# serial_add_sub

File: src/rtl/serial_add_sub.sv
// serial_add_sub: add/subtract two WIDTH-bit operands over WIDTH/BITS_PER_CYCLE
// cycles. Subtraction is done as a + ~b + 1, with the +1 supplied as the
// initial carry. Results appear on sum/cout/ovf/zero only when an operation
// completes and are held until the next one completes.
//
// state | meaning
// IDLE  | waiting for start; operands and mode captured on the accepting edge
// RUN   | one BITS_PER_CYCLE slice added per edge, LSB slice first
// DONE  | single-cycle done pulse; result registers already updated
module serial_add_sub #(
    parameter int WIDTH          = 8,
    parameter int BITS_PER_CYCLE = 1
) (
    input  logic             clk,
    input  logic             rst_n,
    input  logic             start,
    input  logic             sub,
    input  logic [WIDTH-1:0] a,
    input  logic [WIDTH-1:0] b,
    output logic             busy,
    output logic             done,
    output logic [WIDTH-1:0] sum,
    output logic             cout,
    output logic             ovf,
    output logic             zero
);

    localparam int BPC = (BITS_PER_CYCLE < 1) ? 1 : BITS_PER_CYCLE;
    localparam int N   = WIDTH / BPC;
    localparam int CW  = $clog2(N + 1);

    generate
        if (WIDTH < 2 || BITS_PER_CYCLE < 1 || (WIDTH % BITS_PER_CYCLE) != 0) begin : g_bad_params
            $error("serial_add_sub: BITS_PER_CYCLE must divide WIDTH and WIDTH must be >= 2");
        end
    endgenerate

    typedef enum logic [1:0] {
        IDLE = 2'd0,
        RUN  = 2'd1,
        DONE = 2'd2
    } state_t;

    state_t state, state_nxt;

    logic [WIDTH-1:0] op_a;
    logic [WIDTH-1:0] op_b;
    logic [WIDTH-1:0] acc;
    logic             carry;
    logic [CW-1:0]    cnt;

    logic [BPC:0]     slice;
    logic [WIDTH-1:0] slice_ext;
    logic [WIDTH-1:0] acc_nxt;
    logic             msb_cin;
    logic             last;

    // Slice adder and the shift-in of its result at the top of the accumulator.
    always_comb begin
        slice     = {1'b0, op_a[BPC-1:0]} + {1'b0, op_b[BPC-1:0]} + {{BPC{1'b0}}, carry};
        slice_ext = WIDTH'(slice[BPC-1:0]);
        acc_nxt   = (acc >> BPC) | (slice_ext << (WIDTH - BPC));
        // sum bit = a ^ b ^ cin, so the carry into the top bit of the slice
        // falls out of the slice sum; on the last slice that top bit is the MSB.
        msb_cin   = op_a[BPC-1] ^ op_b[BPC-1] ^ slice[BPC-1];
        last      = (cnt == CW'(N - 1));
    end

    // State register.
    always_ff @(posedge clk or negedge rst_n) begin
        if (!rst_n) begin
            state <= IDLE;
        end else begin
            state <= state_nxt;
        end
    end

    // Next-state logic.
    always_comb begin
        state_nxt = state;
        case (state)
            IDLE:    if (start) state_nxt = RUN;
            RUN:     if (last)  state_nxt = DONE;
            DONE:    state_nxt = IDLE;
            default: state_nxt = IDLE;
        endcase
    end

    // Operand capture, per-slice datapath, and result registers.
    always_ff @(posedge clk or negedge rst_n) begin
        if (!rst_n) begin
            op_a  <= '0;
            op_b  <= '0;
            acc   <= '0;
            carry <= 1'b0;
            cnt   <= '0;
            sum   <= '0;
            cout  <= 1'b0;
            ovf   <= 1'b0;
            zero  <= 1'b1;
        end else begin
            case (state)
                IDLE: begin
                    if (start) begin
                        op_a  <= a;
                        op_b  <= b ^ {WIDTH{sub}};
                        carry <= sub;
                        cnt   <= '0;
                    end
                end
                RUN: begin
                    op_a  <= op_a >> BPC;
                    op_b  <= op_b >> BPC;
                    acc   <= acc_nxt;
                    carry <= slice[BPC];
                    cnt   <= cnt + CW'(1);
                    if (last) begin
                        sum  <= acc_nxt;
                        cout <= slice[BPC];
                        ovf  <= msb_cin ^ slice[BPC];
                        zero <= (acc_nxt == '0);
                    end
                end
                default: ;
            endcase
        end
    end

    assign busy = (state != IDLE);
    assign done = (state == DONE);

endmodule

File: config.mk
export PLATFORM = sky130hd
export DESIGN_NAME = serial_add_sub
export DESIGN_NICKNAME = d
export VERILOG_FILES = /design/src/rtl/serial_add_sub.sv
export SDC_FILE = /design/constraint.sdc
export NUM_CORES = 1
export LEC_CHECK = 0
export CELL_PAD_IN_SITES_DETAIL_PLACEMENT = 1
export CELL_PAD_IN_SITES_GLOBAL_PLACEMENT = 2
export CORE_UTILIZATION = 30
export DETAILED_ROUTE_END_ITERATION = 7
export GPL_TIMING_DRIVEN = 0
export PLACE_DENSITY = 0.8
export SETUP_SLACK_MARGIN = 0.3
export SLEW_MARGIN = 20
export SYNTH_ARGS = -nofsm -noshare
export SYNTH_HDL_FRONTEND = slang
export SYNTH_SLANG_ARGS = --single-unit
File: constraint.sdc
create_clock -name clk -period 1.9 [get_ports clk]
set_input_delay 0.285 -clock clk [delete_from_list [all_inputs] [get_ports clk]]
set_output_delay 0.285 -clock clk [all_outputs]
set_load 0.02 [all_outputs]
# cond_pipe_ctrl

`src/rtl/cond_pipe_ctrl.sv`:
```
// Purpose: carries decoder controls D->E->M->W, evaluates ARM condition codes in E against the owned NZCV register, squashes failed instructions.
// Latency: D->E 1 cycle, D->M 2 cycles, D->W 3 cycles; condition result and branch-taken are combinational in E.
// Backpressure: none; stages advance every cycle, FlushE injects a bubble. Optional perf counters under COND_PIPE_PERF_EN.
module cond_pipe_ctrl #(
    parameter int         WA_W      = 4,
    parameter logic [3:0] FLAGS_RST = 4'b0000
) (
    input  logic            clk,
    input  logic            reset_n,
    input  logic            PCSrcD,
    input  logic            RegWriteD,
    input  logic            MemtoRegD,
    input  logic            MemWriteD,
    input  logic            BranchD,
    input  logic            ALUSrcD,
    input  logic [1:0]      ALUControlD,
    input  logic [1:0]      FlagWriteD,
    input  logic [3:0]      CondD,
    input  logic [WA_W-1:0] WA3D,
    input  logic            FlushE,
    input  logic [3:0]      ALUFlagsE,
    output logic [1:0]      ALUControlE,
    output logic            ALUSrcE,
    output logic            BranchTakenE,
    output logic            CondExE,
    output logic            RegWriteM,
    output logic            MemtoRegM,
    output logic            MemWriteM,
    output logic            PCSrcM,
    output logic [WA_W-1:0] WA3M,
    output logic            RegWriteW,
    output logic            MemtoRegW,
    output logic            PCSrcW,
    output logic [WA_W-1:0] WA3W,
    output logic [3:0]      FlagsQ,
    output logic [15:0]     SquashCnt,
    output logic [15:0]     BubbleCnt
);

    // Execute-stage register contents
    logic            pcsrc_e;
    logic            regwrite_e;
    logic            memtoreg_e;
    logic            memwrite_e;
    logic            branch_e;
    logic            alusrc_e;
    logic [1:0]      alucontrol_e;
    logic [1:0]      flagwrite_e;
    logic [3:0]      cond_e;
    logic [WA_W-1:0] wa3_e;

    // NZCV register
    logic flag_n, flag_z, flag_c, flag_v;

    logic cond_ex;

    // D->E register: capture decode controls, or a bubble (all zero, condition AL) on flush
    always_ff @(posedge clk or negedge reset_n) begin
        if (!reset_n) begin
            pcsrc_e      <= 1'b0;
            regwrite_e   <= 1'b0;
            memtoreg_e   <= 1'b0;
            memwrite_e   <= 1'b0;
            branch_e     <= 1'b0;
            alusrc_e     <= 1'b0;
            alucontrol_e <= 2'b00;
            flagwrite_e  <= 2'b00;
            cond_e       <= 4'b0000;
            wa3_e        <= '0;
        end else if (FlushE) begin
            pcsrc_e      <= 1'b0;
            regwrite_e   <= 1'b0;
            memtoreg_e   <= 1'b0;
            memwrite_e   <= 1'b0;
            branch_e     <= 1'b0;
            alusrc_e     <= 1'b0;
            alucontrol_e <= 2'b00;
            flagwrite_e  <= 2'b00;
            cond_e       <= 4'b1110;
            wa3_e        <= '0;
        end else begin
            pcsrc_e      <= PCSrcD;
            regwrite_e   <= RegWriteD;
            memtoreg_e   <= MemtoRegD;
            memwrite_e   <= MemWriteD;
            branch_e     <= BranchD;
            alusrc_e     <= ALUSrcD;
            alucontrol_e <= ALUControlD;
            flagwrite_e  <= FlagWriteD;
            cond_e       <= CondD;
            wa3_e        <= WA3D;
        end
    end

    // Condition evaluation against the committed flags (no bypass of the current E write)
    always_comb begin
        cond_ex = 1'b0;
        case (cond_e)
            4'b0000: cond_ex = flag_z;
            4'b0001: cond_ex = ~flag_z;
            4'b0010: cond_ex = flag_c;
            4'b0011: cond_ex = ~flag_c;
            4'b0100: cond_ex = flag_n;
            4'b0101: cond_ex = ~flag_n;
            4'b0110: cond_ex = flag_v;
            4'b0111: cond_ex = ~flag_v;
            4'b1000: cond_ex = flag_c & ~flag_z;
            4'b1001: cond_ex = ~flag_c | flag_z;
            4'b1010: cond_ex = (flag_n == flag_v);
            4'b1011: cond_ex = (flag_n != flag_v);
            4'b1100: cond_ex = ~flag_z & (flag_n == flag_v);
            4'b1101: cond_ex = flag_z | (flag_n != flag_v);
            default: cond_ex = 1'b1;
        endcase
    end

    assign CondExE      = cond_ex;
    assign BranchTakenE = branch_e & cond_ex;
    assign ALUControlE  = alucontrol_e;
    assign ALUSrcE      = alusrc_e;
    assign FlagsQ       = {flag_n, flag_z, flag_c, flag_v};

    // Flags update: NZ and CV halves written independently, only by passing instructions
    always_ff @(posedge clk or negedge reset_n) begin
        if (!reset_n) begin
            {flag_n, flag_z, flag_c, flag_v} <= FLAGS_RST;
        end else begin
            if (flagwrite_e[1] & cond_ex) begin
                {flag_n, flag_z} <= ALUFlagsE[3:2];
            end
            if (flagwrite_e[0] & cond_ex) begin
                {flag_c, flag_v} <= ALUFlagsE[1:0];
            end
        end
    end

    // E->M register: state-changing controls are gated by the condition result
    always_ff @(posedge clk or negedge reset_n) begin
        if (!reset_n) begin
            RegWriteM <= 1'b0;
            MemtoRegM <= 1'b0;
            MemWriteM <= 1'b0;
            PCSrcM    <= 1'b0;
            WA3M      <= '0;
        end else begin
            RegWriteM <= regwrite_e & cond_ex;
            MemtoRegM <= memtoreg_e;
            MemWriteM <= memwrite_e & cond_ex;
            PCSrcM    <= pcsrc_e & cond_ex;
            WA3M      <= wa3_e;
        end
    end

    // M->W register
    always_ff @(posedge clk or negedge reset_n) begin
        if (!reset_n) begin
            RegWriteW <= 1'b0;
            MemtoRegW <= 1'b0;
            PCSrcW    <= 1'b0;
            WA3W      <= '0;
        end else begin
            RegWriteW <= RegWriteM;
            MemtoRegW <= MemtoRegM;
            PCSrcW    <= PCSrcM;
            WA3W      <= WA3M;
        end
    end

`ifdef COND_PIPE_PERF_EN
    logic [15:0] squash_cnt;
    logic [15:0] bubble_cnt;
    logic        has_effect_e;

    assign has_effect_e = regwrite_e | memwrite_e | pcsrc_e | branch_e | (|flagwrite_e);

    // Saturating counters: squashed effectful instructions and injected bubbles
    always_ff @(posedge clk or negedge reset_n) begin
        if (!reset_n) begin
            squash_cnt <= 16'h0000;
            bubble_cnt <= 16'h0000;
        end else begin
            if (has_effect_e & ~cond_ex & (squash_cnt != 16'hFFFF)) begin
                squash_cnt <= squash_cnt + 16'd1;
            end
            if (FlushE & (bubble_cnt != 16'hFFFF)) begin
                bubble_cnt <= bubble_cnt + 16'd1;
            end
        end
    end

    assign SquashCnt = squash_cnt;
    assign BubbleCnt = bubble_cnt;
`else
    assign SquashCnt = 16'h0000;
    assign BubbleCnt = 16'h0000;
`endif

endmodule

```
`config.mk`:
```
export PLATFORM = sky130hd
export DESIGN_NAME = cond_pipe_ctrl
export DESIGN_NICKNAME = d
export VERILOG_FILES = /design/src/rtl/cond_pipe_ctrl.sv
export SDC_FILE = /design/constraint.sdc
export NUM_CORES = 1
export LEC_CHECK = 0
export CAP_MARGIN = 10
export CORE_AREA = 2 2 84 86
export DETAILED_ROUTE_END_ITERATION = 10
export DIE_AREA = 0 0 86 88
export DONT_BUFFER_PORTS = 1
export PLACE_DENSITY = 0.42
export SYNTH_ARGS = -nofsm -noshare
export SYNTH_HDL_FRONTEND = slang
export SYNTH_SLANG_ARGS = --single-unit
export TNS_END_PERCENT = 50
```
`constraint.sdc`:
```
create_clock -name clk -period 2.3 [get_ports clk]
set_input_delay 0.345 -clock clk [delete_from_list [all_inputs] [get_ports clk]]
set_output_delay 0.345 -clock clk [all_outputs]
set_load 0.03 [all_outputs]
```
# mcbsp_frame_parser

File: src/rtl/mcbsp_frame_parser_pkg.sv
// Shared framing constants for the McBSP byte-stream parser and the transmit-side framer.
// Keeping them here lets both sides agree on the sync header, the length limit and the checksum width.
package mcbsp_frame_parser_pkg;

  typedef enum logic [2:0] {
    HUNT0   = 3'd0,
    HUNT1   = 3'd1,
    LEN     = 3'd2,
    PAYLOAD = 3'd3,
    CSUM    = 3'd4,
    DRAIN   = 3'd5
  } parseState_t;

  localparam logic [7:0] HDR0_DEFAULT    = 8'hEB;
  localparam logic [7:0] HDR1_DEFAULT    = 8'h90;
  localparam int         MAX_LEN_DEFAULT = 64;
  localparam int         CSUM_W          = 8;

  // Additive checksum, wrapping modulo 2**CSUM_W.
  function automatic logic [CSUM_W-1:0] csumAdd(input logic [CSUM_W-1:0] acc,
                                                input logic [7:0]        b);
    return acc + CSUM_W'(b);
  endfunction

endpackage

File: src/rtl/mcbsp_frame_buf.sv
// Payload store: DEPTH x 8 register file, one synchronous write port and one asynchronous read port.
// No reset; contents are only read back after the parser has written them for the current frame.
module mcbsp_frame_buf #(
  parameter int DEPTH = 64,
  parameter int AW    = (DEPTH > 1) ? $clog2(DEPTH) : 1
) (
  input  logic          interfaceClk,
  input  logic          wrEn,
  input  logic [AW-1:0] wrAddr,
  input  logic [7:0]    wrData,
  input  logic [AW-1:0] rdAddr,
  output logic [7:0]    rdData
);

  logic [7:0] mem [DEPTH];

  always_ff @(posedge interfaceClk) begin
    if (wrEn) begin
      mem[wrAddr] <= wrData;
    end
  end

  assign rdData = mem[rdAddr];

endmodule

File: src/rtl/mcbsp_frame_parser.sv
// Hunts EB 90 sync, buffers len+payload, checks the additive checksum and replays good frames on valid/ready.
// Status pulses follow the causing strobe by one cycle; strobes arriving while a frame is being replayed are dropped.
module mcbsp_frame_parser
  import mcbsp_frame_parser_pkg::*;
#(
  parameter int         MAX_LEN = MAX_LEN_DEFAULT,
  parameter logic [7:0] HDR0    = HDR0_DEFAULT,
  parameter logic [7:0] HDR1    = HDR1_DEFAULT,
  parameter int         TIMEOUT = 1023
) (
  input  logic       interfaceClk,
  input  logic       nRst,
  input  logic       McBSPDataEn,
  input  logic [7:0] McBSPData,
  output logic [7:0] frameData,
  output logic       frameValid,
  input  logic       frameReady,
  output logic       frameSof,
  output logic       frameEof,
  output logic       frameGood,
  output logic       frameErr,
  output logic       frameDrop
);

  localparam int              PTR_W     = (MAX_LEN > 1) ? $clog2(MAX_LEN) : 1;
  localparam int              TO_W      = $clog2(TIMEOUT + 1);
  localparam logic [7:0]      MAX_LEN_B = 8'(MAX_LEN);
  localparam logic [TO_W-1:0] TO_LIMIT  = TO_W'(TIMEOUT);
  localparam logic [TO_W-1:0] TO_LAST   = TO_W'(TIMEOUT - 1);

  parseState_t       state;
  parseState_t       stateNext;
  logic [7:0]        lenM1;
  logic [CSUM_W-1:0] sum;
  logic [PTR_W-1:0]  wrPtr;
  logic [PTR_W-1:0]  rdPtr;
  logic [PTR_W-1:0]  rdAddr;
  logic [TO_W-1:0]   toCnt;
  logic [7:0]        bufRdData;

  logic timedState;
  logic toExpire;
  logic accept;
  logic lastAccept;
  logic lenLoad;
  logic payloadWr;
  logic loadFirst;
  logic goodNext;
  logic errNext;
  logic dropNext;

  assign timedState = (state == HUNT1) || (state == LEN) ||
                      (state == PAYLOAD) || (state == CSUM);
  // Expiry is judged one cycle early so the abort lands on the edge where the count would hit TIMEOUT.
  assign toExpire   = timedState && !McBSPDataEn && (toCnt == TO_LAST);
  assign accept     = (state == DRAIN) && frameValid && frameReady;
  assign lastAccept = accept && frameEof;
  assign rdAddr     = loadFirst ? '0 : rdPtr + PTR_W'(1);

  mcbsp_frame_buf #(
    .DEPTH (MAX_LEN),
    .AW    (PTR_W)
  ) uBuf (
    .interfaceClk (interfaceClk),
    .wrEn         (payloadWr),
    .wrAddr       (wrPtr),
    .wrData       (McBSPData),
    .rdAddr       (rdAddr),
    .rdData       (bufRdData)
  );

  always_ff @(posedge interfaceClk or negedge nRst) begin
    if (!nRst) begin
      state <= HUNT0;
    end else begin
      state <= stateNext;
    end
  end

  always_comb begin
    stateNext = state;
    goodNext  = 1'b0;
    errNext   = 1'b0;
    dropNext  = 1'b0;
    lenLoad   = 1'b0;
    payloadWr = 1'b0;
    loadFirst = 1'b0;
    case (state)
      HUNT0: begin
        if (McBSPDataEn && (McBSPData == HDR0)) begin
          stateNext = HUNT1;
        end
      end
      HUNT1: begin
        // A repeated HDR0 may itself be the start of the real header.
        if (McBSPDataEn) begin
          if (McBSPData == HDR1) begin
            stateNext = LEN;
          end else if (McBSPData != HDR0) begin
            stateNext = HUNT0;
          end
        end
      end
      LEN: begin
        if (McBSPDataEn) begin
          if ((McBSPData == 8'd0) || (McBSPData > MAX_LEN_B)) begin
            errNext   = 1'b1;
            stateNext = HUNT0;
          end else begin
            lenLoad   = 1'b1;
            stateNext = PAYLOAD;
          end
        end
      end
      PAYLOAD: begin
        if (McBSPDataEn) begin
          payloadWr = 1'b1;
          if (8'(wrPtr) == lenM1) begin
            stateNext = CSUM;
          end
        end
      end
      CSUM: begin
        if (McBSPDataEn) begin
          if (McBSPData == 8'(sum)) begin
            goodNext  = 1'b1;
            loadFirst = 1'b1;
            stateNext = DRAIN;
          end else begin
            errNext   = 1'b1;
            stateNext = HUNT0;
          end
        end
      end
      DRAIN: begin
        dropNext = McBSPDataEn;
        if (lastAccept) begin
          stateNext = HUNT0;
        end
      end
      default: stateNext = HUNT0;
    endcase
    if (toExpire) begin
      stateNext = HUNT0;
      errNext   = 1'b1;
    end
  end

  always_ff @(posedge interfaceClk or negedge nRst) begin
    if (!nRst) begin
      frameGood  <= 1'b0;
      frameErr   <= 1'b0;
      frameDrop  <= 1'b0;
      frameValid <= 1'b0;
      frameData  <= '0;
      frameSof   <= 1'b0;
      frameEof   <= 1'b0;
      toCnt      <= '0;
      lenM1      <= '0;
      sum        <= '0;
      wrPtr      <= '0;
      rdPtr      <= '0;
    end else begin
      frameGood <= goodNext;
      frameErr  <= errNext;
      frameDrop <= dropNext;

      if (!timedState || toExpire || McBSPDataEn) begin
        toCnt <= '0;
      end else if (toCnt != TO_LIMIT) begin
        toCnt <= toCnt + TO_W'(1);
      end

      if (lenLoad) begin
        lenM1 <= McBSPData - 8'd1;
        sum   <= CSUM_W'(McBSPData);
        wrPtr <= '0;
      end else if (payloadWr) begin
        sum   <= csumAdd(sum, McBSPData);
        wrPtr <= wrPtr + PTR_W'(1);
      end

      // frameData always holds the byte at rdPtr; the read port already looks one ahead.
      if (loadFirst) begin
        frameValid <= 1'b1;
        frameData  <= bufRdData;
        frameSof   <= 1'b1;
        frameEof   <= (lenM1 == 8'd0);
        rdPtr      <= '0;
      end else if (lastAccept) begin
        frameValid <= 1'b0;
        frameData  <= '0;
        frameSof   <= 1'b0;
        frameEof   <= 1'b0;
      end else if (accept) begin
        rdPtr     <= rdPtr + PTR_W'(1);
        frameData <= bufRdData;
        frameSof  <= 1'b0;
        frameEof  <= ((8'(rdPtr) + 8'd1) == lenM1);
      end
    end
  end

endmodule

File: config.mk
export PLATFORM = sky130hd
export DESIGN_NAME = mcbsp_frame_parser
export DESIGN_NICKNAME = d
export VERILOG_FILES = /design/src/rtl/mcbsp_frame_parser_pkg.sv /design/src/rtl/mcbsp_frame_buf.sv /design/src/rtl/mcbsp_frame_parser.sv
export SDC_FILE = /design/constraint.sdc
export NUM_CORES = 1
export LEC_CHECK = 0
export ABC_AREA = 1
export CAP_MARGIN = 20
export CORE_MARGIN = 1
export CORE_UTILIZATION = 36
export CTS_CLUSTER_SIZE = 10
export DETAILED_ROUTE_END_ITERATION = 10
export HOLD_SLACK_MARGIN = 0.08
export PLACE_DENSITY_LB_ADDON = 0.25
export REMOVE_ABC_BUFFERS = 1
export SLEW_MARGIN = 40
export SYNTH_ARGS = -nofsm -noshare
export SYNTH_HDL_FRONTEND = slang
export SYNTH_SLANG_ARGS = --single-unit
File: constraint.sdc
create_clock -name interfaceClk -period 4.37 [get_ports interfaceClk]
set_clock_uncertainty 0.05 [all_clocks]
set_input_delay 0.6555 -clock interfaceClk [delete_from_list [all_inputs] [get_ports interfaceClk]]
set_output_delay 0.6555 -clock interfaceClk [all_outputs]
set_load 0.005 [all_outputs]
# scmp_useq

<file path="src/rtl/scmp_microcode_pak.sv">
// ============================================================================
// Module      : scmp_microcode_pak
// Description : Shared constants and types for the SCMP microcode sequencer:
//               default parameter values, control-word bit indices and the
//               next-address source encoding.
//               Optional feature macro: SCMP_USEQ_STK_CHK_EN (sticky stack
//               overflow/underflow flags in scmp_useq).
// Revision    : 1.0 - initial release
// ============================================================================
`default_nettype none

package scmp_microcode_pak;

  // Default sequencer geometry
  localparam int C_PC_W      = 8;
  localparam int C_NEXT_W    = 4;
  localparam int C_COND_W    = 10;
  localparam int C_STK_DEPTH = 4;

  // Bit positions of the sequencing controls inside a packed control word
  localparam int CTL_IX_DECODE   = 0;
  localparam int CTL_IX_RET      = 1;
  localparam int CTL_IX_CALL     = 2;
  localparam int CTL_IX_COND_JMP = 3;
  localparam int C_CTL_W         = 4;

  // Where the next microcode address comes from, in priority order
  typedef enum logic [2:0] {
    NXT_DECODE = 3'd0,
    NXT_RET    = 3'd1,
    NXT_COND   = 3'd2,
    NXT_ZERO   = 3'd3,
    NXT_REL    = 3'd4
  } nxt_src_e;

endpackage : scmp_microcode_pak

`default_nettype wire

</file>
<file path="src/rtl/scmp_useq_stack.sv">
// ============================================================================
// Module      : scmp_useq_stack
// Description : Return-address stack for the microcode sequencer. Entry 0 is
//               always the top; pushes shift toward the bottom and a push on
//               a full stack drops the oldest entry. Entries at or above the
//               occupancy are kept at zero, so an empty stack reads as 0.
// Revision    : 1.0 - initial release
// ============================================================================
`default_nettype none

module scmp_useq_stack #(
  parameter int DEPTH  = 4,
  parameter int DATA_W = 8
) (
  input  logic                       clk,
  input  logic                       rst,
  input  logic                       i_push,
  input  logic                       i_pop,
  input  logic [DATA_W-1:0]          i_push_data,
  output logic [DATA_W-1:0]          o_top,
  output logic [$clog2(DEPTH):0]     o_sp,
  output logic                       o_ovf_stb,
  output logic                       o_unf_stb
);

  localparam int SP_W = $clog2(DEPTH) + 1;

  logic [DATA_W-1:0] r_stk [DEPTH];
  logic [SP_W-1:0]   r_sp;
  logic              w_full;
  logic              w_empty;

  assign w_full  = (r_sp == SP_W'(DEPTH));
  assign w_empty = (r_sp == '0);

  // A pop on an empty stack yields address 0
  assign o_top     = w_empty ? '0 : r_stk[0];
  assign o_sp      = r_sp;
  // Push+pop together is a replace, so only a lone push can overflow
  assign o_ovf_stb = i_push & ~i_pop & w_full;
  assign o_unf_stb = i_pop & w_empty;

  // Stack storage and occupancy update
  always_ff @(posedge clk) begin
    if (rst) begin
      for (int i = 0; i < DEPTH; i++) r_stk[i] <= '0;
      r_sp <= '0;
    end else if (i_push && i_pop && !w_empty) begin
      r_stk[0] <= i_push_data;
    end else if (i_push) begin
      // Also covers push+pop on empty: the pop has nothing to remove
      for (int i = DEPTH - 1; i > 0; i--) r_stk[i] <= r_stk[i-1];
      r_stk[0] <= i_push_data;
      if (!w_full) r_sp <= r_sp + SP_W'(1);
    end else if (i_pop) begin
      for (int i = 0; i < DEPTH - 1; i++) r_stk[i] <= r_stk[i+1];
      r_stk[DEPTH-1] <= '0;
      if (!w_empty) r_sp <= r_sp - SP_W'(1);
    end
  end

endmodule : scmp_useq_stack

`default_nettype wire

</file>
<file path="src/rtl/scmp_useq.sv">
// ============================================================================
// Module      : scmp_useq
// Description : Microcode sequencer. Selects the next microcode address from
//               decode dispatch, subroutine return, conditional skip, or a
//               relative step, and maintains a return-address stack.
//               Define SCMP_USEQ_STK_CHK_EN to enable the sticky stk_ovf /
//               stk_unf flags; otherwise both outputs are tied to 0.
// Revision    : 1.0 - initial release
// ============================================================================
`default_nettype none

module scmp_useq
  import scmp_microcode_pak::*;
#(
  parameter int PC_W      = C_PC_W,
  parameter int NEXT_W    = C_NEXT_W,
  parameter int COND_W    = C_COND_W,
  parameter int STK_DEPTH = C_STK_DEPTH
) (
  input  logic                         clk,
  input  logic                         rst,
  input  logic                         hold,
  input  logic [PC_W-1:0]              op_pc,
  input  logic [COND_W-1:0]            cond_in,
  input  logic [COND_W-1:0]            cond_xor,
  input  logic [COND_W-1:0]            cond_mask,
  input  logic                         ctl_decode,
  input  logic                         ctl_ret,
  input  logic                         ctl_call,
  input  logic                         ctl_cond_jmp,
  input  logic [NEXT_W-1:0]            nextpc,
  output logic [PC_W-1:0]              mc_pc,
  output logic                         cond,
  output logic [$clog2(STK_DEPTH):0]   sp,
  output logic                         stk_ovf,
  output logic                         stk_unf
);

  logic [C_CTL_W-1:0] w_ctl;
  logic [PC_W-1:0]    r_mc_pc;
  logic [PC_W-1:0]    w_pc_inc;
  logic [PC_W-1:0]    w_pc_rel;
  logic [PC_W-1:0]    w_stk_top;
  logic [PC_W-1:0]    w_nxt_pc;
  nxt_src_e           w_nxt_src;
  logic               w_cond;
  logic               w_push;
  logic               w_pop;
  logic               w_ovf_stb;
  logic               w_unf_stb;

  // Gather the controls into one control word indexed by the shared constants
  always_comb begin
    w_ctl                  = '0;
    w_ctl[CTL_IX_DECODE]   = ctl_decode;
    w_ctl[CTL_IX_RET]      = ctl_ret;
    w_ctl[CTL_IX_CALL]     = ctl_call;
    w_ctl[CTL_IX_COND_JMP] = ctl_cond_jmp;
  end

  // Condition is live regardless of hold; an all-zero mask yields 0
  assign w_cond = |((cond_in ^ cond_xor) & cond_mask);
  assign cond   = w_cond;

  // Address arithmetic wraps naturally at PC_W bits; nextpc is zero-extended
  assign w_pc_inc = r_mc_pc + PC_W'(1);
  assign w_pc_rel = r_mc_pc + PC_W'(nextpc);

  // Decode wins over return, so a return under decode leaves the stack alone
  assign w_push = ~hold & w_ctl[CTL_IX_CALL];
  assign w_pop  = ~hold & w_ctl[CTL_IX_RET] & ~w_ctl[CTL_IX_DECODE];

  // Priority selection of the next-address source
  always_comb begin
    w_nxt_src = NXT_REL;
    if (w_ctl[CTL_IX_DECODE])                 w_nxt_src = NXT_DECODE;
    else if (w_ctl[CTL_IX_RET])               w_nxt_src = NXT_RET;
    else if (w_ctl[CTL_IX_COND_JMP] && w_cond) w_nxt_src = NXT_COND;
    else if (nextpc == '0)                    w_nxt_src = NXT_ZERO;
  end

  // Next-address mux
  always_comb begin
    w_nxt_pc = w_pc_rel;
    case (w_nxt_src)
      NXT_DECODE: w_nxt_pc = op_pc;
      NXT_RET:    w_nxt_pc = w_stk_top;
      NXT_COND:   w_nxt_pc = w_pc_inc;
      NXT_ZERO:   w_nxt_pc = '0;
      default:    w_nxt_pc = w_pc_rel;
    endcase
  end

  // Microcode address register, frozen while hold is asserted
  always_ff @(posedge clk) begin
    if (rst)        r_mc_pc <= '0;
    else if (!hold) r_mc_pc <= w_nxt_pc;
  end

  assign mc_pc = r_mc_pc;

  scmp_useq_stack #(
    .DEPTH  (STK_DEPTH),
    .DATA_W (PC_W)
  ) u_stack (
    .clk         (clk),
    .rst         (rst),
    .i_push      (w_push),
    .i_pop       (w_pop),
    .i_push_data (w_pc_inc),
    .o_top       (w_stk_top),
    .o_sp        (sp),
    .o_ovf_stb   (w_ovf_stb),
    .o_unf_stb   (w_unf_stb)
  );

`ifdef SCMP_USEQ_STK_CHK_EN
  logic r_stk_ovf;
  logic r_stk_unf;

  // Sticky stack error flags; strobes are already qualified by hold
  always_ff @(posedge clk) begin
    if (rst) begin
      r_stk_ovf <= 1'b0;
      r_stk_unf <= 1'b0;
    end else begin
      if (w_ovf_stb) r_stk_ovf <= 1'b1;
      if (w_unf_stb) r_stk_unf <= 1'b1;
    end
  end

  assign stk_ovf = r_stk_ovf;
  assign stk_unf = r_stk_unf;
`else
  logic w_unused_stb;
  assign w_unused_stb = w_ovf_stb | w_unf_stb;
  assign stk_ovf      = 1'b0;
  assign stk_unf      = 1'b0;
`endif

endmodule : scmp_useq

`default_nettype wire

</file>
<file path="config.mk">
export PLATFORM = sky130hd
export DESIGN_NAME = scmp_useq
export DESIGN_NICKNAME = d
export VERILOG_FILES = /design/src/rtl/scmp_microcode_pak.sv /design/src/rtl/scmp_useq_stack.sv /design/src/rtl/scmp_useq.sv
export SDC_FILE = /design/constraint.sdc
export NUM_CORES = 1
export LEC_CHECK = 0
export CAP_MARGIN = 20
export CORE_MARGIN = 2
export CORE_UTILIZATION = 47
export CTS_BUF_LIST = sky130_fd_sc_hd__clkbuf_2
export CTS_CLUSTER_DIAMETER = 30
export DETAILED_ROUTE_END_ITERATION = 8
export PLACE_DENSITY = 0.86
export SYNTH_ARGS = -nofsm -noshare
export SYNTH_HDL_FRONTEND = slang
export SYNTH_SLANG_ARGS = --single-unit
</file>
<file path="constraint.sdc">
create_clock -name clk -period 2.24 [get_ports clk]
set_input_delay 0.336 -clock clk [delete_from_list [all_inputs] [get_ports clk]]
set_output_delay 0.336 -clock clk [all_outputs]
set_load 0.01 [all_outputs]
</file>
### Clock wiring as the flow saved it, serial_add_sub

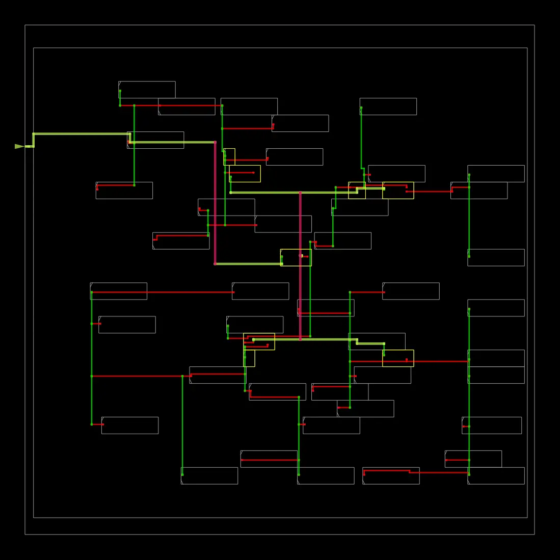
cts bufs inserted: 5
Num Clock Sinks: 41
clock buffers: 5

==> run notes, serial_add_sub <==
impl run done, here's what came out: Pwr per Cell Area=1545 nW/um^2, CTS tree=yes, reg2reg path depth=4, Post-Synth XOR/XNOR Area=4.945%, Die Span X=approximately 83 um, remaining antenna violation count=0, adder share=1.670%, Comb area=858.3 um^2, clk cell area share=3.337%, top comb family, area=simple AND/OR/NAND/NOR gates, Seq share, synth=52.73%, initial antenna violation count=0, WL final=about 4300 um, worst-path maximum fanout=4, Final period util=84.15%, Synth async-reset ratio=100.0%, EDFF count, synth=0, Pre-Repair DR Iteration Count=4, core region area=roughly 6100 um^2, largest net degree at the start of global routing=24, global-route wire length before repair=around 7000 um, required time worst endpoint=~2.1 ns, status=finished, final reports clean, met3 Use GR=between 4 and 5%, DRC=0, final instance area=2587 um^2, final hold viol count=0, sequential cell area=between 1000 and 1500 um^2, MUX area fraction=around 12%, Post-Layout Cell Count=~300, Root Driver=clkbuf_8, vias per inst=4.785, area delta synth->final=32.82%, Clk pwr share=between 10% and 20%, total gr overflow=0, #MultiIn Comb=around 120, Crit path buffers/inverters=0, Setup Viol. Count Final=0, CTS resizes=13, Synth area leaders=dfrtp_1, mux2_4, mux2_2, Crit path largest cell delay=between 0.6 and 0.7 ns, Least-Margin Pin Slew=0.5788 ns, Inst Count DP=278, DP Area=around 2400 um^2, Cell Rows=28, met2 wire len=~2000 um, Data buffer area share=about a fifth, Reg clk slew, reported paths=about 0.080 ns, CP top delay family=adder cells, Comb area share=33.17%, Tapcells=75
==> serial_add_sub: cells in the final DEF (no fill, tap or decap), types with 2 or more instances in the layout <==
cell	Yosys	final
a21oi_1	11	11
a22oi_1	7	7
and3b_1	8	8
buf_2	5	5
buf_4	0	10
buf_6	0	2
clkbuf_1	6	4
clkbuf_8	0	5
clkdlybuf4s50_1	0	22
clkinv_2	0	2
dfrtp_1	40	40
dlymetal6s2s_1	0	5
inv_1	2	2
mux2_2	10	10
mux2_4	8	8
nand2_1	21	21
nand3_1	2	2
nor2_1	2	2
nor2b_1	5	5
nor4_1	2	2
o21ai_0	19	19
xor2_1	9	9
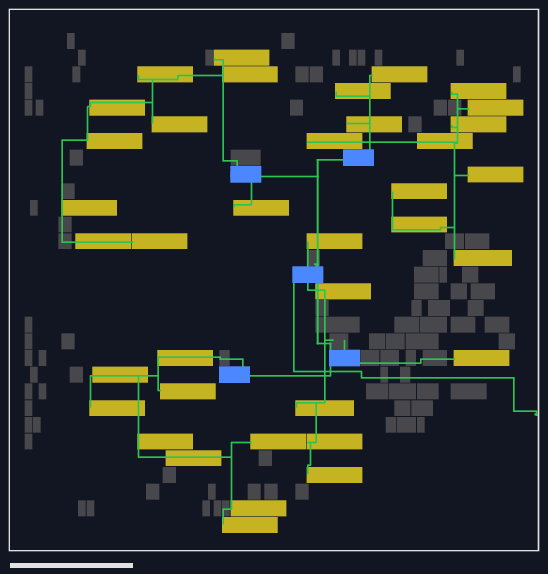
*Clock distribution, cond_pipe_ctrl*
The bar under the picture is 20 um long.
Yellow stands for flip-flops, count 37. Green stands for clock wires, length 497 um. Blue stands for cells driving clock nets, count 5.
Position of the flops: all over the die.

==> run notes, cond_pipe_ctrl <==
impl run done, here's what came out: status=finished, final reports clean, Avg WL per Cell=about 14 um, area share, top type=56.49%, DP Area=approximately 1600 um^2, Final Critical Period=2.215 ns, count of cell types in the netlist=30, initial antenna violation count=0, Pins Over Slew Limit=0, WL final=between 2000 and 3000 um, Crit path buffers/inverters=1, Root Driver=clkbuf_8, Worst EP arrival=approximately 1.9 ns, Clk pwr share=about 30%, remaining antenna violation count=0, #MultiIn Comb=81, final instance area=1714 um^2, global-route wire length before repair=~4400 um, Hold Path Class=in -> reg, layout cells sized above 1=a little over a fifth, Data buffer area share=roughly 3.5%, top_reg_cell synth=dfrtp_1, Clock Path Buffers=2, Cell Int Power=roughly 1.1 mW, Psw=between 500 and 600 uW, DIE AREA=between 7000 and 8000 um^2, Net count, final=around 160, endpoint of the lowest-slack register-to-register path=flag_c$_DFFE_PN0P_, flop share of the area=between 50% and 60%, reg2reg path depth=6, final core utilization=between 20% and 30%, Initial Utilization=roughly a quarter, Reg clk slew, reported paths=around 0.080 ns, CP Cell Sequence=buf_4, mux2_2, nor3_1, o31ai_2, nand2_1, and2_4, Final period util=between 90% and 100%, most frequent logic cell in the layout=dfrtp_1, pre-CTS WS=0.2926 ns, CTS resizes=4, Yosys Instances=129, synthesized flop and latch total=37, Worst Hold Launch=FlushE, Tapcells=around 80, post-CTS setup buffers=0, Seq share, synth=between 50% and 60%, count leader, synth=dfrtp_1, dominant kind of cell=flip-flops and latches, Synth area leaders=dfrtp_1, buf_4, nor2b_1, routability congestion estimate=0.7681, seq pwr=~810 uW, Final Worst Setup Slack=roughly 0.085 ns, largest net degree at the start of global routing=38, Comb area=521.8 um^2, Crit. Startpoint=flag_n$_DFFE_PN0P_, vias per inst=3.916, # fillers=684, number of buffers added on ports=0
==> cond_pipe_ctrl: routing by layer <==
metal	GRT usage, %	part of all wire [%]	vias up
li1	-	-	360
met1	8.299	38	422
met2	13.60	53	52
met3	3.770	8.5	4
met4	3.463	0.98	0
met5	0	0	-
==> cond_pipe_ctrl: cells by family after synthesis <==
| kind of cell | synth area share (%) |
|---|---|
| AOI/OAI and AO/OA | 4.809 |
| xor gates and xnor gates | 0.5344 |
| buffers and inverters | 19.39 |
| DFF | 56.49 |
| muxes | 4.733 |
| other | 0.2288 |
| and+or+nand+nor | 13.82 |
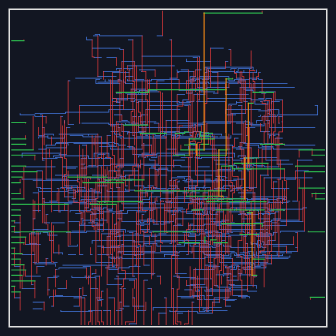
*Metal layers overlaid, scmp_useq*
Orange stands for met4, wire length 113 um. Green stands for met3, wire length 446 um. Blue stands for met1, wire length 2,800 um. Red stands for met2, wire length 3,230 um.

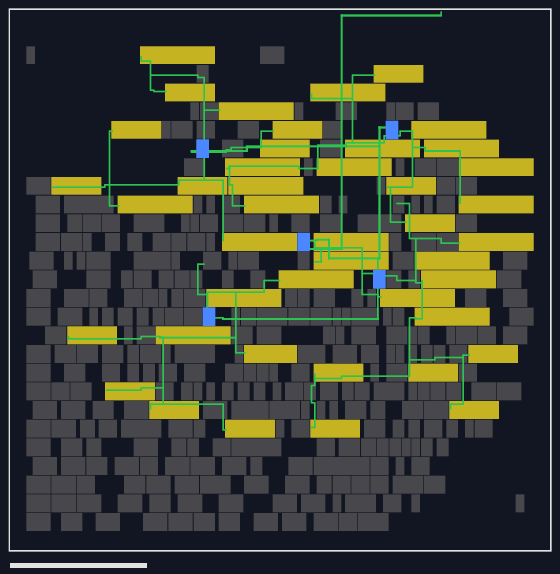
*Clock distribution, scmp_useq*
The bar under the picture is 20 um long.
Yellow stands for flip-flops, count 43. Green stands for clock wires, length 546 um. Blue stands for cells driving clock nets, count 5.
There are 6 routed clock nets.
clock latency (worst-skew pair): 0.44 ns
Clock Skews: 0.02383 ns

==> run notes, scmp_useq <==
impl run done, here's what came out: Global Route Usage Sum=22.34%, hold_ws=roughly 0.53 ns, Post-Layout Cell Count=around 420, Reg clk slew, reported paths=approximately 0.20 ns, CP top delay family=buffers and inverters, DR iter-0 viols=254, Inst Count DP=409, IR drop worst, VDD=approximately 330 uV, Pwr per Cell Area=between 500 and 600 nW/um^2, Seq share, synth=approximately 42%, remaining antenna violation count=0, pre-CTS WS=-0.4454 ns, met2 Usage GRT=between 30% and 40%, WL final=between 6000 and 7000 um, Avg WL per Cell=between 15 and 20 um, # fillers=about 440, seq pwr=approximately 950 uW, Comb power frac=27.2%, die y size=78.66 um, number of diodes=0, R2R Path Start=mc_pc[0]$_SDFFE_PP0N_, top_reg_cell synth=edfxtp_1, Post-Synth XOR/XNOR Area=between 7 and 8%, routability congestion estimate=about 0.9, Syn Area/Cell=9.668 um^2, status=finished, final reports clean, Synth async-reset ratio=0%
## scmp_useq: area by class of cell
type / count / area [um^2] / area share (%)
sequential: 43 / 1102 / 31.92
clock buffer: 6 / 30.03 / 0.8696
tap: 72 / 90.09 / 2.609
multi-input combinational: 201 / 1396 / 40.43
inverter: 10 / 37.54 / 1.087
timing repair buffer: 83 / 784.5 / 22.72
clock inverter: 2 / 12.51 / 0.3623
## scmp_useq: what timing repair did
action / CTS / global route
endpoints found under the setup margin: 1 / 2
hold buffers: 0 / 0
buffers inserted: 0 / 0
pin swaps: 0 / 4
gates resized: 1 / 5
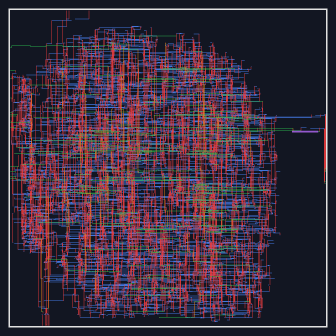
*Metal layers overlaid, mcbsp_frame_parser*
Green stands for met3, wire length 4,810 um. Purple stands for met5, wire length 20.2 um. Orange stands for met4, wire length 1,690 um. Red stands for met2, wire length 32.7 mm. Blue stands for met1, wire length 31.1 mm.
Global Route Usage Sum: 20.36%
vias post-DR: 17,060
WL final: 70,290 um
Avg WL per Cell: 22.36 um

==> run notes, mcbsp_frame_parser <==
impl run done, here's what came out: YS warnings=0, area delta synth->final=13.26%, I/O pin count=26, reg2reg path depth=17, met2 Usage GRT=roughly 32%, top power group=registers, DIE AREA=about 69,000 um^2, RSZ-0062 raised after global routing=false, met2 wire len=~33,000 um, hold_ws=between 0.4 and 0.5 ns, comb pwr=297 uW, met1 GRT Util=about 28%, CP Cell Sequence=ha_1, nor2_1, nand2_1, nor2_2, nand3_4, nand2_4, inv_2, buf_4, nand3_1, nand3_1, nand3_1, nand2_1, nand2_1, nand3_1, nand2_1, nand2_1, nand2_1, number of buffers added on ports=25, Top cells excl fill/tap=nand3_1, edfxtp_1, nand2_1, vias per inst=around 5.4, total gr overflow=0, worst-path maximum fanout=between 40 and 50, clock latency (worst-skew pair)=approximately 0.60 ns, DRC=0, Worst Hold Launch=toCnt[7]$_DFFE_PN0P_, Largest Register=uBuf.mem, htree depth=3, # fillers=roughly 6,300, Synth area leaders=edfxtp_1, nand3_1, nand2_1, EDFF count, synth=just over 500, Crit path top cell by count=nand2_1, worst setup path endpoint=frameData[7]$_DFFE_PN0P_, Inst Count DP=just over 3,000, routability congestion estimate=about 0.86, Pwr per Cell Area=407.2 nW/um^2, endpoint of the lowest-slack register-to-register path=frameData[7]$_DFFE_PN0P_, global-route wire length before repair=roughly 110,000 um, MUX area fraction=0%, Cell Int Power=approximately 8.9 mW, yosys stat chip area=between 20,000 and 25,000 um^2, R2R Path Start=sum[3]$_DFFE_PN0P_, count of cell types in the netlist=46, status=finished, final reports clean, Post-synth top cells=nand3_1, edfxtp_1, nand2_1, IR drop worst, VDD=between 200 and 300 uV, Pre-Repair DR Iteration Count=5, Cell Rows=95, Max Used Layer=met5, Hold Buf Count CTS=1, Num Clock Sinks=567, Crit path buffers/inverters=2, Yosys Instances=between 2,000 and 2,500, WS Path Type=reg -> reg, Reg clk slew, reported paths=around 0.060 ns, Regs by FF count=uBuf.mem (512), toCnt (10), Seq share, synth=roughly 69%, WHS Endpoint=toCnt[7]$_DFFE_PN0P_, required time worst endpoint=4.80 ns
==> mcbsp_frame_parser: final cells by class <==
class / instances / area, um^2 / area share (%)
clock buffer: 101 / 1847 / 6.671
clock inverter: 3 / 47.55 / 0.1718
inverter: 111 / 424.2 / 1.532
multi-input combinational: 1385 / 6604 / 23.86
sequential: 567 / 16750 / 60.51
tap: 873 / 1092 / 3.946
timing repair buffer: 103 / 915.9 / 3.309

# button_event_arbiter

### Wires at chosen ports, followed through buffers, button_event_arbiter

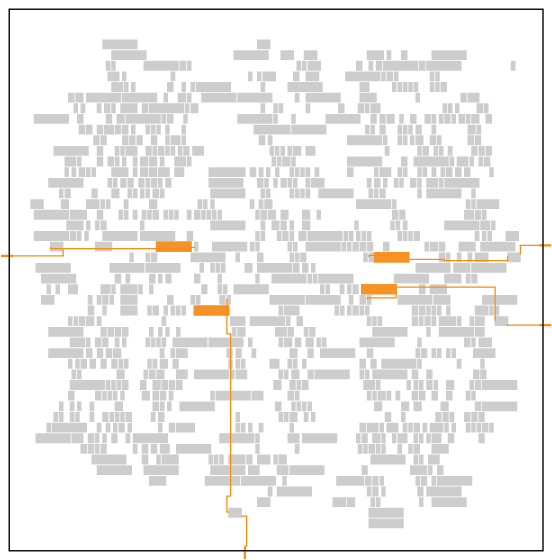

## src/rtl/button_event_arbiter.sv

```systemverilog
// Classifies debounced button levels into SHORT/LONG/REPEAT events and merges them into
// one valid/ready event stream using round-robin arbitration over one-deep per-button slots.
module button_event_arbiter #(
   parameter int unsigned N_BTN           = 4,
   parameter int unsigned CLK_HZ          = 16_000_000,
   parameter int unsigned Simulacion      = 0,
   parameter int unsigned TICK_CYCLES_SIM = 4,
   parameter int unsigned LONG_MS         = 500,
   parameter int unsigned REPEAT_MS       = 150
) (
   input  logic             clk,
   input  logic             reset,
   input  logic [N_BTN-1:0] pressed_i,
   output logic             evt_valid_o,
   input  logic             evt_ready_i,
   output logic [2:0]       evt_btn_o,
   output logic [1:0]       evt_type_o,
   output logic [N_BTN-1:0] ovf_o,
   input  logic             ovf_clear_i
);

   localparam int unsigned TickDiv = (Simulacion != 0) ? TICK_CYCLES_SIM : CLK_HZ / 1000;
   localparam int unsigned PreW    = (TickDiv > 1) ? $clog2(TickDiv) : 1;
   localparam int unsigned HoldMax = (LONG_MS > REPEAT_MS) ? LONG_MS : REPEAT_MS;
   localparam int unsigned CntW    = $clog2(HoldMax) + 1;

   localparam logic [PreW-1:0] PreLast  = PreW'(TickDiv - 1);
   localparam logic [CntW-1:0] LongLast = CntW'(LONG_MS - 1);
   localparam logic [CntW-1:0] RptLast  = CntW'(REPEAT_MS - 1);

   localparam logic [1:0] EvtShort  = 2'd0;
   localparam logic [1:0] EvtLong   = 2'd1;
   localparam logic [1:0] EvtRepeat = 2'd2;

   typedef enum logic [1:0] {StIdle, StHeld, StRpt} state_e;

   logic [PreW-1:0]  pre_q, pre_d;
   logic             tick;
   logic [N_BTN-1:0] prev_q, armed_q, armed_d, rise;
   state_e           state_q [N_BTN];
   state_e           state_d [N_BTN];
   logic [CntW-1:0]  cnt_q [N_BTN];
   logic [CntW-1:0]  cnt_d [N_BTN];
   logic [N_BTN-1:0] emit;
   logic [1:0]       emit_type [N_BTN];

   logic [N_BTN-1:0] slot_full_q, slot_full_d;
   logic [1:0]       slot_type_q [N_BTN];
   logic [1:0]       slot_type_d [N_BTN];
   logic [N_BTN-1:0] ovf_q, ovf_d, gnt;
   logic             valid_q, valid_d, load, found_hi, found_lo;
   logic [2:0]       btn_q, btn_d, rr_q, rr_d, idx_hi, idx_lo, gnt_idx;
   logic [1:0]       type_q, type_d, gnt_type;

   // A button held through reset release must be seen released before a press counts.
   assign rise    = pressed_i & ~prev_q & armed_q;
   assign armed_d = armed_q | ~pressed_i;

   always_comb begin
      tick  = (pre_q == PreLast);
      pre_d = tick ? '0 : pre_q + PreW'(1);
   end

   always_comb begin
      for (int i = 0; i < N_BTN; i++) begin
         state_d[i]   = state_q[i];
         cnt_d[i]     = cnt_q[i];
         emit[i]      = 1'b0;
         emit_type[i] = EvtShort;
         case (state_q[i])
            StIdle: begin
               if (rise[i]) begin
                  state_d[i] = StHeld;
                  cnt_d[i]   = '0;
               end
            end
            StHeld: begin
               if (!pressed_i[i]) begin
                  emit[i]    = 1'b1;
                  state_d[i] = StIdle;
               end else if (tick) begin
                  if (cnt_q[i] == LongLast) begin
                     emit[i]      = 1'b1;
                     emit_type[i] = EvtLong;
                     state_d[i]   = StRpt;
                     cnt_d[i]     = '0;
                  end else begin
                     cnt_d[i] = cnt_q[i] + CntW'(1);
                  end
               end
            end
            StRpt: begin
               if (!pressed_i[i]) begin
                  state_d[i] = StIdle;
               end else if (REPEAT_MS != 0 && tick) begin
                  if (cnt_q[i] == RptLast) begin
                     emit[i]      = 1'b1;
                     emit_type[i] = EvtRepeat;
                     cnt_d[i]     = '0;
                  end else begin
                     cnt_d[i] = cnt_q[i] + CntW'(1);
                  end
               end
            end
            default: state_d[i] = StIdle;
         endcase
      end
   end

   // Round-robin: first full slot above the last grant wins, else the lowest full slot.
   always_comb begin
      load     = (!valid_q || evt_ready_i) && (|slot_full_q);
      found_hi = 1'b0;
      found_lo = 1'b0;
      idx_hi   = '0;
      idx_lo   = '0;
      for (int i = 0; i < N_BTN; i++) begin
         if (slot_full_q[i]) begin
            if (i > int'(rr_q)) begin
               if (!found_hi) begin
                  found_hi = 1'b1;
                  idx_hi   = 3'(i);
               end
            end else if (!found_lo) begin
               found_lo = 1'b1;
               idx_lo   = 3'(i);
            end
         end
      end
      gnt_idx  = found_hi ? idx_hi : idx_lo;
      gnt_type = EvtShort;
      for (int i = 0; i < N_BTN; i++) begin
         gnt[i] = load && (3'(i) == gnt_idx);
         if (3'(i) == gnt_idx) gnt_type = slot_type_q[i];
      end
   end

   always_comb begin
      ovf_d = ovf_clear_i ? '0 : ovf_q;
      for (int i = 0; i < N_BTN; i++) begin
         slot_full_d[i] = slot_full_q[i] & ~gnt[i];
         slot_type_d[i] = slot_type_q[i];
         if (emit[i]) begin
            if (slot_full_d[i]) begin
               ovf_d[i] = 1'b1;
            end else begin
               slot_full_d[i] = 1'b1;
               slot_type_d[i] = emit_type[i];
            end
         end
      end
   end

   always_comb begin
      valid_d = valid_q;
      btn_d   = btn_q;
      type_d  = type_q;
      rr_d    = rr_q;
      if (!valid_q || evt_ready_i) begin
         valid_d = load;
         if (load) begin
            btn_d  = gnt_idx;
            type_d = gnt_type;
            rr_d   = gnt_idx;
         end
      end
   end

   always_ff @(posedge clk or posedge reset) begin
      if (reset) begin
         pre_q       <= '0;
         prev_q      <= '0;
         armed_q     <= '0;
         slot_full_q <= '0;
         ovf_q       <= '0;
         valid_q     <= 1'b0;
         btn_q       <= '0;
         type_q      <= '0;
         rr_q        <= 3'(N_BTN - 1);
         for (int i = 0; i < N_BTN; i++) begin
            state_q[i]     <= StIdle;
            cnt_q[i]       <= '0;
            slot_type_q[i] <= '0;
         end
      end else begin
         pre_q       <= pre_d;
         prev_q      <= pressed_i;
         armed_q     <= armed_d;
         slot_full_q <= slot_full_d;
         ovf_q       <= ovf_d;
         valid_q     <= valid_d;
         btn_q       <= btn_d;
         type_q      <= type_d;
         rr_q        <= rr_d;
         for (int i = 0; i < N_BTN; i++) begin
            state_q[i]     <= state_d[i];
            cnt_q[i]       <= cnt_d[i];
            slot_type_q[i] <= slot_type_d[i];
         end
      end
   end

   assign evt_valid_o = valid_q;
   assign evt_btn_o   = btn_q;
   assign evt_type_o  = type_q;
   assign ovf_o       = ovf_q;

endmodule
```

## config.mk

```make
export PLATFORM = sky130hd
export DESIGN_NAME = button_event_arbiter
export DESIGN_NICKNAME = d
export VERILOG_FILES = /design/src/rtl/button_event_arbiter.sv
export SDC_FILE = /design/constraint.sdc
export NUM_CORES = 1
export LEC_CHECK = 0
export ABC_AREA = 1
export CAP_MARGIN = 20
export CORE_AREA = 5 5 131 133
export CTS_CLUSTER_SIZE = 24
export DETAILED_ROUTE_END_ITERATION = 8
export DIE_AREA = 0 0 136 138
export GPL_ROUTABILITY_DRIVEN = 0
export HOLD_SLACK_MARGIN = 0.05
export PLACE_DENSITY = 0.51
export SLEW_MARGIN = 20
export SYNTH_ARGS = -nofsm -noshare
export SYNTH_HDL_FRONTEND = slang
export SYNTH_SLANG_ARGS = --single-unit
```

## constraint.sdc

```tcl
create_clock -name clk -period 3.5 [get_ports clk]
set_input_delay 0.7 -clock clk [delete_from_list [all_inputs] [get_ports clk]]
set_output_delay 0.7 -clock clk [all_outputs]
set_load 0.02 [all_outputs]
```

# pc_unit

===== config.mk =====
export PLATFORM = sky130hd
export DESIGN_NAME = pc_unit
export DESIGN_NICKNAME = d
export VERILOG_FILES = /design/src/rtl/pc_unit.sv
export SDC_FILE = /design/constraint.sdc
export NUM_CORES = 1
export LEC_CHECK = 0
export CAP_MARGIN = 0
export CORE_UTILIZATION = 59
export DETAILED_ROUTE_END_ITERATION = 10
export PLACE_DENSITY_LB_ADDON = 0.05
export SYNTH_ARGS = -nofsm -noshare
export SYNTH_HDL_FRONTEND = slang
export SYNTH_SLANG_ARGS = --single-unit

===== constraint.sdc =====
create_clock -name CLK -period 9.8 [get_ports CLK]
set_input_delay 2.94 -clock CLK [delete_from_list [all_inputs] [get_ports CLK]]
set_output_delay 2.94 -clock CLK [all_outputs]
set_load 0.01 [all_outputs]

===== src/rtl/pc_unit.sv =====
// Fetch-stage program counter: picks the next fetch address from redirect, buffered redirect,
// return-address stack, predicted jump or sequential increment; sticky halt.
module pc_unit #(
  parameter int unsigned      WIDTH      = 32,
  parameter logic [WIDTH-1:0] RESET_ADDR = '0,
  parameter int unsigned      INC        = 4,
  parameter int unsigned      RAS_DEPTH  = 4
) (
  input  logic             CLK,
  input  logic             nRST,
  input  logic             ihit,
  input  logic             stall,
  input  logic             halt,
  input  logic             redir_valid,
  input  logic [WIDTH-1:0] redir_addr,
  input  logic             jump_valid,
  input  logic [WIDTH-1:0] jump_addr,
  input  logic             ras_push,
  input  logic [WIDTH-1:0] push_addr,
  input  logic             ras_pop,
  output logic [WIDTH-1:0] iaddr,
  output logic             halted,
  output logic             pend_valid,
  output logic             ras_empty
);

  localparam int unsigned PTR_W = (RAS_DEPTH > 1) ? $clog2(RAS_DEPTH) : 1;
  localparam int unsigned CNT_W = $clog2(RAS_DEPTH + 1);

  logic [WIDTH-1:0] pend_addr;
  logic [WIDTH-1:0] ras_mem [RAS_DEPTH];
  logic [PTR_W-1:0] top_ptr;
  logic [CNT_W-1:0] ras_cnt;

  logic             adv, take_redir, take_pend, squash, do_push, do_pop;
  logic [WIDTH-1:0] ras_top;
  logic [WIDTH-1:0] iaddr_nxt, pend_addr_nxt, wr_data;
  logic             pend_valid_nxt, wr_en;
  logic [PTR_W-1:0] top_ptr_nxt, wr_idx;
  logic [CNT_W-1:0] ras_cnt_nxt;

  // Advance qualification; the squash blocks RAS updates on a wrong-path redirect cycle.
  always_comb begin
    adv        = ihit & ~stall & ~halted & ~halt;
    take_redir = adv & redir_valid;
    take_pend  = adv & ~redir_valid & pend_valid;
    squash     = take_redir | take_pend;
    do_pop     = adv & ~squash & ras_pop & ~ras_empty;
    do_push    = adv & ~squash & ras_push;
    ras_top    = ras_mem[top_ptr];
  end

  // Next fetch address, first match wins.
  always_comb begin
    iaddr_nxt = iaddr;
    if (adv) begin
      if (redir_valid)     iaddr_nxt = redir_addr;
      else if (pend_valid) iaddr_nxt = pend_addr;
      else if (do_pop)     iaddr_nxt = ras_top;
      else if (jump_valid) iaddr_nxt = jump_addr;
      else                 iaddr_nxt = iaddr + WIDTH'(INC);
    end
  end

  // Buffered redirect: youngest unapplied redirect is kept until fetch can advance.
  always_comb begin
    pend_valid_nxt = pend_valid;
    pend_addr_nxt  = pend_addr;
    if (!halted) begin
      if (squash) pend_valid_nxt = 1'b0;
      if (redir_valid && !adv) begin
        pend_valid_nxt = 1'b1;
        pend_addr_nxt  = redir_addr;
      end
    end
  end

  // Circular RAS; push+pop together replaces the top entry in place.
  always_comb begin
    top_ptr_nxt = top_ptr;
    ras_cnt_nxt = ras_cnt;
    wr_en       = 1'b0;
    wr_idx      = top_ptr;
    wr_data     = push_addr;
    if (do_push && do_pop) begin
      wr_en = 1'b1;
    end else if (do_push) begin
      top_ptr_nxt = top_ptr + PTR_W'(1);
      wr_en       = 1'b1;
      wr_idx      = top_ptr + PTR_W'(1);
      if (ras_cnt != CNT_W'(RAS_DEPTH)) ras_cnt_nxt = ras_cnt + CNT_W'(1);
    end else if (do_pop) begin
      top_ptr_nxt = top_ptr - PTR_W'(1);
      ras_cnt_nxt = ras_cnt - CNT_W'(1);
    end
  end

  always_ff @(posedge CLK) begin
    if (!nRST) begin
      iaddr      <= RESET_ADDR;
      halted     <= 1'b0;
      pend_valid <= 1'b0;
      pend_addr  <= '0;
      top_ptr    <= '0;
      ras_cnt    <= '0;
      ras_empty  <= 1'b1;
      for (int i = 0; i < int'(RAS_DEPTH); i++) ras_mem[i] <= '0;
    end else begin
      iaddr      <= iaddr_nxt;
      halted     <= halted | halt;
      pend_valid <= pend_valid_nxt;
      pend_addr  <= pend_addr_nxt;
      top_ptr    <= top_ptr_nxt;
      ras_cnt    <= ras_cnt_nxt;
      ras_empty  <= (ras_cnt_nxt == '0);
      if (wr_en) ras_mem[wr_idx] <= wr_data;
    end
  end

endmodule


# onehot_sequencer

[src/rtl/onehot_sequencer.sv]
// Walks one active select bit across the first L of WIDTH lines, P passes,
// ascending or descending, with stall (en low) and immediate abort.
module onehot_sequencer #(
  parameter int WIDTH = 280,
  parameter int IDXW  = 9,
  parameter int PW    = 8
) (
  input  logic             clk,
  input  logic             rst,
  input  logic             start,
  input  logic [IDXW-1:0]  len,
  input  logic [PW-1:0]    passes,
  input  logic             dir,
  input  logic             en,
  input  logic             abort,
  output logic [WIDTH-1:0] sel,
  output logic [IDXW-1:0]  idx,
  output logic             wrap,
  output logic             done,
  output logic             busy,
  output logic             dbg_state
);

  // Handshake: start is a level that is accepted on any rising edge where busy
  // is low; there is no backpressure, and len/passes/dir are captured on that
  // same edge. done/wrap are single-cycle pulses with no acknowledge.

  typedef enum logic {IDLE = 1'b0, RUN = 1'b1} state_t;

  state_t          state, state_nx;
  logic [IDXW-1:0] pos, pos_nx;
  logic [IDXW-1:0] len_q, len_nx;
  logic [PW-1:0]   rem_q, rem_nx;
  logic            dir_q, dir_nx;
  logic            wrap_nx, done_nx;
  logic [IDXW-1:0] eff_len;
  logic            at_last;

  // Zero or oversize lengths mean "use every line".
  assign eff_len = ((len == '0) || (len > IDXW'(WIDTH))) ? IDXW'(WIDTH) : len;
  assign at_last = dir_q ? (pos == '0) : (pos == (len_q - IDXW'(1)));

  always_comb begin
    state_nx = state;
    pos_nx   = pos;
    len_nx   = len_q;
    rem_nx   = rem_q;
    dir_nx   = dir_q;
    wrap_nx  = 1'b0;
    done_nx  = 1'b0;
    case (state)
      IDLE: begin
        if (start) begin
          state_nx = RUN;
          len_nx   = eff_len;
          rem_nx   = (passes == '0) ? PW'(1) : passes;
          dir_nx   = dir;
          pos_nx   = dir ? (eff_len - IDXW'(1)) : '0;
        end
      end
      RUN: begin
        if (abort) begin
          state_nx = IDLE;
          pos_nx   = '0;
        end else if (en) begin
          if (!at_last) begin
            pos_nx = dir_q ? (pos - IDXW'(1)) : (pos + IDXW'(1));
          end else if (rem_q > PW'(1)) begin
            pos_nx  = dir_q ? (len_q - IDXW'(1)) : '0;
            rem_nx  = rem_q - PW'(1);
            wrap_nx = 1'b1;
          end else begin
            state_nx = IDLE;
            pos_nx   = '0;
            done_nx  = 1'b1;
          end
        end
      end
      default: state_nx = IDLE;
    endcase
  end

  always_ff @(posedge clk or negedge rst) begin
    if (!rst) begin
      state <= IDLE;
      pos   <= '0;
      len_q <= '0;
      rem_q <= '0;
      dir_q <= 1'b0;
      wrap  <= 1'b0;
      done  <= 1'b0;
    end else begin
      state <= state_nx;
      pos   <= pos_nx;
      len_q <= len_nx;
      rem_q <= rem_nx;
      dir_q <= dir_nx;
      wrap  <= wrap_nx;
      done  <= done_nx;
    end
  end

  assign busy      = (state == RUN);
  assign dbg_state = state;
  assign idx       = pos;

  always_comb begin
    sel = '0;
    for (int i = 0; i < WIDTH; i++) begin
      sel[i] = busy && (pos == IDXW'(i));
    end
  end

endmodule

[config.mk]
export PLATFORM = sky130hd
export DESIGN_NAME = onehot_sequencer
export DESIGN_NICKNAME = d
export VERILOG_FILES = /design/src/rtl/onehot_sequencer.sv
export SDC_FILE = /design/constraint.sdc
export NUM_CORES = 1
export LEC_CHECK = 0
export ABC_AREA = 0
export ABC_CLOCK_PERIOD_IN_PS = 8900
export CELL_PAD_IN_SITES_DETAIL_PLACEMENT = 0
export CELL_PAD_IN_SITES_GLOBAL_PLACEMENT = 1
export CORE_MARGIN = 2
export CORE_UTILIZATION = 23
export DETAILED_ROUTE_END_ITERATION = 8
export MAX_ROUTING_LAYER = met4
export PLACE_DENSITY_LB_ADDON = 0.05
export SKIP_CTS_REPAIR_TIMING = 1
export SYNTH_ARGS = -nofsm -noshare
export SYNTH_HDL_FRONTEND = slang
export SYNTH_SLANG_ARGS = --single-unit
[constraint.sdc]
create_clock -name clk -period 8.9 [get_ports clk]
set_input_delay 1.78 -clock clk [delete_from_list [all_inputs] [get_ports clk]]
set_output_delay 1.78 -clock clk [all_outputs]
set_load 0.03 [all_outputs]

==> notes/layouts.md <==
Pictures saved along the way, in no particular order.

Clock distribution.
The bar under the picture is 50 um long.
Plate I
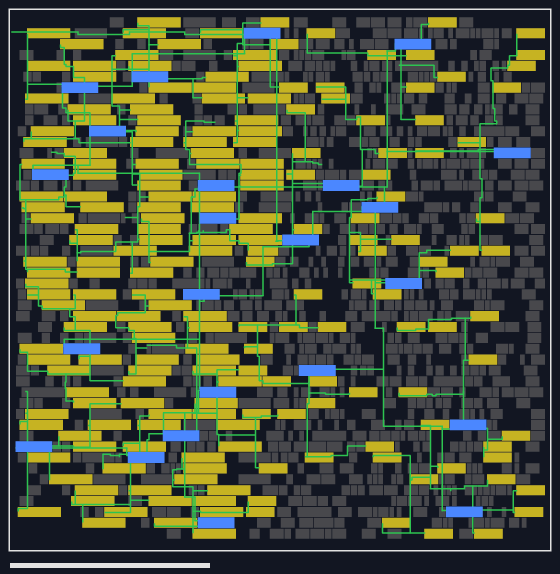
Plate II
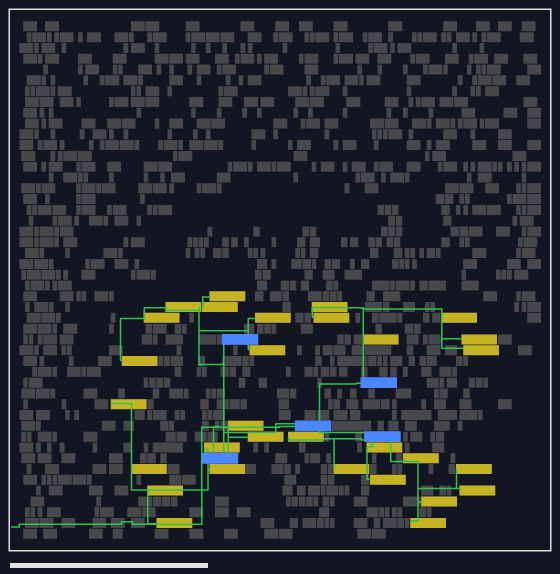
Plate III
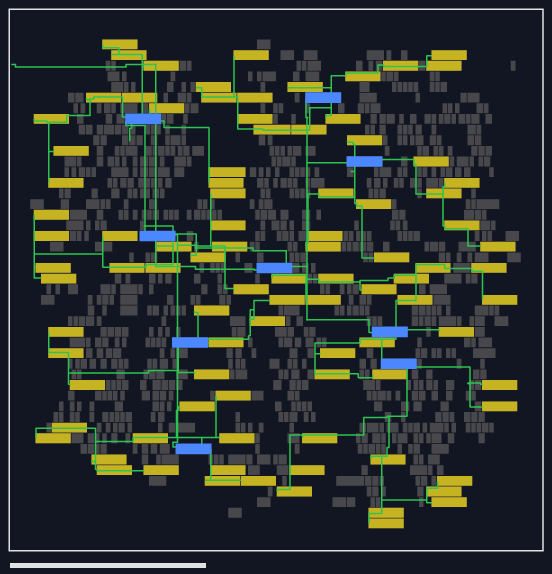
onehot_sequencer -> Plate II
pc_unit -> Plate I
button_event_arbiter -> Plate III
Of these, most sequential cells: Plate I
Of these, fewest sequential cells: Plate II

### Metal layers overlaid, pc_unit

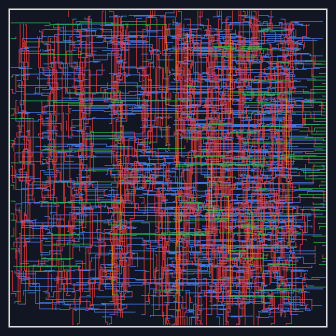
Red stands for met2, wire length 12,900 um. Green stands for met3, wire length 2,430 um. Blue stands for met1, wire length 11,500 um. Orange stands for met4, wire length 562 um.

==> run notes, pc_unit <==
impl run done, here's what came out: Setup TNS=0 ns, Pins Over Slew Limit=0, WL final=between 20,000 and 30,000 um, Seq share, synth=about 51%, cell count along the critical path=10, Largest Register=ras_mem, final hold viol count=0, # fillers=approximately 1,300, Post-synth top cells=nand2_1, edfxtp_1, and2_1, Comb area=approximately 4800 um^2, nonclk inv count=15, Clock Path Buffers=3, DIE AREA=roughly 18,000 um^2, #MultiIn Comb=686, EDFF count, synth=around 130, total gr overflow=0, max-cap violation count=0, status=finished, final reports clean, Root Driver=clkbuf_16, area share, top type=roughly 37%, Crit path top cell by count=nand2_1, CTS tree=yes, yosys stat chip area=10,440 um^2, cts bufs inserted=23, Data buffer area share=11.91%, clk cell area share=roughly 5.8%, Syn Area/Cell=10.65 um^2, layout cells sized above 1=10.45%, top comb family, area=simple AND/OR/NAND/NOR gates, DP Area=between 10,000 and 15,000 um^2, most frequent logic cell in the layout=clkdlybuf4s50_1, Final Critical Period=~6.7 ns, depth of the worst hold-timing path=2, clock buffers=29, Cell Rows=48, hold_ws=~0.46 ns, Non-clock buffers=around 160, area delta synth->final=21.37%, number of diodes=0, Worst setup EP type=flop, Yosys Instances=roughly 1,000, final core utilization=~73%, Syn Nets=around 1,100, Comb area share=between 30% and 40%, global-route wire length before repair=~43,000 um, Crit path largest cell delay=0.64 ns, Final period util=about two thirds, Setup Viol. Count Final=0, count leader, synth=nand2_1, vias per inst=roughly 6.3, Crit path buffers/inverters=3, f_max=roughly 150 MHz, Inst Count DP=approximately 1,300, clock latency (worst-skew pair)=0.52 ns, Top cells excl fill/tap=clkdlybuf4s50_1, nand2_1, edfxtp_1, pre-CTS WS=around 2.7 ns, routability congestion estimate=0.8776, Post-Synth XOR/XNOR Area=around 1.3%, Num Clock Sinks=~200, Reg clk slew, reported paths=roughly 0.06 ns, Die Span X=135.0 um, post-CTS setup buffers=0, DR iter-0 viols=855, final instance area=between 10,000 and 15,000 um^2, synthesized area=approximately 10,000 um^2, htree depth=1, endpoint of the lowest-slack register-to-register path=ras_mem[2][11]$_SDFFCE_PN0P_, CP Cell Sequence=clkdlybuf4s50_1, nor4b_4, nand2_1, inv_2, ha_1, or2_2, a31o_2, nand2_1, nand2_1, buf_4, Initial Utilization=about three fifths, total power=1.993 mW
pc_unit: metal layers:
layer | wire (um) | global-route usage [%] | vias to the layer above
met3 | 2426 | 6.569 | 45
li1 | - | - | 3869
met1 | 11500 | 42.27 | 3994
met2 | 12860 | 48.57 | 405
met4 | 561 | 8.677 | 0
met5 | 0 | 0 | -
pc_unit: power breakdown:
part / switching [mW] / total, mW / internal, mW
clock: 0.348 / 0.843 / 0.494
combinational: 0.102 / 0.194 / 0.0920
sequential: 0.0213 / 0.956 / 0.935
total: 0.472 / 1.99 / 1.52
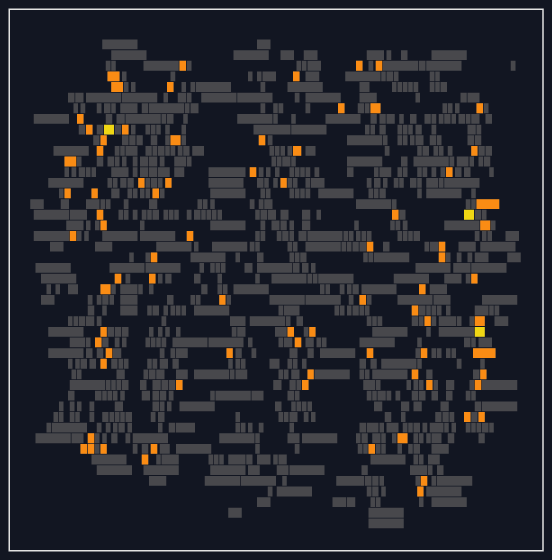
*Logic cells by family, button_event_arbiter*
Orange stands for inverting AOI/OAI gates, cells 79, most used o21ai_0, where all over the die. Yellow stands for AND-OR and OR-AND gates, cells 3, most used o21a_1.
Post-Layout Cell Count: 1,111
Comb area share: 47.68%
most frequent logic cell in the layout: nand2_1

Notes on 'Wires at chosen ports, followed through buffers' of button_event_arbiter above:
Orange stands for ovf_o, bits 4, direction output, edge 2 east, 1 south, 1 west, end cells 4, buffers 4, wire 217 um.

==> run notes, button_event_arbiter <==
impl run done, here's what came out: Detailed Place HPWL=~11,000 um, met1 GRT Util=20.71%, final hold viol count=0, largest net degree at the start of global routing=a little under 80, Yosys Instances=between 800 and 900, Root Driver=clkbuf_16, I/O pin count=18, critical path's slowest cell=clkdlybuf4s50_1, clock latency (worst-skew pair)=roughly 0.35 ns, Non-clock buffers=18, worst setup path endpoint=cnt_q[0]$_DFFE_PP0P_, total tool warning count=38, final instance area=between 6000 and 7000 um^2, initial antenna violation count=0, area delta synth->final=9.661%, DIE AREA=around 19,000 um^2, Avg WL per Cell=13.20 um, Final period util=about two thirds, vias per inst=about 5.1, Initial Utilization=a little under 40%, post-CTS setup buffers=0, count leader, synth=nand2_1, sequential cells=roughly 93, clk cell area share=about 4%, depth of the worst hold-timing path=2, Hold Buf Count CTS=0, R2R Path Start=pre_q[0]$_DFF_PP0_, nonclk inv count=roughly 130, adder share=approximately 4.3%, CP Cell Sequence=clkdlybuf4s50_1, inv_1, o31ai_1, nand2_1, a21oi_4, inv_1, nand2_1, o21ai_0, Reg2Reg Setup Slack=approximately 1.4 ns, Crit path largest cell delay=~0.60 ns, Slew HR=approximately three fifths, WL final=about 15,000 um, status=finished, final reports clean, Regs by FF count=cnt_q (40), pre_q (14), worst-path maximum fanout=15, Pins Over Slew Limit=0, required time worst endpoint=3.73 ns, M1 WL=slightly below 7000 um, WHS Endpoint=armed_q[3]$_DFF_PP0_, Top cells excl fill/tap=nand2_1, inv_1, nand3_1, synthesized flop and latch total=approximately 93, number of buffers added on ports=16
## button_event_arbiter: worst register-to-register path, cell delays in order (launching register included)
cell     delay (ns)
dfrtp_1        0.37
ha_1           0.22
nand3_2        0.11
nor2_2         0.14
nand2_1        0.14
inv_4          0.17
nand3_2        0.10
a21oi_2        0.42
inv_2          0.16
o21ai_0        0.20
## button_event_arbiter: report_power, final
| part | total [mW] | leakage (nW) | switching, mW | internal (mW) |
|---|---|---|---|---|
| sequential | 1.39 | 1.22 | 0.154 | 1.24 |
| clock | 0.920 | 0.136 | 0.421 | 0.500 |
| combinational | 1.77 | 1.90 | 1.24 | 0.528 |
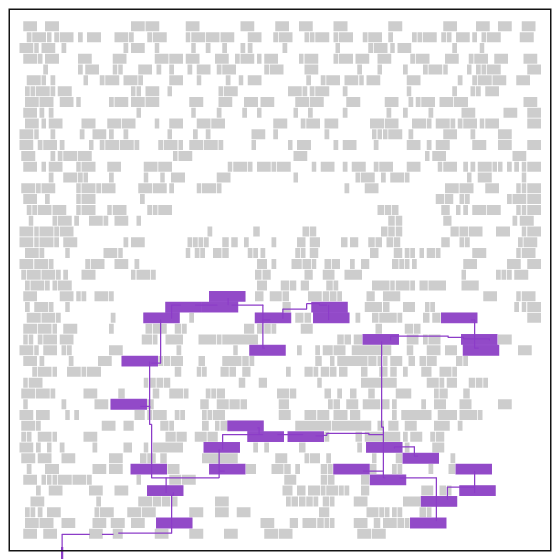
*Wires at chosen ports, followed through buffers, onehot_sequencer*
Purple stands for rst, bits 1, direction input, edge south, end cells 30, buffers 2, wire 326 um.

==> run notes, onehot_sequencer <==
impl run done, here's what came out: status=finished, final reports clean, Reg2Reg Setup Slack=approximately 5.5 ns, comb pwr=474 uW, final hold viol count=0, top power group=combinational logic, pre-CTS WS=around 4 ns, Pwr per Cell Area=about 120 nW/um^2, Avg WL per Cell=20.78 um, RSZ-0062 raised after global routing=false, remaining antenna violation count=0, WS Path Type=reg -> out, CP Launch Type=flop, IR drop worst, VDD=67.61 uV, CTS tree=yes, Inst Count DP=1,180, Clock Path Buffers=2, DR iter-0 viols=473, count of cell types in the netlist=about 57, Hold Path Class=reg -> reg, Worst EP arrival=~3.5 ns, vias in the first global route=~5,500, f_max=190.5 MHz, GR peak layer=met2, WL final=24,680 um, final core utilization=42.96%, Slew HR=between 30% and 40%, dominant kind of cell=non-clock buffers, Crit. Startpoint=idx[8]$_DFFE_PN0P_, Syn Inst Count=roughly 700, layout cells sized above 1=about 2.3%, Global Route Usage Sum=a little over a quarter, die y size=roughly 140 um, DR WL met3=about 1800 um, Reg clk slew, reported paths=0.05 ns, Root Driver=clkbuf_16, Post-Layout Cell Count=about 1,200, Final period util=about three fifths, number of diodes=0, DP Area=7232 um^2, vias per inst=a little under 5, Worst Hold Launch=len_q[1]$_DFFE_PN0P_, Simple-Gate Area Share=approximately half, synthesized flop and latch total=30, flop share of the area=between 10% and 20%, Die Span X=136.0 um
==> onehot_sequencer: synthesized netlist by cell type (all sizes together) (2+ instances only) <==
library cell,number
a2111oi,2
nand3b,4
nor2,315
dfrtp,30
o31ai,2
nor4,10
clkbuf,53
o22ai,6
buf,4
xor2,9
a21boi,3
nand2,55
o21ai,29
nand4,6
a211oi,2
nand3,24
o31a,3
xnor2,11
or4,4
ha,10
and2,7
a21oi,23
o21a,4
nand2b,4
mux2i,2
nor2b,6
nor3,17
inv,16
a31oi,5
a211o,3
and3,10

# rv32_dmem_arb

### Logic cells by family, rv32_dmem_arb

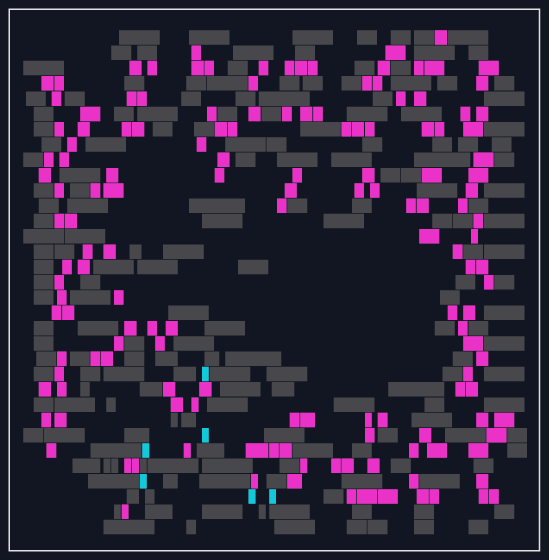

[src/rtl/rv32_pkg.sv]
// Shared rv32 types for the data-memory path plus the arbiter's state and
// owner encodings.
package rv32_pkg;

  localparam int unsigned DMEM_AW = 12;

  typedef logic [DMEM_AW-1:0] rv_dmem_addr_t;
  typedef logic [31:0]        rv32_data_t;

  typedef enum logic {
    NORMAL,
    BOOST
  } arb_state_e;

  typedef enum logic {
    OWNER_CORE,
    OWNER_HOST
  } dmem_owner_e;

endpackage

[src/rtl/rv32_dmem_arb.sv]
// Two-requester data-memory arbiter: core has priority, host is protected from
// starvation by a one-cycle BOOST window, and host owns memory in programming mode.
module rv32_dmem_arb
  import rv32_pkg::*;
#(
  parameter int unsigned STARVE_MAX = 4
) (
  input  logic          clk,
  input  logic          rst_n,
  input  logic          core_req,
  input  logic          core_we,
  input  rv_dmem_addr_t core_addr,
  input  rv32_data_t    core_wdata,
  output logic          core_gnt,
  output logic          core_rvalid,
  output rv32_data_t    core_rdata,
  input  logic          host_req,
  input  logic          host_we,
  input  rv_dmem_addr_t host_addr,
  input  rv32_data_t    host_wdata,
  output logic          host_gnt,
  output logic          host_rvalid,
  output rv32_data_t    host_rdata,
  input  logic          host_program,
  output rv_dmem_addr_t mem_addr,
  output rv32_data_t    mem_wdata,
  output logic          mem_wen,
  input  rv32_data_t    mem_rdata
);

  localparam int unsigned CW = $clog2(STARVE_MAX + 1);
  localparam logic [CW-1:0] CNT_LAST = CW'(STARVE_MAX - 1);

  arb_state_e  state_q, state_d;
  logic [CW-1:0] cnt_q, cnt_d;
  logic        rd_pend_q;
  dmem_owner_e owner_q;

  // Grants are gated by rst_n so nothing reaches the BRAM while reset is held.
  always_comb begin
    core_gnt = 1'b0;
    host_gnt = 1'b0;
    if (rst_n) begin
      if (host_program) begin
        host_gnt = host_req;
      end else if (state_q == BOOST) begin
        host_gnt = host_req;
        core_gnt = core_req & ~host_req;
      end else begin
        core_gnt = core_req;
        host_gnt = host_req & ~core_req;
      end
    end
  end

  // BOOST and programming mode both fall back to NORMAL with a cleared counter.
  always_comb begin
    state_d = NORMAL;
    cnt_d   = '0;
    if (!host_program && state_q == NORMAL && host_req && !host_gnt) begin
      if (cnt_q == CNT_LAST) begin
        state_d = BOOST;
      end else begin
        cnt_d = cnt_q + 1'b1;
      end
    end
  end

  always_comb begin
    mem_wen   = 1'b0;
    mem_addr  = '0;
    mem_wdata = '0;
    if (core_gnt) begin
      mem_wen   = core_we;
      mem_addr  = core_addr;
      mem_wdata = core_wdata;
    end else if (host_gnt) begin
      mem_wen   = host_we;
      mem_addr  = host_addr;
      mem_wdata = host_wdata;
    end
  end

  always_ff @(posedge clk or negedge rst_n) begin
    if (!rst_n) begin
      state_q   <= NORMAL;
      cnt_q     <= '0;
      rd_pend_q <= 1'b0;
      owner_q   <= OWNER_CORE;
    end else begin
      state_q   <= state_d;
      cnt_q     <= cnt_d;
      rd_pend_q <= (core_gnt & ~core_we) | (host_gnt & ~host_we);
      owner_q   <= host_gnt ? OWNER_HOST : OWNER_CORE;
    end
  end

  assign core_rvalid = rd_pend_q && (owner_q == OWNER_CORE);
  assign host_rvalid = rd_pend_q && (owner_q == OWNER_HOST);
  assign core_rdata  = mem_rdata;
  assign host_rdata  = mem_rdata;

endmodule

[config.mk]
export PLATFORM = sky130hd
export DESIGN_NAME = rv32_dmem_arb
export DESIGN_NICKNAME = d
export VERILOG_FILES = /design/src/rtl/rv32_pkg.sv /design/src/rtl/rv32_dmem_arb.sv
export SDC_FILE = /design/constraint.sdc
export NUM_CORES = 1
export LEC_CHECK = 0
export ABC_AREA = 1
export CAP_MARGIN = 30
export CORE_AREA = 2 2 92 94
export DETAILED_ROUTE_END_ITERATION = 10
export DIE_AREA = 0 0 94 96
export GPL_ROUTABILITY_DRIVEN = 0
export PLACE_DENSITY_LB_ADDON = 0.12
export SLEW_MARGIN = 20
export SYNTH_ARGS = -nofsm -noshare
export SYNTH_HDL_FRONTEND = slang
export SYNTH_SLANG_ARGS = --single-unit
[constraint.sdc]
create_clock -name clk -period 1.6 [get_ports clk]
set_input_delay 0.32 -clock clk [delete_from_list [all_inputs] [get_ports clk]]
set_output_delay 0.32 -clock clk [all_outputs]
set_load 0.05 [all_outputs]
# mii_rx_deframer

$ cat src/rtl/mii_rx_deframer.sv
// ---------------------------------------------------------------------------
// mii_rx_deframer
//
// Purpose:
//   Turns the MII receive nibble stream (already registered in the
//   phy_smii_ref_clk domain by the SMII/RMII PHY interface) into a byte
//   stream. It strips the preamble/SFD, pairs nibbles into bytes (low nibble
//   first), checks the Ethernet FCS by CRC-32 residue, and flags runt, odd
//   nibble and oversize frames. It also keeps saturating good/bad frame
//   counters.
//
// Ports:
//   phy_smii_ref_clk   in   1   single clock (125 MHz)
//   rstn_async         in   1   asynchronous active-low reset
//   mac_mii_rxc        in   1   MII rx clock, used as a data-level signal
//   mac_mii_rxdv       in   1   MII rx data valid
//   mac_mii_rxd        in   4   MII rx nibble
//   out_valid          out  1   one-cycle strobe, out_data valid
//   out_data           out  8   received byte (first byte after SFD first)
//   out_last           out  1   with out_valid: final byte of the frame
//   out_err            out  1   with out_last: frame error
//   out_fcs_ok         out  1   with out_last: CRC residue correct
//   frame_ok_cnt       out  16  frames ended with out_err=0 (saturating)
//   frame_err_cnt      out  16  frames ended with out_err=1 (saturating)
//   dbg_state          out  2   current FSM state (IDLE/PREAMBLE/DATA/DROP)
//
// Output handshake:
//   out_valid is a single-cycle strobe with no back-pressure; out_data,
//   out_last, out_err and out_fcs_ok are meaningful only while out_valid=1
//   and are driven to 0 otherwise. Every output changes at most one clock
//   after the sample-enable cycle that caused it.
// ---------------------------------------------------------------------------
module mii_rx_deframer #(
    parameter int PRE_MIN   = 2,
    parameter int MIN_BYTES = 64,
    parameter int MAX_BYTES = 1522
) (
    input  logic        phy_smii_ref_clk,
    input  logic        rstn_async,
    input  logic        mac_mii_rxc,
    input  logic        mac_mii_rxdv,
    input  logic [3:0]  mac_mii_rxd,
    output logic        out_valid,
    output logic [7:0]  out_data,
    output logic        out_last,
    output logic        out_err,
    output logic        out_fcs_ok,
    output logic [15:0] frame_ok_cnt,
    output logic [15:0] frame_err_cnt,
    output logic [1:0]  dbg_state
);

    typedef enum logic [1:0] {
        IDLE     = 2'd0,
        PREAMBLE = 2'd1,
        DATA     = 2'd2,
        DROP     = 2'd3
    } state_t;

    localparam logic [3:0]  NIB_PRE     = 4'h5;
    localparam logic [3:0]  NIB_SFD     = 4'hD;
    localparam logic [3:0]  PRE_MIN_N   = 4'(PRE_MIN);
    localparam logic [10:0] MIN_B       = 11'(MIN_BYTES);
    localparam logic [10:0] MAX_B       = 11'(MAX_BYTES);
    localparam logic [31:0] CRC_INIT    = 32'hFFFF_FFFF;
    // Register value left behind after running the received FCS through the
    // (non-inverted) CRC register of a good frame.
    localparam logic [31:0] CRC_RESIDUE = 32'hDEBB_20E3;

    // Reflected CRC-32, one byte, LSB first.
    function automatic logic [31:0] crc32_byte(input logic [31:0] c,
                                               input logic [7:0]  d);
        logic [31:0] r;
        r = c;
        for (int i = 0; i < 8; i++) begin
            if (r[0] ^ d[i]) r = (r >> 1) ^ 32'hEDB8_8320;
            else             r = r >> 1;
        end
        return r;
    endfunction

    // ---------------- state -------------------------------------------------
    state_t      state,      state_nxt;
    logic [3:0]  pre_cnt,    pre_cnt_nxt;
    logic        phase,      phase_nxt;
    logic [3:0]  low_nib,    low_nib_nxt;
    logic [10:0] byte_cnt,   byte_cnt_nxt;
    logic [31:0] crc,        crc_nxt;
    logic [7:0]  buf_data,   buf_data_nxt;
    logic        buf_full,   buf_full_nxt;
    logic        rxc_r;

    logic        out_valid_nxt;
    logic [7:0]  out_data_nxt;
    logic        out_last_nxt;
    logic        out_err_nxt;
    logic        out_fcs_ok_nxt;
    logic        ok_inc;
    logic        err_inc;

    logic        smp;
    logic [7:0]  byte_now;
    logic [31:0] crc_now;
    logic        fcs_good;
    logic        end_err;

    // rxc is a plain level from the PHY block; its rising edge marks the
    // cycle where rxdv/rxd are stable and should be taken.
    assign smp      = mac_mii_rxc & ~rxc_r;
    assign byte_now = {mac_mii_rxd, low_nib};
    assign crc_now  = crc32_byte(crc, byte_now);
    assign fcs_good = (crc == CRC_RESIDUE);
    assign end_err  = ~fcs_good | phase | (byte_cnt < MIN_B);

    assign dbg_state = state;

    // ---------------- next state / outputs ----------------------------------
    always_comb begin
        state_nxt      = state;
        pre_cnt_nxt    = pre_cnt;
        phase_nxt      = phase;
        low_nib_nxt    = low_nib;
        byte_cnt_nxt   = byte_cnt;
        crc_nxt        = crc;
        buf_data_nxt   = buf_data;
        buf_full_nxt   = buf_full;
        out_valid_nxt  = 1'b0;
        out_data_nxt   = 8'h00;
        out_last_nxt   = 1'b0;
        out_err_nxt    = 1'b0;
        out_fcs_ok_nxt = 1'b0;
        ok_inc         = 1'b0;
        err_inc        = 1'b0;

        if (smp) begin
            unique case (state)
                IDLE: begin
                    if (mac_mii_rxdv) begin
                        if (mac_mii_rxd == NIB_PRE) begin
                            state_nxt   = PREAMBLE;
                            pre_cnt_nxt = 4'd1;
                        end else begin
                            state_nxt = DROP;
                        end
                    end
                end

                PREAMBLE: begin
                    if (!mac_mii_rxdv) begin
                        state_nxt = IDLE;
                    end else if (mac_mii_rxd == NIB_PRE) begin
                        if (pre_cnt != 4'hF) pre_cnt_nxt = pre_cnt + 4'd1;
                    end else if (mac_mii_rxd == NIB_SFD && pre_cnt >= PRE_MIN_N) begin
                        state_nxt    = DATA;
                        phase_nxt    = 1'b0;
                        byte_cnt_nxt = 11'd0;
                        crc_nxt      = CRC_INIT;
                        buf_full_nxt = 1'b0;
                    end else begin
                        state_nxt = DROP;
                    end
                end

                DATA: begin
                    if (!mac_mii_rxdv) begin
                        // End of frame; a dangling low nibble is simply
                        // dropped and reported through the phase term.
                        state_nxt    = IDLE;
                        buf_full_nxt = 1'b0;
                        if (buf_full) begin
                            out_valid_nxt  = 1'b1;
                            out_data_nxt   = buf_data;
                            out_last_nxt   = 1'b1;
                            out_fcs_ok_nxt = fcs_good;
                            out_err_nxt    = end_err;
                            ok_inc         = ~end_err;
                            err_inc        = end_err;
                        end else begin
                            err_inc = 1'b1;
                        end
                    end else if (byte_cnt == MAX_B) begin
                        // Frame still running after the maximum length:
                        // close it out as errored and ignore the rest.
                        state_nxt     = DROP;
                        buf_full_nxt  = 1'b0;
                        out_valid_nxt = 1'b1;
                        out_data_nxt  = buf_data;
                        out_last_nxt  = 1'b1;
                        out_err_nxt   = 1'b1;
                        err_inc       = 1'b1;
                    end else if (!phase) begin
                        low_nib_nxt = mac_mii_rxd;
                        phase_nxt   = 1'b1;
                    end else begin
                        // Byte complete. The buffer delays output by one byte
                        // so the final byte can carry last/err/fcs_ok.
                        phase_nxt    = 1'b0;
                        crc_nxt      = crc_now;
                        byte_cnt_nxt = byte_cnt + 11'd1;
                        if (buf_full) begin
                            out_valid_nxt = 1'b1;
                            out_data_nxt  = buf_data;
                        end
                        buf_data_nxt = byte_now;
                        buf_full_nxt = 1'b1;
                    end
                end

                DROP: begin
                    if (!mac_mii_rxdv) state_nxt = IDLE;
                end

                default: state_nxt = IDLE;
            endcase
        end
    end

    // ---------------- registers ---------------------------------------------
    always_ff @(posedge phy_smii_ref_clk or negedge rstn_async) begin
        if (!rstn_async) begin
            state         <= IDLE;
            pre_cnt       <= 4'd0;
            phase         <= 1'b0;
            low_nib       <= 4'd0;
            byte_cnt      <= 11'd0;
            crc           <= CRC_INIT;
            buf_data      <= 8'h00;
            buf_full      <= 1'b0;
            rxc_r         <= 1'b0;
            out_valid     <= 1'b0;
            out_data      <= 8'h00;
            out_last      <= 1'b0;
            out_err       <= 1'b0;
            out_fcs_ok    <= 1'b0;
            frame_ok_cnt  <= 16'h0000;
            frame_err_cnt <= 16'h0000;
        end else begin
            state      <= state_nxt;
            pre_cnt    <= pre_cnt_nxt;
            phase      <= phase_nxt;
            low_nib    <= low_nib_nxt;
            byte_cnt   <= byte_cnt_nxt;
            crc        <= crc_nxt;
            buf_data   <= buf_data_nxt;
            buf_full   <= buf_full_nxt;
            rxc_r      <= mac_mii_rxc;
            out_valid  <= out_valid_nxt;
            out_data   <= out_data_nxt;
            out_last   <= out_last_nxt;
            out_err    <= out_err_nxt;
            out_fcs_ok <= out_fcs_ok_nxt;
            if (ok_inc && frame_ok_cnt != 16'hFFFF)
                frame_ok_cnt <= frame_ok_cnt + 16'd1;
            if (err_inc && frame_err_cnt != 16'hFFFF)
                frame_err_cnt <= frame_err_cnt + 16'd1;
        end
    end

endmodule

$ cat config.mk
export PLATFORM = sky130hd
export DESIGN_NAME = mii_rx_deframer
export DESIGN_NICKNAME = d
export VERILOG_FILES = /design/src/rtl/mii_rx_deframer.sv
export SDC_FILE = /design/constraint.sdc
export NUM_CORES = 1
export LEC_CHECK = 0
export ABC_AREA = 1
export CORE_MARGIN = 2
export CORE_UTILIZATION = 61
export DETAILED_ROUTE_END_ITERATION = 6
export GPL_TIMING_DRIVEN = 0
export HOLD_SLACK_MARGIN = 0.15
export PLACE_DENSITY_LB_ADDON = 0.15
export SETUP_SLACK_MARGIN = 0.15
export SLEW_MARGIN = 20
export SYNTH_ARGS = -nofsm -noshare
export SYNTH_HDL_FRONTEND = slang
export SYNTH_SLANG_ARGS = --single-unit
$ cat constraint.sdc
create_clock -name phy_smii_ref_clk -period 5.55 [get_ports phy_smii_ref_clk]
set_input_delay 0.555 -clock phy_smii_ref_clk [delete_from_list [all_inputs] [get_ports phy_smii_ref_clk]]
set_output_delay 0.555 -clock phy_smii_ref_clk [all_outputs]
set_load 0.02 [all_outputs]
# nes_controller_emulator

### src/rtl/nes_controller_emulator.sv
// Console-facing emulation of one or more 4021-based NES pads.
//
// The console's latch and shift clock arrive asynchronously and are resynchronized here.
// While the synchronized latch is high every pad's shift register parallel-loads its
// button byte. After the latch falls, each rising console clock shifts one bit out, MSB
// first and active-low.
//
// Ports:
//   clk                        system clock; must run at least 2*(SYNC_STAGES+2) times the
//                              console clock frequency
//   rst                        synchronous, active-high reset
//   controller_latch_i         console latch (async, active-high)
//   controller_clk_i           console shift clock (async, shifts on its rising edge)
//   buttons_LIST_i             pressed=1; pad n uses [8n+7:8n]; bit7=A ... bit0=Right
//   controller_serial_LIST_no  per-pad serial data, active-low
//   latched_o                  one-cycle pulse when the latch has fallen
//   done_o                     one-cycle pulse on the 8th accepted shift
//   bits_sent_o                shifts since the last latch, saturating at 8
module nes_controller_emulator #(
  parameter int unsigned NUM_CONTROLLERS = 4,
  parameter int unsigned SYNC_STAGES     = 2
) (
  input  logic                         clk,
  input  logic                         rst,
  input  logic                         controller_latch_i,
  input  logic                         controller_clk_i,
  input  logic [8*NUM_CONTROLLERS-1:0] buttons_LIST_i,
  output logic [NUM_CONTROLLERS-1:0]   controller_serial_LIST_no,
  output logic                         latched_o,
  output logic                         done_o,
  output logic [3:0]                   bits_sent_o
);

  typedef enum logic [1:0] {StIdle, StLoad, StShift, StDone} state_e;

  state_e state_q, state_d;

  logic [SYNC_STAGES-1:0] latch_sync_q, clk_sync_q;
  logic                   latch_hist_q, clk_hist_q;
  logic                   clk_rise_q;
  logic                   latch_s, clk_s;

  logic [NUM_CONTROLLERS-1:0][7:0] sr_q, sr_d;
  logic [3:0]                      cnt_q, cnt_d;
  logic                            latched_q, latched_d;
  logic                            done_q, done_d;

  assign latch_s = latch_sync_q[SYNC_STAGES-1];
  assign clk_s   = clk_sync_q[SYNC_STAGES-1];

  // Synchronizers, history flops and a registered clock-rise pulse. The latch is acted on
  // through its history flop so that latch and clock events see the same total latency
  // from the pins: SYNC_STAGES+1 clk edges.
  always_ff @(posedge clk) begin
    if (rst) begin
      latch_sync_q <= '0;
      clk_sync_q   <= '0;
      latch_hist_q <= 1'b0;
      clk_hist_q   <= 1'b0;
      clk_rise_q   <= 1'b0;
    end else begin
      latch_sync_q <= {latch_sync_q[SYNC_STAGES-2:0], controller_latch_i};
      clk_sync_q   <= {clk_sync_q[SYNC_STAGES-2:0], controller_clk_i};
      latch_hist_q <= latch_s;
      clk_hist_q   <= clk_s;
      clk_rise_q   <= clk_s & ~clk_hist_q;
    end
  end

  always_ff @(posedge clk) begin
    if (rst) begin
      state_q   <= StIdle;
      sr_q      <= '0;
      cnt_q     <= 4'd0;
      latched_q <= 1'b0;
      done_q    <= 1'b0;
    end else begin
      state_q   <= state_d;
      sr_q      <= sr_d;
      cnt_q     <= cnt_d;
      latched_q <= latched_d;
      done_q    <= done_d;
    end
  end

  always_comb begin
    state_d   = state_q;
    sr_d      = sr_q;
    cnt_d     = cnt_q;
    latched_d = 1'b0;
    done_d    = 1'b0;
    if (latch_hist_q) begin
      // Latch high in any state: parallel load, abandoning any partial transfer.
      sr_d    = buttons_LIST_i;
      cnt_d   = 4'd0;
      state_d = StLoad;
    end else begin
      unique case (state_q)
        StIdle: ;
        StLoad: begin
          state_d   = StShift;
          latched_d = 1'b1;
        end
        StShift: begin
          if (clk_rise_q) begin
            for (int n = 0; n < NUM_CONTROLLERS; n++) begin
              sr_d[n] = {sr_q[n][6:0], 1'b1};
            end
            cnt_d = cnt_q + 4'd1;
            if (cnt_q == 4'd7) begin
              state_d = StDone;
              done_d  = 1'b1;
            end
          end
        end
        StDone: begin
          // Mimics the real pad's grounded serial input: extra clocks shift in 1s.
          if (clk_rise_q) begin
            for (int n = 0; n < NUM_CONTROLLERS; n++) begin
              sr_d[n] = {sr_q[n][6:0], 1'b1};
            end
          end
        end
        default: state_d = StIdle;
      endcase
    end
  end

  always_comb begin
    for (int n = 0; n < NUM_CONTROLLERS; n++) begin
      controller_serial_LIST_no[n] = ~sr_q[n][7];
    end
  end

  assign latched_o   = latched_q;
  assign done_o      = done_q;
  assign bits_sent_o = cnt_q;

endmodule

### config.mk
export PLATFORM = sky130hd
export DESIGN_NAME = nes_controller_emulator
export DESIGN_NICKNAME = d
export VERILOG_FILES = /design/src/rtl/nes_controller_emulator.sv
export SDC_FILE = /design/constraint.sdc
export NUM_CORES = 1
export LEC_CHECK = 0
export ABC_AREA = 1
export CAP_MARGIN = 20
export CORE_MARGIN = 3
export CORE_UTILIZATION = 42
export CTS_CLUSTER_DIAMETER = 50
export DETAILED_ROUTE_END_ITERATION = 7
export GPL_TIMING_DRIVEN = 0
export PLACE_DENSITY = 0.69
export SETUP_SLACK_MARGIN = 0.4
export SLEW_MARGIN = 20
export SYNTH_ARGS = -nofsm -noshare
export SYNTH_HDL_FRONTEND = slang
export SYNTH_SLANG_ARGS = --single-unit
export TNS_END_PERCENT = 50
### constraint.sdc
create_clock -name clk -period 1.73 [get_ports clk]
set_input_delay 0.346 -clock clk [delete_from_list [all_inputs] [get_ports clk]]
set_output_delay 0.346 -clock clk [all_outputs]
set_load 0.1 [all_outputs]
# hazard_scoreboard

**src/rtl/hazard_scoreboard.sv**
```systemverilog
// hazard_scoreboard: per-register latency scoreboard that stalls ID on RAW, WAW and MDU
// structural hazards and counts stalled cycles.
module hazard_scoreboard #(
  parameter int REG_ADDR_W = 5,
  parameter int LOAD_LAT = 1,
  parameter int MDU_LAT = 4,
  parameter int CNT_W = 16
) (
  input  logic                  clk_i,
  input  logic                  rst_i,
  input  logic                  Valid_i,
  input  logic [REG_ADDR_W-1:0] Rs1_i,
  input  logic [REG_ADDR_W-1:0] Rs2_i,
  input  logic                  Rs1Use_i,
  input  logic                  Rs2Use_i,
  input  logic [REG_ADDR_W-1:0] Rd_i,
  input  logic                  RegWrite_i,
  input  logic [1:0]            Class_i,
  input  logic                  Flush_i,
  output logic                  Stall_o,
  output logic                  PCWrite_o,
  output logic                  NoOp_o,
  output logic                  MDUBusy_o,
  output logic [CNT_W-1:0]      StallCnt_o
);
  localparam int MAX_LAT = LOAD_LAT > MDU_LAT ? LOAD_LAT : MDU_LAT;
  localparam int LAT_W = MAX_LAT > 1 ? $clog2(MAX_LAT + 1) : 1;
  localparam int NREG = 2 ** REG_ADDR_W;
  logic [LAT_W-1:0] cnt [NREG];
  logic [LAT_W-1:0] mdu_cnt, lat;
  logic [CNT_W-1:0] stall_cnt;
  logic raw, structural, waw, issue;
  always_comb begin
    lat = Class_i == 2'b01 ? LAT_W'(LOAD_LAT) : Class_i == 2'b10 ? LAT_W'(MDU_LAT) : '0;
    raw = (Rs1Use_i && Rs1_i != '0 && cnt[Rs1_i] != '0) ||
          (Rs2Use_i && Rs2_i != '0 && cnt[Rs2_i] != '0);
    structural = Class_i == 2'b10 && mdu_cnt != '0;
    waw = RegWrite_i && Rd_i != '0 && cnt[Rd_i] > lat;
    Stall_o = Valid_i && !Flush_i && (raw || structural || waw);
    issue = Valid_i && !Flush_i && !Stall_o;
  end
  assign PCWrite_o = !Stall_o;
  assign NoOp_o = Stall_o;
  assign MDUBusy_o = mdu_cnt != '0;
  assign StallCnt_o = stall_cnt;
  // cnt[0] is only ever reset, so x0 never looks busy
  always_ff @(posedge clk_i) begin
    if (rst_i) begin
      for (int r = 0; r < NREG; r++) cnt[r] <= '0;
      mdu_cnt <= '0;
      stall_cnt <= '0;
    end else begin
      for (int r = 1; r < NREG; r++)
        cnt[r] <= (issue && RegWrite_i && Rd_i == REG_ADDR_W'(r) && lat != '0) ? lat
                  : cnt[r] - LAT_W'(cnt[r] != '0);
      mdu_cnt <= (issue && Class_i == 2'b10) ? LAT_W'(MDU_LAT) : mdu_cnt - LAT_W'(mdu_cnt != '0);
      stall_cnt <= stall_cnt + CNT_W'(Stall_o && !(&stall_cnt));
    end
  end
endmodule

```
**config.mk**
```make
export PLATFORM = sky130hd
export DESIGN_NAME = hazard_scoreboard
export DESIGN_NICKNAME = d
export VERILOG_FILES = /design/src/rtl/hazard_scoreboard.sv
export SDC_FILE = /design/constraint.sdc
export NUM_CORES = 1
export LEC_CHECK = 0
export ABC_CLOCK_PERIOD_IN_PS = 14900
export CORE_MARGIN = 2
export CORE_UTILIZATION = 24
export CTS_BUF_LIST = sky130_fd_sc_hd__clkbuf_4 sky130_fd_sc_hd__clkbuf_8
export DETAILED_ROUTE_END_ITERATION = 12
export GPL_TIMING_DRIVEN = 0
export PLACE_DENSITY = 0.49
export SYNTH_ARGS = -nofsm -noshare
export SYNTH_HDL_FRONTEND = slang
export SYNTH_SLANG_ARGS = --single-unit
```
**constraint.sdc**
```tcl
create_clock -name clk_i -period 14.9 [get_ports clk_i]
set_clock_uncertainty 0.2 [all_clocks]
set_input_delay 1.49 -clock clk_i [delete_from_list [all_inputs] [get_ports clk_i]]
set_output_delay 1.49 -clock clk_i [all_outputs]
set_load 0.02 [all_outputs]
```
# demux8_16b

**src/rtl/demux8_16b_pkg.sv**
```systemverilog
// Shared sizing constants and helpers for the 8-channel, 16-bit routing demux.
package demux8_16b_pkg;

  localparam int NCH    = 8;
  localparam int DATA_W = 16;
  localparam int SEL_W  = 3;
  localparam int OCC_W  = 4;

  function automatic logic [OCC_W-1:0] popcnt_ch(input logic [NCH-1:0] v);
    logic [OCC_W-1:0] cnt;
    cnt = '0;
    for (int i = 0; i < NCH; i++) begin
      cnt = cnt + OCC_W'(v[i]);
    end
    return cnt;
  endfunction

endpackage

```
**src/rtl/demux_slot_16b.sv**
```systemverilog
// One output channel: a single-entry word buffer with its full flag.
module demux_slot_16b
  import demux8_16b_pkg::*;
(
  input  logic              clk,
  input  logic              reset,
  input  logic              i_load,
  input  logic [DATA_W-1:0] i_data,
  input  logic              i_out_ready,
  output logic              o_full,
  output logic [DATA_W-1:0] o_data
);

  logic              r_full;
  logic [DATA_W-1:0] r_data;

  // A load on the same edge as a consume keeps the slot full with the new word.
  always_ff @(posedge clk or posedge reset) begin
    if (reset) begin
      r_full <= 1'b0;
      r_data <= '0;
    end else begin
      r_full <= i_load | (r_full & ~i_out_ready);
      if (i_load) begin
        r_data <= i_data;
      end
    end
  end

  assign o_full = r_full;
  assign o_data = r_data;

endmodule

```
**src/rtl/demux8_16b.sv**
```systemverilog
// 1-to-8 demux of 16-bit words into one-entry channel buffers.
// Optional broadcast to all channels is compiled in with DEMUX_BCAST_EN.
module demux8_16b
  import demux8_16b_pkg::*;
(
  input  logic                  clk,
  input  logic                  reset,
  input  logic [DATA_W-1:0]     in_data,
  input  logic [SEL_W-1:0]      control,
  input  logic                  in_valid,
  output logic                  in_ready,
  output logic [NCH*DATA_W-1:0] out_data,
  output logic [NCH-1:0]        out_valid,
  input  logic [NCH-1:0]        out_ready,
`ifdef DEMUX_BCAST_EN
  input  logic                  bcast,
`endif
  output logic [OCC_W-1:0]      occ
);

  logic [NCH-1:0]   w_full;
  logic [NCH-1:0]   w_room;
  logic [NCH-1:0]   w_cons;
  logic [NCH-1:0]   w_load;
  logic             w_bc;
  logic             w_accept;
  logic [OCC_W-1:0] w_inc;
  logic [OCC_W-1:0] w_dec;
  logic [OCC_W-1:0] r_occ;

  assign w_room = ~w_full | out_ready;
  assign w_cons = w_full & out_ready;

`ifdef DEMUX_BCAST_EN
  assign w_bc = in_valid & bcast;
`else
  assign w_bc = 1'b0;
`endif

  // Broadcast needs every channel free this cycle; control is then ignored.
  always_comb begin
    in_ready = w_bc ? (&w_room) : w_room[control];
  end

  assign w_accept = in_valid & in_ready;

  always_comb begin
    w_load = '0;
    if (w_accept) begin
      if (w_bc) begin
        w_load = '1;
      end else begin
        w_load[control] = 1'b1;
      end
    end
  end

  genvar g;
  generate
    for (g = 0; g < NCH; g++) begin : g_slot
      demux_slot_16b u_slot (
        .clk         (clk),
        .reset       (reset),
        .i_load      (w_load[g]),
        .i_data      (in_data),
        .i_out_ready (out_ready[g]),
        .o_full      (w_full[g]),
        .o_data      (out_data[g*DATA_W +: DATA_W])
      );
    end
  endgenerate

  // Loads into empty slots add one; consumes not refilled on the same edge remove one.
  assign w_inc = popcnt_ch(w_load & ~w_full);
  assign w_dec = popcnt_ch(w_cons & ~w_load);

  always_ff @(posedge clk or posedge reset) begin
    if (reset) begin
      r_occ <= '0;
    end else begin
      r_occ <= r_occ + w_inc - w_dec;
    end
  end

  assign out_valid = w_full;
  assign occ       = r_occ;

endmodule

```
**config.mk**
```make
export PLATFORM = sky130hd
export DESIGN_NAME = demux8_16b
export DESIGN_NICKNAME = d
export VERILOG_FILES = /design/src/rtl/demux8_16b_pkg.sv /design/src/rtl/demux_slot_16b.sv /design/src/rtl/demux8_16b.sv
export SDC_FILE = /design/constraint.sdc
export NUM_CORES = 1
export LEC_CHECK = 0
export ABC_CLOCK_PERIOD_IN_PS = 6700
export CORE_MARGIN = 5
export CORE_UTILIZATION = 40
export CTS_BUF_LIST = sky130_fd_sc_hd__clkbuf_8 sky130_fd_sc_hd__clkbuf_16
export DETAILED_ROUTE_END_ITERATION = 6
export HOLD_SLACK_MARGIN = 0.03
export PLACE_DENSITY_LB_ADDON = 0.3
export SLEW_MARGIN = 20
export SYNTH_ARGS = -nofsm -noshare
export SYNTH_HDL_FRONTEND = slang
export SYNTH_SLANG_ARGS = --single-unit
export TNS_END_PERCENT = 10
```
**constraint.sdc**
```tcl
create_clock -name clk -period 6.7 [get_ports clk]
set_input_delay 0.67 -clock clk [delete_from_list [all_inputs] [get_ports clk]]
set_output_delay 0.67 -clock clk [all_outputs]
set_load 0.01 [all_outputs]
```
### Wires at chosen ports, followed through buffers, rv32_dmem_arb

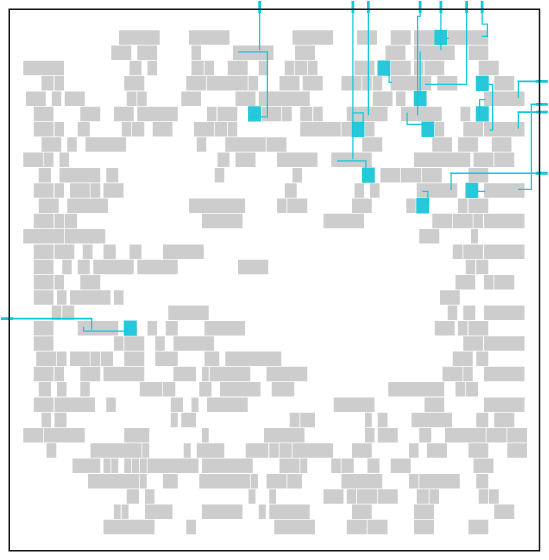
Cyan stands for mem_addr, bits 12, direction output, edge 7 north, 4 east, 1 west, end cells 12, buffers 12, wire 241 um.
number of buffers added on ports: 143
I/O pin count: 240

Notes on 'Logic cells by family' of rv32_dmem_arb above:
Magenta stands for NAND gates, cells 148, most used nand3_1, where all over the die. Cyan stands for inverters, cells 6, most used inv_1.

==> run notes, rv32_dmem_arb <==
impl run done, here's what came out: Synth area leaders=buf_4, nand3_1, nand2_1, critical path's slowest cell=dfrtp_1, Synth async-reset ratio=100.0%, Detailed Place HPWL=4755 um, Compound Share, Synth=0%, WL final=about 6600 um, Non-clock buffers=approximately 160, Final period util=104.8%, Pre-Repair DR Iteration Count=4, met1 GRT Util=between 10 and 15%, f_max=between 500 and 600 MHz, cell count along the critical path=6, DP Area=between 3000 and 4000 um^2, Inst Count DP=approximately 430, Worst EP arrival=about 1.4 ns, synthesized area=1520 um^2, DR iter-0 viols=26, #MultiIn Comb=between 150 and 200, max-cap violation count=0, sequential cell area=roughly 150 um^2, CP top delay family=flip-flops, status=complete, but fails checks, Pins Over Slew Limit=0, reg2reg path depth=6, final core utilization=roughly 44%, largest net degree at the start of global routing=34, Final Worst Setup Slack=-0.07661 ns, Pwr per Cell Area=405.7 nW/um^2, Clock Path Buffers=2, area delta synth->final=135.2%, total tool warning count=28, core region area=slightly above 8000 um^2, dominant kind of cell=non-clock buffers, Crit path largest cell delay=around 0.4 ns, Post-synth top cells=nand3_1, buf_4, nand2_1, area leader, netlist=buf_4, YS warnings=0, Worst setup EP type=output pin, clock latency (worst-skew pair)=between 0.2 and 0.25 ns, CTS resizes=around 78, clk cell area share=under 10%, Setup Viol. Count Final=~46, clock buffers=3, Clock Skews=0.0008233 ns, CP Cell Sequence=nor2_1, nand2_2, buf_12, nand3_1, nand2_2, buf_12, post-CTS setup buffers=5, failing checks=setup timing, layout cells sized above 1=between 40% and 50%, EDFF count, synth=0, met3 Use GR=under 10%, worst-path maximum fanout=27, Slew HR=~87%, adder share=0.8230%
## rv32_dmem_arb: state kept, by name, indices dropped and copies added (netlist names)
register and cells:
rd_pend_q 1, cnt_q 3, state_q 1, owner_q 1
## rv32_dmem_arb: kinds of logic after synthesis
kind of cell | Yosys count
flip-flops | 6
buffers and inverters | 90
adder cells (fa/ha/maj) | 1
AND/OR/NAND/NOR | 158
## rv32_dmem_arb: power breakdown
part	internal, mW	switching, mW	leakage, nW
clock network	0.161	0.0577	0.0216
logic	0.581	0.491	1.42
registers	0.158	0.00230	0.0815
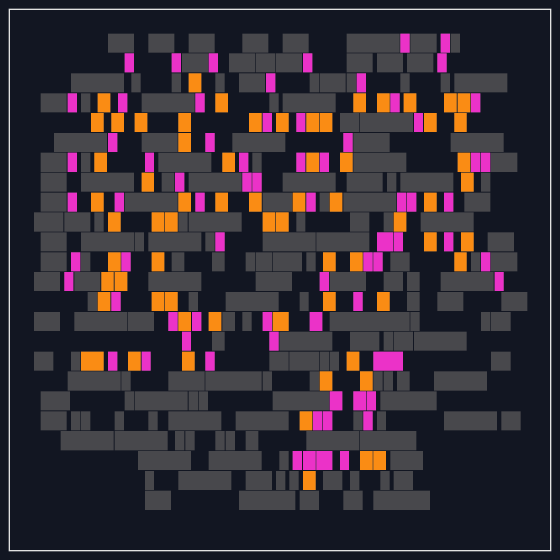
*Logic cells by family, nes_controller_emulator*
Magenta stands for NAND gates, cells 71, most used nand2_1. Orange stands for inverting AOI/OAI gates, cells 66, most used a21oi_1.

==> run notes, nes_controller_emulator <==
impl run done, here's what came out: largest net degree at the start of global routing=15, Post-Layout Cell Count=around 370, yosys stat chip area=1936 um^2, remaining antenna violation count=0, Syn Inst Count=about 260, worst setup path endpoint=bits_sent_o[3], pre-CTS WS=-0.09718 ns, WHS Endpoint=sr_q[4]$_SDFFE_PP0P_, seq pwr=~1.1 mW, WL final=about 4200 um, Setup Viol. Count Final=0, most frequent logic cell in the layout=nand2_1, met3 Use GR=4.925%, Reg2Reg Setup Slack=0.51 ns, area leader, netlist=dfxtp_1, vias post-DR=1,714, status=finished, final reports clean, Syn Nets=301, clock latency (worst-skew pair)=~0.3 ns, flop share of the area=between 30% and 40%, Comb area=around 760 um^2, Synth area leaders=dfxtp_1, a21oi_1, nand2_1, sw frac=between 20% and 30%, dominant kind of cell=flip-flops and latches, Global Route Usage Sum=roughly 16%, clock buffers=6, Clock Path Buffers=2, comb pwr=~190 uW, worst-path maximum fanout=4, post-CTS setup buffers=0, depth of the worst hold-timing path=2, Reg clk slew, reported paths=roughly 0.09 ns, Crit path largest cell delay=between 0.3 and 0.4 ns, Slew HR=68.91%, cts bufs inserted=5, area share, top type=~50%, DR iter-0 viols=about 120, reg2reg path depth=5, Worst EP arrival=slightly below 1 ns, Top cells excl fill/tap=nand2_1, a21oi_1, dfxtp_1, sequential cells=between 40 and 50, initial antenna violation count=0, max reg flops=32, clk cell area share=about 4.6%, # fillers=around 440, M1 WL=approximately 2000 um, area delta synth->final=31.80%, Hold Path Class=in -> reg, global-route wire length before repair=a little under 7000 um, Data buffer area share=around 20%, CP Launch Type=flop, Net count, final=352, met2 wire len=roughly 1900 um, CTS resizes=~55, nonclk inv count=41, met2 Usage GRT=~25%
[nes_controller_emulator: cell usage after synthesis (all sizes together)]
cell,instances
nand3,4
nand4,1
clkbuf,4
nor2,17
ha,1
o21a,1
inv,41
buf,8
a31oi,1
nand2,66
a21oi,50
dfxtp,47
nor3,8
o21ai,15
[nes_controller_emulator: cell families after synthesis]
family | Yosys count | share of synthesized area [%]
buf+inv | 53 | 12.22
compound gates | 67 | 17.71
simple gates | 96 | 20.81
flops | 47 | 48.61
fa+ha+maj | 1 | 0.6463
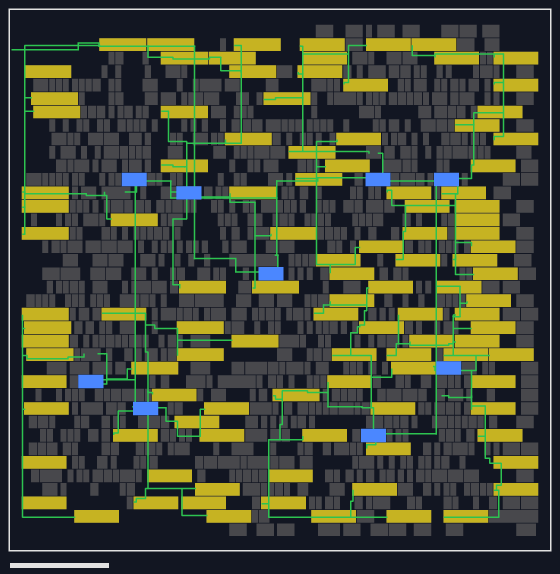
*Clock distribution, mii_rx_deframer*
The bar under the picture is 20 um long.
Blue stands for cells driving clock nets, count 9. Green stands for clock wires, length 1,300 um. Yellow stands for flip-flops, count 108.
Position of the flops: all over the die.
Clk pwr share: 13.4%
Clock group: 466 uW
Clock Skews: 0.01837 ns
clock latency (worst-skew pair): 0.40 ns

==> run notes, mii_rx_deframer <==
impl run done, here's what came out: Worst Hold Launch=buf_data[7]$_DFFE_PN0P_, Root Driver=clkbuf_8, Comb area share=between 40% and 50%, CTS tree=yes, initial antenna violation count=0, Tapcells=140, YS warnings=0, final core utilization=a little over two thirds, EDFF count, synth=0, required time worst endpoint=roughly 5.9 ns, WS Path Type=in -> reg, top_reg_cell synth=dfrtp_1, Num Clock Sinks=roughly 110, status=finished, final reports clean, Comb area=~3300 um^2, post-CTS setup buffers=0
==> mii_rx_deframer: Yosys cell counts, drive strengths merged (4+ instances only) <==
cell      n  area [um^2]
nor2     83        341.6
nand4    22        165.2
ha       10        125.1
a22oi     9        72.57
nand2   253        967.2
a21oi    19        117.6
inv     140        525.5
buf      13        108.9
nor3     15        85.08
o21ai    52        267.8
nand3b    4        30.03
xnor2    21        210.2
dfstp    32        840.8
xor2     57        499.2
nand3    64        330.3
dfrtp    76         1902
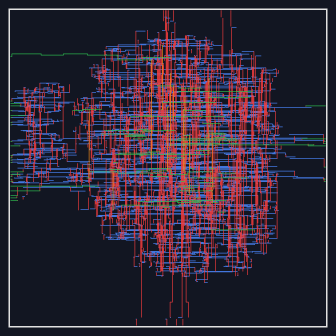
*Metal layers overlaid, hazard_scoreboard*
Orange stands for met4, wire length 460 um. Green stands for met3, wire length 1,280 um. Blue stands for met1, wire length 11,500 um. Red stands for met2, wire length 11,100 um.

==> run notes, hazard_scoreboard <==
impl run done, here's what came out: Synth async-reset ratio=0%, Final Critical Period=9.857 ns, global-route wire length before repair=about 37,000 um, #MultiIn Comb=around 570, WL final=around 24,000 um, worst-path maximum fanout=10, required time worst endpoint=between 10 and 15 ns, Reg2Reg Setup Slack=9.83 ns, final instance area=8677 um^2, Final period util=between 60% and 70%, Setup Viol. Count Final=0, final core utilization=between 20% and 30%, met2 Usage GRT=between 20% and 30%, RSZ-0062 raised after global routing=false, Pwr per Cell Area=~160 nW/um^2, remaining antenna violation count=0, CTS resizes=0, Initial Utilization=24.24%, sequential power share=between 30% and 40%, critical path's slowest cell=buf_1, Simple-Gate Area Share=a little over a fifth, Crit path buffers/inverters=7, Setup TNS=0 ns, most frequent logic cell in the layout=dfxtp_1, Root Driver=clkbuf_8, total gr overflow=0, Pre-Repair DR Iteration Count=4, hold_ws=around 0.33 ns, Clock Path Buffers=2, seq pwr=slightly below 500 uW, status=finished, final reports clean, dominant kind of cell=logic gates, max-cap violation count=0, Final Worst Setup Slack=roughly 5.0 ns, Yosys Instances=about 810, Syn Area/Cell=9.359 um^2, Non-clock buffers=approximately 89, met3 Use GR=approximately 2.7%, Post-Layout Cell Count=about 1,300, layout cells sized above 1=about 12%, LEAKAGE=between 3 and 4 nW, sw frac=40.60%, Clk pwr share=around 13%, CP Launch Type=primary input, met2 wire len=approximately 11,000 um, clk cell area share=just over 2%, count of cell types in the netlist=56, R2R Path Start=cnt[23][2]$_SDFF_PP0_, depth of the worst hold-timing path=2, largest net degree at the start of global routing=18, I/O pin count=about 44, Inst Count DP=~1,300, M1 WL=11,480 um, Crit path largest cell delay=between 0.7 and 0.8 ns, Slew HR=about a third, area leader, netlist=dfxtp_1, nonclk inv count=roughly 77, Psw=566.7 uW, Net count, final=between 900 and 1,000, # fillers=approximately 3,400, area share, top type=29.47%, synthesized flop and latch total=approximately 110, Detailed Place HPWL=~19,000 um, Comb area=around 4900 um^2, area delta synth->final=14.04%, endpoint of the lowest-slack register-to-register path=StallCnt_o[10]$_SDFF_PP0_, Num Clock Sinks=approximately 110, Worst EP arrival=between 8 and 9 ns, Die Span X=~180 um, met1 GRT Util=20.38%
==> hazard_scoreboard: cell usage after synthesis, types with 12 or more instances <==
cell / count
mux4_2: 33
nand4_1: 24
inv_1: 77
mux2i_1: 39
or3_1: 35
nor2_1: 69
xor2_1: 40
clkbuf_1: 29
o21ai_0: 12
mux2_2: 25
nor3b_1: 34
nand2_1: 53
dfxtp_1: 112
ha_1: 71
nor4_1: 16
==> hazard_scoreboard: sequential cells by signal, summed over array words and instances (netlist names) <==
name / count
cnt: 93
StallCnt_o: 16
mdu_cnt: 3
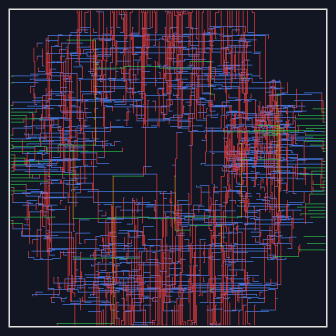
*Metal layers overlaid, demux8_16b*
Green stands for met3, wire length 773 um. Orange stands for met4, wire length 278 um. Red stands for met2, wire length 7,780 um. Blue stands for met1, wire length 5,990 um.
Global Route Usage Sum: 17.60%
Avg WL per Cell: 19.76 um
WL final: 14,820 um

==> run notes, demux8_16b <==
impl run done, here's what came out: Syn Area/Cell=about 16 um^2, DIE AREA=approximately 17,000 um^2, I/O pin count=around 170, Die Span X=between 100 and 150 um, Non-clock buffers=about 180, sequential cell area=about 3500 um^2, Cell Int Power=2.261 mW, hold_ws=roughly 0.5 ns, depth of the worst hold-timing path=1, total gr overflow=0, Syn Nets=~420, Synth area leaders=dfrtp_1, mux2_2, fa_1, worst setup path endpoint=occ[3]$_DFF_PP0_, Final Critical Period=between 5 and 6 ns, area delta synth->final=43.09%, sw frac=27.06%, Top cells excl fill/tap=clkdlybuf4s50_1, dfrtp_1, mux2_2, total tool warning count=26, nonclk inv count=14, status=finished, final reports clean, cts bufs inserted=17, number of buffers added on ports=between 150 and 200, required time worst endpoint=7.04 ns, layout cells sized above 1=between 30% and 40%, synthesized flop and latch total=about 140, critical path's slowest cell=clkdlybuf4s50_1, clock latency (worst-skew pair)=0.42 ns, initial antenna violation count=0
-- demux8_16b: power groups by stage --
| stage | Combinational [mW] | Sequential (mW) | Clock [mW] |
|---|---|---|---|
| final | 0.936 | 1.15 | 1.02 |
| after global routing | 1.02 | 1.17 | 1.09 |
| after CTS | 0.952 | 1.15 | 1.04 |
| after detailed placement | 0.943 | 1.16 | 0 |
| after global placement | 0.926 | 1.15 | 0 |
| after floorplan | 0.350 | 1.24 | 0 |
-- demux8_16b: sequential cells by signal, indices dropped and copies added (netlist names) --
signal                count
g_slot.u_slot.o_full      8
occ                       4
g_slot.u_slot.o_data    128

# ysyx_23060236_axi_rd_master

### Wires at chosen ports, followed through buffers, ysyx_23060236_axi_rd_master

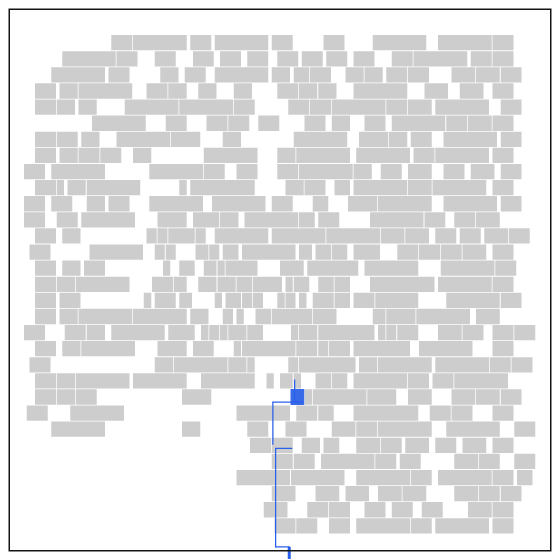

**src/rtl/ysyx_23060236_axi_rd_master.sv**
```systemverilog
`default_nettype none
// ============================================================================
// Module   : ysyx_23060236_axi_rd_master
// Brief    : AXI4-Lite single-beat read initiator with error reporting and an
//            R-phase watchdog that drains late beats after a timeout.
// Revision : 1.0 - initial release
// ============================================================================
module ysyx_23060236_axi_rd_master #(
  parameter int TIMEOUT_CYCLES = 255,
  parameter int CNT_W          = 8
) (
  input  logic        clock,
  input  logic        reset,
  input  logic        req_valid,
  output logic        req_ready,
  input  logic [31:0] req_addr,
  output logic        rsp_valid,
  input  logic        rsp_ready,
  output logic [31:0] rsp_data,
  output logic        rsp_err,
  output logic        rsp_timeout,
  output logic [31:0] araddr,
  output logic        arvalid,
  input  logic        arready,
  input  logic [31:0] rdata,
  input  logic [1:0]  rresp,
  input  logic        rvalid,
  output logic        rready
);

  localparam logic [2:0] c_st_idle  = 3'd0;
  localparam logic [2:0] c_st_ar    = 3'd1;
  localparam logic [2:0] c_st_r     = 3'd2;
  localparam logic [2:0] c_st_rsp   = 3'd3;
  localparam logic [2:0] c_st_drain = 3'd4;

  localparam logic             c_wdog_en  = (TIMEOUT_CYCLES != 0);
  localparam logic [CNT_W-1:0] c_cnt_last = CNT_W'(TIMEOUT_CYCLES - 1);
  localparam logic [CNT_W-1:0] c_cnt_max  = {CNT_W{1'b1}};

  logic [2:0]       r_state;
  logic [2:0]       w_state_nxt;
  logic [31:0]      r_araddr;
  logic [CNT_W-1:0] r_cnt;
  logic [31:0]      r_rsp_data;
  logic             r_rsp_err;
  logic             r_rsp_timeout;
  logic             w_timeout;

  // A beat arriving in the expiry cycle takes priority over the watchdog.
  assign w_timeout = c_wdog_en && (r_cnt == c_cnt_last);

  always_ff @(posedge clock or negedge reset) begin
    if (!reset) begin
      r_state <= c_st_idle;
    end else begin
      r_state <= w_state_nxt;
    end
  end

  always_comb begin
    w_state_nxt = r_state;
    case (r_state)
      c_st_idle:  if (req_valid) w_state_nxt = c_st_ar;
      c_st_ar:    if (arready)   w_state_nxt = c_st_r;
      c_st_r:     if (rvalid || w_timeout) w_state_nxt = c_st_rsp;
      c_st_rsp:   if (rsp_ready) w_state_nxt = r_rsp_timeout ? c_st_drain : c_st_idle;
      c_st_drain: if (rvalid)    w_state_nxt = c_st_idle;
      default:    w_state_nxt = c_st_idle;
    endcase
  end

  always_comb begin
    req_ready = 1'b0;
    arvalid   = 1'b0;
    rready    = 1'b0;
    rsp_valid = 1'b0;
    case (r_state)
      c_st_idle:  req_ready = 1'b1;
      c_st_ar:    arvalid   = 1'b1;
      c_st_r:     rready    = 1'b1;
      c_st_rsp:   rsp_valid = 1'b1;
      c_st_drain: rready    = 1'b1;
      default:    req_ready = 1'b0;
    endcase
  end

  always_ff @(posedge clock or negedge reset) begin
    if (!reset) begin
      r_araddr      <= 32'h0;
      r_cnt         <= '0;
      r_rsp_data    <= 32'h0;
      r_rsp_err     <= 1'b0;
      r_rsp_timeout <= 1'b0;
    end else begin
      if (r_state == c_st_idle && req_valid) begin
        r_araddr <= req_addr;
      end
      if (r_state == c_st_ar && arready) begin
        r_cnt <= '0;
      end
      if (r_state == c_st_r) begin
        if (rvalid) begin
          r_rsp_data    <= rdata;
          r_rsp_err     <= (rresp != 2'b00);
          r_rsp_timeout <= 1'b0;
        end else if (w_timeout) begin
          r_rsp_data    <= 32'h0;
          r_rsp_err     <= 1'b1;
          r_rsp_timeout <= 1'b1;
        end else if (c_wdog_en && r_cnt != c_cnt_max) begin
          r_cnt <= r_cnt + 1'b1;
        end
      end
    end
  end

  assign araddr      = r_araddr;
  assign rsp_data    = r_rsp_data;
  assign rsp_err     = r_rsp_err;
  assign rsp_timeout = r_rsp_timeout;

endmodule
`default_nettype wire

```
**config.mk**
```make
export PLATFORM = sky130hd
export DESIGN_NAME = ysyx_23060236_axi_rd_master
export DESIGN_NICKNAME = d
export VERILOG_FILES = /design/src/rtl/ysyx_23060236_axi_rd_master.sv
export SDC_FILE = /design/constraint.sdc
export NUM_CORES = 1
export LEC_CHECK = 0
export CORE_MARGIN = 2
export CORE_UTILIZATION = 41
export CTS_CLUSTER_DIAMETER = 60
export DETAILED_ROUTE_END_ITERATION = 6
export PLACE_DENSITY = 0.77
export SLEW_MARGIN = 20
export SYNTH_ARGS = -nofsm -noshare
export SYNTH_HDL_FRONTEND = slang
export SYNTH_SLANG_ARGS = --single-unit
```
**constraint.sdc**
```tcl
create_clock -name clock -period 2.4 [get_ports clock]
set_clock_uncertainty 0.2 [all_clocks]
set_input_delay 0.48 -clock clock [delete_from_list [all_inputs] [get_ports clock]]
set_output_delay 0.48 -clock clock [all_outputs]
set_load 0.005 [all_outputs]
```
# mem_port_arbiter

File: src/rtl/params_pkg.sv
// rtl/params_pkg.sv - shared CPU memory-system types and widths
package params_pkg;

  localparam int ADDR_WIDTH       = 32;
  localparam int CACHE_LINE_BYTES = 16;

  typedef enum logic [1:0] {
    SIZE_BYTE,
    SIZE_HALF,
    SIZE_WORD,
    SIZE_LINE
  } access_size_t;

  // Which transaction currently owns the shared memory port
  typedef enum logic [1:0] {
    ARB_IDLE,
    ARB_IC_RD,
    ARB_DC_RD,
    ARB_DC_WR
  } arb_state_t;

  // Round-robin memory of the most recent grant
  typedef enum logic {
    ARB_OWNER_IC,
    ARB_OWNER_DC
  } arb_owner_t;

endpackage

File: src/rtl/mem_port_arbiter.sv
// rtl/mem_port_arbiter.sv - round-robin icache/dcache arbiter onto the shared memory port
module mem_port_arbiter
  import params_pkg::*;
#(
  parameter int ADDR_WIDTH = params_pkg::ADDR_WIDTH,
  parameter int LINE_WIDTH = params_pkg::CACHE_LINE_BYTES * 8
) (
  input  logic                  clk_i,
  input  logic                  rst_i,
  input  logic                  ic_rd_req_i,
  input  logic [ADDR_WIDTH-1:0] ic_addr_i,
  input  access_size_t          ic_access_size_i,
  output logic                  ic_data_valid_o,
  output logic [LINE_WIDTH-1:0] ic_data_o,
  input  logic                  dc_rd_req_i,
  input  logic                  dc_wr_req_i,
  input  logic [ADDR_WIDTH-1:0] dc_addr_i,
  input  logic [LINE_WIDTH-1:0] dc_wr_data_i,
  input  access_size_t          dc_access_size_i,
  output logic                  dc_data_valid_o,
  output logic [LINE_WIDTH-1:0] dc_data_o,
  output logic                  dc_wr_done_o,
  output logic                  rd_req_valid_o,
  output logic                  wr_req_valid_o,
  output logic                  req_is_instr_o,
  output logic [ADDR_WIDTH-1:0] req_address_o,
  output logic [LINE_WIDTH-1:0] wr_data_o,
  output access_size_t          req_access_size_o,
  input  logic                  mem_data_valid_i,
  input  logic                  mem_data_is_instr_i,
  input  logic                  mem_write_done_i,
  input  logic [LINE_WIDTH-1:0] mem_data_i,
  output logic                  busy_o,
  output logic                  err_o
);

  arb_state_t            state_q;
  arb_owner_t            last_grant_q;
  logic [ADDR_WIDTH-1:0] addr_q;
  access_size_t          size_q;
  logic [LINE_WIDTH-1:0] wr_data_q;
  logic                  is_instr_q;
  logic                  err_q;

  logic                  grant_d;
  arb_owner_t            owner_d;
  logic                  dc_cand;

  // Round-robin pick: on contention, grant the cache that did not win last time
  always_comb begin
    grant_d = 1'b0;
    owner_d = ARB_OWNER_IC;
    dc_cand = dc_wr_req_i | dc_rd_req_i;
    if (ic_rd_req_i && dc_cand) begin
      grant_d = 1'b1;
      owner_d = (last_grant_q == ARB_OWNER_IC) ? ARB_OWNER_DC : ARB_OWNER_IC;
    end else if (ic_rd_req_i) begin
      grant_d = 1'b1;
      owner_d = ARB_OWNER_IC;
    end else if (dc_cand) begin
      grant_d = 1'b1;
      owner_d = ARB_OWNER_DC;
    end
  end

  // Transaction FSM: latch a granted request, hold it until the matching response
  always_ff @(posedge clk_i or negedge rst_i) begin
    if (!rst_i) begin
      state_q      <= ARB_IDLE;
      last_grant_q <= ARB_OWNER_IC;
      addr_q       <= '0;
      size_q       <= SIZE_BYTE;
      wr_data_q    <= '0;
      is_instr_q   <= 1'b0;
      err_q        <= 1'b0;
    end else begin
      case (state_q)
        ARB_IDLE: begin
          // Nothing is outstanding, so any response here is dropped
          if (mem_data_valid_i || mem_write_done_i) begin
            err_q <= 1'b1;
          end
          if (grant_d) begin
            last_grant_q <= owner_d;
            if (owner_d == ARB_OWNER_IC) begin
              addr_q     <= ic_addr_i;
              size_q     <= ic_access_size_i;
              is_instr_q <= 1'b1;
              state_q    <= ARB_IC_RD;
            end else begin
              addr_q     <= dc_addr_i;
              size_q     <= dc_access_size_i;
              is_instr_q <= 1'b0;
              if (dc_wr_req_i) begin
                wr_data_q <= dc_wr_data_i;
                state_q   <= ARB_DC_WR;
              end else begin
                state_q   <= ARB_DC_RD;
              end
            end
          end
        end
        ARB_IC_RD, ARB_DC_RD: begin
          if (mem_write_done_i) begin
            err_q <= 1'b1;
          end
          if (mem_data_valid_i) begin
            if (mem_data_is_instr_i != is_instr_q) begin
              err_q <= 1'b1;
            end
            state_q <= ARB_IDLE;
          end
        end
        ARB_DC_WR: begin
          if (mem_data_valid_i) begin
            err_q <= 1'b1;
          end
          if (mem_write_done_i) begin
            state_q <= ARB_IDLE;
          end
        end
        default: state_q <= ARB_IDLE;
      endcase
    end
  end

  assign busy_o            = (state_q != ARB_IDLE);
  assign err_o             = err_q;
  assign rd_req_valid_o    = (state_q == ARB_IC_RD) || (state_q == ARB_DC_RD);
  assign wr_req_valid_o    = (state_q == ARB_DC_WR);
  assign req_is_instr_o    = is_instr_q;
  assign req_address_o     = addr_q;
  assign req_access_size_o = size_q;
  assign wr_data_o         = wr_data_q;

  assign ic_data_valid_o   = mem_data_valid_i & (state_q == ARB_IC_RD);
  assign dc_data_valid_o   = mem_data_valid_i & (state_q == ARB_DC_RD);
  assign dc_wr_done_o      = mem_write_done_i & (state_q == ARB_DC_WR);
  assign ic_data_o         = mem_data_i;
  assign dc_data_o         = mem_data_i;

endmodule

File: config.mk
export PLATFORM = sky130hd
export DESIGN_NAME = mem_port_arbiter
export DESIGN_NICKNAME = d
export VERILOG_FILES = /design/src/rtl/params_pkg.sv /design/src/rtl/mem_port_arbiter.sv
export SDC_FILE = /design/constraint.sdc
export NUM_CORES = 1
export LEC_CHECK = 0
export CORE_AREA = 2 2 296 298
export CTS_CLUSTER_DIAMETER = 60
export DETAILED_ROUTE_END_ITERATION = 16
export DIE_AREA = 0 0 298 300
export GPL_TIMING_DRIVEN = 0
export PLACE_DENSITY = 0.34
export RECOVER_POWER = 25
export SETUP_SLACK_MARGIN = 0.05
export SYNTH_ARGS = -nofsm -noshare
export SYNTH_HDL_FRONTEND = slang
export SYNTH_SLANG_ARGS = --single-unit
File: constraint.sdc
create_clock -name clk_i -period 4.2 [get_ports clk_i]
set_clock_uncertainty 0.2 [all_clocks]
set_input_delay 0.42 -clock clk_i [delete_from_list [all_inputs] [get_ports clk_i]]
set_output_delay 0.42 -clock clk_i [all_outputs]
set_load 0.02 [all_outputs]

==> gallery <==
Logic cells by family.
(a)
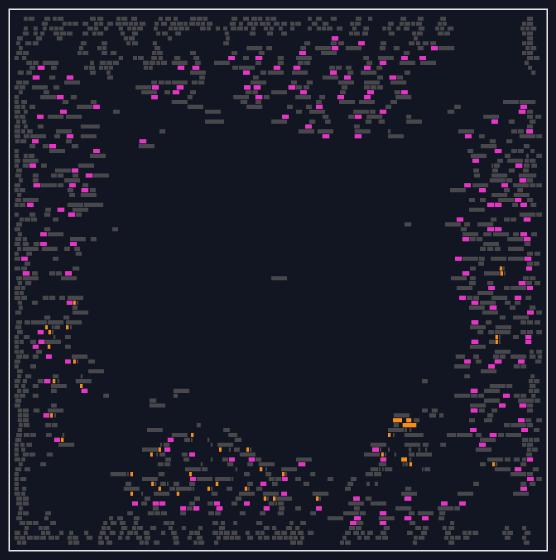
(b)
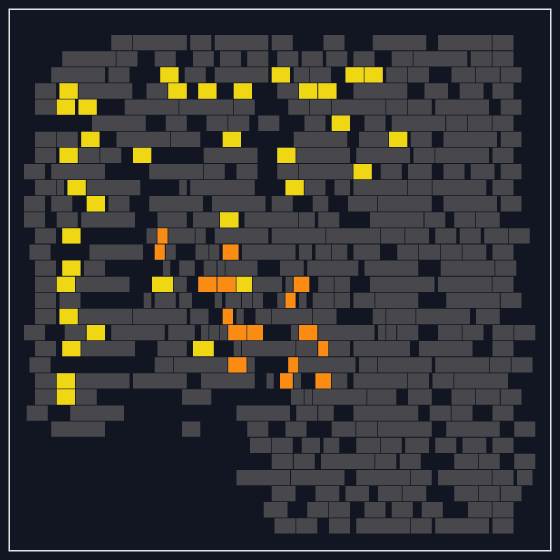
| picture | from |
|---|---|
| (a) | mem_port_arbiter |
| (b) | ysyx_23060236_axi_rd_master |
The one with the most cells is (a).

### Wires at chosen ports, followed through buffers, mem_port_arbiter

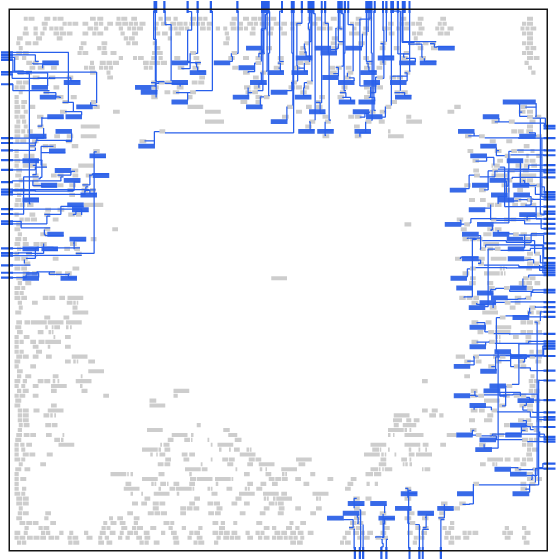
Blue stands for wr_data_o, bits 128, direction output, edge 53 east, 40 north, 26 west, 9 south, end cells 128, buffers 128, wire 5,810 um.
I/O pin count: 758
number of buffers added on ports: 629

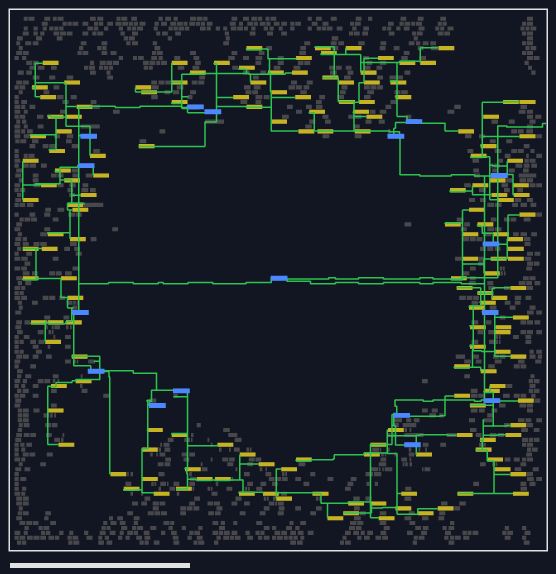
*Clock distribution, mem_port_arbiter*
The bar under the picture is 100 um long.
Yellow stands for flip-flops, count 167. Blue stands for cells driving clock nets, count 17. Green stands for clock wires, length 3,790 um.
There are 18 routed clock nets.

==> run notes, mem_port_arbiter <==
impl run done, here's what came out: CTS resizes=0, final instance area=about 17,000 um^2, Post-Synth XOR/XNOR Area=less than 1%, most frequent logic cell in the layout=clkdlybuf4s50_1, CP Cell Sequence=dlygate4sd3_1, clkbuf_2, number of diodes=1, total gr overflow=0, Hold Buf Count CTS=1, sequential cells=167, Syn Inst Count=around 710, routability congestion estimate=roughly 0.76, htree depth=4, YS warnings=0, Detailed Place HPWL=around 31,000 um, Pins Over Slew Limit=roughly 80, core region area=about 86,000 um^2, f_max=about 360 MHz, WS Path Type=in -> async, yosys stat chip area=roughly 8700 um^2, cts bufs inserted=17, CTS tree=yes, Cell Int Power=around 6.2 mW, Compound Share, Synth=approximately 2.9%, LEAKAGE=between 7 and 8 nW, # fillers=around 9,500, status=complete, but fails checks, max-cap violation count=1, initial antenna violation count=3, WHS Endpoint=req_address_o[18]$_DFFE_PN0P_, largest net degree at the start of global routing=slightly below 90, RSZ-0062 raised after global routing=false, Top cells excl fill/tap=clkdlybuf4s50_1, buf_4, dfrtp_1, clock latency (worst-skew pair)=about 0.5 ns, Clock Path Buffers=2, failing checks=capacitance limit, slew limit, Syn Area/Cell=around 12 um^2, Final Worst Setup Slack=approximately 1.4 ns
==> mem_port_arbiter: registers in the layout, indices dropped and copies added, names as in the netlist <==
register,count
req_address_o,32
req_access_size_o,2
err_o,1
state_q,2
req_is_instr_o,1
wr_data_o,128
last_grant_q,1
==> mem_port_arbiter: per-layer routing <==
metal / global-route usage (%) / vias up / part of all wire, %
met5: 0 / - / 0.031
met4: 2.477 / 2 / 1.3
met3: 3.823 / 28 / 9.0
met2: 14.83 / 382 / 52
met1: 8.705 / 3497 / 37
li1: - / 3407 / -
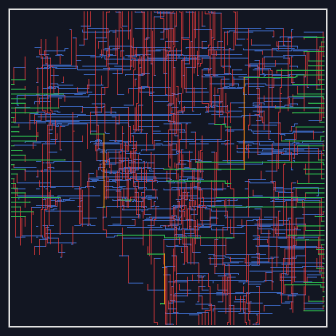
*Metal layers overlaid, ysyx_23060236_axi_rd_master*
Blue stands for met1, wire length 3,270 um. Green stands for met3, wire length 600 um. Red stands for met2, wire length 3,670 um. Orange stands for met4, wire length 61.9 um.
WL final: 7595 um
vias post-DR: 2,419
Avg WL per Cell: 15.79 um

Notes on 'Wires at chosen ports, followed through buffers' of ysyx_23060236_axi_rd_master above:
Blue stands for rsp_valid, bits 1, direction output, edge south, end cells 1, buffers 1, wire 37.8 um.
I/O pin count: 142
number of buffers added on ports: 141

==> run notes, ysyx_23060236_axi_rd_master <==
impl run done, here's what came out: Die Span X=roughly 90 um, number of diodes=0, final instance area=4967 um^2, Worst EP arrival=around 1.7 ns, Setup Viol. Count Final=0, Comb area=between 1000 and 1500 um^2, Detailed Place HPWL=about 5600 um, Final Critical Period=~2.3 ns, Post-synth top cells=dfrtp_1, mux2_2, a22o_1, initial antenna violation count=0, f_max=427.7 MHz, status=finished, final reports clean, vias per inst=about 5.0, vias in the first global route=about 2,400, post-CTS setup buffers=0, Synth async-reset ratio=100.0%, CTS tree=yes, Initial Utilization=42.76%, R2R Path Start=r_state[2]$_DFFE_PN0P_, Net count, final=approximately 450, hold_ws=0.2964 ns, worst-path maximum fanout=9, Comb power frac=a little over two fifths, Cell Int Power=approximately 4.3 mW, Clock Path Buffers=2, RSZ-0062 raised after global routing=false, routability congestion estimate=0.7676, Syn Nets=roughly 300, synthesized area=between 3000 and 4000 um^2, Final Worst Setup Slack=slightly above 0.06 ns, total power=between 5 and 6 mW, Non-clock buffers=approximately 160, Root Driver=clkbuf_8, Cell Rows=31, GR peak layer=met2, dominant kind of cell=flip-flops and latches, max-cap violation count=0
[ysyx_23060236_axi_rd_master: worst max-delay path, stage by stage (launching register included)]
cell	delay [ns]
dfrtp_2	0.49
nor3b_4	0.27
clkdlybuf4s50_1	0.56
[ysyx_23060236_axi_rd_master: logic make-up (layout without fill, tap and decap cells)]
group	after synthesis	after routing	share of synthesized area, %
DFF	77	77	61.80
AOI/OAI and AO/OA	51	51	13.40
muxes	38	38	13.72
and+or+nand+nor	38	38	7.103
buffers and inverters	16	175	2.889
adders and majority gates	2	2	0.8024
xor gates and xnor gates	1	1	0.2810

# axi_lite_traffic_gen

### Metal layers overlaid, axi_lite_traffic_gen

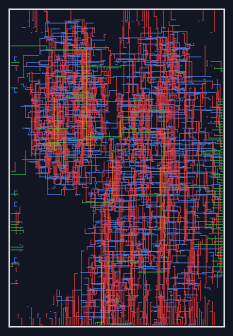

**src/rtl/axi_lite_pkg.sv**
```systemverilog
// axi_lite_pkg: response codes, run-mode encodings and FSM state type shared by the traffic generator
package axi_lite_pkg;
  localparam logic [1:0] OKAY = 2'b00, EXOKAY = 2'b01, SLVERR = 2'b10, DECERR = 2'b11;
  typedef enum logic [1:0] {
    MODE_WR = 2'b00,
    MODE_RD = 2'b01,
    MODE_WR_RD = 2'b10,
    MODE_WR_RD_EACH = 2'b11
  } mode_e;
  typedef enum logic [2:0] {IDLE, WR_ISSUE, WR_WAIT, RD_ISSUE, RD_WAIT, NEXT, FIN} state_e;
endpackage

```
**src/rtl/axi_lite_watchdog.sv**
```systemverilog
// axi_lite_watchdog: per-transaction wait-cycle counter
// ports: aclk/areset clock and sync reset, clear restarts the count, enable counts one cycle, expired registered flag
module axi_lite_watchdog #(
  parameter int TIMEOUT = 256
) (
  input  logic aclk,
  input  logic areset,
  input  logic clear,
  input  logic enable,
  output logic expired
);
  logic [31:0] cnt;
  // expired rises one cycle early so the FSM acts during the TIMEOUT-th waiting cycle
  always_ff @(posedge aclk)
    if (areset || clear) begin
      cnt <= '0;
      expired <= 1'b0;
    end else if (enable) begin
      cnt <= cnt + 32'd1;
      expired <= cnt + 32'd2 >= 32'(TIMEOUT);
    end
endmodule

```
**src/rtl/axi_lite_traffic_gen.sv**
```systemverilog
// axi_lite_traffic_gen: issues a run of patterned AXI-lite writes/reads to a master and checks the responses
// ports: aclk/areset clock and sync reset; start/mode run request; busy/done/pass/err_cnt/first_err_addr/timeout_flag status;
//        wr_req/wr_addr/wr_data/wr_strb + wr_done/wr_resp write channel; rd_req/rd_addr + rd_done/rd_data/rd_resp read channel
module axi_lite_traffic_gen
  import axi_lite_pkg::*;
#(
  parameter int ADDR_W = 32,
  parameter int DATA_W = 32,
  parameter int NUM_XFER = 16,
  parameter longint BASE_ADDR = 0,
  parameter int ADDR_STRIDE = DATA_W / 8,
  parameter PATTERN_BASE = 32'hA5A5_0000,
  parameter int TIMEOUT = 256
) (
  input  logic                  aclk,
  input  logic                  areset,
  input  logic                  start,
  input  logic [1:0]            mode,
  output logic                  busy,
  output logic                  done,
  output logic                  pass,
  output logic [8:0]            err_cnt,
  output logic [ADDR_W-1:0]     first_err_addr,
  output logic                  timeout_flag,
  output logic                  wr_req,
  output logic [ADDR_W-1:0]     wr_addr,
  output logic [DATA_W-1:0]     wr_data,
  output logic [DATA_W/8-1:0]   wr_strb,
  input  logic                  wr_done,
  input  logic [1:0]            wr_resp,
  output logic                  rd_req,
  output logic [ADDR_W-1:0]     rd_addr,
  input  logic                  rd_done,
  input  logic [DATA_W-1:0]     rd_data,
  input  logic [1:0]            rd_resp
);
  state_e state, state_nxt;
  mode_e mode_q;
  logic [7:0] idx, idx_nxt;
  logic last, last_rd, in_wait, accept, bad, expired, timeout_hit, err_inc;
  logic [ADDR_W-1:0] cur_addr;
  logic [DATA_W-1:0] cur_data;
  assign cur_addr = ADDR_W'(BASE_ADDR) + ADDR_W'(idx) * ADDR_W'(ADDR_STRIDE);
  assign cur_data = DATA_W'(PATTERN_BASE) ^ {(DATA_W / 8){idx}};
  assign last = idx == 8'(NUM_XFER - 1);
  assign in_wait = state == WR_WAIT || state == RD_WAIT;
  // a done arriving in the same cycle as the request pulse belongs to nothing we issued
  assign accept = state == WR_WAIT ? wr_done && !wr_req : state == RD_WAIT && rd_done && !rd_req;
  assign bad = state == WR_WAIT ? wr_resp != OKAY
             : rd_resp != OKAY || (mode_q != MODE_RD && rd_data != cur_data);
  assign timeout_hit = in_wait && !accept && expired;
  assign err_inc = (accept && bad) || timeout_hit;
  assign busy = !(state == IDLE || state == FIN);
  assign done = state == FIN;
  assign pass = done && err_cnt == '0 && !timeout_flag;
  axi_lite_watchdog #(.TIMEOUT(TIMEOUT)) u_wdog (
    .aclk   (aclk),
    .areset (areset),
    .clear  (!in_wait),
    .enable (in_wait),
    .expired(expired)
  );
  always_ff @(posedge aclk) state <= areset ? IDLE : state_nxt;
  always_comb begin
    state_nxt = state;
    idx_nxt = idx;
    case (state)
      IDLE, FIN: if (start) state_nxt = mode == MODE_RD ? RD_ISSUE : WR_ISSUE;
      WR_ISSUE: state_nxt = WR_WAIT;
      RD_ISSUE: state_nxt = RD_WAIT;
      WR_WAIT, RD_WAIT: state_nxt = accept ? NEXT : expired ? FIN : state;
      NEXT: begin
        case (mode_q)
          MODE_WR: state_nxt = last ? FIN : WR_ISSUE;
          MODE_RD: state_nxt = last ? FIN : RD_ISSUE;
          MODE_WR_RD: state_nxt = last_rd ? (last ? FIN : RD_ISSUE) : (last ? RD_ISSUE : WR_ISSUE);
          default: state_nxt = last_rd ? (last ? FIN : WR_ISSUE) : RD_ISSUE;
        endcase
        // the index only wraps at the write-to-read turnaround; per-address mode reads the same index it wrote
        idx_nxt = (state_nxt == FIN || (mode_q == MODE_WR_RD_EACH && !last_rd)) ? idx
                : last ? 8'd0 : idx + 8'd1;
      end
      default: state_nxt = IDLE;
    endcase
  end
  always_ff @(posedge aclk) begin
    if (areset) begin
      mode_q <= MODE_WR;
      idx <= '0;
      last_rd <= 1'b0;
      wr_req <= 1'b0;
      rd_req <= 1'b0;
      wr_addr <= '0;
      wr_data <= '0;
      wr_strb <= '0;
      rd_addr <= '0;
      err_cnt <= '0;
      first_err_addr <= '0;
      timeout_flag <= 1'b0;
    end else begin
      wr_req <= state == WR_ISSUE;
      rd_req <= state == RD_ISSUE;
      idx <= idx_nxt;
      if (state == WR_ISSUE) begin
        wr_addr <= cur_addr;
        wr_data <= cur_data;
        wr_strb <= '1;
      end
      if (state == RD_ISSUE) rd_addr <= cur_addr;
      if (in_wait) last_rd <= state == RD_WAIT;
      if ((state == IDLE || state == FIN) && start) begin
        mode_q <= mode_e'(mode);
        idx <= '0;
        err_cnt <= '0;
        first_err_addr <= '0;
        timeout_flag <= 1'b0;
      end
      if (err_inc) begin
        if (err_cnt != 9'd511) err_cnt <= err_cnt + 9'd1;
        if (err_cnt == '0) first_err_addr <= state == WR_WAIT ? wr_addr : rd_addr;
      end
      if (timeout_hit) timeout_flag <= 1'b1;
    end
  end
endmodule

```
**config.mk**
```make
export PLATFORM = sky130hd
export DESIGN_NAME = axi_lite_traffic_gen
export DESIGN_NICKNAME = d
export VERILOG_FILES = /design/src/rtl/axi_lite_pkg.sv /design/src/rtl/axi_lite_watchdog.sv /design/src/rtl/axi_lite_traffic_gen.sv
export SDC_FILE = /design/constraint.sdc
export NUM_CORES = 1
export LEC_CHECK = 0
export CAP_MARGIN = 20
export CORE_ASPECT_RATIO = 1.5
export CORE_MARGIN = 2
export CORE_UTILIZATION = 43
export CTS_BUF_LIST = sky130_fd_sc_hd__clkbuf_16
export DETAILED_ROUTE_END_ITERATION = 8
export GPL_TIMING_DRIVEN = 0
export HOLD_SLACK_MARGIN = 0.05
export PLACE_DENSITY = 0.77
export SLEW_MARGIN = 5
export SYNTH_ARGS = -nofsm -noshare
export SYNTH_HDL_FRONTEND = slang
export SYNTH_SLANG_ARGS = --single-unit
```
**constraint.sdc**
```tcl
create_clock -name aclk -period 2.3 [get_ports aclk]
set_input_delay 0.46 -clock aclk [delete_from_list [all_inputs] [get_ports aclk]]
set_output_delay 0.46 -clock aclk [all_outputs]
set_load 0.005 [all_outputs]
```
# shared_reg_arb

[config.mk]
export PLATFORM = sky130hd
export DESIGN_NAME = shared_reg_arb
export DESIGN_NICKNAME = d
export VERILOG_FILES = /design/src/rtl/shared_reg_arb_pkg.sv /design/src/rtl/shared_reg_arb_rr_pick.sv /design/src/rtl/shared_reg_arb.sv
export SDC_FILE = /design/constraint.sdc
export NUM_CORES = 1
export LEC_CHECK = 0
export CAP_MARGIN = 40
export CORE_UTILIZATION = 41
export CTS_BUF_LIST = sky130_fd_sc_hd__clkbuf_8
export DETAILED_ROUTE_END_ITERATION = 12
export GPL_TIMING_DRIVEN = 0
export PLACE_DENSITY = 0.82
export SLEW_MARGIN = 15
export SYNTH_ARGS = -nofsm -noshare
export SYNTH_HDL_FRONTEND = slang
export SYNTH_SLANG_ARGS = --single-unit
[constraint.sdc]
create_clock -name clk -period 3.1 [get_ports clk]
set_input_delay 0.31 -clock clk [delete_from_list [all_inputs] [get_ports clk]]
set_output_delay 0.31 -clock clk [all_outputs]
set_load 0.1 [all_outputs]
[src/rtl/shared_reg_arb_pkg.sv]
// shared_reg_arb_pkg
// Shared definitions for the shared-register write arbiter:
//   - state_t        : lock FSM states (OPEN, LOCKED)
//   - NUM_REQ_MIN/MAX: legal requester-count bounds
//   - rr_search()    : rotating first-one search used by rr_pick
package shared_reg_arb_pkg;

  typedef enum logic {
    OPEN   = 1'b0,
    LOCKED = 1'b1
  } state_t;

  localparam int NUM_REQ_MIN = 2;
  localparam int NUM_REQ_MAX = 16;

  // Returns {found, index}. Searches req starting at ptr and wrapping
  // modulo n, so the first set bit at or after ptr wins.
  function automatic logic [4:0] rr_search(
    input logic [NUM_REQ_MAX-1:0] req,
    input logic [3:0]             ptr,
    input int                     n
  );
    logic       found;
    logic [3:0] idx;
    int         j;
    found = 1'b0;
    idx   = 4'd0;
    for (int off = 0; off < NUM_REQ_MAX; off++) begin
      if (off < n) begin
        j = int'(ptr) + off;
        if (j >= n) j = j - n;
        if (!found && req[j[3:0]]) begin
          found = 1'b1;
          idx   = j[3:0];
        end
      end
    end
    return {found, idx};
  endfunction

endpackage

[src/rtl/shared_reg_arb_rr_pick.sv]
// rr_pick
// Combinational rotating-priority picker.
// Ports:
//   req  : request vector
//   ptr  : index that currently has highest priority
//   mask : bits allowed to win (all ones for plain round robin)
//   gnt  : one-hot grant, zero when nothing eligible
//   idx  : index of the granted bit
//   any  : at least one eligible request
module rr_pick
  import shared_reg_arb_pkg::*;
#(
  parameter int N     = 4,
  parameter int IDX_W = 2
) (
  input  logic [N-1:0]     req,
  input  logic [IDX_W-1:0] ptr,
  input  logic [N-1:0]     mask,
  output logic [N-1:0]     gnt,
  output logic [IDX_W-1:0] idx,
  output logic             any
);

  logic [4:0] res;

  assign res = rr_search(NUM_REQ_MAX'(req & mask), 4'(ptr), N);
  assign any = res[4];
  assign idx = IDX_W'(res[3:0]);

  genvar gi;
  generate
    for (gi = 0; gi < N; gi++) begin : g_gnt
      assign gnt[gi] = any && (idx == IDX_W'(gi));
    end
  endgenerate

endmodule

[src/rtl/shared_reg_arb.sv]
// shared_reg_arb
// Round-robin write arbiter in front of one shared data register.
// Ports:
//   clk, rst  : clock, synchronous active-high reset
//   req_vld   : per-requester write request
//   req_data  : flattened write data, requester i at [i*DAT_W +: DAT_W]
//   req_lock  : ownership hold request (only with SHARED_REG_ARB_LOCK_EN)
//   req_rdy   : one-hot combinational grant
//   data_out  : shared register contents
//   data_upd  : one-cycle pulse aligned with newly written data_out
//   last_src  : index of the most recent writer
// Optional feature macro: SHARED_REG_ARB_LOCK_EN adds req_lock and an
// OPEN/LOCKED FSM that lets a writer keep exclusive ownership.
module shared_reg_arb
  import shared_reg_arb_pkg::*;
#(
  parameter  int DAT_W   = 8,
  parameter  int NUM_REQ = 4,
  localparam int IDX_W   = $clog2(NUM_REQ)
) (
  input  logic                     clk,
  input  logic                     rst,
  input  logic [NUM_REQ-1:0]       req_vld,
  input  logic [NUM_REQ*DAT_W-1:0] req_data,
`ifdef SHARED_REG_ARB_LOCK_EN
  input  logic [NUM_REQ-1:0]       req_lock,
`endif
  output logic [NUM_REQ-1:0]       req_rdy,
  output logic [DAT_W-1:0]         data_out,
  output logic                     data_upd,
  output logic [IDX_W-1:0]         last_src
);

  logic [DAT_W-1:0]   data_arr [NUM_REQ];
  logic [NUM_REQ-1:0] mask;
  logic [NUM_REQ-1:0] gnt;
  logic [IDX_W-1:0]   widx;
  logic               any;
  logic               write;
  logic               adv_ptr;
  logic [IDX_W-1:0]   ptr;

  genvar gi;
  generate
    for (gi = 0; gi < NUM_REQ; gi++) begin : g_unpack
      assign data_arr[gi] = req_data[gi*DAT_W +: DAT_W];
    end

    // An out-of-range NUM_REQ elaborates with no picker so nothing is granted.
    if (NUM_REQ >= NUM_REQ_MIN && NUM_REQ <= NUM_REQ_MAX) begin : g_pick
      rr_pick #(.N(NUM_REQ), .IDX_W(IDX_W)) u_pick (
        .req  (req_vld),
        .ptr  (ptr),
        .mask (mask),
        .gnt  (gnt),
        .idx  (widx),
        .any  (any)
      );
    end else begin : g_no_pick
      assign gnt  = '0;
      assign widx = '0;
      assign any  = 1'b0;
    end
  endgenerate

  // Grants are suppressed during reset so no write can be seen as accepted.
  assign write   = any & ~rst;
  assign req_rdy = rst ? '0 : gnt;

`ifdef SHARED_REG_ARB_LOCK_EN
  state_t           state, state_next;
  logic [IDX_W-1:0] owner, owner_next;

  // Kept separate from the next-state logic: mask feeds the picker, whose
  // result feeds next-state, so merging them would form a false comb loop.
  always_comb begin
    mask = '1;
    if (state == LOCKED) begin
      mask        = '0;
      mask[owner] = 1'b1;
    end
  end

  always_comb begin
    state_next = state;
    owner_next = owner;
    adv_ptr    = write;
    case (state)
      OPEN: begin
        if (write && req_lock[widx]) begin
          state_next = LOCKED;
          owner_next = widx;
        end
      end
      LOCKED: begin
        // Release is decided by req_lock alone; an owner write on the
        // release edge still advances the pointer.
        if (!req_lock[owner]) state_next = OPEN;
        else                  adv_ptr    = 1'b0;
      end
      default: state_next = OPEN;
    endcase
  end

  always_ff @(posedge clk) begin
    if (rst) begin
      state <= OPEN;
      owner <= '0;
    end else begin
      state <= state_next;
      owner <= owner_next;
    end
  end
`else
  assign mask    = '1;
  assign adv_ptr = write;
`endif

  always_ff @(posedge clk) begin
    if (rst) begin
      data_out <= '0;
      data_upd <= 1'b0;
      last_src <= '0;
      ptr      <= '0;
    end else begin
      data_upd <= write;
      if (write) begin
        data_out <= data_arr[widx];
        last_src <= widx;
      end
      if (adv_ptr) begin
        ptr <= (widx == IDX_W'(NUM_REQ - 1)) ? '0 : widx + IDX_W'(1);
      end
    end
  end

endmodule

# rv32_wb_unit_flat

**src/rtl/rv32_wb_unit_if.sv**
```systemverilog
// Handshake and write-port bundle between the issue/ALU/LSU side and the
// writeback unit. The unit itself connects through the slave modport.
interface rv32_wb_unit_if #(
  parameter int DATA_W = 32
);
  logic              alu_valid;
  logic              alu_ready;
  logic [4:0]        alu_rd;
  logic [DATA_W-1:0] alu_val;
  logic              lsu_valid;
  logic              lsu_ready;
  logic [4:0]        lsu_rd;
  logic [DATA_W-1:0] lsu_val;
  logic              iss_long;
  logic [4:0]        iss_rd;
  logic [4:0]        iss_rs1;
  logic [4:0]        iss_rs2;
  logic              hazard;
  logic              wb_en;
  logic [4:0]        wb_reg;
  logic [DATA_W-1:0] wb_val;

  modport master (
    output alu_valid, alu_rd, alu_val,
    output lsu_valid, lsu_rd, lsu_val,
    output iss_long, iss_rd, iss_rs1, iss_rs2,
    input  alu_ready, lsu_ready, hazard,
    input  wb_en, wb_reg, wb_val
  );

  modport slave (
    input  alu_valid, alu_rd, alu_val,
    input  lsu_valid, lsu_rd, lsu_val,
    input  iss_long, iss_rd, iss_rs1, iss_rs2,
    output alu_ready, lsu_ready, hazard,
    output wb_en, wb_reg, wb_val
  );
endinterface

```
**src/rtl/rv32_wb_unit.sv**
```systemverilog
// Register-file writeback arbiter: single-cycle ALU results take priority, LSU
// results queue in a 2-entry FIFO, and a pending scoreboard raises issue hazards.
module rv32_wb_unit #(
  parameter int DATA_W = 32
) (
  input  logic          clk,
  input  logic          rst,
  rv32_wb_unit_if.slave bus
);
  typedef struct packed {
    logic [4:0]        rd;
    logic [DATA_W-1:0] val;
  } res_t;

  res_t              fifo_mem [2];
  logic              head;
  logic              tail;
  logic [1:0]        count;
  logic [31:0]       pend;
  logic [31:0]       pend_nxt;
  logic              full;
  logic              push;
  logic              pop;
  res_t              head_ent;

  logic              take_p0;
  res_t              sel_p0;

  logic              vld_p1;
  logic [4:0]        rd_p1;
  logic [DATA_W-1:0] val_p1;

  assign full          = (count == 2'd2);
  assign bus.lsu_ready = !full;
  assign bus.alu_ready = !full;
  assign push          = bus.lsu_valid && !full;
  assign head_ent      = fifo_mem[head];

  // A full FIFO blocks the ALU, so the head always drains when the ALU is idle or stalled.
  assign pop = (count != 2'd0) && !(bus.alu_valid && !full);

  assign bus.hazard = pend[bus.iss_rs1] | pend[bus.iss_rs2] | pend[bus.iss_rd];

  // Clear first so that a same-cycle set of the same bit wins.
  always_comb begin
    pend_nxt = pend;
    if (pop) pend_nxt[head_ent.rd] = 1'b0;
    if (bus.iss_long && (bus.iss_rd != 5'd0)) pend_nxt[bus.iss_rd] = 1'b1;
  end

  always_ff @(posedge clk) begin
    if (push) fifo_mem[tail] <= '{rd: bus.lsu_rd, val: bus.lsu_val};
  end

  always_ff @(posedge clk or posedge rst) begin
    if (rst) begin
      count <= 2'd0;
      head  <= 1'b0;
      tail  <= 1'b0;
      pend  <= '0;
    end else begin
      if (push) tail <= ~tail;
      if (pop)  head <= ~head;
      count <= count + {1'b0, push} - {1'b0, pop};
      pend  <= pend_nxt;
    end
  end

  // Stage p0: pick the result that owns the write port this cycle.
  always_comb begin
    take_p0 = 1'b0;
    sel_p0  = head_ent;
    if (bus.alu_valid && !full) begin
      take_p0 = 1'b1;
      sel_p0  = '{rd: bus.alu_rd, val: bus.alu_val};
    end else if (pop) begin
      take_p0 = 1'b1;
    end
  end

  // Stage p1: registered register-file write port; x0 writes are suppressed.
  always_ff @(posedge clk or posedge rst) begin
    if (rst) begin
      vld_p1 <= 1'b0;
      rd_p1  <= '0;
      val_p1 <= '0;
    end else if (take_p0) begin
      vld_p1 <= (sel_p0.rd != 5'd0);
      rd_p1  <= sel_p0.rd;
      val_p1 <= sel_p0.val;
    end else begin
      vld_p1 <= 1'b0;
    end
  end

  assign bus.wb_en  = vld_p1;
  assign bus.wb_reg = rd_p1;
  assign bus.wb_val = val_p1;
endmodule
```
**src/flat_wrapper.sv**
```systemverilog
// flat-port wrapper written by rule: the top's interface ports become plain ports
module rv32_wb_unit_flat 
#(
  parameter int DATA_W = 32
)
  (clk, rst, bus_alu_valid, bus_alu_rd, bus_alu_val, bus_lsu_valid, bus_lsu_rd, bus_lsu_val, bus_iss_long, bus_iss_rd, bus_iss_rs1, bus_iss_rs2, bus_alu_ready, bus_lsu_ready, bus_hazard, bus_wb_en, bus_wb_reg, bus_wb_val);
  rv32_wb_unit_if #(.DATA_W(DATA_W)) bus_i ();
  input  logic clk;
  input  logic rst;
  input wire logic [$bits(bus_i.alu_valid)-1:0] bus_alu_valid;
  input wire logic [$bits(bus_i.alu_rd)-1:0] bus_alu_rd;
  input wire logic [$bits(bus_i.alu_val)-1:0] bus_alu_val;
  input wire logic [$bits(bus_i.lsu_valid)-1:0] bus_lsu_valid;
  input wire logic [$bits(bus_i.lsu_rd)-1:0] bus_lsu_rd;
  input wire logic [$bits(bus_i.lsu_val)-1:0] bus_lsu_val;
  input wire logic [$bits(bus_i.iss_long)-1:0] bus_iss_long;
  input wire logic [$bits(bus_i.iss_rd)-1:0] bus_iss_rd;
  input wire logic [$bits(bus_i.iss_rs1)-1:0] bus_iss_rs1;
  input wire logic [$bits(bus_i.iss_rs2)-1:0] bus_iss_rs2;
  output wire logic [$bits(bus_i.alu_ready)-1:0] bus_alu_ready;
  output wire logic [$bits(bus_i.lsu_ready)-1:0] bus_lsu_ready;
  output wire logic [$bits(bus_i.hazard)-1:0] bus_hazard;
  output wire logic [$bits(bus_i.wb_en)-1:0] bus_wb_en;
  output wire logic [$bits(bus_i.wb_reg)-1:0] bus_wb_reg;
  output wire logic [$bits(bus_i.wb_val)-1:0] bus_wb_val;
  assign bus_i.alu_valid = bus_alu_valid;
  assign bus_i.alu_rd = bus_alu_rd;
  assign bus_i.alu_val = bus_alu_val;
  assign bus_i.lsu_valid = bus_lsu_valid;
  assign bus_i.lsu_rd = bus_lsu_rd;
  assign bus_i.lsu_val = bus_lsu_val;
  assign bus_i.iss_long = bus_iss_long;
  assign bus_i.iss_rd = bus_iss_rd;
  assign bus_i.iss_rs1 = bus_iss_rs1;
  assign bus_i.iss_rs2 = bus_iss_rs2;
  assign bus_alu_ready = bus_i.alu_ready;
  assign bus_lsu_ready = bus_i.lsu_ready;
  assign bus_hazard = bus_i.hazard;
  assign bus_wb_en = bus_i.wb_en;
  assign bus_wb_reg = bus_i.wb_reg;
  assign bus_wb_val = bus_i.wb_val;
  rv32_wb_unit #(.DATA_W(DATA_W)) u_core (.clk(clk), .rst(rst), .bus(bus_i));
endmodule
```
**config.mk**
```make
export PLATFORM = sky130hd
export DESIGN_NAME = rv32_wb_unit_flat
export DESIGN_NICKNAME = d
export VERILOG_FILES = /design/src/rtl/rv32_wb_unit_if.sv /design/src/rtl/rv32_wb_unit.sv /design/src/flat_wrapper.sv
export SDC_FILE = /design/constraint.sdc
export NUM_CORES = 1
export LEC_CHECK = 0
export ABC_AREA = 1
export CORE_MARGIN = 2
export CORE_UTILIZATION = 35
export DETAILED_ROUTE_END_ITERATION = 12
export SLEW_MARGIN = 20
export SYNTH_ARGS = -nofsm -noshare
export SYNTH_HDL_FRONTEND = slang
export SYNTH_SLANG_ARGS = --single-unit
```
**constraint.sdc**
```tcl
create_clock -name clk -period 3 [get_ports clk]
set_input_delay 0.3 -clock clk [delete_from_list [all_inputs] [get_ports clk]]
set_output_delay 0.3 -clock clk [all_outputs]
set_load 0.005 [all_outputs]
```

==> gallery <==
Clock wiring as the flow saved it.
picture 1
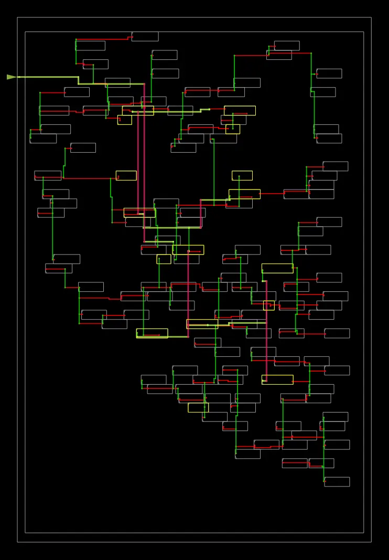
picture 2
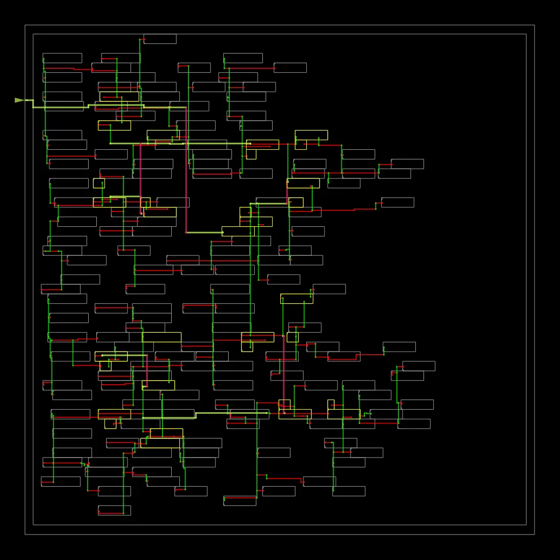
picture 3
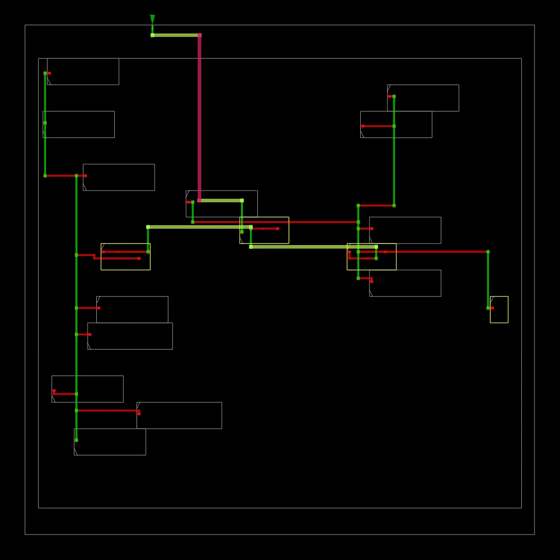
Picture 3 is shared_reg_arb.
Picture 1 is axi_lite_traffic_gen.
Picture 2 is rv32_wb_unit_flat.

### Clock distribution, shared_reg_arb

The bar under the picture is 20 um long.
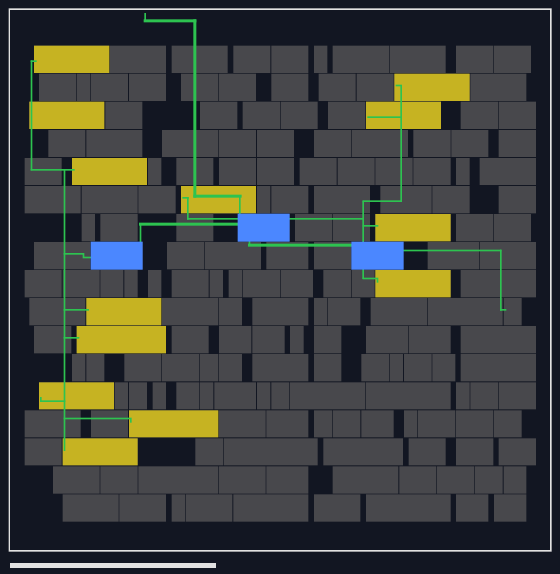
Yellow stands for flip-flops, count 13. Blue stands for cells driving clock nets, count 3. Green stands for clock wires, length 201 um.
Position of the flops: all over the die.
Clock group: 157 uW
Clk pwr share: 5.5%

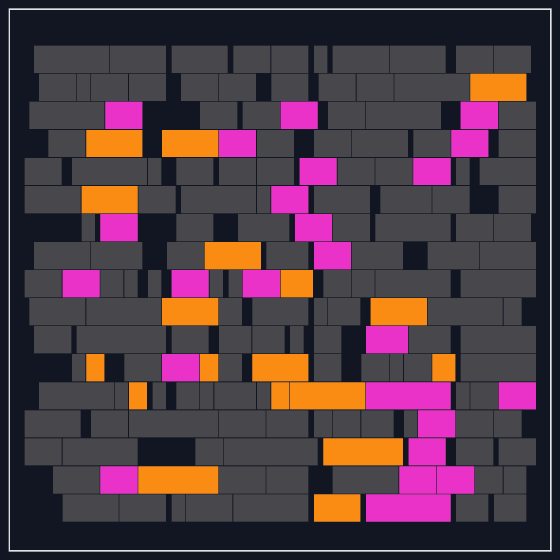
*Logic cells by family, shared_reg_arb*
Orange stands for inverting AOI/OAI gates, cells 18, most used o221ai_2. Magenta stands for multiplexers, cells 24, most used mux2i_1, where all over the die.
Post-Layout Cell Count: 208
most frequent logic cell in the layout: clkdlybuf4s50_1
Comb area share: 39.54%

==> run notes, shared_reg_arb <==
impl run done, here's what came out: M1 WL=1642 um, Cell Rows=17, final instance area=approximately 2000 um^2, Reg clk slew, reported paths=around 0.06 ns, I/O pin count=53, routability congestion estimate=between 0.8 and 0.9, CP Cell Sequence=buf_8, mux2_2, nand3b_2, nand3_4, or3_4, o22ai_4, buf_12, buf_4, ha_1, and2_4, buf_12, Tapcells=28, yosys stat chip area=around 1000 um^2, GR peak layer=met2, met3 Use GR=7.246%, Final Critical Period=a little over 3 ns, Slew HR=a little under two thirds, top comb family, area=multiplexers, Comb area=between 800 and 900 um^2, clk cell area share=~2.3%, clock buffers=3, status=complete, but fails checks, Worst EP arrival=2.79 ns, count leader, synth=mux2i_1, WL final=between 4000 and 5000 um, Net count, final=224, Die Span X=52.39 um, Non-clock buffers=approximately 78, vias post-DR=between 1,000 and 1,500, vias per inst=between 5 and 6, Synth async-reset ratio=0%, Pwr per Cell Area=1395 nW/um^2, top_reg_cell synth=dfxtp_1, Syn Nets=around 150, # fillers=between 100 and 150, Crit. Startpoint=ptr[0]$_SDFFE_PP0P_, DRC=0, total gr overflow=0, Setup TNS=-0.0006382 ns, Reg2Reg Setup Slack=approximately 0.33 ns, Final Worst Setup Slack=-0.0006382 ns, YS warnings=0, DIE AREA=approximately 2700 um^2, CP Launch Type=flop, dominant kind of cell=non-clock buffers, htree depth=1, flop share of the area=roughly an eighth, failing checks=setup timing, Psw=roughly 1.5 mW, adder share=6.010%, seq pwr=just under 300 uW, area share, top type=between 20% and 30%, Synth area leaders=dfxtp_1, mux2i_1, o221ai_2, WS Path Type=reg -> out, Simple-Gate Area Share=roughly 19%, Data buffer area share=between 40 and 50%, reg2reg path depth=12, Setup Viol. Count Final=1, Seq share, synth=between 20 and 30%, CP top delay family=simple AND/OR/NAND/NOR gates, Regs by FF count=data_out (8), last_src (2), ptr (2), cts bufs inserted=3, total power=about 2.8 mW, post-CTS setup buffers=5, synthesized flop and latch total=13, die y size=about 52 um, Root Driver=clkbuf_8, initial antenna violation count=0, Cell Int Power=~1.4 mW, Initial Utilization=45.32%, Crit path top cell by count=buf_12, CTS tree=yes, Max Used Layer=met4, final hold viol count=0
-- shared_reg_arb: placed cells by master, fill, tap and decap left out, types with 2 or more instances in the layout --
cell / count
a21oi_1: 4
a31oi_4: 2
buf_12: 5
buf_4: 10
buf_8: 14
clkbuf_8: 3
clkdlybuf4s50_1: 44
dfxtp_1: 11
dfxtp_4: 2
dlygate4sd2_1: 4
ha_1: 4
mux2i_1: 21
mux4_2: 2
nand2_1: 15
nor2_1: 3
nor2_4: 2
nor2b_1: 2
o221ai_2: 8
or3_4: 2
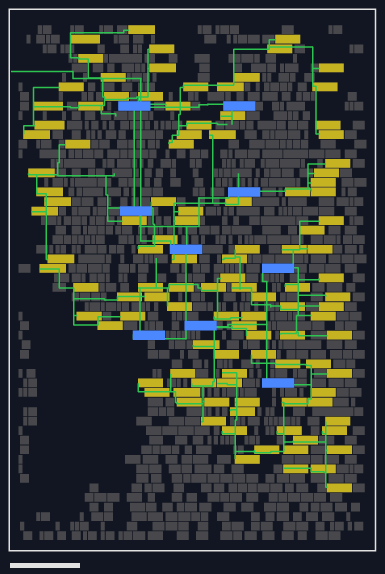
*Clock distribution, axi_lite_traffic_gen*
The bar under the picture is 20 um long.
Yellow stands for flip-flops, count 112. Green stands for clock wires, length 1,330 um. Blue stands for cells driving clock nets, count 9.
Position of the flops: all over the die.

## Picture notes: 'Metal layers overlaid' of axi_lite_traffic_gen
Orange stands for met4, wire length 409 um. Green stands for met3, wire length 806 um. Blue stands for met1, wire length 6,470 um. Red stands for met2, wire length 10,100 um.

==> run notes, axi_lite_traffic_gen <==
impl run done, here's what came out: Final Worst Setup Slack=-0.04612 ns, met3 Use GR=about 3.6%, Worst setup EP type=flop, sequential cell area=2272 um^2, failing checks=setup timing, Regs by FF count=first_err_addr (32), u_wdog.cnt (32), wr_data (12), dominant kind of cell=logic gates, total gr overflow=0, synthesized flop and latch total=112, worst-path maximum fanout=6, Synth area leaders=dfxtp_1, buf_4, nor2_1, die y size=approximately 150 um, Global Route Usage Sum=20.74%, Die Span X=103.9 um, Yosys Instances=around 770, final core utilization=roughly 64%, Top cells excl fill/tap=clkdlybuf4s50_1, buf_4, dfxtp_1, Final period util=102.0%, WL final=17,760 um, Hold Path Class=reg -> reg, final instance area=about 9300 um^2, clk cell area share=under 10%, remaining antenna violation count=0, status=complete, but fails checks, Slew HR=59.45%, Final Critical Period=~2.3 ns, total power=6.222 mW, required time worst endpoint=around 2.5 ns, DP Area=around 8300 um^2, Setup Viol. Count Final=1, global-route wire length before repair=around 27,000 um, number of diodes=0, area delta synth->final=44.56%, Root Driver=clkbuf_16
axi_lite_traffic_gen: cell families (layout without fill, tap and decap cells):
group	Yosys count	after routing	synth area share, %
simple gates	335	335	29.00
buf+inv	145	332	14.13
mux	23	23	3.577
flops	112	112	34.84
fa+ha+maj	7	7	1.361
compound gates	93	93	10.23
other cells	1	48	0.05826
xor+xnor	50	50	6.804
axi_lite_traffic_gen: power by group:
| part | switching (mW) | internal [mW] |
|---|---|---|
| sequential | 0.111 | 2.03 |
| combinational | 1.23 | 1.21 |
| clock | 0.839 | 0.791 |
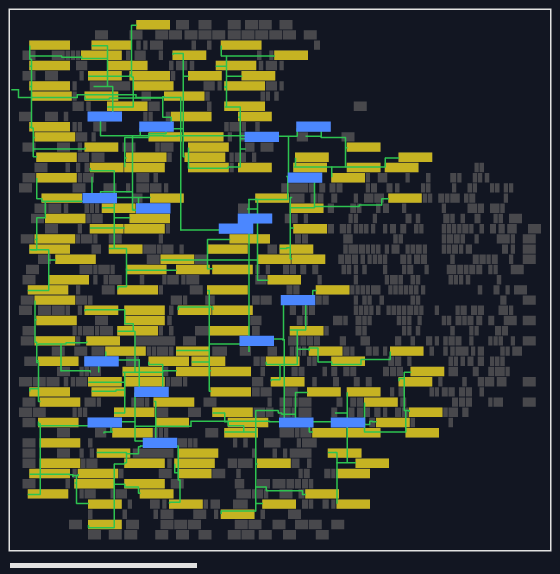
*Clock distribution, rv32_wb_unit_flat*
The bar under the picture is 50 um long.
Yellow stands for flip-flops, count 148. Green stands for clock wires, length 1,750 um. Blue stands for cells driving clock nets, count 17.
There are 18 routed clock nets.
Clk pwr share: 26.3%
Clock group: 2.21 mW
Clock Skews: 0.01309 ns

==> run notes, rv32_wb_unit_flat <==
impl run done, here's what came out: status=finished, final reports clean, vias per inst=~4.9, CTS resizes=0, required time worst endpoint=between 2 and 3 ns, cell count along the critical path=12, CP Cell Sequence=clkdlybuf4s50_1, nand2_1, inv_1, nand2_1, nand4_1, nand2_1, nand2_1, inv_1, nand2_1, nor2_1, nand3_1, clkdlybuf4s50_1, DR iter-0 viols=375, remaining antenna violation count=0, Data buffer area share=16.24%, Crit path buffers/inverters=4, CP top delay family=buffers and inverters, Final period util=between 90% and 100%, Synth async-reset ratio=approximately half, Clock Path Buffers=2, htree depth=4, met2 wire len=between 8000 and 9000 um, WS Path Type=in -> out, Pwr per Cell Area=around 920 nW/um^2, M1 WL=approximately 7800 um, Psw=between 2 and 3 mW, critical path's slowest cell=clkdlybuf4s50_1, Post-synth top cells=nand2_1, nor2_1, dfrtp_1, edfxtp_1, o21ai_0, # fillers=approximately 1,800, cts bufs inserted=17, sequential cells=around 150, Comb area share=26.04%, seq pwr=3.33 mW, Crit path largest cell delay=0.55 ns, GR peak layer=met2, number of buffers added on ports=around 130, max-cap violation count=0, Net count, final=between 900 and 1,000, Num Clock Sinks=about 150, global-route wire length before repair=a little under 30,000 um, total power=around 8.4 mW, met3 Use GR=7.020%, Pre-Repair DR Iteration Count=8, Syn Area/Cell=9.372 um^2, vias post-DR=roughly 5,600, WL final=18,330 um, Non-clock buffers=151, total tool warning count=26, LEAKAGE=approximately 3.7 nW, Seq share, synth=59.38%, Hold Buf Count CTS=0, reg2reg path depth=8, post-CTS setup buffers=0, Initial Utilization=between 30% and 40%, Synth area leaders=edfxtp_1, dfrtp_1, nand2_1, largest net degree at the start of global routing=about 40, area delta synth->final=32.99%, routability congestion estimate=between 0.9 and 1, flop share of the area=between 40% and 50%
-- rv32_wb_unit_flat: kinds of logic after synthesis --
kind of cell / Yosys count / synth area share, %
DFF: 148 / 59.38
muxes: 5 / 0.7660
adders and majority gates: 1 / 0.1824
and+or+nand+nor: 354 / 21.41
xor gates and xnor gates: 2 / 0.2554
AOI/OAI and AO/OA: 127 / 11.80
buffers and inverters: 95 / 6.201
-- rv32_wb_unit_flat: worst register-to-register path: cells and delay by family (launching register included) --
family | cells | cell delay, ns
flops | 1 | 0.40
compound gates | 1 | 0.09
buf+inv | 3 | 0.62
simple gates | 4 | 0.85

# puf_response_collector

**config.mk**
```make
export PLATFORM = sky130hd
export DESIGN_NAME = puf_response_collector
export DESIGN_NICKNAME = d
export VERILOG_FILES = /design/src/rtl/puf_response_collector.sv
export SDC_FILE = /design/constraint.sdc
export NUM_CORES = 1
export LEC_CHECK = 0
export ABC_AREA = 1
export CAP_MARGIN = 5
export CORE_MARGIN = 2
export CORE_UTILIZATION = 45
export CTS_BUF_LIST = sky130_fd_sc_hd__clkbuf_8
export DETAILED_ROUTE_END_ITERATION = 7
export GPL_ROUTABILITY_DRIVEN = 0
export GPL_TIMING_DRIVEN = 0
export MAX_ROUTING_LAYER = met4
export PLACE_DENSITY_LB_ADDON = 0.3
export SLEW_MARGIN = 10
export SYNTH_ARGS = -nofsm -noshare
export SYNTH_HDL_FRONTEND = slang
export SYNTH_SLANG_ARGS = --single-unit
```
**constraint.sdc**
```tcl
create_clock -name clk -period 1.71 [get_ports clk]
set_input_delay 0.342 -clock clk [delete_from_list [all_inputs] [get_ports clk]]
set_output_delay 0.342 -clock clk [all_outputs]
set_load 0.02 [all_outputs]
```
**src/rtl/puf_response_collector.sv**
```systemverilog
// ---------------------------------------------------------------------------
// puf_response_collector
//
// Purpose:
//   Drives a one-bit ring-oscillator PUF through a fixed per-bit schedule
//   (CLEAR -> SETTLE -> MEASURE -> HOLD), samples the single response bit
//   after each measurement and packs RESP_BITS of them into a response word.
//   Challenges run seed, seed+1, ... (mod 256). The finished word is offered
//   to the consumer on a valid/ready handshake.
//
// Parameters:
//   RESP_BITS      response bits per run (1..256)
//   SETTLE_CYCLES  cycles with ROs enabled and counters held in reset (>= 1)
//   WINDOW_CYCLES  measurement window length in clk cycles (>= 1)
//
// Ports:
//   clk            rising-edge clock
//   reset          synchronous active-high reset; aborts any run
//   start          begin a run (honoured in IDLE only)
//   seed           base challenge, captured with the accepted start
//   busy           high in every state except IDLE
//   puf_en         PUF ring-oscillator enable
//   puf_reset      PUF counter reset
//   puf_challenge  PUF challenge, bit 0 is the MSB
//   puf_out        PUF response bit
//   resp_data      assembled response word, resp_data[0] answers challenge seed
//   resp_valid     resp_data complete and stable
//   resp_ready     consumer accepts the word
//
// Every output is a flop whose next value is decoded from the next state, so
// outputs change exactly on the edge that enters a state and carry no
// combinational path from inputs.
// ---------------------------------------------------------------------------
module puf_response_collector #(
    parameter int RESP_BITS     = 16,
    parameter int SETTLE_CYCLES = 4,
    parameter int WINDOW_CYCLES = 1024
) (
    input  logic                 clk,
    input  logic                 reset,
    input  logic                 start,
    input  logic [7:0]           seed,
    output logic                 busy,
    output logic                 puf_en,
    output logic                 puf_reset,
    output logic [0:7]           puf_challenge,
    input  logic                 puf_out,
    output logic [RESP_BITS-1:0] resp_data,
    output logic                 resp_valid,
    input  logic                 resp_ready
);

    // One counter serves SETTLE, MEASURE and HOLD; it must reach the larger
    // of the two configurable lengths minus one (HOLD only needs 0..1).
    localparam int CNT_MAX = (SETTLE_CYCLES > WINDOW_CYCLES) ? SETTLE_CYCLES : WINDOW_CYCLES;
    localparam int CNT_W   = (CNT_MAX > 2) ? $clog2(CNT_MAX) : 1;
    localparam int IDX_W   = (RESP_BITS > 1) ? $clog2(RESP_BITS) : 1;

    localparam logic [CNT_W-1:0] SETTLE_LAST = CNT_W'(SETTLE_CYCLES - 1);
    localparam logic [CNT_W-1:0] WINDOW_LAST = CNT_W'(WINDOW_CYCLES - 1);
    localparam logic [CNT_W-1:0] HOLD_LAST   = CNT_W'(1);
    localparam logic [IDX_W-1:0] IDX_LAST    = IDX_W'(RESP_BITS - 1);

    typedef enum logic [2:0] {
        ST_IDLE,
        ST_CLEAR,
        ST_SETTLE,
        ST_MEASURE,
        ST_HOLD,
        ST_DONE
    } state_t;

    state_t               state_q,      state_d;
    logic [CNT_W-1:0]     cnt_q,        cnt_d;
    logic [IDX_W-1:0]     idx_q,        idx_d;
    logic [7:0]           chal_q,       chal_d;
    logic [RESP_BITS-1:0] data_q,       data_d;
    logic                 busy_q,       busy_d;
    logic                 en_q,         en_d;
    logic                 prst_q,       prst_d;
    logic                 valid_q,      valid_d;

    // -----------------------------------------------------------------------
    // Next-state and next-output decode
    // -----------------------------------------------------------------------
    always_comb begin
        // NOTE: every variable gets a default before the case so no path
        // leaves it unassigned; otherwise synthesis infers a latch.
        state_d = state_q;
        cnt_d   = cnt_q;
        idx_d   = idx_q;
        chal_d  = chal_q;
        data_d  = data_q;

        unique case (state_q)
            ST_IDLE: begin
                if (start) begin
                    // The challenge register doubles as the seed latch:
                    // later seed changes cannot reach the run.
                    chal_d  = seed;
                    idx_d   = '0;
                    data_d  = '0;
                    cnt_d   = '0;
                    state_d = ST_CLEAR;
                end
            end

            ST_CLEAR: begin
                cnt_d   = '0;
                state_d = ST_SETTLE;
            end

            ST_SETTLE: begin
                if (cnt_q == SETTLE_LAST) begin
                    cnt_d   = '0;
                    state_d = ST_MEASURE;
                end else begin
                    cnt_d = cnt_q + CNT_W'(1);
                end
            end

            ST_MEASURE: begin
                if (cnt_q == WINDOW_LAST) begin
                    cnt_d   = '0;
                    state_d = ST_HOLD;
                end else begin
                    cnt_d = cnt_q + CNT_W'(1);
                end
            end

            ST_HOLD: begin
                if (cnt_q == HOLD_LAST) begin
                    // Comparator has had a full cycle to settle with the
                    // counters frozen; capture the bit now.
                    data_d[idx_q] = puf_out;
                    cnt_d         = '0;
                    if (idx_q == IDX_LAST) begin
                        state_d = ST_DONE;
                    end else begin
                        idx_d   = idx_q + IDX_W'(1);
                        // seed + b tracked incrementally; 8-bit add wraps.
                        chal_d  = chal_q + 8'd1;
                        state_d = ST_CLEAR;
                    end
                end else begin
                    cnt_d = cnt_q + CNT_W'(1);
                end
            end

            ST_DONE: begin
                if (resp_ready) begin
                    state_d = ST_IDLE;
                end
            end

            default: begin
                state_d = ST_IDLE;
            end
        endcase

        // Outputs decoded from the state being entered, then registered.
        busy_d  = (state_d != ST_IDLE);
        en_d    = (state_d == ST_SETTLE) || (state_d == ST_MEASURE);
        prst_d  = (state_d == ST_IDLE) || (state_d == ST_CLEAR) ||
                  (state_d == ST_SETTLE) || (state_d == ST_DONE);
        valid_d = (state_d == ST_DONE);
    end

    // -----------------------------------------------------------------------
    // State and output registers
    // -----------------------------------------------------------------------
    always_ff @(posedge clk) begin
        // NOTE: non-blocking assignments so every flop samples the pre-edge
        // value of its neighbours; blocking here would create ordering races.
        if (reset) begin
            state_q <= ST_IDLE;
            cnt_q   <= '0;
            idx_q   <= '0;
            chal_q  <= '0;
            data_q  <= '0;
            busy_q  <= 1'b0;
            en_q    <= 1'b0;
            prst_q  <= 1'b1;
            valid_q <= 1'b0;
        end else begin
            state_q <= state_d;
            cnt_q   <= cnt_d;
            idx_q   <= idx_d;
            chal_q  <= chal_d;
            data_q  <= data_d;
            busy_q  <= busy_d;
            en_q    <= en_d;
            prst_q  <= prst_d;
            valid_q <= valid_d;
        end
    end

    assign busy          = busy_q;
    assign puf_en        = en_q;
    assign puf_reset     = prst_q;
    assign puf_challenge = chal_q;   // chal_q[7] lands on puf_challenge[0]
    assign resp_data     = data_q;
    assign resp_valid    = valid_q;

endmodule

```
# serial_adder_ctrl

$ cat config.mk
export PLATFORM = sky130hd
export DESIGN_NAME = serial_adder_ctrl
export DESIGN_NICKNAME = d
export VERILOG_FILES = /design/src/rtl/serial_adder_ctrl.sv
export SDC_FILE = /design/constraint.sdc
export NUM_CORES = 1
export LEC_CHECK = 0
export CAP_MARGIN = 0
export CORE_ASPECT_RATIO = 2
export CORE_MARGIN = 10
export CORE_UTILIZATION = 40
export DETAILED_ROUTE_END_ITERATION = 16
export GPL_TIMING_DRIVEN = 0
export PLACE_DENSITY_LB_ADDON = 0.3
export SYNTH_ARGS = -nofsm -noshare
export SYNTH_HDL_FRONTEND = slang
export SYNTH_SLANG_ARGS = --single-unit
$ cat constraint.sdc
create_clock -name clk -period 1.35 [get_ports clk]
set_input_delay 0.135 -clock clk [delete_from_list [all_inputs] [get_ports clk]]
set_output_delay 0.135 -clock clk [all_outputs]
set_load 0.05 [all_outputs]
$ cat src/rtl/serial_adder_ctrl.sv
// Bit-serial adder: one full-adder cell walks a + b + cin LSB first, one bit per
// clock, behind a valid/ready input port and a valid/ready result port.
module serial_adder_ctrl #(
  parameter int WIDTH = 8
) (
  input  logic             clk,
  input  logic             rst_n,
  input  logic             in_valid,
  output logic             in_ready,
  input  logic [WIDTH-1:0] a,
  input  logic [WIDTH-1:0] b,
  input  logic             cin,
  output logic             out_valid,
  input  logic             out_ready,
  output logic [WIDTH-1:0] sum,
  output logic             cout,
  output logic             ovf,
  output logic             busy,
  output logic [1:0]       state_dbg
);

  // Handshakes: a transfer happens on a rising edge where valid and ready are
  // both 1; valid never depends on ready, and a result is held until taken.

  localparam int CW = $clog2(WIDTH + 1);

  typedef enum logic [1:0] {
    S_IDLE = 2'd0,
    S_RUN  = 2'd1,
    S_DONE = 2'd2
  } state_t;

  state_t            state_q, state_d;
  logic [WIDTH-1:0]  a_q, a_d;
  logic [WIDTH-1:0]  b_q, b_d;
  logic [WIDTH-1:0]  sum_q, sum_d;
  logic [CW-1:0]     cnt_q, cnt_d;
  logic              carry_q, carry_d;
  logic              cout_q, cout_d;
  logic              ovf_q, ovf_d;

  logic              bit_a, bit_b, s_bit, c_next, last_bit;

  // Operands shift right each RUN edge, so bit[cnt] always sits at index 0.
  assign bit_a    = a_q[0];
  assign bit_b    = b_q[0];
  assign s_bit    = bit_a ^ bit_b ^ carry_q;
  assign c_next   = (bit_a & bit_b) | ((bit_a ^ bit_b) & carry_q);
  assign last_bit = (cnt_q == CW'(WIDTH - 1));

  always_comb begin
    state_d = state_q;
    a_d     = a_q;
    b_d     = b_q;
    sum_d   = sum_q;
    cnt_d   = cnt_q;
    carry_d = carry_q;
    cout_d  = cout_q;
    ovf_d   = ovf_q;
    case (state_q)
      S_IDLE: begin
        if (in_valid) begin
          a_d     = a;
          b_d     = b;
          carry_d = cin;
          cnt_d   = '0;
          state_d = S_RUN;
        end
      end
      S_RUN: begin
        a_d              = a_q >> 1;
        b_d              = b_q >> 1;
        sum_d            = sum_q >> 1;
        sum_d[WIDTH-1]   = s_bit;
        carry_d          = c_next;
        cnt_d            = cnt_q + CW'(1);
        if (last_bit) begin
          // carry_q here is the carry into the MSB
          cout_d  = c_next;
          ovf_d   = carry_q ^ c_next;
          state_d = S_DONE;
        end
      end
      S_DONE: begin
        if (out_ready) state_d = S_IDLE;
      end
      default: state_d = S_IDLE;
    endcase
  end

  always_ff @(posedge clk) begin
    if (!rst_n) begin
      state_q <= S_IDLE;
      a_q     <= '0;
      b_q     <= '0;
      sum_q   <= '0;
      cnt_q   <= '0;
      carry_q <= 1'b0;
      cout_q  <= 1'b0;
      ovf_q   <= 1'b0;
    end else begin
      state_q <= state_d;
      a_q     <= a_d;
      b_q     <= b_d;
      sum_q   <= sum_d;
      cnt_q   <= cnt_d;
      carry_q <= carry_d;
      cout_q  <= cout_d;
      ovf_q   <= ovf_d;
    end
  end

  // Status outputs are gated by rst_n so nothing is advertised during reset.
  assign in_ready  = rst_n && (state_q == S_IDLE);
  assign out_valid = rst_n && (state_q == S_DONE);
  assign busy      = rst_n && (state_q != S_IDLE);
  assign sum       = sum_q;
  assign cout      = cout_q;
  assign ovf       = ovf_q;
  assign state_dbg = state_q;

endmodule

==> gallery <==
Wires at chosen ports, followed through buffers.
panel A
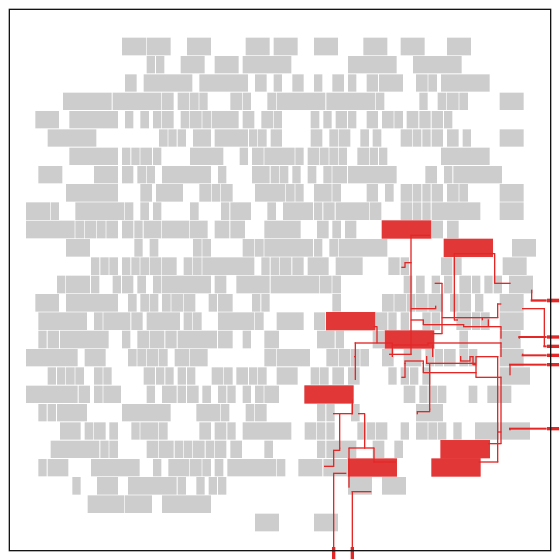
panel B
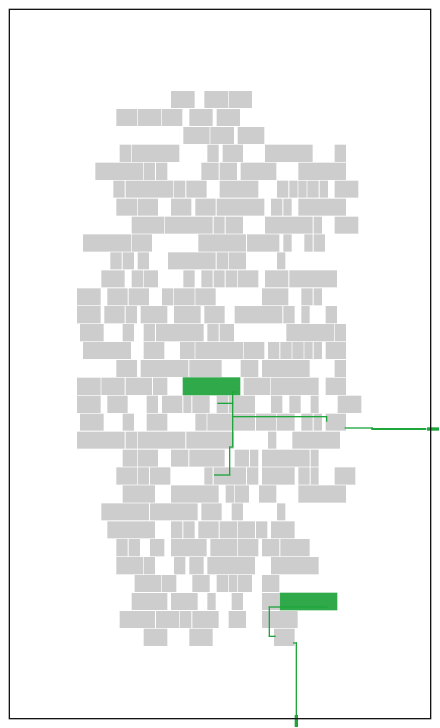
puf_response_collector: panel A
serial_adder_ctrl: panel B
The one with the most cells is panel A.

### Clock wiring as the flow saved it, serial_adder_ctrl

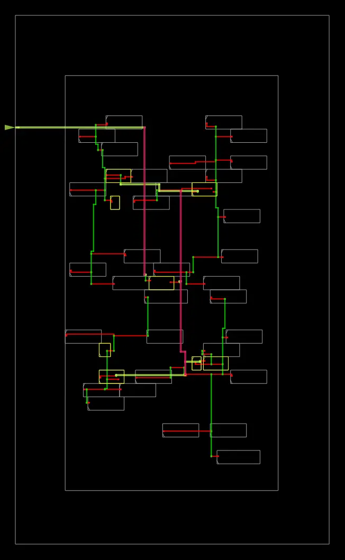
Num Clock Sinks: 33
sequential cells: 33
Clock Skews: 0.007364 ns
Clock group: 737 uW
clock latency (worst-skew pair): 0.29 ns

==> run notes, serial_adder_ctrl <==
impl run done, here's what came out: DRC=0, Clock Path Buffers=2, Net count, final=between 200 and 250, Psw=around 630 uW, synthesized area=about 1500 um^2, status=complete, but fails checks, Final Critical Period=1.390 ns, met1 GRT Util=approximately an eighth, #MultiIn Comb=125, pre-CTS WS=-0.6912 ns, Cell Int Power=1.586 mW, Final period util=102.9%, count leader, synth=dfxtp_1, sw frac=roughly 28%, Reg2Reg Setup Slack=~0.010 ns, Comb area share=37.40%, count of cell types in the netlist=36, I/O pin count=36, RSZ-0062 raised after global routing=true, WHS Endpoint=a_q[1]$_SDFFE_PN0P_, Syn Nets=200, Cell Rows=31, vias post-DR=about 1,500, layout cells sized above 1=a little over a quarter, sequential power share=48.5%, top_reg_cell synth=dfxtp_1, final core utilization=61.02%, met2 Usage GRT=23.99%, dominant kind of cell=logic gates, routability congestion estimate=~0.83, Max Used Layer=met4, Syn Inst Count=~180, sequential cell area=around 670 um^2, failing checks=setup timing, remaining antenna violation count=0, f_max=slightly above 700 MHz, reg2reg path depth=5, yosys stat chip area=around 1500 um^2, vias per inst=5.504, synthesized flop and latch total=33, Global Route Usage Sum=12.93%, global-route wire length before repair=a little over 7000 um, Avg WL per Cell=15.49 um, vias in the first global route=1,493, comb pwr=403 uW, endpoint of the lowest-slack register-to-register path=b_q[0]$_SDFFE_PN0P_, Detailed Place HPWL=3122 um, Simple-Gate Area Share=19.72%, clk cell area share=3.825%, met3 Use GR=under 10%, Setup Viol. Count Final=1, hold_ws=0.2184 ns, Final Worst Setup Slack=-0.03981 ns, Crit. Startpoint=state_dbg[1]$_SDFFE_PN0P_, Root Driver=clkbuf_8
==> serial_adder_ctrl: sequential cells by signal (all words and copies together) (netlist names) <==
name       cells
a_q            8
b_q            8
carry_q        1
cnt_q          4
cout           1
ovf            1
state_dbg      2
sum            8
==> serial_adder_ctrl: critical path, cell delays in order (launching register included) <==
cell and delay (ns):
dfxtp_4 0.36, buf_6 0.12, inv_8 0.05, buf_12 0.13
a21oi_4 0.15, buf_8 0.16
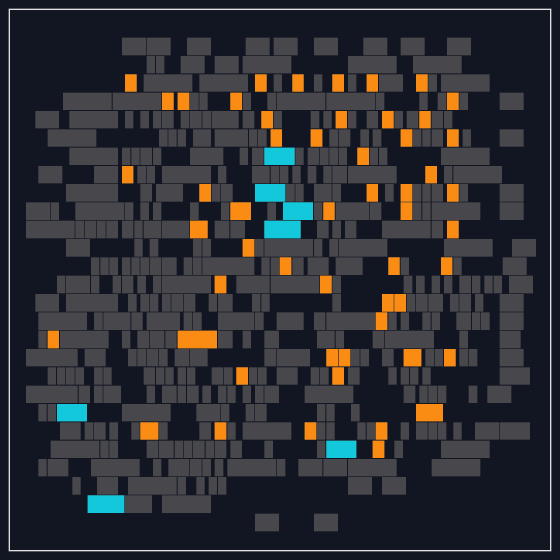
*Logic cells by family, puf_response_collector*
Orange stands for inverting AOI/OAI gates, cells 53, most used a21oi_1. Cyan stands for adder and majority cells, cells 7, most used ha_1.
Comb area share: 45.20%
most frequent logic cell in the layout: nand2_1

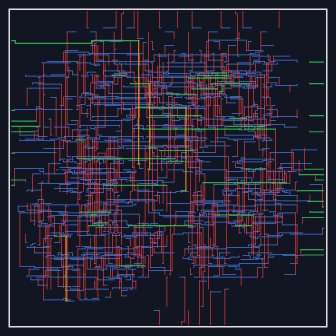
*Metal layers overlaid, puf_response_collector*
Blue stands for met1, wire length 2,800 um. Red stands for met2, wire length 2,900 um. Orange stands for met4, wire length 90.4 um. Green stands for met3, wire length 383 um.

==> run notes, puf_response_collector <==
impl run done, here's what came out: status=finished, final reports clean, total power=about 2.2 mW, area share, top type=34.47%, remaining antenna violation count=0, final core utilization=approximately 58%, Slew HR=between 60% and 70%, Reg clk slew, reported paths=around 0.09 ns, Root Driver=clkbuf_8, top power group=registers, CP Launch Type=flop, Clock group=around 690 uW, DIE AREA=between 6000 and 7000 um^2, Clock Path Buffers=2, sequential power share=about 50%, post-CTS setup buffers=0, hold_ws=0.4608 ns, R2R Path Start=cnt_q[0]$_SDFFE_PP0P_, Detailed Place HPWL=4539 um, Compound Share, Synth=11.25%, Crit path largest cell delay=0.63 ns, area leader, netlist=dfxtp_1, Hold Path Class=reg -> reg, top comb family, area=simple AND/OR/NAND/NOR gates, Clk pwr share=between 30% and 40%, I/O pin count=~41, CP top delay family=buffers and inverters, Avg WL per Cell=approximately 12 um, synthesized flop and latch total=about 45, LEAKAGE=around 1.4 nW, total tool warning count=30, vias in the first global route=approximately 2,400, Syn Area/Cell=6.470 um^2, cell count along the critical path=1, Synth async-reset ratio=0%, Post-Synth XOR/XNOR Area=a little over 2%, seq pwr=1.12 mW, Worst setup EP type=output pin, Seq share, synth=between 30 and 40%, Clock Skews=a little over 0.006 ns, total gr overflow=0, adder share=3.351%, WHS Endpoint=resp_data[8]$_SDFFE_PP0P_, Hold Buf Count CTS=0, Pre-Repair DR Iteration Count=5, WS Path Type=reg -> out, top_reg_cell synth=dfxtp_1, Simple-Gate Area Share=38.54%, Final Critical Period=roughly 1.7 ns, Post-Layout Cell Count=~530, Cell Int Power=1.586 mW, f_max=around 600 MHz, area delta synth->final=24.56%, # fillers=534, clock latency (worst-skew pair)=approximately 0.30 ns, max reg flops=16, depth of the worst hold-timing path=2, DRC=0, cts bufs inserted=5, Yosys Instances=404, global-route wire length before repair=10,820 um, CP Cell Sequence=clkdlybuf4s50_1
-- puf_response_collector: layout make-up --
cell class	instances	area, um^2	area share [%]
plain buffers	15	108.9	3.344
clock buffers	6	82.58	2.537
clock inverters	2	13.76	0.4228
inverters	44	165.2	5.073
multi-input cells	300	1471	45.20
flip-flops and latches	45	907.1	27.86
well taps	72	90.09	2.767
repair buffers	42	416.7	12.80
-- puf_response_collector: metal layers --
metal  vias to the layer above  track usage (%)  part of all wire, %
met4                         0            5.424                  1.5
met3                         9            3.708                  6.2
li1                       1383                -                    -
met5                         -                -                    0
met2                        93            34.83                   47
met1                      1167            27.81                   45

# alu_seq_ctrl

### Wires at chosen ports, followed through buffers, alu_seq_ctrl

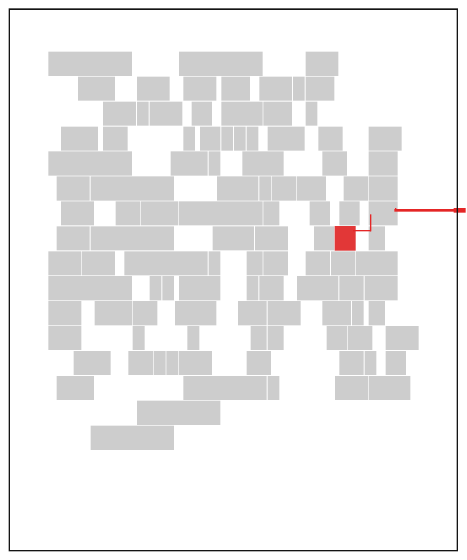

`src/rtl/alu_seq_ctrl_pkg.sv`:
```
// Shared definitions for the ALU sequencer: FSM state encodings, branch
// condition codes and flag bit positions.
package alu_seq_ctrl_pkg;

   typedef enum logic [1:0] {
      S_IDLE   = 2'd0,
      S_EXEC   = 2'd1,
      S_SYNC   = 2'd2,
      S_COMMIT = 2'd3
   } state_t;

   localparam logic [2:0] COND_AL = 3'd0;
   localparam logic [2:0] COND_EQ = 3'd1;
   localparam logic [2:0] COND_NE = 3'd2;
   localparam logic [2:0] COND_CS = 3'd3;
   localparam logic [2:0] COND_CC = 3'd4;
   localparam logic [2:0] COND_HI = 3'd5;
   localparam logic [2:0] COND_LS = 3'd6;
   localparam logic [2:0] COND_NV = 3'd7;

   localparam int FLG_C = 1;
   localparam int FLG_Z = 0;

endpackage

```
`src/rtl/alu_cond_eval.sv`:
```
// Combinational branch condition evaluator over a {C,Z} flag pair.
// Kept standalone so the branch unit can reuse it.
module alu_cond_eval
   import alu_seq_ctrl_pkg::*;
(
   input  logic [2:0] cond,
   input  logic [1:0] flags,
   output logic       cond_true
);

   logic c_flag;
   logic z_flag;

   assign c_flag = flags[FLG_C];
   assign z_flag = flags[FLG_Z];

   // Decode the condition code against the selected flags
   always_comb begin
      cond_true = 1'b0;
      case (cond)
         COND_AL: cond_true = 1'b1;
         COND_EQ: cond_true = z_flag;
         COND_NE: cond_true = ~z_flag;
         COND_CS: cond_true = c_flag;
         COND_CC: cond_true = ~c_flag;
         COND_HI: cond_true = c_flag & ~z_flag;
         COND_LS: cond_true = ~c_flag | z_flag;
         COND_NV: cond_true = 1'b0;
         default: cond_true = 1'b0;
      endcase
   end

endmodule

```
`src/rtl/alu_seq_ctrl.sv`:
```
// ALU sequencer: accepts one op at a time, runs it for EXEC_CYC cycles,
// strobes flag capture, then flag commit and writeback.
// Optional macro ALU_SEQ_BYPASS_EN forwards the flags being committed in
// COMMIT to the condition evaluator instead of the committed flag register.
module alu_seq_ctrl
   import alu_seq_ctrl_pkg::*;
#(
   parameter int EXEC_CYC = 2,
   parameter int CNT_W    = 4
)(
   input  logic       clk,
   input  logic       rst,
   input  logic       start,
   input  logic [3:0] op,
   input  logic       upd_flags,
   input  logic       hold,
   input  logic       flush,
   input  logic [1:0] flag_new,
   input  logic [1:0] flag_cur,
   input  logic [2:0] cond,
   output logic       ready,
   output logic       alu_en,
   output logic [3:0] alu_op,
   output logic       flag_sync,
   output logic       flag_we,
   output logic       wb_en,
   output logic       done,
   output logic       cond_true
);

   state_t     state;
   state_t     state_nxt;
   logic [CNT_W-1:0] cnt;
   logic       upd_flags_q;
   logic [1:0] snapshot;
   logic [1:0] flags_sel;
   logic       accept;

   assign accept = start & ready;

   // State register, execute counter, op latches and flag snapshot
   always_ff @(posedge clk or posedge rst) begin
      if (rst) begin
         state       <= S_IDLE;
         cnt         <= '0;
         alu_op      <= 4'd0;
         upd_flags_q <= 1'b0;
         snapshot    <= 2'b00;
      end else begin
         state <= state_nxt;
         if (accept) begin
            alu_op      <= op;
            upd_flags_q <= upd_flags;
            cnt         <= CNT_W'(EXEC_CYC - 1);
         end else if (state == S_EXEC && !hold && !flush && cnt != '0) begin
            cnt <= cnt - 1'b1;
         end
         if (flag_sync) begin
            snapshot <= flag_new;
         end
      end
   end

   // Next-state and strobe decode; flush wins over hold, hold freezes everything
   always_comb begin
      state_nxt = state;
      ready     = 1'b0;
      alu_en    = 1'b0;
      flag_sync = 1'b0;
      flag_we   = 1'b0;
      wb_en     = 1'b0;
      done      = 1'b0;
      if (flush) begin
         state_nxt = S_IDLE;
      end else begin
         case (state)
            S_IDLE: begin
               ready = 1'b1;
               if (start) state_nxt = S_EXEC;
            end
            S_EXEC: begin
               alu_en = 1'b1;
               if (!hold && cnt == '0) state_nxt = S_SYNC;
            end
            S_SYNC: begin
               if (!hold) begin
                  flag_sync = upd_flags_q;
                  state_nxt = S_COMMIT;
               end
            end
            S_COMMIT: begin
               if (!hold) begin
                  flag_we   = upd_flags_q;
                  wb_en     = 1'b1;
                  done      = 1'b1;
                  state_nxt = S_IDLE;
               end
            end
            default: state_nxt = S_IDLE;
         endcase
      end
   end

`ifdef ALU_SEQ_BYPASS_EN
   assign flags_sel = (state == S_COMMIT && upd_flags_q && !flush) ? snapshot : flag_cur;
`else
   logic unused_snapshot;
   assign unused_snapshot = ^snapshot;
   assign flags_sel = flag_cur;
`endif

   alu_cond_eval u_cond_eval (
      .cond      (cond),
      .flags     (flags_sel),
      .cond_true (cond_true)
   );

endmodule

```
`config.mk`:
```
export PLATFORM = sky130hd
export DESIGN_NAME = alu_seq_ctrl
export DESIGN_NICKNAME = d
export VERILOG_FILES = /design/src/rtl/alu_seq_ctrl_pkg.sv /design/src/rtl/alu_cond_eval.sv /design/src/rtl/alu_seq_ctrl.sv
export SDC_FILE = /design/constraint.sdc
export NUM_CORES = 1
export LEC_CHECK = 0
export CORE_ASPECT_RATIO = 1.25
export CORE_MARGIN = 4
export CORE_UTILIZATION = 35
export DETAILED_ROUTE_END_ITERATION = 10
export MAX_ROUTING_LAYER = met4
export PLACE_DENSITY = 0.72
export SETUP_SLACK_MARGIN = 0.15
export SYNTH_ARGS = -nofsm -noshare
export SYNTH_HDL_FRONTEND = slang
export SYNTH_SLANG_ARGS = --single-unit
```
`constraint.sdc`:
```
create_clock -name clk -period 2.2 [get_ports clk]
set_input_delay 0.44 -clock clk [delete_from_list [all_inputs] [get_ports clk]]
set_output_delay 0.44 -clock clk [all_outputs]
set_load 0.01 [all_outputs]
```
# rv_mem_lsu

### src/rtl/rv_mem_lsu.sv
// rtl/rv_mem_lsu.sv - Q103H load/store unit with D_MEM handshake; watchdog built only with RV_MEM_LSU_TIMEOUT_EN
module rv_mem_lsu #(
   parameter int ADDR_W      = 32,
   parameter int DATA_W      = 32,
   parameter int TIMEOUT_CYC = 64
) (
   input  logic              clk,
   input  logic              rst,
   input  logic              ready_Q104H,
   input  logic              valid_Q103H,
   input  logic              is_load_Q103H,
   input  logic              is_store_Q103H,
   input  logic [2:0]        funct3_Q103H,
   input  logic [1:0]        sel_wb_Q103H,
   input  logic [31:0]       pc_plus4_Q103H,
   input  logic [ADDR_W-1:0] alu_out_Q103H,
   input  logic [DATA_W-1:0] st_data_Q103H,
   output logic              dmem_req_valid,
   input  logic              dmem_req_ready,
   output logic [ADDR_W-1:0] dmem_req_addr,
   output logic              dmem_req_wr_en,
   output logic [DATA_W/8-1:0] dmem_req_byte_en,
   output logic [DATA_W-1:0] dmem_req_wr_data,
   input  logic              dmem_rsp_valid,
   input  logic [DATA_W-1:0] dmem_rsp_data,
   output logic              mem_stall_Q103H,
   output logic              misalign_Q103H,
   output logic              timeout_err,
   output logic [DATA_W-1:0] wb_data_Q104H
);

   localparam int NB    = DATA_W / 8;
   localparam int OFF_W = $clog2(NB);

   localparam logic [1:0]  SEL_PC_PLUS4 = 2'd0;
   localparam logic [1:0]  SEL_ALU_OUT  = 2'd1;
   localparam logic [1:0]  SEL_DMEM_RD  = 2'd2;
   localparam logic [31:0] TIMEOUT_DATA = 32'hDEAD_BEEF;

   typedef enum logic [1:0] {IDLE, REQ, WAIT_RSP} state_t;

   state_t            state;
   state_t            state_next;
   logic [1:0]        size;
   logic [OFF_W-1:0]  off;
   logic              mem_op;
   logic              addr_misaligned;
   logic              access;
   logic              completing;
   logic              rsp_now;
   logic              timeout_now;
   logic              done_q;
   logic              to_q;
   logic [DATA_W-1:0] shifted;
   logic [DATA_W-1:0] fmt_data;
   logic [DATA_W-1:0] ld_data_q;
   logic [DATA_W-1:0] wb_next;

   assign size   = funct3_Q103H[1:0];
   assign off    = alu_out_Q103H[OFF_W-1:0];
   assign mem_op = valid_Q103H & (is_load_Q103H | is_store_Q103H);

   // Natural alignment check for the access size
   always_comb begin
      addr_misaligned = 1'b0;
      case (size)
         2'd1:    addr_misaligned = alu_out_Q103H[0];
         2'd2:    addr_misaligned = |alu_out_Q103H[1:0];
         2'd3:    addr_misaligned = |alu_out_Q103H[2:0];
         default: addr_misaligned = 1'b0;
      endcase
   end

   assign misalign_Q103H = mem_op & addr_misaligned;
   // done_q masks an instruction that already completed but is still parked waiting for Q104H
   assign access = mem_op & ~addr_misaligned & ~done_q;

   assign dmem_req_addr  = alu_out_Q103H & ~ADDR_W'(NB - 1);
   assign dmem_req_wr_en = is_store_Q103H;

   // Store lane steering: byte enables from size/offset, data replicated across lanes
   always_comb begin
      dmem_req_byte_en = '1;
      dmem_req_wr_data = st_data_Q103H;
      case (size)
         2'd0: begin
            dmem_req_byte_en = NB'(1) << off;
            dmem_req_wr_data = {NB{st_data_Q103H[7:0]}};
         end
         2'd1: begin
            dmem_req_byte_en = NB'(3) << off;
            dmem_req_wr_data = {(NB/2){st_data_Q103H[15:0]}};
         end
         2'd2: begin
            dmem_req_byte_en = NB'(15) << off;
            dmem_req_wr_data = {(NB/4){st_data_Q103H[31:0]}};
         end
         default: begin
            dmem_req_byte_en = '1;
            dmem_req_wr_data = st_data_Q103H;
         end
      endcase
   end

   assign shifted = dmem_rsp_data >> {off, 3'b000};

   // Load alignment: truncate to access size, then sign or zero extend
   always_comb begin
      fmt_data = shifted;
      case (funct3_Q103H)
         3'b000:  fmt_data = DATA_W'($signed(shifted[7:0]));
         3'b001:  fmt_data = DATA_W'($signed(shifted[15:0]));
         3'b010:  fmt_data = DATA_W'($signed(shifted[31:0]));
         3'b100:  fmt_data = DATA_W'(shifted[7:0]);
         3'b101:  fmt_data = DATA_W'(shifted[15:0]);
         3'b110:  fmt_data = DATA_W'(shifted[31:0]);
         default: fmt_data = shifted;
      endcase
   end

   // FSM state register
   always_ff @(posedge clk) begin
      if (rst) state <= IDLE;
      else     state <= state_next;
   end

   // FSM next state, request valid and completion detection
   always_comb begin
      state_next     = state;
      dmem_req_valid = 1'b0;
      completing     = 1'b0;
      rsp_now        = 1'b0;
      case (state)
         IDLE: begin
            if (access) begin
               dmem_req_valid = 1'b1;
               if (dmem_req_ready) begin
                  if (is_store_Q103H) completing = 1'b1;
                  else                state_next = WAIT_RSP;
               end else begin
                  state_next = REQ;
               end
            end
         end
         REQ: begin
            dmem_req_valid = 1'b1;
            if (dmem_req_ready) begin
               if (is_store_Q103H) begin
                  completing = 1'b1;
                  state_next = IDLE;
               end else begin
                  state_next = WAIT_RSP;
               end
            end
         end
         WAIT_RSP: begin
            if (dmem_rsp_valid) begin
               rsp_now    = 1'b1;
               completing = 1'b1;
               state_next = IDLE;
            end
         end
         default: state_next = IDLE;
      endcase
      if (timeout_now) begin
         completing = 1'b1;
         state_next = IDLE;
      end
   end

   assign mem_stall_Q103H = access & ~completing;

   // Load-data register and the parked-completion flag used while Q104H is not ready
   always_ff @(posedge clk) begin
      if (rst) begin
         ld_data_q <= '0;
         done_q    <= 1'b0;
      end else begin
         if (timeout_now)  ld_data_q <= DATA_W'(TIMEOUT_DATA);
         else if (rsp_now) ld_data_q <= fmt_data;
         if (ready_Q104H)     done_q <= 1'b0;
         else if (completing) done_q <= 1'b1;
      end
   end

   // Write-back select; a same-cycle response bypasses the load-data register
   always_comb begin
      wb_next = '0;
      if (misalign_Q103H) begin
         wb_next = '0;
      end else if (timeout_now | (done_q & to_q)) begin
         wb_next = DATA_W'(TIMEOUT_DATA);
      end else begin
         case (sel_wb_Q103H)
            SEL_PC_PLUS4: wb_next = DATA_W'(pc_plus4_Q103H);
            SEL_ALU_OUT:  wb_next = DATA_W'(alu_out_Q103H);
            SEL_DMEM_RD:  wb_next = rsp_now ? fmt_data : ld_data_q;
            default:      wb_next = '0;
         endcase
      end
   end

   // Q104H pipeline register
   always_ff @(posedge clk) begin
      if (rst)                                  wb_data_Q104H <= '0;
      else if (ready_Q104H & ~mem_stall_Q103H)  wb_data_Q104H <= wb_next;
   end

`ifdef RV_MEM_LSU_TIMEOUT_EN
   localparam int CNT_W = $clog2(TIMEOUT_CYC + 1);

   logic [CNT_W-1:0] wd_cnt;

   assign timeout_now = (state != IDLE) && (wd_cnt == CNT_W'(TIMEOUT_CYC - 1));

   // Watchdog counter runs while a request or response is outstanding
   always_ff @(posedge clk) begin
      if (rst)                                       wd_cnt <= '0;
      else if ((state != IDLE) && (state_next != IDLE)) wd_cnt <= wd_cnt + 1'b1;
      else                                           wd_cnt <= '0;
   end

   // Sticky error plus a flag marking a parked instruction that ended by timeout
   always_ff @(posedge clk) begin
      if (rst) begin
         timeout_err <= 1'b0;
         to_q        <= 1'b0;
      end else begin
         if (timeout_now) timeout_err <= 1'b1;
         if (ready_Q104H)      to_q <= 1'b0;
         else if (timeout_now) to_q <= 1'b1;
      end
   end
`else
   // No watchdog: the FSM waits indefinitely (expression is constant 0)
   assign timeout_now = (TIMEOUT_CYC < 0);
   assign to_q        = 1'b0;
   assign timeout_err = 1'b0;
`endif

endmodule

### config.mk
export PLATFORM = sky130hd
export DESIGN_NAME = rv_mem_lsu
export DESIGN_NICKNAME = d
export VERILOG_FILES = /design/src/rtl/rv_mem_lsu.sv
export SDC_FILE = /design/constraint.sdc
export NUM_CORES = 1
export LEC_CHECK = 0
export ABC_AREA = 0
export CAP_MARGIN = 20
export CORE_MARGIN = 1.5
export CORE_UTILIZATION = 25
export CTS_CLUSTER_SIZE = 14
export DETAILED_ROUTE_END_ITERATION = 7
export SLEW_MARGIN = 20
export SYNTH_ARGS = -nofsm -noshare
export SYNTH_HDL_FRONTEND = slang
export SYNTH_SLANG_ARGS = --single-unit
### constraint.sdc
create_clock -name clk -period 2.63 [get_ports clk]
set_clock_uncertainty 0.1 [all_clocks]
set_input_delay 0.526 -clock clk [delete_from_list [all_inputs] [get_ports clk]]
set_output_delay 0.526 -clock clk [all_outputs]
set_load 0.03 [all_outputs]
# mem_arbiter_flat

--- config.mk ---
export PLATFORM = sky130hd
export DESIGN_NAME = mem_arbiter_flat
export DESIGN_NICKNAME = d
export VERILOG_FILES = /design/src/rtl/mem_arbiter_pkg.sv /design/src/rtl/mem_arbiter_if.sv /design/src/rtl/mem_arbiter_rr_pick2.sv /design/src/rtl/mem_arbiter.sv /design/src/flat_wrapper.sv
export SDC_FILE = /design/constraint.sdc
export NUM_CORES = 1
export LEC_CHECK = 0
export ABC_AREA = 1
export CORE_MARGIN = 3
export CORE_UTILIZATION = 40
export CTS_BUF_LIST = sky130_fd_sc_hd__clkbuf_8
export CTS_CLUSTER_DIAMETER = 60
export CTS_CLUSTER_SIZE = 16
export DETAILED_ROUTE_END_ITERATION = 12
export PLACE_DENSITY_LB_ADDON = 0.25
export SYNTH_ARGS = -nofsm -noshare
export SYNTH_HDL_FRONTEND = slang
export SYNTH_SLANG_ARGS = --single-unit
--- constraint.sdc ---
create_clock -name clk -period 1.6 [get_ports clk]
set_clock_uncertainty 0.1 [all_clocks]
set_input_delay 0.32 -clock clk [delete_from_list [all_inputs] [get_ports clk]]
set_output_delay 0.32 -clock clk [all_outputs]
set_load 0.02 [all_outputs]
--- src/rtl/mem_arbiter_pkg.sv ---
// ============================================================================
// mem_arb_pkg : shared state and owner encodings for the memory arbiter
// Rev 1.0
// ============================================================================
`default_nettype none

package mem_arb_pkg;

    typedef enum logic [1:0] {
        ST_IDLE = 2'd0,
        ST_BUSY = 2'd1,
        ST_DONE = 2'd2
    } state_t;

    localparam logic [1:0] OWN_NONE = 2'b00;
    localparam logic [1:0] OWN_I    = 2'b01;
    localparam logic [1:0] OWN_D    = 2'b10;

endpackage

`default_nettype wire

--- src/rtl/mem_arbiter_if.sv ---
// ============================================================================
// mem_arbiter_if : requester, memory and debug signals of the memory arbiter
// Rev 1.0
// ============================================================================
`default_nettype none

interface mem_arbiter_if #(
    parameter int AW = 32,
    parameter int DW = 32
);
    logic          i_req;
    logic          i_wen;
    logic [AW-1:0] i_address;
    logic [DW-1:0] i_datain;
    logic [3:0]    i_byte_select;
    logic          i_ready;
    logic          i_err;
    logic [DW-1:0] i_dataout;

    logic          d_req;
    logic          d_wen;
    logic [AW-1:0] d_address;
    logic [DW-1:0] d_datain;
    logic [3:0]    d_byte_select;
    logic          d_ready;
    logic          d_err;
    logic [DW-1:0] d_dataout;

    logic          mem_ren;
    logic          mem_wen;
    logic [AW-1:0] mem_address;
    logic [DW-1:0] mem_datain;
    logic [3:0]    mem_byte_select;
    logic [DW-1:0] mem_dataout;
    logic          mem_ready;

    logic [1:0]    owner;

    // Arbiter view
    modport master (
        input  i_req, i_wen, i_address, i_datain, i_byte_select,
        output i_ready, i_err, i_dataout,
        input  d_req, d_wen, d_address, d_datain, d_byte_select,
        output d_ready, d_err, d_dataout,
        output mem_ren, mem_wen, mem_address, mem_datain, mem_byte_select,
        input  mem_dataout, mem_ready,
        output owner
    );

    // Requester / memory view
    modport slave (
        output i_req, i_wen, i_address, i_datain, i_byte_select,
        input  i_ready, i_err, i_dataout,
        output d_req, d_wen, d_address, d_datain, d_byte_select,
        input  d_ready, d_err, d_dataout,
        input  mem_ren, mem_wen, mem_address, mem_datain, mem_byte_select,
        output mem_dataout, mem_ready,
        input  owner
    );

endinterface

`default_nettype wire

--- src/rtl/mem_arbiter_rr_pick2.sv ---
// ============================================================================
// rr_pick2 : two-way round-robin selector; a tie goes to the side not last served
// Rev 1.0
// ============================================================================
`default_nettype none

module rr_pick2 (
    input  wire logic req_i,
    input  wire logic req_d,
    input  wire logic last_served,   // 0 = I, 1 = D
    output logic      gnt_i,
    output logic      gnt_d
);

    assign gnt_i = req_i && (!req_d || last_served);
    assign gnt_d = req_d && (!req_i || !last_served);

endmodule

`default_nettype wire

--- src/rtl/mem_arbiter.sv ---
// ============================================================================
// mem_arbiter : round-robin sharing of the main-memory port between I and D
//               refill paths, with a per-transaction watchdog
// Rev 1.0
// ============================================================================
`default_nettype none

module mem_arbiter
    import mem_arb_pkg::*;
#(
    parameter int AW      = 32,
    parameter int DW      = 32,
    parameter int TIMEOUT = 64
) (
    input  wire logic     clk,
    input  wire logic     reset,
    mem_arbiter_if.master bus
);

    localparam int                   c_cnt_w    = $clog2(TIMEOUT + 1);
    localparam logic [c_cnt_w-1:0]   c_cnt_last = c_cnt_w'(TIMEOUT - 1);

    state_t               r_state;
    state_t               w_next;
    logic [1:0]           r_owner;
    logic                 r_last_served;
    logic                 r_wen;
    logic                 r_timeout;
    logic [c_cnt_w-1:0]   r_cnt;
    logic [AW-1:0]        r_address;
    logic [DW-1:0]        r_datain;
    logic [3:0]           r_byte_select;
    logic [DW-1:0]        r_i_dataout;
    logic [DW-1:0]        r_d_dataout;

    logic                 w_gnt_i;
    logic                 w_gnt_d;
    logic                 w_grant;
    logic                 w_done_ok;
    logic                 w_done_to;

    rr_pick2 u_pick (
        .req_i       (bus.i_req),
        .req_d       (bus.d_req),
        .last_served (r_last_served),
        .gnt_i       (w_gnt_i),
        .gnt_d       (w_gnt_d)
    );

    always_ff @(posedge clk) begin
        if (reset) begin
            r_state <= ST_IDLE;
        end else begin
            r_state <= w_next;
        end
    end

    // mem_ready takes priority over the watchdog on the final BUSY cycle
    always_comb begin
        w_next    = r_state;
        w_grant   = 1'b0;
        w_done_ok = 1'b0;
        w_done_to = 1'b0;
        case (r_state)
            ST_IDLE: begin
                if (w_gnt_i || w_gnt_d) begin
                    w_grant = 1'b1;
                    w_next  = ST_BUSY;
                end
            end
            ST_BUSY: begin
                if (bus.mem_ready) begin
                    w_done_ok = 1'b1;
                    w_next    = ST_DONE;
                end else if (r_cnt == c_cnt_last) begin
                    w_done_to = 1'b1;
                    w_next    = ST_DONE;
                end
            end
            ST_DONE: w_next = ST_IDLE;
            default: w_next = ST_IDLE;
        endcase
    end

    always_ff @(posedge clk) begin
        if (reset) begin
            r_owner       <= OWN_NONE;
            r_last_served <= 1'b1;
            r_wen         <= 1'b0;
            r_timeout     <= 1'b0;
            r_cnt         <= '0;
            r_address     <= '0;
            r_datain      <= '0;
            r_byte_select <= '0;
            r_i_dataout   <= '0;
            r_d_dataout   <= '0;
        end else begin
            if (w_grant) begin
                r_owner       <= w_gnt_i ? OWN_I : OWN_D;
                r_wen         <= w_gnt_i ? bus.i_wen : bus.d_wen;
                r_address     <= w_gnt_i ? bus.i_address : bus.d_address;
                r_datain      <= w_gnt_i ? bus.i_datain : bus.d_datain;
                r_byte_select <= w_gnt_i ? bus.i_byte_select : bus.d_byte_select;
                r_cnt         <= '0;
                r_timeout     <= 1'b0;
            end else if (w_done_ok || w_done_to) begin
                r_last_served <= (r_owner == OWN_D);
                r_timeout     <= w_done_to;
                if (w_done_ok && !r_wen) begin
                    if (r_owner == OWN_I) begin
                        r_i_dataout <= bus.mem_dataout;
                    end else begin
                        r_d_dataout <= bus.mem_dataout;
                    end
                end
            end else if (r_state == ST_BUSY) begin
                r_cnt <= r_cnt + 1'b1;
            end else if (r_state == ST_DONE) begin
                r_owner <= OWN_NONE;
            end
        end
    end

    assign bus.mem_ren         = (r_state == ST_BUSY) && !r_wen;
    assign bus.mem_wen         = (r_state == ST_BUSY) && r_wen;
    assign bus.mem_address     = r_address;
    assign bus.mem_datain      = r_datain;
    assign bus.mem_byte_select = r_byte_select;
    assign bus.owner           = r_owner;

    assign bus.i_ready   = (r_state == ST_DONE) && (r_owner == OWN_I);
    assign bus.i_err     = (r_state == ST_DONE) && (r_owner == OWN_I) && r_timeout;
    assign bus.i_dataout = r_i_dataout;
    assign bus.d_ready   = (r_state == ST_DONE) && (r_owner == OWN_D);
    assign bus.d_err     = (r_state == ST_DONE) && (r_owner == OWN_D) && r_timeout;
    assign bus.d_dataout = r_d_dataout;

endmodule

`default_nettype wire

--- src/flat_wrapper.sv ---
// flat-port wrapper written by rule: the top's interface ports become plain ports
module mem_arbiter_flat import mem_arb_pkg::*;
#(
    parameter int AW      = 32,
    parameter int DW      = 32,
    parameter int TIMEOUT = 64
)
  (clk, reset, bus_i_req, bus_i_wen, bus_i_address, bus_i_datain, bus_i_byte_select, bus_i_ready, bus_i_err, bus_i_dataout, bus_d_req, bus_d_wen, bus_d_address, bus_d_datain, bus_d_byte_select, bus_d_ready, bus_d_err, bus_d_dataout, bus_mem_ren, bus_mem_wen, bus_mem_address, bus_mem_datain, bus_mem_byte_select, bus_mem_dataout, bus_mem_ready, bus_owner);
  mem_arbiter_if #(.AW(AW), .DW(DW)) bus_i ();
  input  wire logic clk;
  input  wire logic reset;
  input wire logic [$bits(bus_i.i_req)-1:0] bus_i_req;
  input wire logic [$bits(bus_i.i_wen)-1:0] bus_i_wen;
  input wire logic [$bits(bus_i.i_address)-1:0] bus_i_address;
  input wire logic [$bits(bus_i.i_datain)-1:0] bus_i_datain;
  input wire logic [$bits(bus_i.i_byte_select)-1:0] bus_i_byte_select;
  output wire logic [$bits(bus_i.i_ready)-1:0] bus_i_ready;
  output wire logic [$bits(bus_i.i_err)-1:0] bus_i_err;
  output wire logic [$bits(bus_i.i_dataout)-1:0] bus_i_dataout;
  input wire logic [$bits(bus_i.d_req)-1:0] bus_d_req;
  input wire logic [$bits(bus_i.d_wen)-1:0] bus_d_wen;
  input wire logic [$bits(bus_i.d_address)-1:0] bus_d_address;
  input wire logic [$bits(bus_i.d_datain)-1:0] bus_d_datain;
  input wire logic [$bits(bus_i.d_byte_select)-1:0] bus_d_byte_select;
  output wire logic [$bits(bus_i.d_ready)-1:0] bus_d_ready;
  output wire logic [$bits(bus_i.d_err)-1:0] bus_d_err;
  output wire logic [$bits(bus_i.d_dataout)-1:0] bus_d_dataout;
  output wire logic [$bits(bus_i.mem_ren)-1:0] bus_mem_ren;
  output wire logic [$bits(bus_i.mem_wen)-1:0] bus_mem_wen;
  output wire logic [$bits(bus_i.mem_address)-1:0] bus_mem_address;
  output wire logic [$bits(bus_i.mem_datain)-1:0] bus_mem_datain;
  output wire logic [$bits(bus_i.mem_byte_select)-1:0] bus_mem_byte_select;
  input wire logic [$bits(bus_i.mem_dataout)-1:0] bus_mem_dataout;
  input wire logic [$bits(bus_i.mem_ready)-1:0] bus_mem_ready;
  output wire logic [$bits(bus_i.owner)-1:0] bus_owner;
  assign bus_i.i_req = bus_i_req;
  assign bus_i.i_wen = bus_i_wen;
  assign bus_i.i_address = bus_i_address;
  assign bus_i.i_datain = bus_i_datain;
  assign bus_i.i_byte_select = bus_i_byte_select;
  assign bus_i_ready = bus_i.i_ready;
  assign bus_i_err = bus_i.i_err;
  assign bus_i_dataout = bus_i.i_dataout;
  assign bus_i.d_req = bus_d_req;
  assign bus_i.d_wen = bus_d_wen;
  assign bus_i.d_address = bus_d_address;
  assign bus_i.d_datain = bus_d_datain;
  assign bus_i.d_byte_select = bus_d_byte_select;
  assign bus_d_ready = bus_i.d_ready;
  assign bus_d_err = bus_i.d_err;
  assign bus_d_dataout = bus_i.d_dataout;
  assign bus_mem_ren = bus_i.mem_ren;
  assign bus_mem_wen = bus_i.mem_wen;
  assign bus_mem_address = bus_i.mem_address;
  assign bus_mem_datain = bus_i.mem_datain;
  assign bus_mem_byte_select = bus_i.mem_byte_select;
  assign bus_i.mem_dataout = bus_mem_dataout;
  assign bus_i.mem_ready = bus_mem_ready;
  assign bus_owner = bus_i.owner;
  mem_arbiter #(.AW(AW), .DW(DW), .TIMEOUT(TIMEOUT)) u_core (.clk(clk), .reset(reset), .bus(bus_i));
endmodule
### Wires at chosen ports, followed through buffers, mem_arbiter_flat

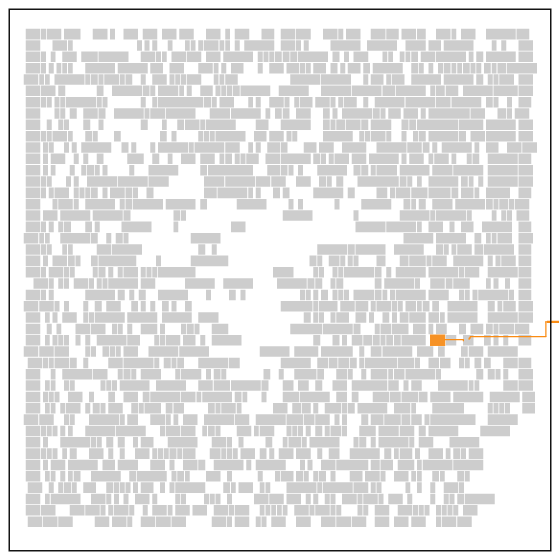
Orange stands for bus_i_err, bits 1, direction output, edge east, end cells 1, buffers 1, wire 28.3 um.

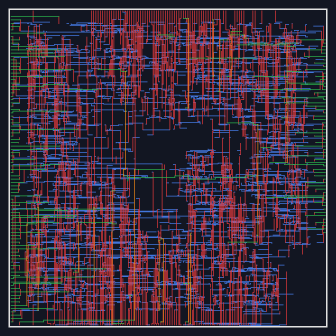
*Metal layers overlaid, mem_arbiter_flat*
Orange stands for met4, wire length 608 um. Red stands for met2, wire length 10,900 um. Green stands for met3, wire length 1,510 um. Blue stands for met1, wire length 8,140 um.
WL final: 21,200 um
vias post-DR: 6,804
Global Route Usage Sum: 23.82%

==> run notes, mem_arbiter_flat <==
impl run done, here's what came out: Final period util=108.0%, final core utilization=between 70% and 80%, Crit. Startpoint=u_core.r_state[1]$_SDFFE_PP0P_, vias per inst=around 4.8, #MultiIn Comb=685, Root Driver=clkbuf_8, Yosys Instances=906, flop share of the area=~28%, initial antenna violation count=0, remaining antenna violation count=0, clk cell area share=between 4 and 5%, area delta synth->final=70.37%, status=complete, but fails checks, DP Area=between 9000 and 10,000 um^2, Final Worst Setup Slack=-0.1273 ns, Reg clk slew, reported paths=around 0.08 ns, Detailed Place HPWL=about 15,000 um, synthesized flop and latch total=between 100 and 150, Max Used Layer=met4, Reg2Reg Setup Slack=-0.13 ns, dominant kind of cell=non-clock buffers, Comb area share=~29%, Num Clock Sinks=approximately 150, CP Launch Type=flop, Worst setup EP type=output pin, total tool warning count=28, DIE AREA=16,780 um^2, Die Span X=between 100 and 150 um, number of buffers added on ports=~310, final hold viol count=0, clock latency (worst-skew pair)=between 0.4 and 0.5 ns, Clock Path Buffers=2, Synth area leaders=dfxtp_1, nand2_1, nor2_1, Avg WL per Cell=around 15 um, area share, top type=47.87%, number of diodes=0, count leader, synth=nand2_1, Setup Viol. Count Final=16, Inst Count DP=~1,400, Crit path largest cell delay=roughly 0.36 ns, layout cells sized above 1=between 10% and 20%, failing checks=setup timing
## mem_arbiter_flat: sequential cells by signal, indices dropped and copies added (netlist names), 2 cells and up
name and count:
u_core.r_state 2, u_core.bus.d_dataout 32, u_core.bus.mem_datain 32, u_core.bus.mem_byte_select 4, u_core.bus.mem_address 32, u_core.bus.owner 2, u_core.r_cnt 7, u_core.bus.i_dataout 32
## mem_arbiter_flat: report_power, final
part / leakage, nW / total (mW) / switching [mW] / internal (mW)
clock: 0.211 / 3.08 / 1.47 / 1.61
sequential: 1.19 / 4.07 / 0.158 / 3.92
combinational: 3.20 / 2.77 / 1.48 / 1.29
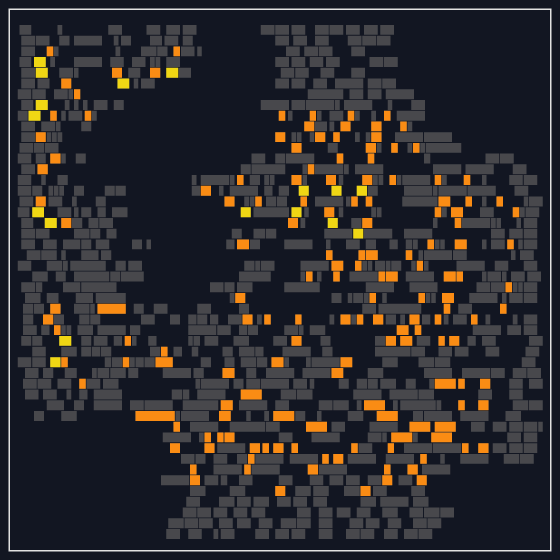
*Logic cells by family, rv_mem_lsu*
Yellow stands for AND-OR and OR-AND gates, cells 17, most used a22o_1. Orange stands for inverting AOI/OAI gates, cells 154, most used a22oi_1.

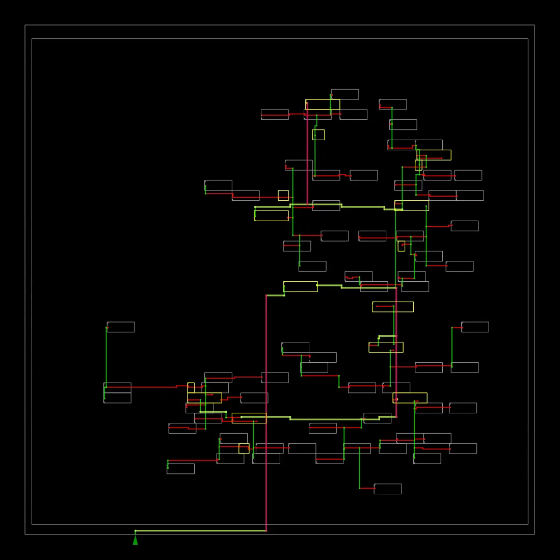
*Clock wiring as the flow saved it, rv_mem_lsu*
sequential cells: 67
clock buffers: 9
clock latency (worst-skew pair): 0.34 ns

==> run notes, rv_mem_lsu <==
impl run done, here's what came out: critical path's slowest cell=dlygate4sd2_1, top comb family, area=AND-OR/OR-AND gates, MUX area fraction=approximately an eighth, Pre-Repair DR Iteration Count=5, total tool warning count=33, Detailed Place HPWL=12,940 um, total gr overflow=0, cts bufs inserted=9, yosys stat chip area=roughly 4500 um^2, Synth area leaders=dfxtp_1, mux2_2, buf_4, Yosys Instances=approximately 550, seq pwr=~1.1 mW, hold_ws=0.3479 ns, area share, top type=between 20% and 30%, Reg clk slew, reported paths=0.05 ns, Tapcells=225, EDFF count, synth=0, Die Span X=roughly 140 um, depth of the worst hold-timing path=2, R2R Path Start=state[0]$_SDFFE_PP0P_, reg2reg path depth=6, Worst EP arrival=1.94 ns, Worst setup EP type=output pin, nonclk inv count=11, Worst Hold Launch=wb_data_Q104H[14]$_SDFFE_PP0P_, top power group=the clock network, vias post-DR=between 4,000 and 5,000, status=finished, final reports clean, CTS resizes=35, RSZ-0062 raised after global routing=false, Clk pwr share=between 30% and 40%, comb pwr=approximately 1.1 mW, clk cell area share=under 10%, Comb area=2679 um^2, layout cells sized above 1=between 20% and 30%, largest net degree at the start of global routing=33, number of buffers added on ports=242, top_reg_cell synth=dfxtp_1, Setup TNS=0 ns, Psw=about 1.0 mW, Crit path buffers/inverters=5, Initial Utilization=25.76%, Final Worst Setup Slack=just over 0.06 ns, synthesized area=between 4000 and 5000 um^2, CP top delay family=buffers and inverters, flop share of the area=between 10% and 20%, core region area=between 15,000 and 20,000 um^2, Final Critical Period=2.570 ns, sequential power share=roughly a third, Setup Viol. Count Final=0, # fillers=~1,700, DRC=0, Data buffer area share=40.09%, worst-path maximum fanout=6, WS Path Type=in -> out, Post-synth top cells=nand2_1, dfxtp_1, nor2_1, sw frac=between 30% and 40%, f_max=between 300 and 400 MHz, Avg WL per Cell=around 16 um, Crit path largest cell delay=between 0.3 and 0.4 ns, dominant kind of cell=non-clock buffers, Post-Synth XOR/XNOR Area=0%
==> rv_mem_lsu: registers in the layout (all words and copies together) (netlist names) <==
| name | cells |
|---|---|
| ld_data_q | 32 |
| state | 2 |
| done_q | 1 |
| wb_data_Q104H | 32 |
==> rv_mem_lsu: per-layer routing <==
layer | global-route usage, % | vias to the layer above | share of wire, %
met3 | 6.000 | 14 | 8.5
met5 | 0 | - | 0.078
met1 | 21.62 | 2244 | 43
li1 | - | 2447 | -
met2 | 29.34 | 177 | 47
met4 | 4.620 | 2 | 1.2
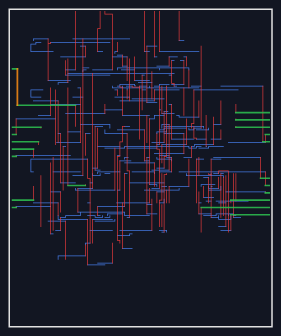
*Metal layers overlaid, alu_seq_ctrl*
Blue stands for met1, wire length 667 um. Red stands for met2, wire length 800 um. Green stands for met3, wire length 85.3 um. Orange stands for met4, wire length 6.80 um.

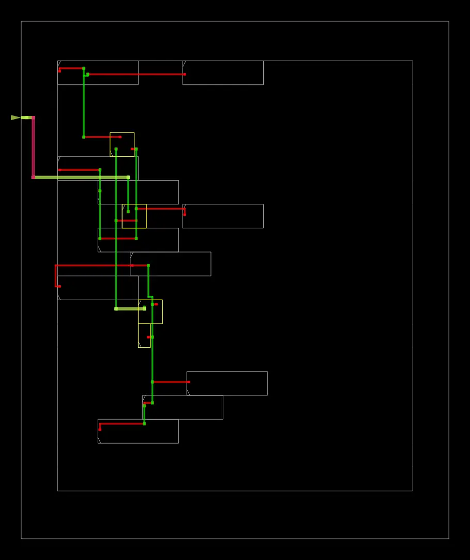
*Clock wiring as the flow saved it, alu_seq_ctrl*
clock buffers: 4
Clock group: 135 uW

About 'Wires at chosen ports, followed through buffers' of alu_seq_ctrl:
Red stands for flag_we, bits 1, direction output, edge east, end cells 1, buffers 1, wire 9.90 um.

==> run notes, alu_seq_ctrl <==
impl run done, here's what came out: met1 GRT Util=about 13%, Syn Nets=~96, comb pwr=roughly 500 uW, EDFF count, synth=0, met3 Use GR=under 10%, Synth area leaders=dfrtp_1, ha_1, mux2_2, Data buffer area share=around 29%, Compound Share, Synth=9.655%, Pre-Repair DR Iteration Count=4, Non-clock buffers=33, count leader, synth=dfrtp_1, Post-synth top cells=dfrtp_1, nor2_1, inv_1, Tapcells=20, I/O pin count=28, Detailed Place HPWL=approximately 1200 um, Top cells excl fill/tap=clkdlybuf4s50_1, dfrtp_1, nor2_1, sequential cells=11, cts bufs inserted=3, core region area=1982 um^2, Regs by FF count=alu_op (4), cnt (4), state (2), Clock Path Buffers=2, Slew HR=between 70 and 80%, Max Used Layer=met4, top comb family, area=simple AND/OR/NAND/NOR gates, Crit. Startpoint=flag_cur[1], total gr overflow=0, # fillers=approximately 180, routability congestion estimate=around 0.77, number of diodes=0, Net count, final=between 100 and 150, adder share=about 10%, met2 Usage GRT=a little under a quarter, DR iter-0 viols=5, Simple-Gate Area Share=between 20% and 30%, CTS tree=yes, clk cell area share=about 2.5%, global-route wire length before repair=2773 um, IR drop worst, VDD=roughly 550 uV, Cell Int Power=roughly 620 uW, final hold viol count=0, LEAKAGE=0.5304 nW, required time worst endpoint=approximately 1.8 ns, Setup Viol. Count Final=0, max-cap violation count=0, Synth async-reset ratio=100.0%, synthesized flop and latch total=11, dominant kind of cell=logic gates, WL final=between 1500 and 2000 um, Seq share, synth=about 38%, area leader, netlist=dfrtp_1, Clock Skews=0.004841 ns, Initial Utilization=36.62%, sequential power share=35.7%, total tool warning count=33, status=finished, final reports clean, GR peak layer=met2, top power group=combinational logic, total power=a little under 1 mW, Hold Path Class=in -> async, Reg2Reg Setup Slack=around 0.40 ns, initial antenna violation count=0, CP top delay family=buffers and inverters, WS Path Type=in -> out, htree depth=1
-- alu_seq_ctrl: through the flow --
step | utilization (%) | std cells | setup WS, ns | setup TNS (ns) | cell area, um^2
6_report | 53.35 | 127 | 0.3134 | 0 | 1057
5_1_grt | 53.35 | 127 | 0.2000 | 0 | 1057
4_1_cts | 53.41 | 127 | 0.01666 | 0 | 1059
3_5_place_dp | 51.96 | 122 | -0.2877 | -0.3599 | 1030
3_3_place_gp | 51.96 | 122 | -0.2544 | -0.2544 | 1030
2_1_floorplan | - | 73 | 0.5840 | 0 | 725.7

# module_barrido_teclado

### Wires at chosen ports, followed through buffers, module_barrido_teclado

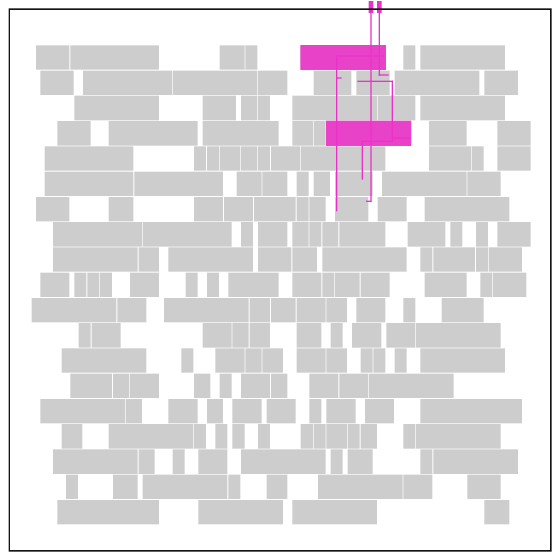

File: src/rtl/teclado_pkg.sv
// Shared types and helpers for the 4x4 keypad scanner.
package teclado_pkg;

    localparam int N_COL = 4;
    localparam int N_FIL = 4;
    localparam logic [N_COL-1:0] COL_RST = 4'b1110;

    typedef enum logic [1:0] {
        SCAN,
        DEBOUNCE,
        WAIT_REL,
        REL_DEB
    } estado_t;

    // Lowest-index active-low row; row 0 has the highest priority.
    function automatic logic [1:0] fila_baja(input logic [N_FIL-1:0] filas);
        logic [1:0] idx;
        idx = 2'd0;
        for (int i = N_FIL - 1; i >= 0; i--) begin
            if (!filas[i]) idx = 2'(i);
        end
        return idx;
    endfunction

    function automatic logic [N_COL-1:0] col_drive(input logic [1:0] idx);
        return ~(~COL_RST << idx);
    endfunction

endpackage

File: src/rtl/module_sincronizador.sv
// Purpose: 2-FF synchroniser for asynchronous level inputs, idles high.
// Latency: 2 clk cycles.
// Backpressure: none, free-running.
module module_sincronizador #(
    parameter int W = 4
) (
    input  logic         clk,
    input  logic         rst_n,
    input  logic [W-1:0] d_i,
    output logic [W-1:0] q_o
);

    logic [W-1:0] meta_d, meta_q;
    logic [W-1:0] sync_d, sync_q;

    always_comb begin
        meta_d = d_i;
        sync_d = meta_q;
    end

    always_ff @(posedge clk or negedge rst_n) begin
        if (!rst_n) begin
            meta_q <= '1;
            sync_q <= '1;
        end else begin
            meta_q <= meta_d;
            sync_q <= sync_d;
        end
    end

    assign q_o = sync_q;

endmodule

File: src/rtl/module_barrido_teclado.sv
// Purpose: scan a 4x4 active-low keypad, debounce press/release, emit one code pulse per key.
// Latency: pulse T_DEB+1 cycles after the first low row sample (plus 2 sync cycles).
// Backpressure: none; the decoder must accept each single-cycle dato_listo_o pulse.
module module_barrido_teclado
    import teclado_pkg::*;
#(
    parameter int T_COL = 27000,
    parameter int T_DEB = 270000
) (
    input  logic             clk,
    input  logic             rst,
    input  logic [N_FIL-1:0] filas_i,
    output logic [N_COL-1:0] columnas_o,
    output logic             dato_listo_o,
    output logic [1:0]       dato_codc_o,
    output logic [1:0]       dato_codf_o
);

    localparam int CNT_MAX = (T_COL > T_DEB) ? T_COL : T_DEB;
    localparam int CNT_W   = (CNT_MAX > 1) ? $clog2(CNT_MAX) : 1;
    localparam logic [CNT_W-1:0] COL_LAST = CNT_W'(T_COL - 1);
    localparam logic [CNT_W-1:0] DEB_LAST = CNT_W'(T_DEB - 1);

    logic [N_FIL-1:0] filas_s;

    estado_t          state_d, state_q;
    logic [1:0]       col_d, col_q;
    logic [1:0]       fila_d, fila_q;
    logic [CNT_W-1:0] cnt_d, cnt_q;
    logic             listo_d, listo_q;
    logic [1:0]       codc_d, codc_q;
    logic [1:0]       codf_d, codf_q;

    module_sincronizador #(
        .W (N_FIL)
    ) u_sinc_filas (
        .clk   (clk),
        .rst_n (rst),
        .d_i   (filas_i),
        .q_o   (filas_s)
    );

    always_comb begin
        state_d = state_q;
        col_d   = col_q;
        fila_d  = fila_q;
        cnt_d   = cnt_q + 1'b1;
        listo_d = 1'b0;
        codc_d  = codc_q;
        codf_d  = codf_q;
        case (state_q)
            SCAN: begin
                // Rows are only trusted on the last dwell cycle, after the lines settle.
                if (cnt_q == COL_LAST) begin
                    cnt_d = '0;
                    if (!(&filas_s)) begin
                        fila_d  = fila_baja(filas_s);
                        state_d = DEBOUNCE;
                    end else begin
                        col_d = col_q + 1'b1;
                    end
                end
            end
            DEBOUNCE: begin
                if (filas_s[fila_q]) begin
                    cnt_d   = '0;
                    col_d   = col_q + 1'b1;
                    state_d = SCAN;
                end else if (cnt_q == DEB_LAST) begin
                    cnt_d   = '0;
                    listo_d = 1'b1;
                    codc_d  = col_q;
                    codf_d  = fila_q;
                    state_d = WAIT_REL;
                end
            end
            WAIT_REL: begin
                cnt_d = '0;
                if (&filas_s) state_d = REL_DEB;
            end
            REL_DEB: begin
                if (!(&filas_s)) begin
                    cnt_d   = '0;
                    state_d = WAIT_REL;
                end else if (cnt_q == DEB_LAST) begin
                    cnt_d   = '0;
                    col_d   = col_q + 1'b1;
                    state_d = SCAN;
                end
            end
            default: begin
                cnt_d   = '0;
                state_d = SCAN;
            end
        endcase
    end

    always_ff @(posedge clk or negedge rst) begin
        if (!rst) begin
            state_q <= SCAN;
            col_q   <= 2'd0;
            fila_q  <= 2'd0;
            cnt_q   <= '0;
            listo_q <= 1'b0;
            codc_q  <= 2'd0;
            codf_q  <= 2'd0;
        end else begin
            state_q <= state_d;
            col_q   <= col_d;
            fila_q  <= fila_d;
            cnt_q   <= cnt_d;
            listo_q <= listo_d;
            codc_q  <= codc_d;
            codf_q  <= codf_d;
        end
    end

    assign columnas_o   = col_drive(col_q);
    assign dato_listo_o = listo_q;
    assign dato_codc_o  = codc_q;
    assign dato_codf_o  = codf_q;

endmodule

File: config.mk
export PLATFORM = sky130hd
export DESIGN_NAME = module_barrido_teclado
export DESIGN_NICKNAME = d
export VERILOG_FILES = /design/src/rtl/teclado_pkg.sv /design/src/rtl/module_sincronizador.sv /design/src/rtl/module_barrido_teclado.sv
export SDC_FILE = /design/constraint.sdc
export NUM_CORES = 1
export LEC_CHECK = 0
export CAP_MARGIN = 20
export CORE_MARGIN = 2
export CORE_UTILIZATION = 61
export CTS_BUF_LIST = sky130_fd_sc_hd__clkbuf_4 sky130_fd_sc_hd__clkbuf_8 sky130_fd_sc_hd__clkbuf_16
export CTS_CLUSTER_SIZE = 16
export DETAILED_ROUTE_END_ITERATION = 7
export HOLD_SLACK_MARGIN = 0.1
export PLACE_DENSITY = 0.83
export SLEW_MARGIN = 20
export SYNTH_ARGS = -nofsm -noshare
export SYNTH_HDL_FRONTEND = slang
export SYNTH_SLANG_ARGS = --single-unit
File: constraint.sdc
create_clock -name clk -period 3.75 [get_ports clk]
set_input_delay 0.5625 -clock clk [delete_from_list [all_inputs] [get_ports clk]]
set_output_delay 0.5625 -clock clk [all_outputs]
set_load 0.005 [all_outputs]
# rca_seq_ctrl

$ cat config.mk
export PLATFORM = sky130hd
export DESIGN_NAME = rca_seq_ctrl
export DESIGN_NICKNAME = d
export VERILOG_FILES = /design/src/rtl/rca_pkg.sv /design/src/rtl/rca_8bit.sv /design/src/rtl/rca_seq_ctrl.sv
export SDC_FILE = /design/constraint.sdc
export NUM_CORES = 1
export LEC_CHECK = 0
export ABC_AREA = 1
export ABC_CLOCK_PERIOD_IN_PS = 4900
export CAP_MARGIN = 20
export CORE_MARGIN = 2
export CORE_UTILIZATION = 53
export CTS_BUF_LIST = sky130_fd_sc_hd__clkbuf_4 sky130_fd_sc_hd__clkbuf_8
export CTS_CLUSTER_DIAMETER = 40
export DETAILED_ROUTE_END_ITERATION = 10
export GPL_TIMING_DRIVEN = 0
export MAX_ROUTING_LAYER = met4
export PLACE_DENSITY_LB_ADDON = 0.15
export SYNTH_ARGS = -nofsm -noshare
export SYNTH_HDL_FRONTEND = slang
export SYNTH_HIERARCHICAL = 1
export SYNTH_SLANG_ARGS = --single-unit
export TNS_END_PERCENT = 50
$ cat constraint.sdc
create_clock -name clk -period 4.9 [get_ports clk]
set_input_delay 0.735 -clock clk [delete_from_list [all_inputs] [get_ports clk]]
set_output_delay 0.735 -clock clk [all_outputs]
set_load 0.005 [all_outputs]
$ cat src/rtl/rca_pkg.sv
// Shared definitions for the sequential ripple-carry adder.
// Latency: n/a (types and constants only).
// Backpressure: n/a.
package rca_pkg;

    // Datapath slice width; the sequencer walks the operand in slices of this size.
    localparam int BYTE_W = 8;

    typedef enum logic [1:0] {
        IDLE = 2'd0,
        RUN  = 2'd1,
        DONE = 2'd2
    } rca_state_t;

endpackage

$ cat src/rtl/rca_8bit.sv
// Combinational 8-bit ripple-carry adder slice: s/co = a + b + ci.
// Latency: 0 cycles (purely combinational).
// Backpressure: none.
// Ports: a, b - addend slices; ci - carry in; s - sum slice; co - carry out.
module rca_8bit
    import rca_pkg::*;
(
    input  logic [BYTE_W-1:0] a,
    input  logic [BYTE_W-1:0] b,
    input  logic              ci,
    output logic [BYTE_W-1:0] s,
    output logic              co
);

    logic c;

    // Explicit bit-serial carry chain rather than a '+' so the slice stays a
    // true ripple-carry structure.
    always_comb begin
        s = '0;
        c = ci;
        for (int i = 0; i < BYTE_W; i++) begin
            s[i] = a[i] ^ b[i] ^ c;
            c    = (a[i] & b[i]) | (c & (a[i] ^ b[i]));
        end
        co = c;
    end

endmodule

$ cat src/rtl/rca_seq_ctrl.sv
// Sequential adder: sum/cout = a + b + cin, one byte per cycle LSB first through one rca_8bit.
// Latency: done pulses NBYTES cycles after the accepting start edge; back-to-back start allowed in DONE.
// Backpressure: none; start is ignored while busy (RUN), caller must wait for done.
// Ports: clk, rst_n (async active-low); start, a, b, cin request an operation;
//        busy (RUN), done (1-cycle pulse), sum, cout hold the result until the next accepted start.
// Optional: define RCA_SEQ_SUB_EN to add input 'sub' (sub=1 computes a - b, cout=1 means no borrow).
module rca_seq_ctrl
    import rca_pkg::*;
#(
    parameter int NBYTES = 4
) (
    input  logic                     clk,
    input  logic                     rst_n,
    input  logic                     start,
    input  logic [BYTE_W*NBYTES-1:0] a,
    input  logic [BYTE_W*NBYTES-1:0] b,
    input  logic                     cin,
`ifdef RCA_SEQ_SUB_EN
    input  logic                     sub,
`endif
    output logic                     busy,
    output logic                     done,
    output logic [BYTE_W*NBYTES-1:0] sum,
    output logic                     cout
);

    localparam int IDXW = (NBYTES > 1) ? $clog2(NBYTES) : 1;
    localparam int W    = BYTE_W * NBYTES;

    rca_state_t       state, state_nxt;
    logic [IDXW-1:0]  idx;
    logic             carry;
    logic [W-1:0]     a_q, b_q;
    logic [BYTE_W-1:0] a_byte, b_byte, add_s;
    logic             add_co;
    logic             last_byte;
    logic             accept;
    logic [W-1:0]     b_in;
    logic             c_in;

    // Operand conditioning at accept: subtraction is a + ~b + 1.
`ifdef RCA_SEQ_SUB_EN
    assign b_in = sub ? ~b : b;
    assign c_in = sub ? 1'b1 : cin;
`else
    assign b_in = b;
    assign c_in = cin;
`endif

    // start is only honoured outside RUN, which also gives back-to-back from DONE.
    assign accept    = start && (state != RUN);
    assign last_byte = (int'(idx) == NBYTES - 1);

    // Byte mux feeding the single adder slice.
    always_comb begin
        a_byte = '0;
        b_byte = '0;
        for (int i = 0; i < NBYTES; i++) begin
            if (int'(idx) == i) begin
                a_byte = a_q[i*BYTE_W +: BYTE_W];
                b_byte = b_q[i*BYTE_W +: BYTE_W];
            end
        end
    end

    rca_8bit u_add (
        .a  (a_byte),
        .b  (b_byte),
        .ci (carry),
        .s  (add_s),
        .co (add_co)
    );

    always_ff @(posedge clk or negedge rst_n) begin
        if (!rst_n) begin
            state <= IDLE;
        end else begin
            state <= state_nxt;
        end
    end

    always_comb begin
        state_nxt = state;
        busy      = 1'b0;
        done      = 1'b0;
        case (state)
            IDLE: begin
                if (start) state_nxt = RUN;
            end
            RUN: begin
                busy = 1'b1;
                if (last_byte) state_nxt = DONE;
            end
            DONE: begin
                done      = 1'b1;
                state_nxt = start ? RUN : IDLE;
            end
            default: state_nxt = IDLE;
        endcase
    end

    always_ff @(posedge clk or negedge rst_n) begin
        if (!rst_n) begin
            idx   <= '0;
            carry <= 1'b0;
            a_q   <= '0;
            b_q   <= '0;
            sum   <= '0;
            cout  <= 1'b0;
        end else if (accept) begin
            a_q   <= a;
            b_q   <= b_in;
            carry <= c_in;
            idx   <= '0;
        end else if (state == RUN) begin
            for (int i = 0; i < NBYTES; i++) begin
                if (int'(idx) == i) sum[i*BYTE_W +: BYTE_W] <= add_s;
            end
            carry <= add_co;
            idx   <= idx + 1'b1;
            if (last_byte) cout <= add_co;
        end
    end

endmodule

### Clock wiring as the flow saved it, rca_seq_ctrl

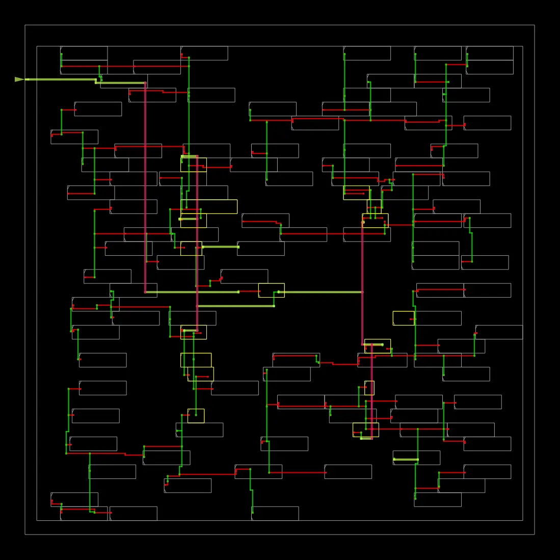
Clock group: 571 uW
clock latency (worst-skew pair): 0.37 ns
sequential cells: 102
cts bufs inserted: 9

==> run notes, rca_seq_ctrl <==
impl run done, here's what came out: adder share=about 4.4%, Post-Synth XOR/XNOR Area=0%, MUX area fraction=0%, Reg2Reg Setup Slack=0.15 ns, WS Path Type=reg -> reg, area delta synth->final=33.00%, Non-clock buffers=146, htree depth=3, status=finished, final reports clean, post-CTS setup buffers=2, Comb area share=a little under a third, number of diodes=0, LEAKAGE=around 3.2 nW, hold_ws=0.3063 ns, Detailed Place HPWL=between 9000 and 10,000 um, max-cap violation count=0, met1 GRT Util=between 30% and 40%, vias per inst=~5.3, Worst setup EP type=flop, I/O pin count=around 100, total tool warning count=29, Crit path largest cell delay=around 0.44 ns, Net count, final=781, Synth area leaders=dfrtp_1, nand2_1, nand3_1, most frequent logic cell in the layout=nand2_1, nonclk inv count=about 41, DRC=0
rca_seq_ctrl: power by group through the flow:
stage          Sequential (mW)  Clock, mW  Combinational, mW
2_1_floorplan             1.44          0               1.46
3_3_place_gp              1.47          0               2.37
3_5_place_dp              1.48          0               2.44
4_1_cts                   1.47      0.573               2.50
5_1_grt                   1.53      0.605               2.96
6_report                  1.48      0.571               2.71
rca_seq_ctrl: state kept, by name (all words and copies together) (netlist names):
register,flops
a_q,32
cout,1
sum,32
b_q,32
idx,2
state,2
carry,1
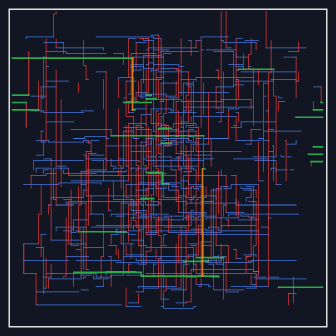
*Metal layers overlaid, module_barrido_teclado*
Blue stands for met1, wire length 1,400 um. Red stands for met2, wire length 1,580 um. Orange stands for met4, wire length 29.2 um. Green stands for met3, wire length 144 um.
Avg WL per Cell: 14.77 um
Global Route Usage Sum: 21.92%
vias post-DR: 1,261
WL final: 3146 um

## Picture notes: 'Wires at chosen ports, followed through buffers' of module_barrido_teclado
Magenta stands for dato_codf_o, bits 2, direction output, edge north, end cells 2, buffers 2, wire 69.9 um.
I/O pin count: 15
number of buffers added on ports: 14

==> run notes, module_barrido_teclado <==
impl run done, here's what came out: Least-Margin Pin Slew=about 0.7 ns, YS warnings=0, layout cells sized above 1=around 14%, clock latency (worst-skew pair)=0.34 ns, CTS resizes=0, sequential cell area=960.9 um^2, depth of the worst hold-timing path=0, LEAKAGE=just over 0.9 nW, Clock group=~360 uW, Reg clk slew, reported paths=0.11 ns, CTS tree=yes, vias in the first global route=between 1,000 and 1,500, M1 WL=between 1000 and 1500 um, DR iter-0 viols=43, Comb area=around 770 um^2, RSZ-0062 raised after global routing=false, Post-Layout Cell Count=213, final core utilization=between 70% and 80%, Comb power frac=2.3%, Hold Buf Count CTS=0, Crit path top cell by count=inv_1, # fillers=about 220, Final Worst Setup Slack=around 1.6 ns, Crit path buffers/inverters=3, Clk pwr share=around 45%, met2 Usage GRT=between 30% and 40%, global-route wire length before repair=between 5000 and 6000 um, reg2reg path depth=5, clk cell area share=roughly 5.4%, Yosys Instances=~160, status=finished, final reports clean, sw frac=about 18%, met2 wire len=around 1600 um, #MultiIn Comb=about 110, clock buffers=6, worst-path maximum fanout=5, WS Path Type=reg -> out, required time worst endpoint=between 3 and 4 ns, Largest Register=cnt_q, largest net degree at the start of global routing=39, Slew HR=53.51%
module_barrido_teclado: cell usage in the layout, fill, tap and decap left out, drive strengths merged, types with 2 or more instances in the layout:
master         synthesis  routed
a21oi                  2       2
and2                   2       2
and3                   2       2
and4                   4       4
bufinv                 0       2
clkbuf                 1       6
clkdlybuf4s50          0      14
dfrtp                 30      30
dfstp                  8       8
ha                     5       5
inv                    9       9
mux2                   5       5
nand2                 12      12
nand3                  7       7
nand3b                 2       2
nand4                  5       5
nor2                  24      24
nor3                   5       5
nor4b                  4       4
o31ai                  2       2
xnor2                 10      10
xor2                   9       9

==> gallery <==
Logic cells by family.
shot_01.png
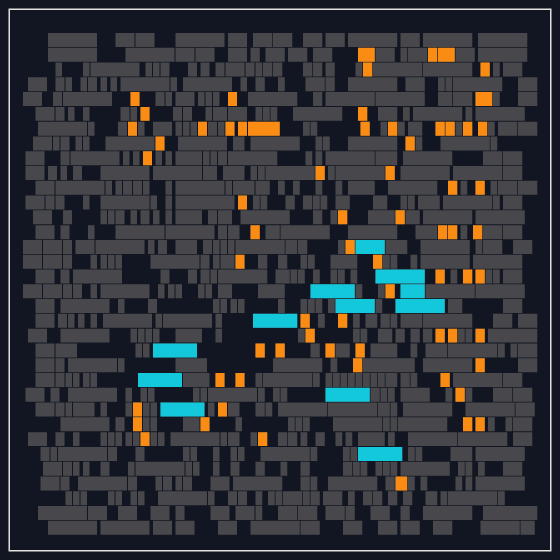
shot_02.png
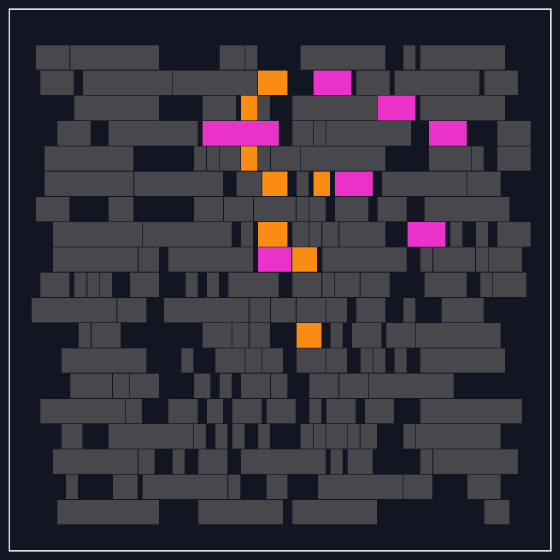
- module_barrido_teclado = shot_02.png
- rca_seq_ctrl = shot_01.png
- most cells: shot_01.png

Key to shot_01.png:
Cyan stands for adder and majority cells, cells 12, most used fa_2. Orange stands for inverting AOI/OAI gates, cells 67, most used a21oi_1.



==> screenshots <==
Clock distribution.
image #1
The bar under the picture is 10 um long.
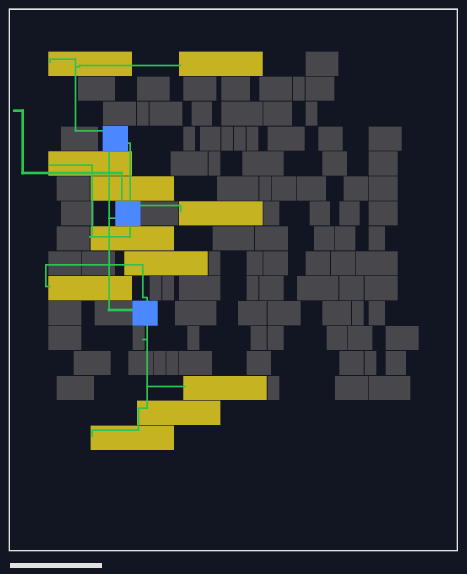
image #2
The bar under the picture is 20 um long.
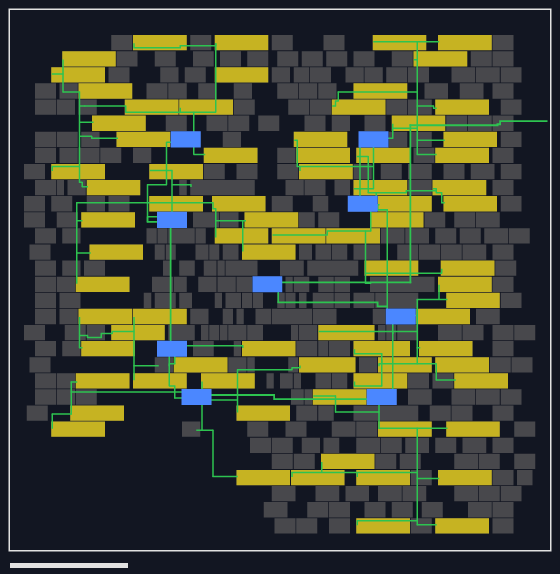
image #3
The bar under the picture is 20 um long.
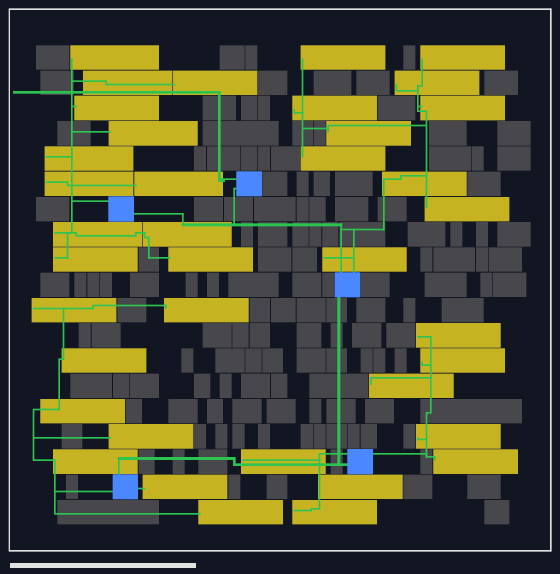
image #4
The bar under the picture is 20 um long.
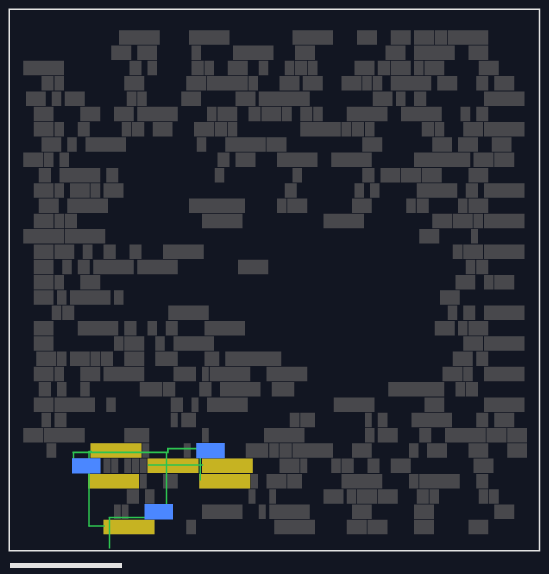
image #5
The bar under the picture is 50 um long.
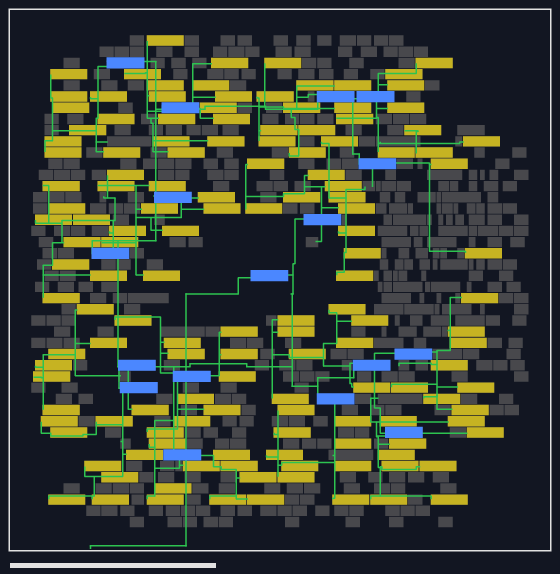
image #6
The bar under the picture is 50 um long.
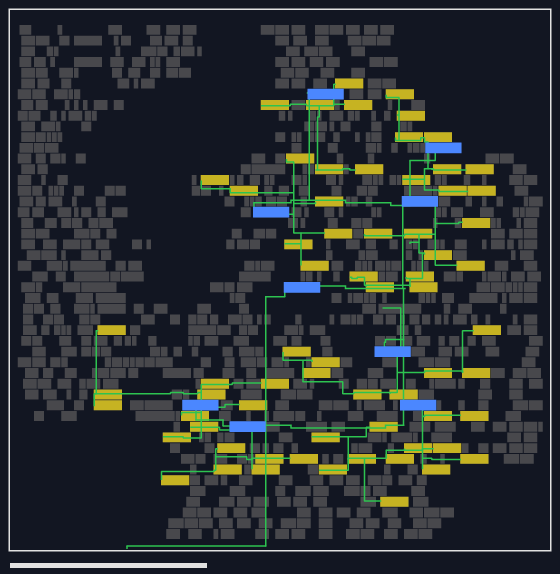
The one with the fewest sequential cells is image #4.
The one with the smallest die is image #1.
Image #1 comes from alu_seq_ctrl.
Image #2 comes from ysyx_23060236_axi_rd_master.
Image #6 comes from rv_mem_lsu.
Image #4 comes from rv32_dmem_arb.
Image #3 comes from module_barrido_teclado.
Image #5 comes from demux8_16b.

Key to image #2:
Green stands for clock wires, length 876 um. Blue stands for cells driving clock nets, count 9. Yellow stands for flip-flops, count 77.
There are 10 routed clock nets. Position of the flops: all over the die.


==> gallery <==
Logic cells by family.
Plate I
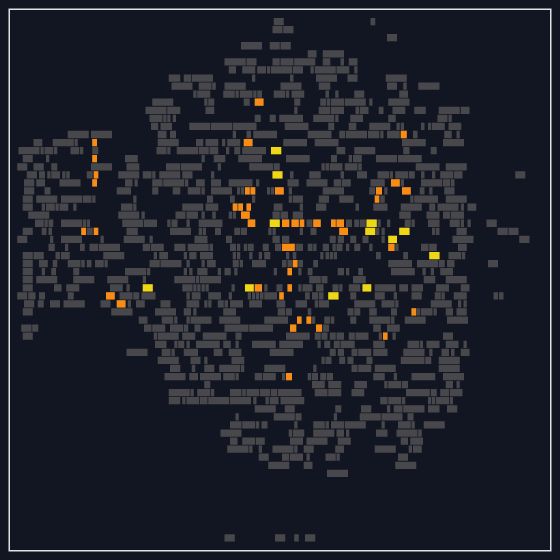
Plate II
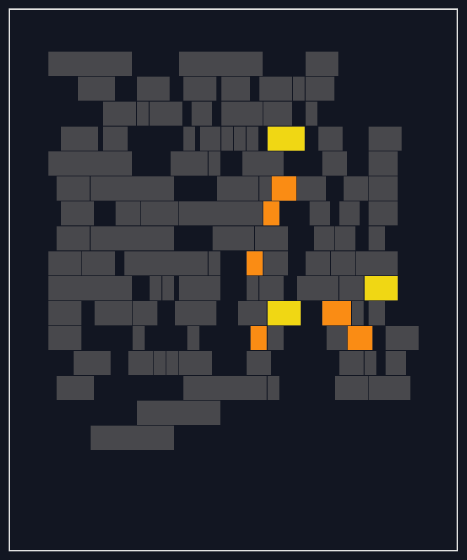
Plate III
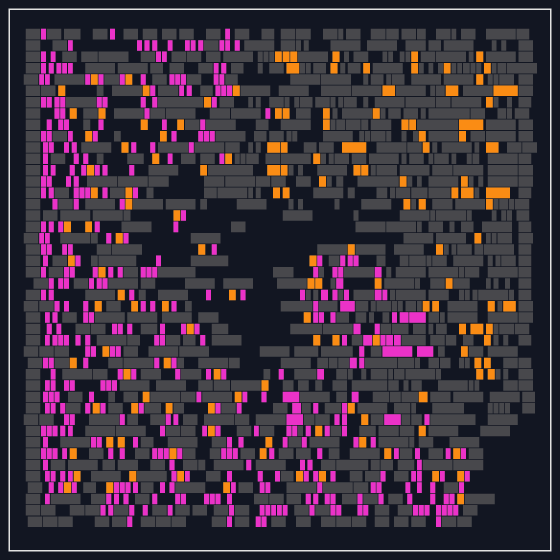
Plate IV
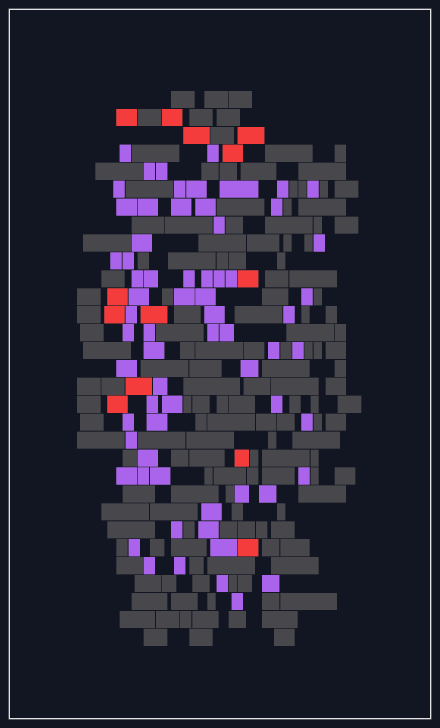
Plate V
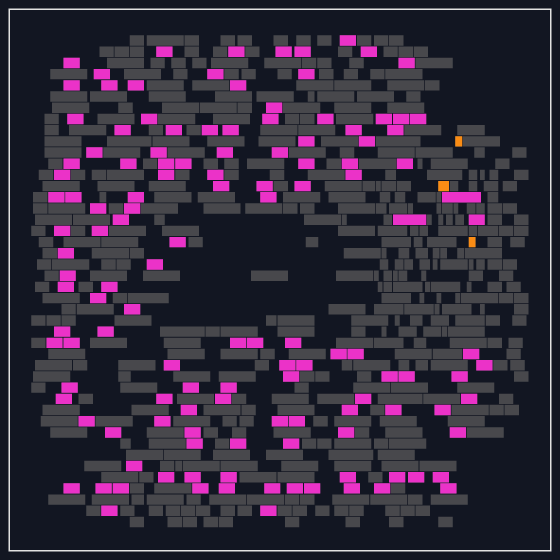
Plate VI
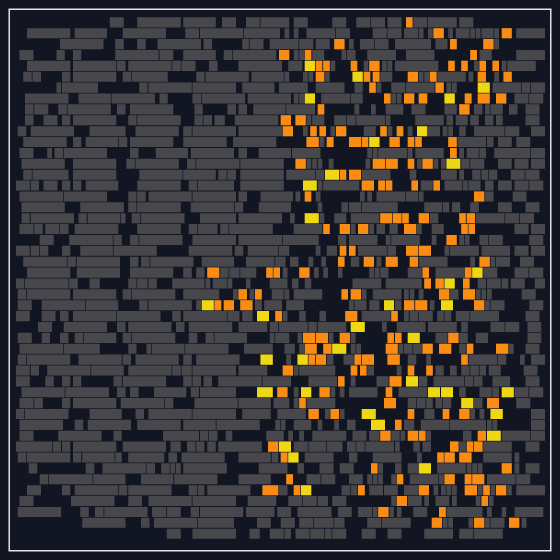
- fewest cells: Plate II
| picture | from |
|---|---|
| Plate VI | pc_unit |
| Plate I | hazard_scoreboard |
| Plate III | mem_arbiter_flat |
| Plate II | alu_seq_ctrl |
| Plate IV | serial_adder_ctrl |
| Plate V | demux8_16b |

Key to Plate I:
Orange stands for inverting AOI/OAI gates, cells 44, most used o21ai_0. Yellow stands for AND-OR and OR-AND gates, cells 12.

Power figures rest on the tool's default switching activity, not on a simulated workload.
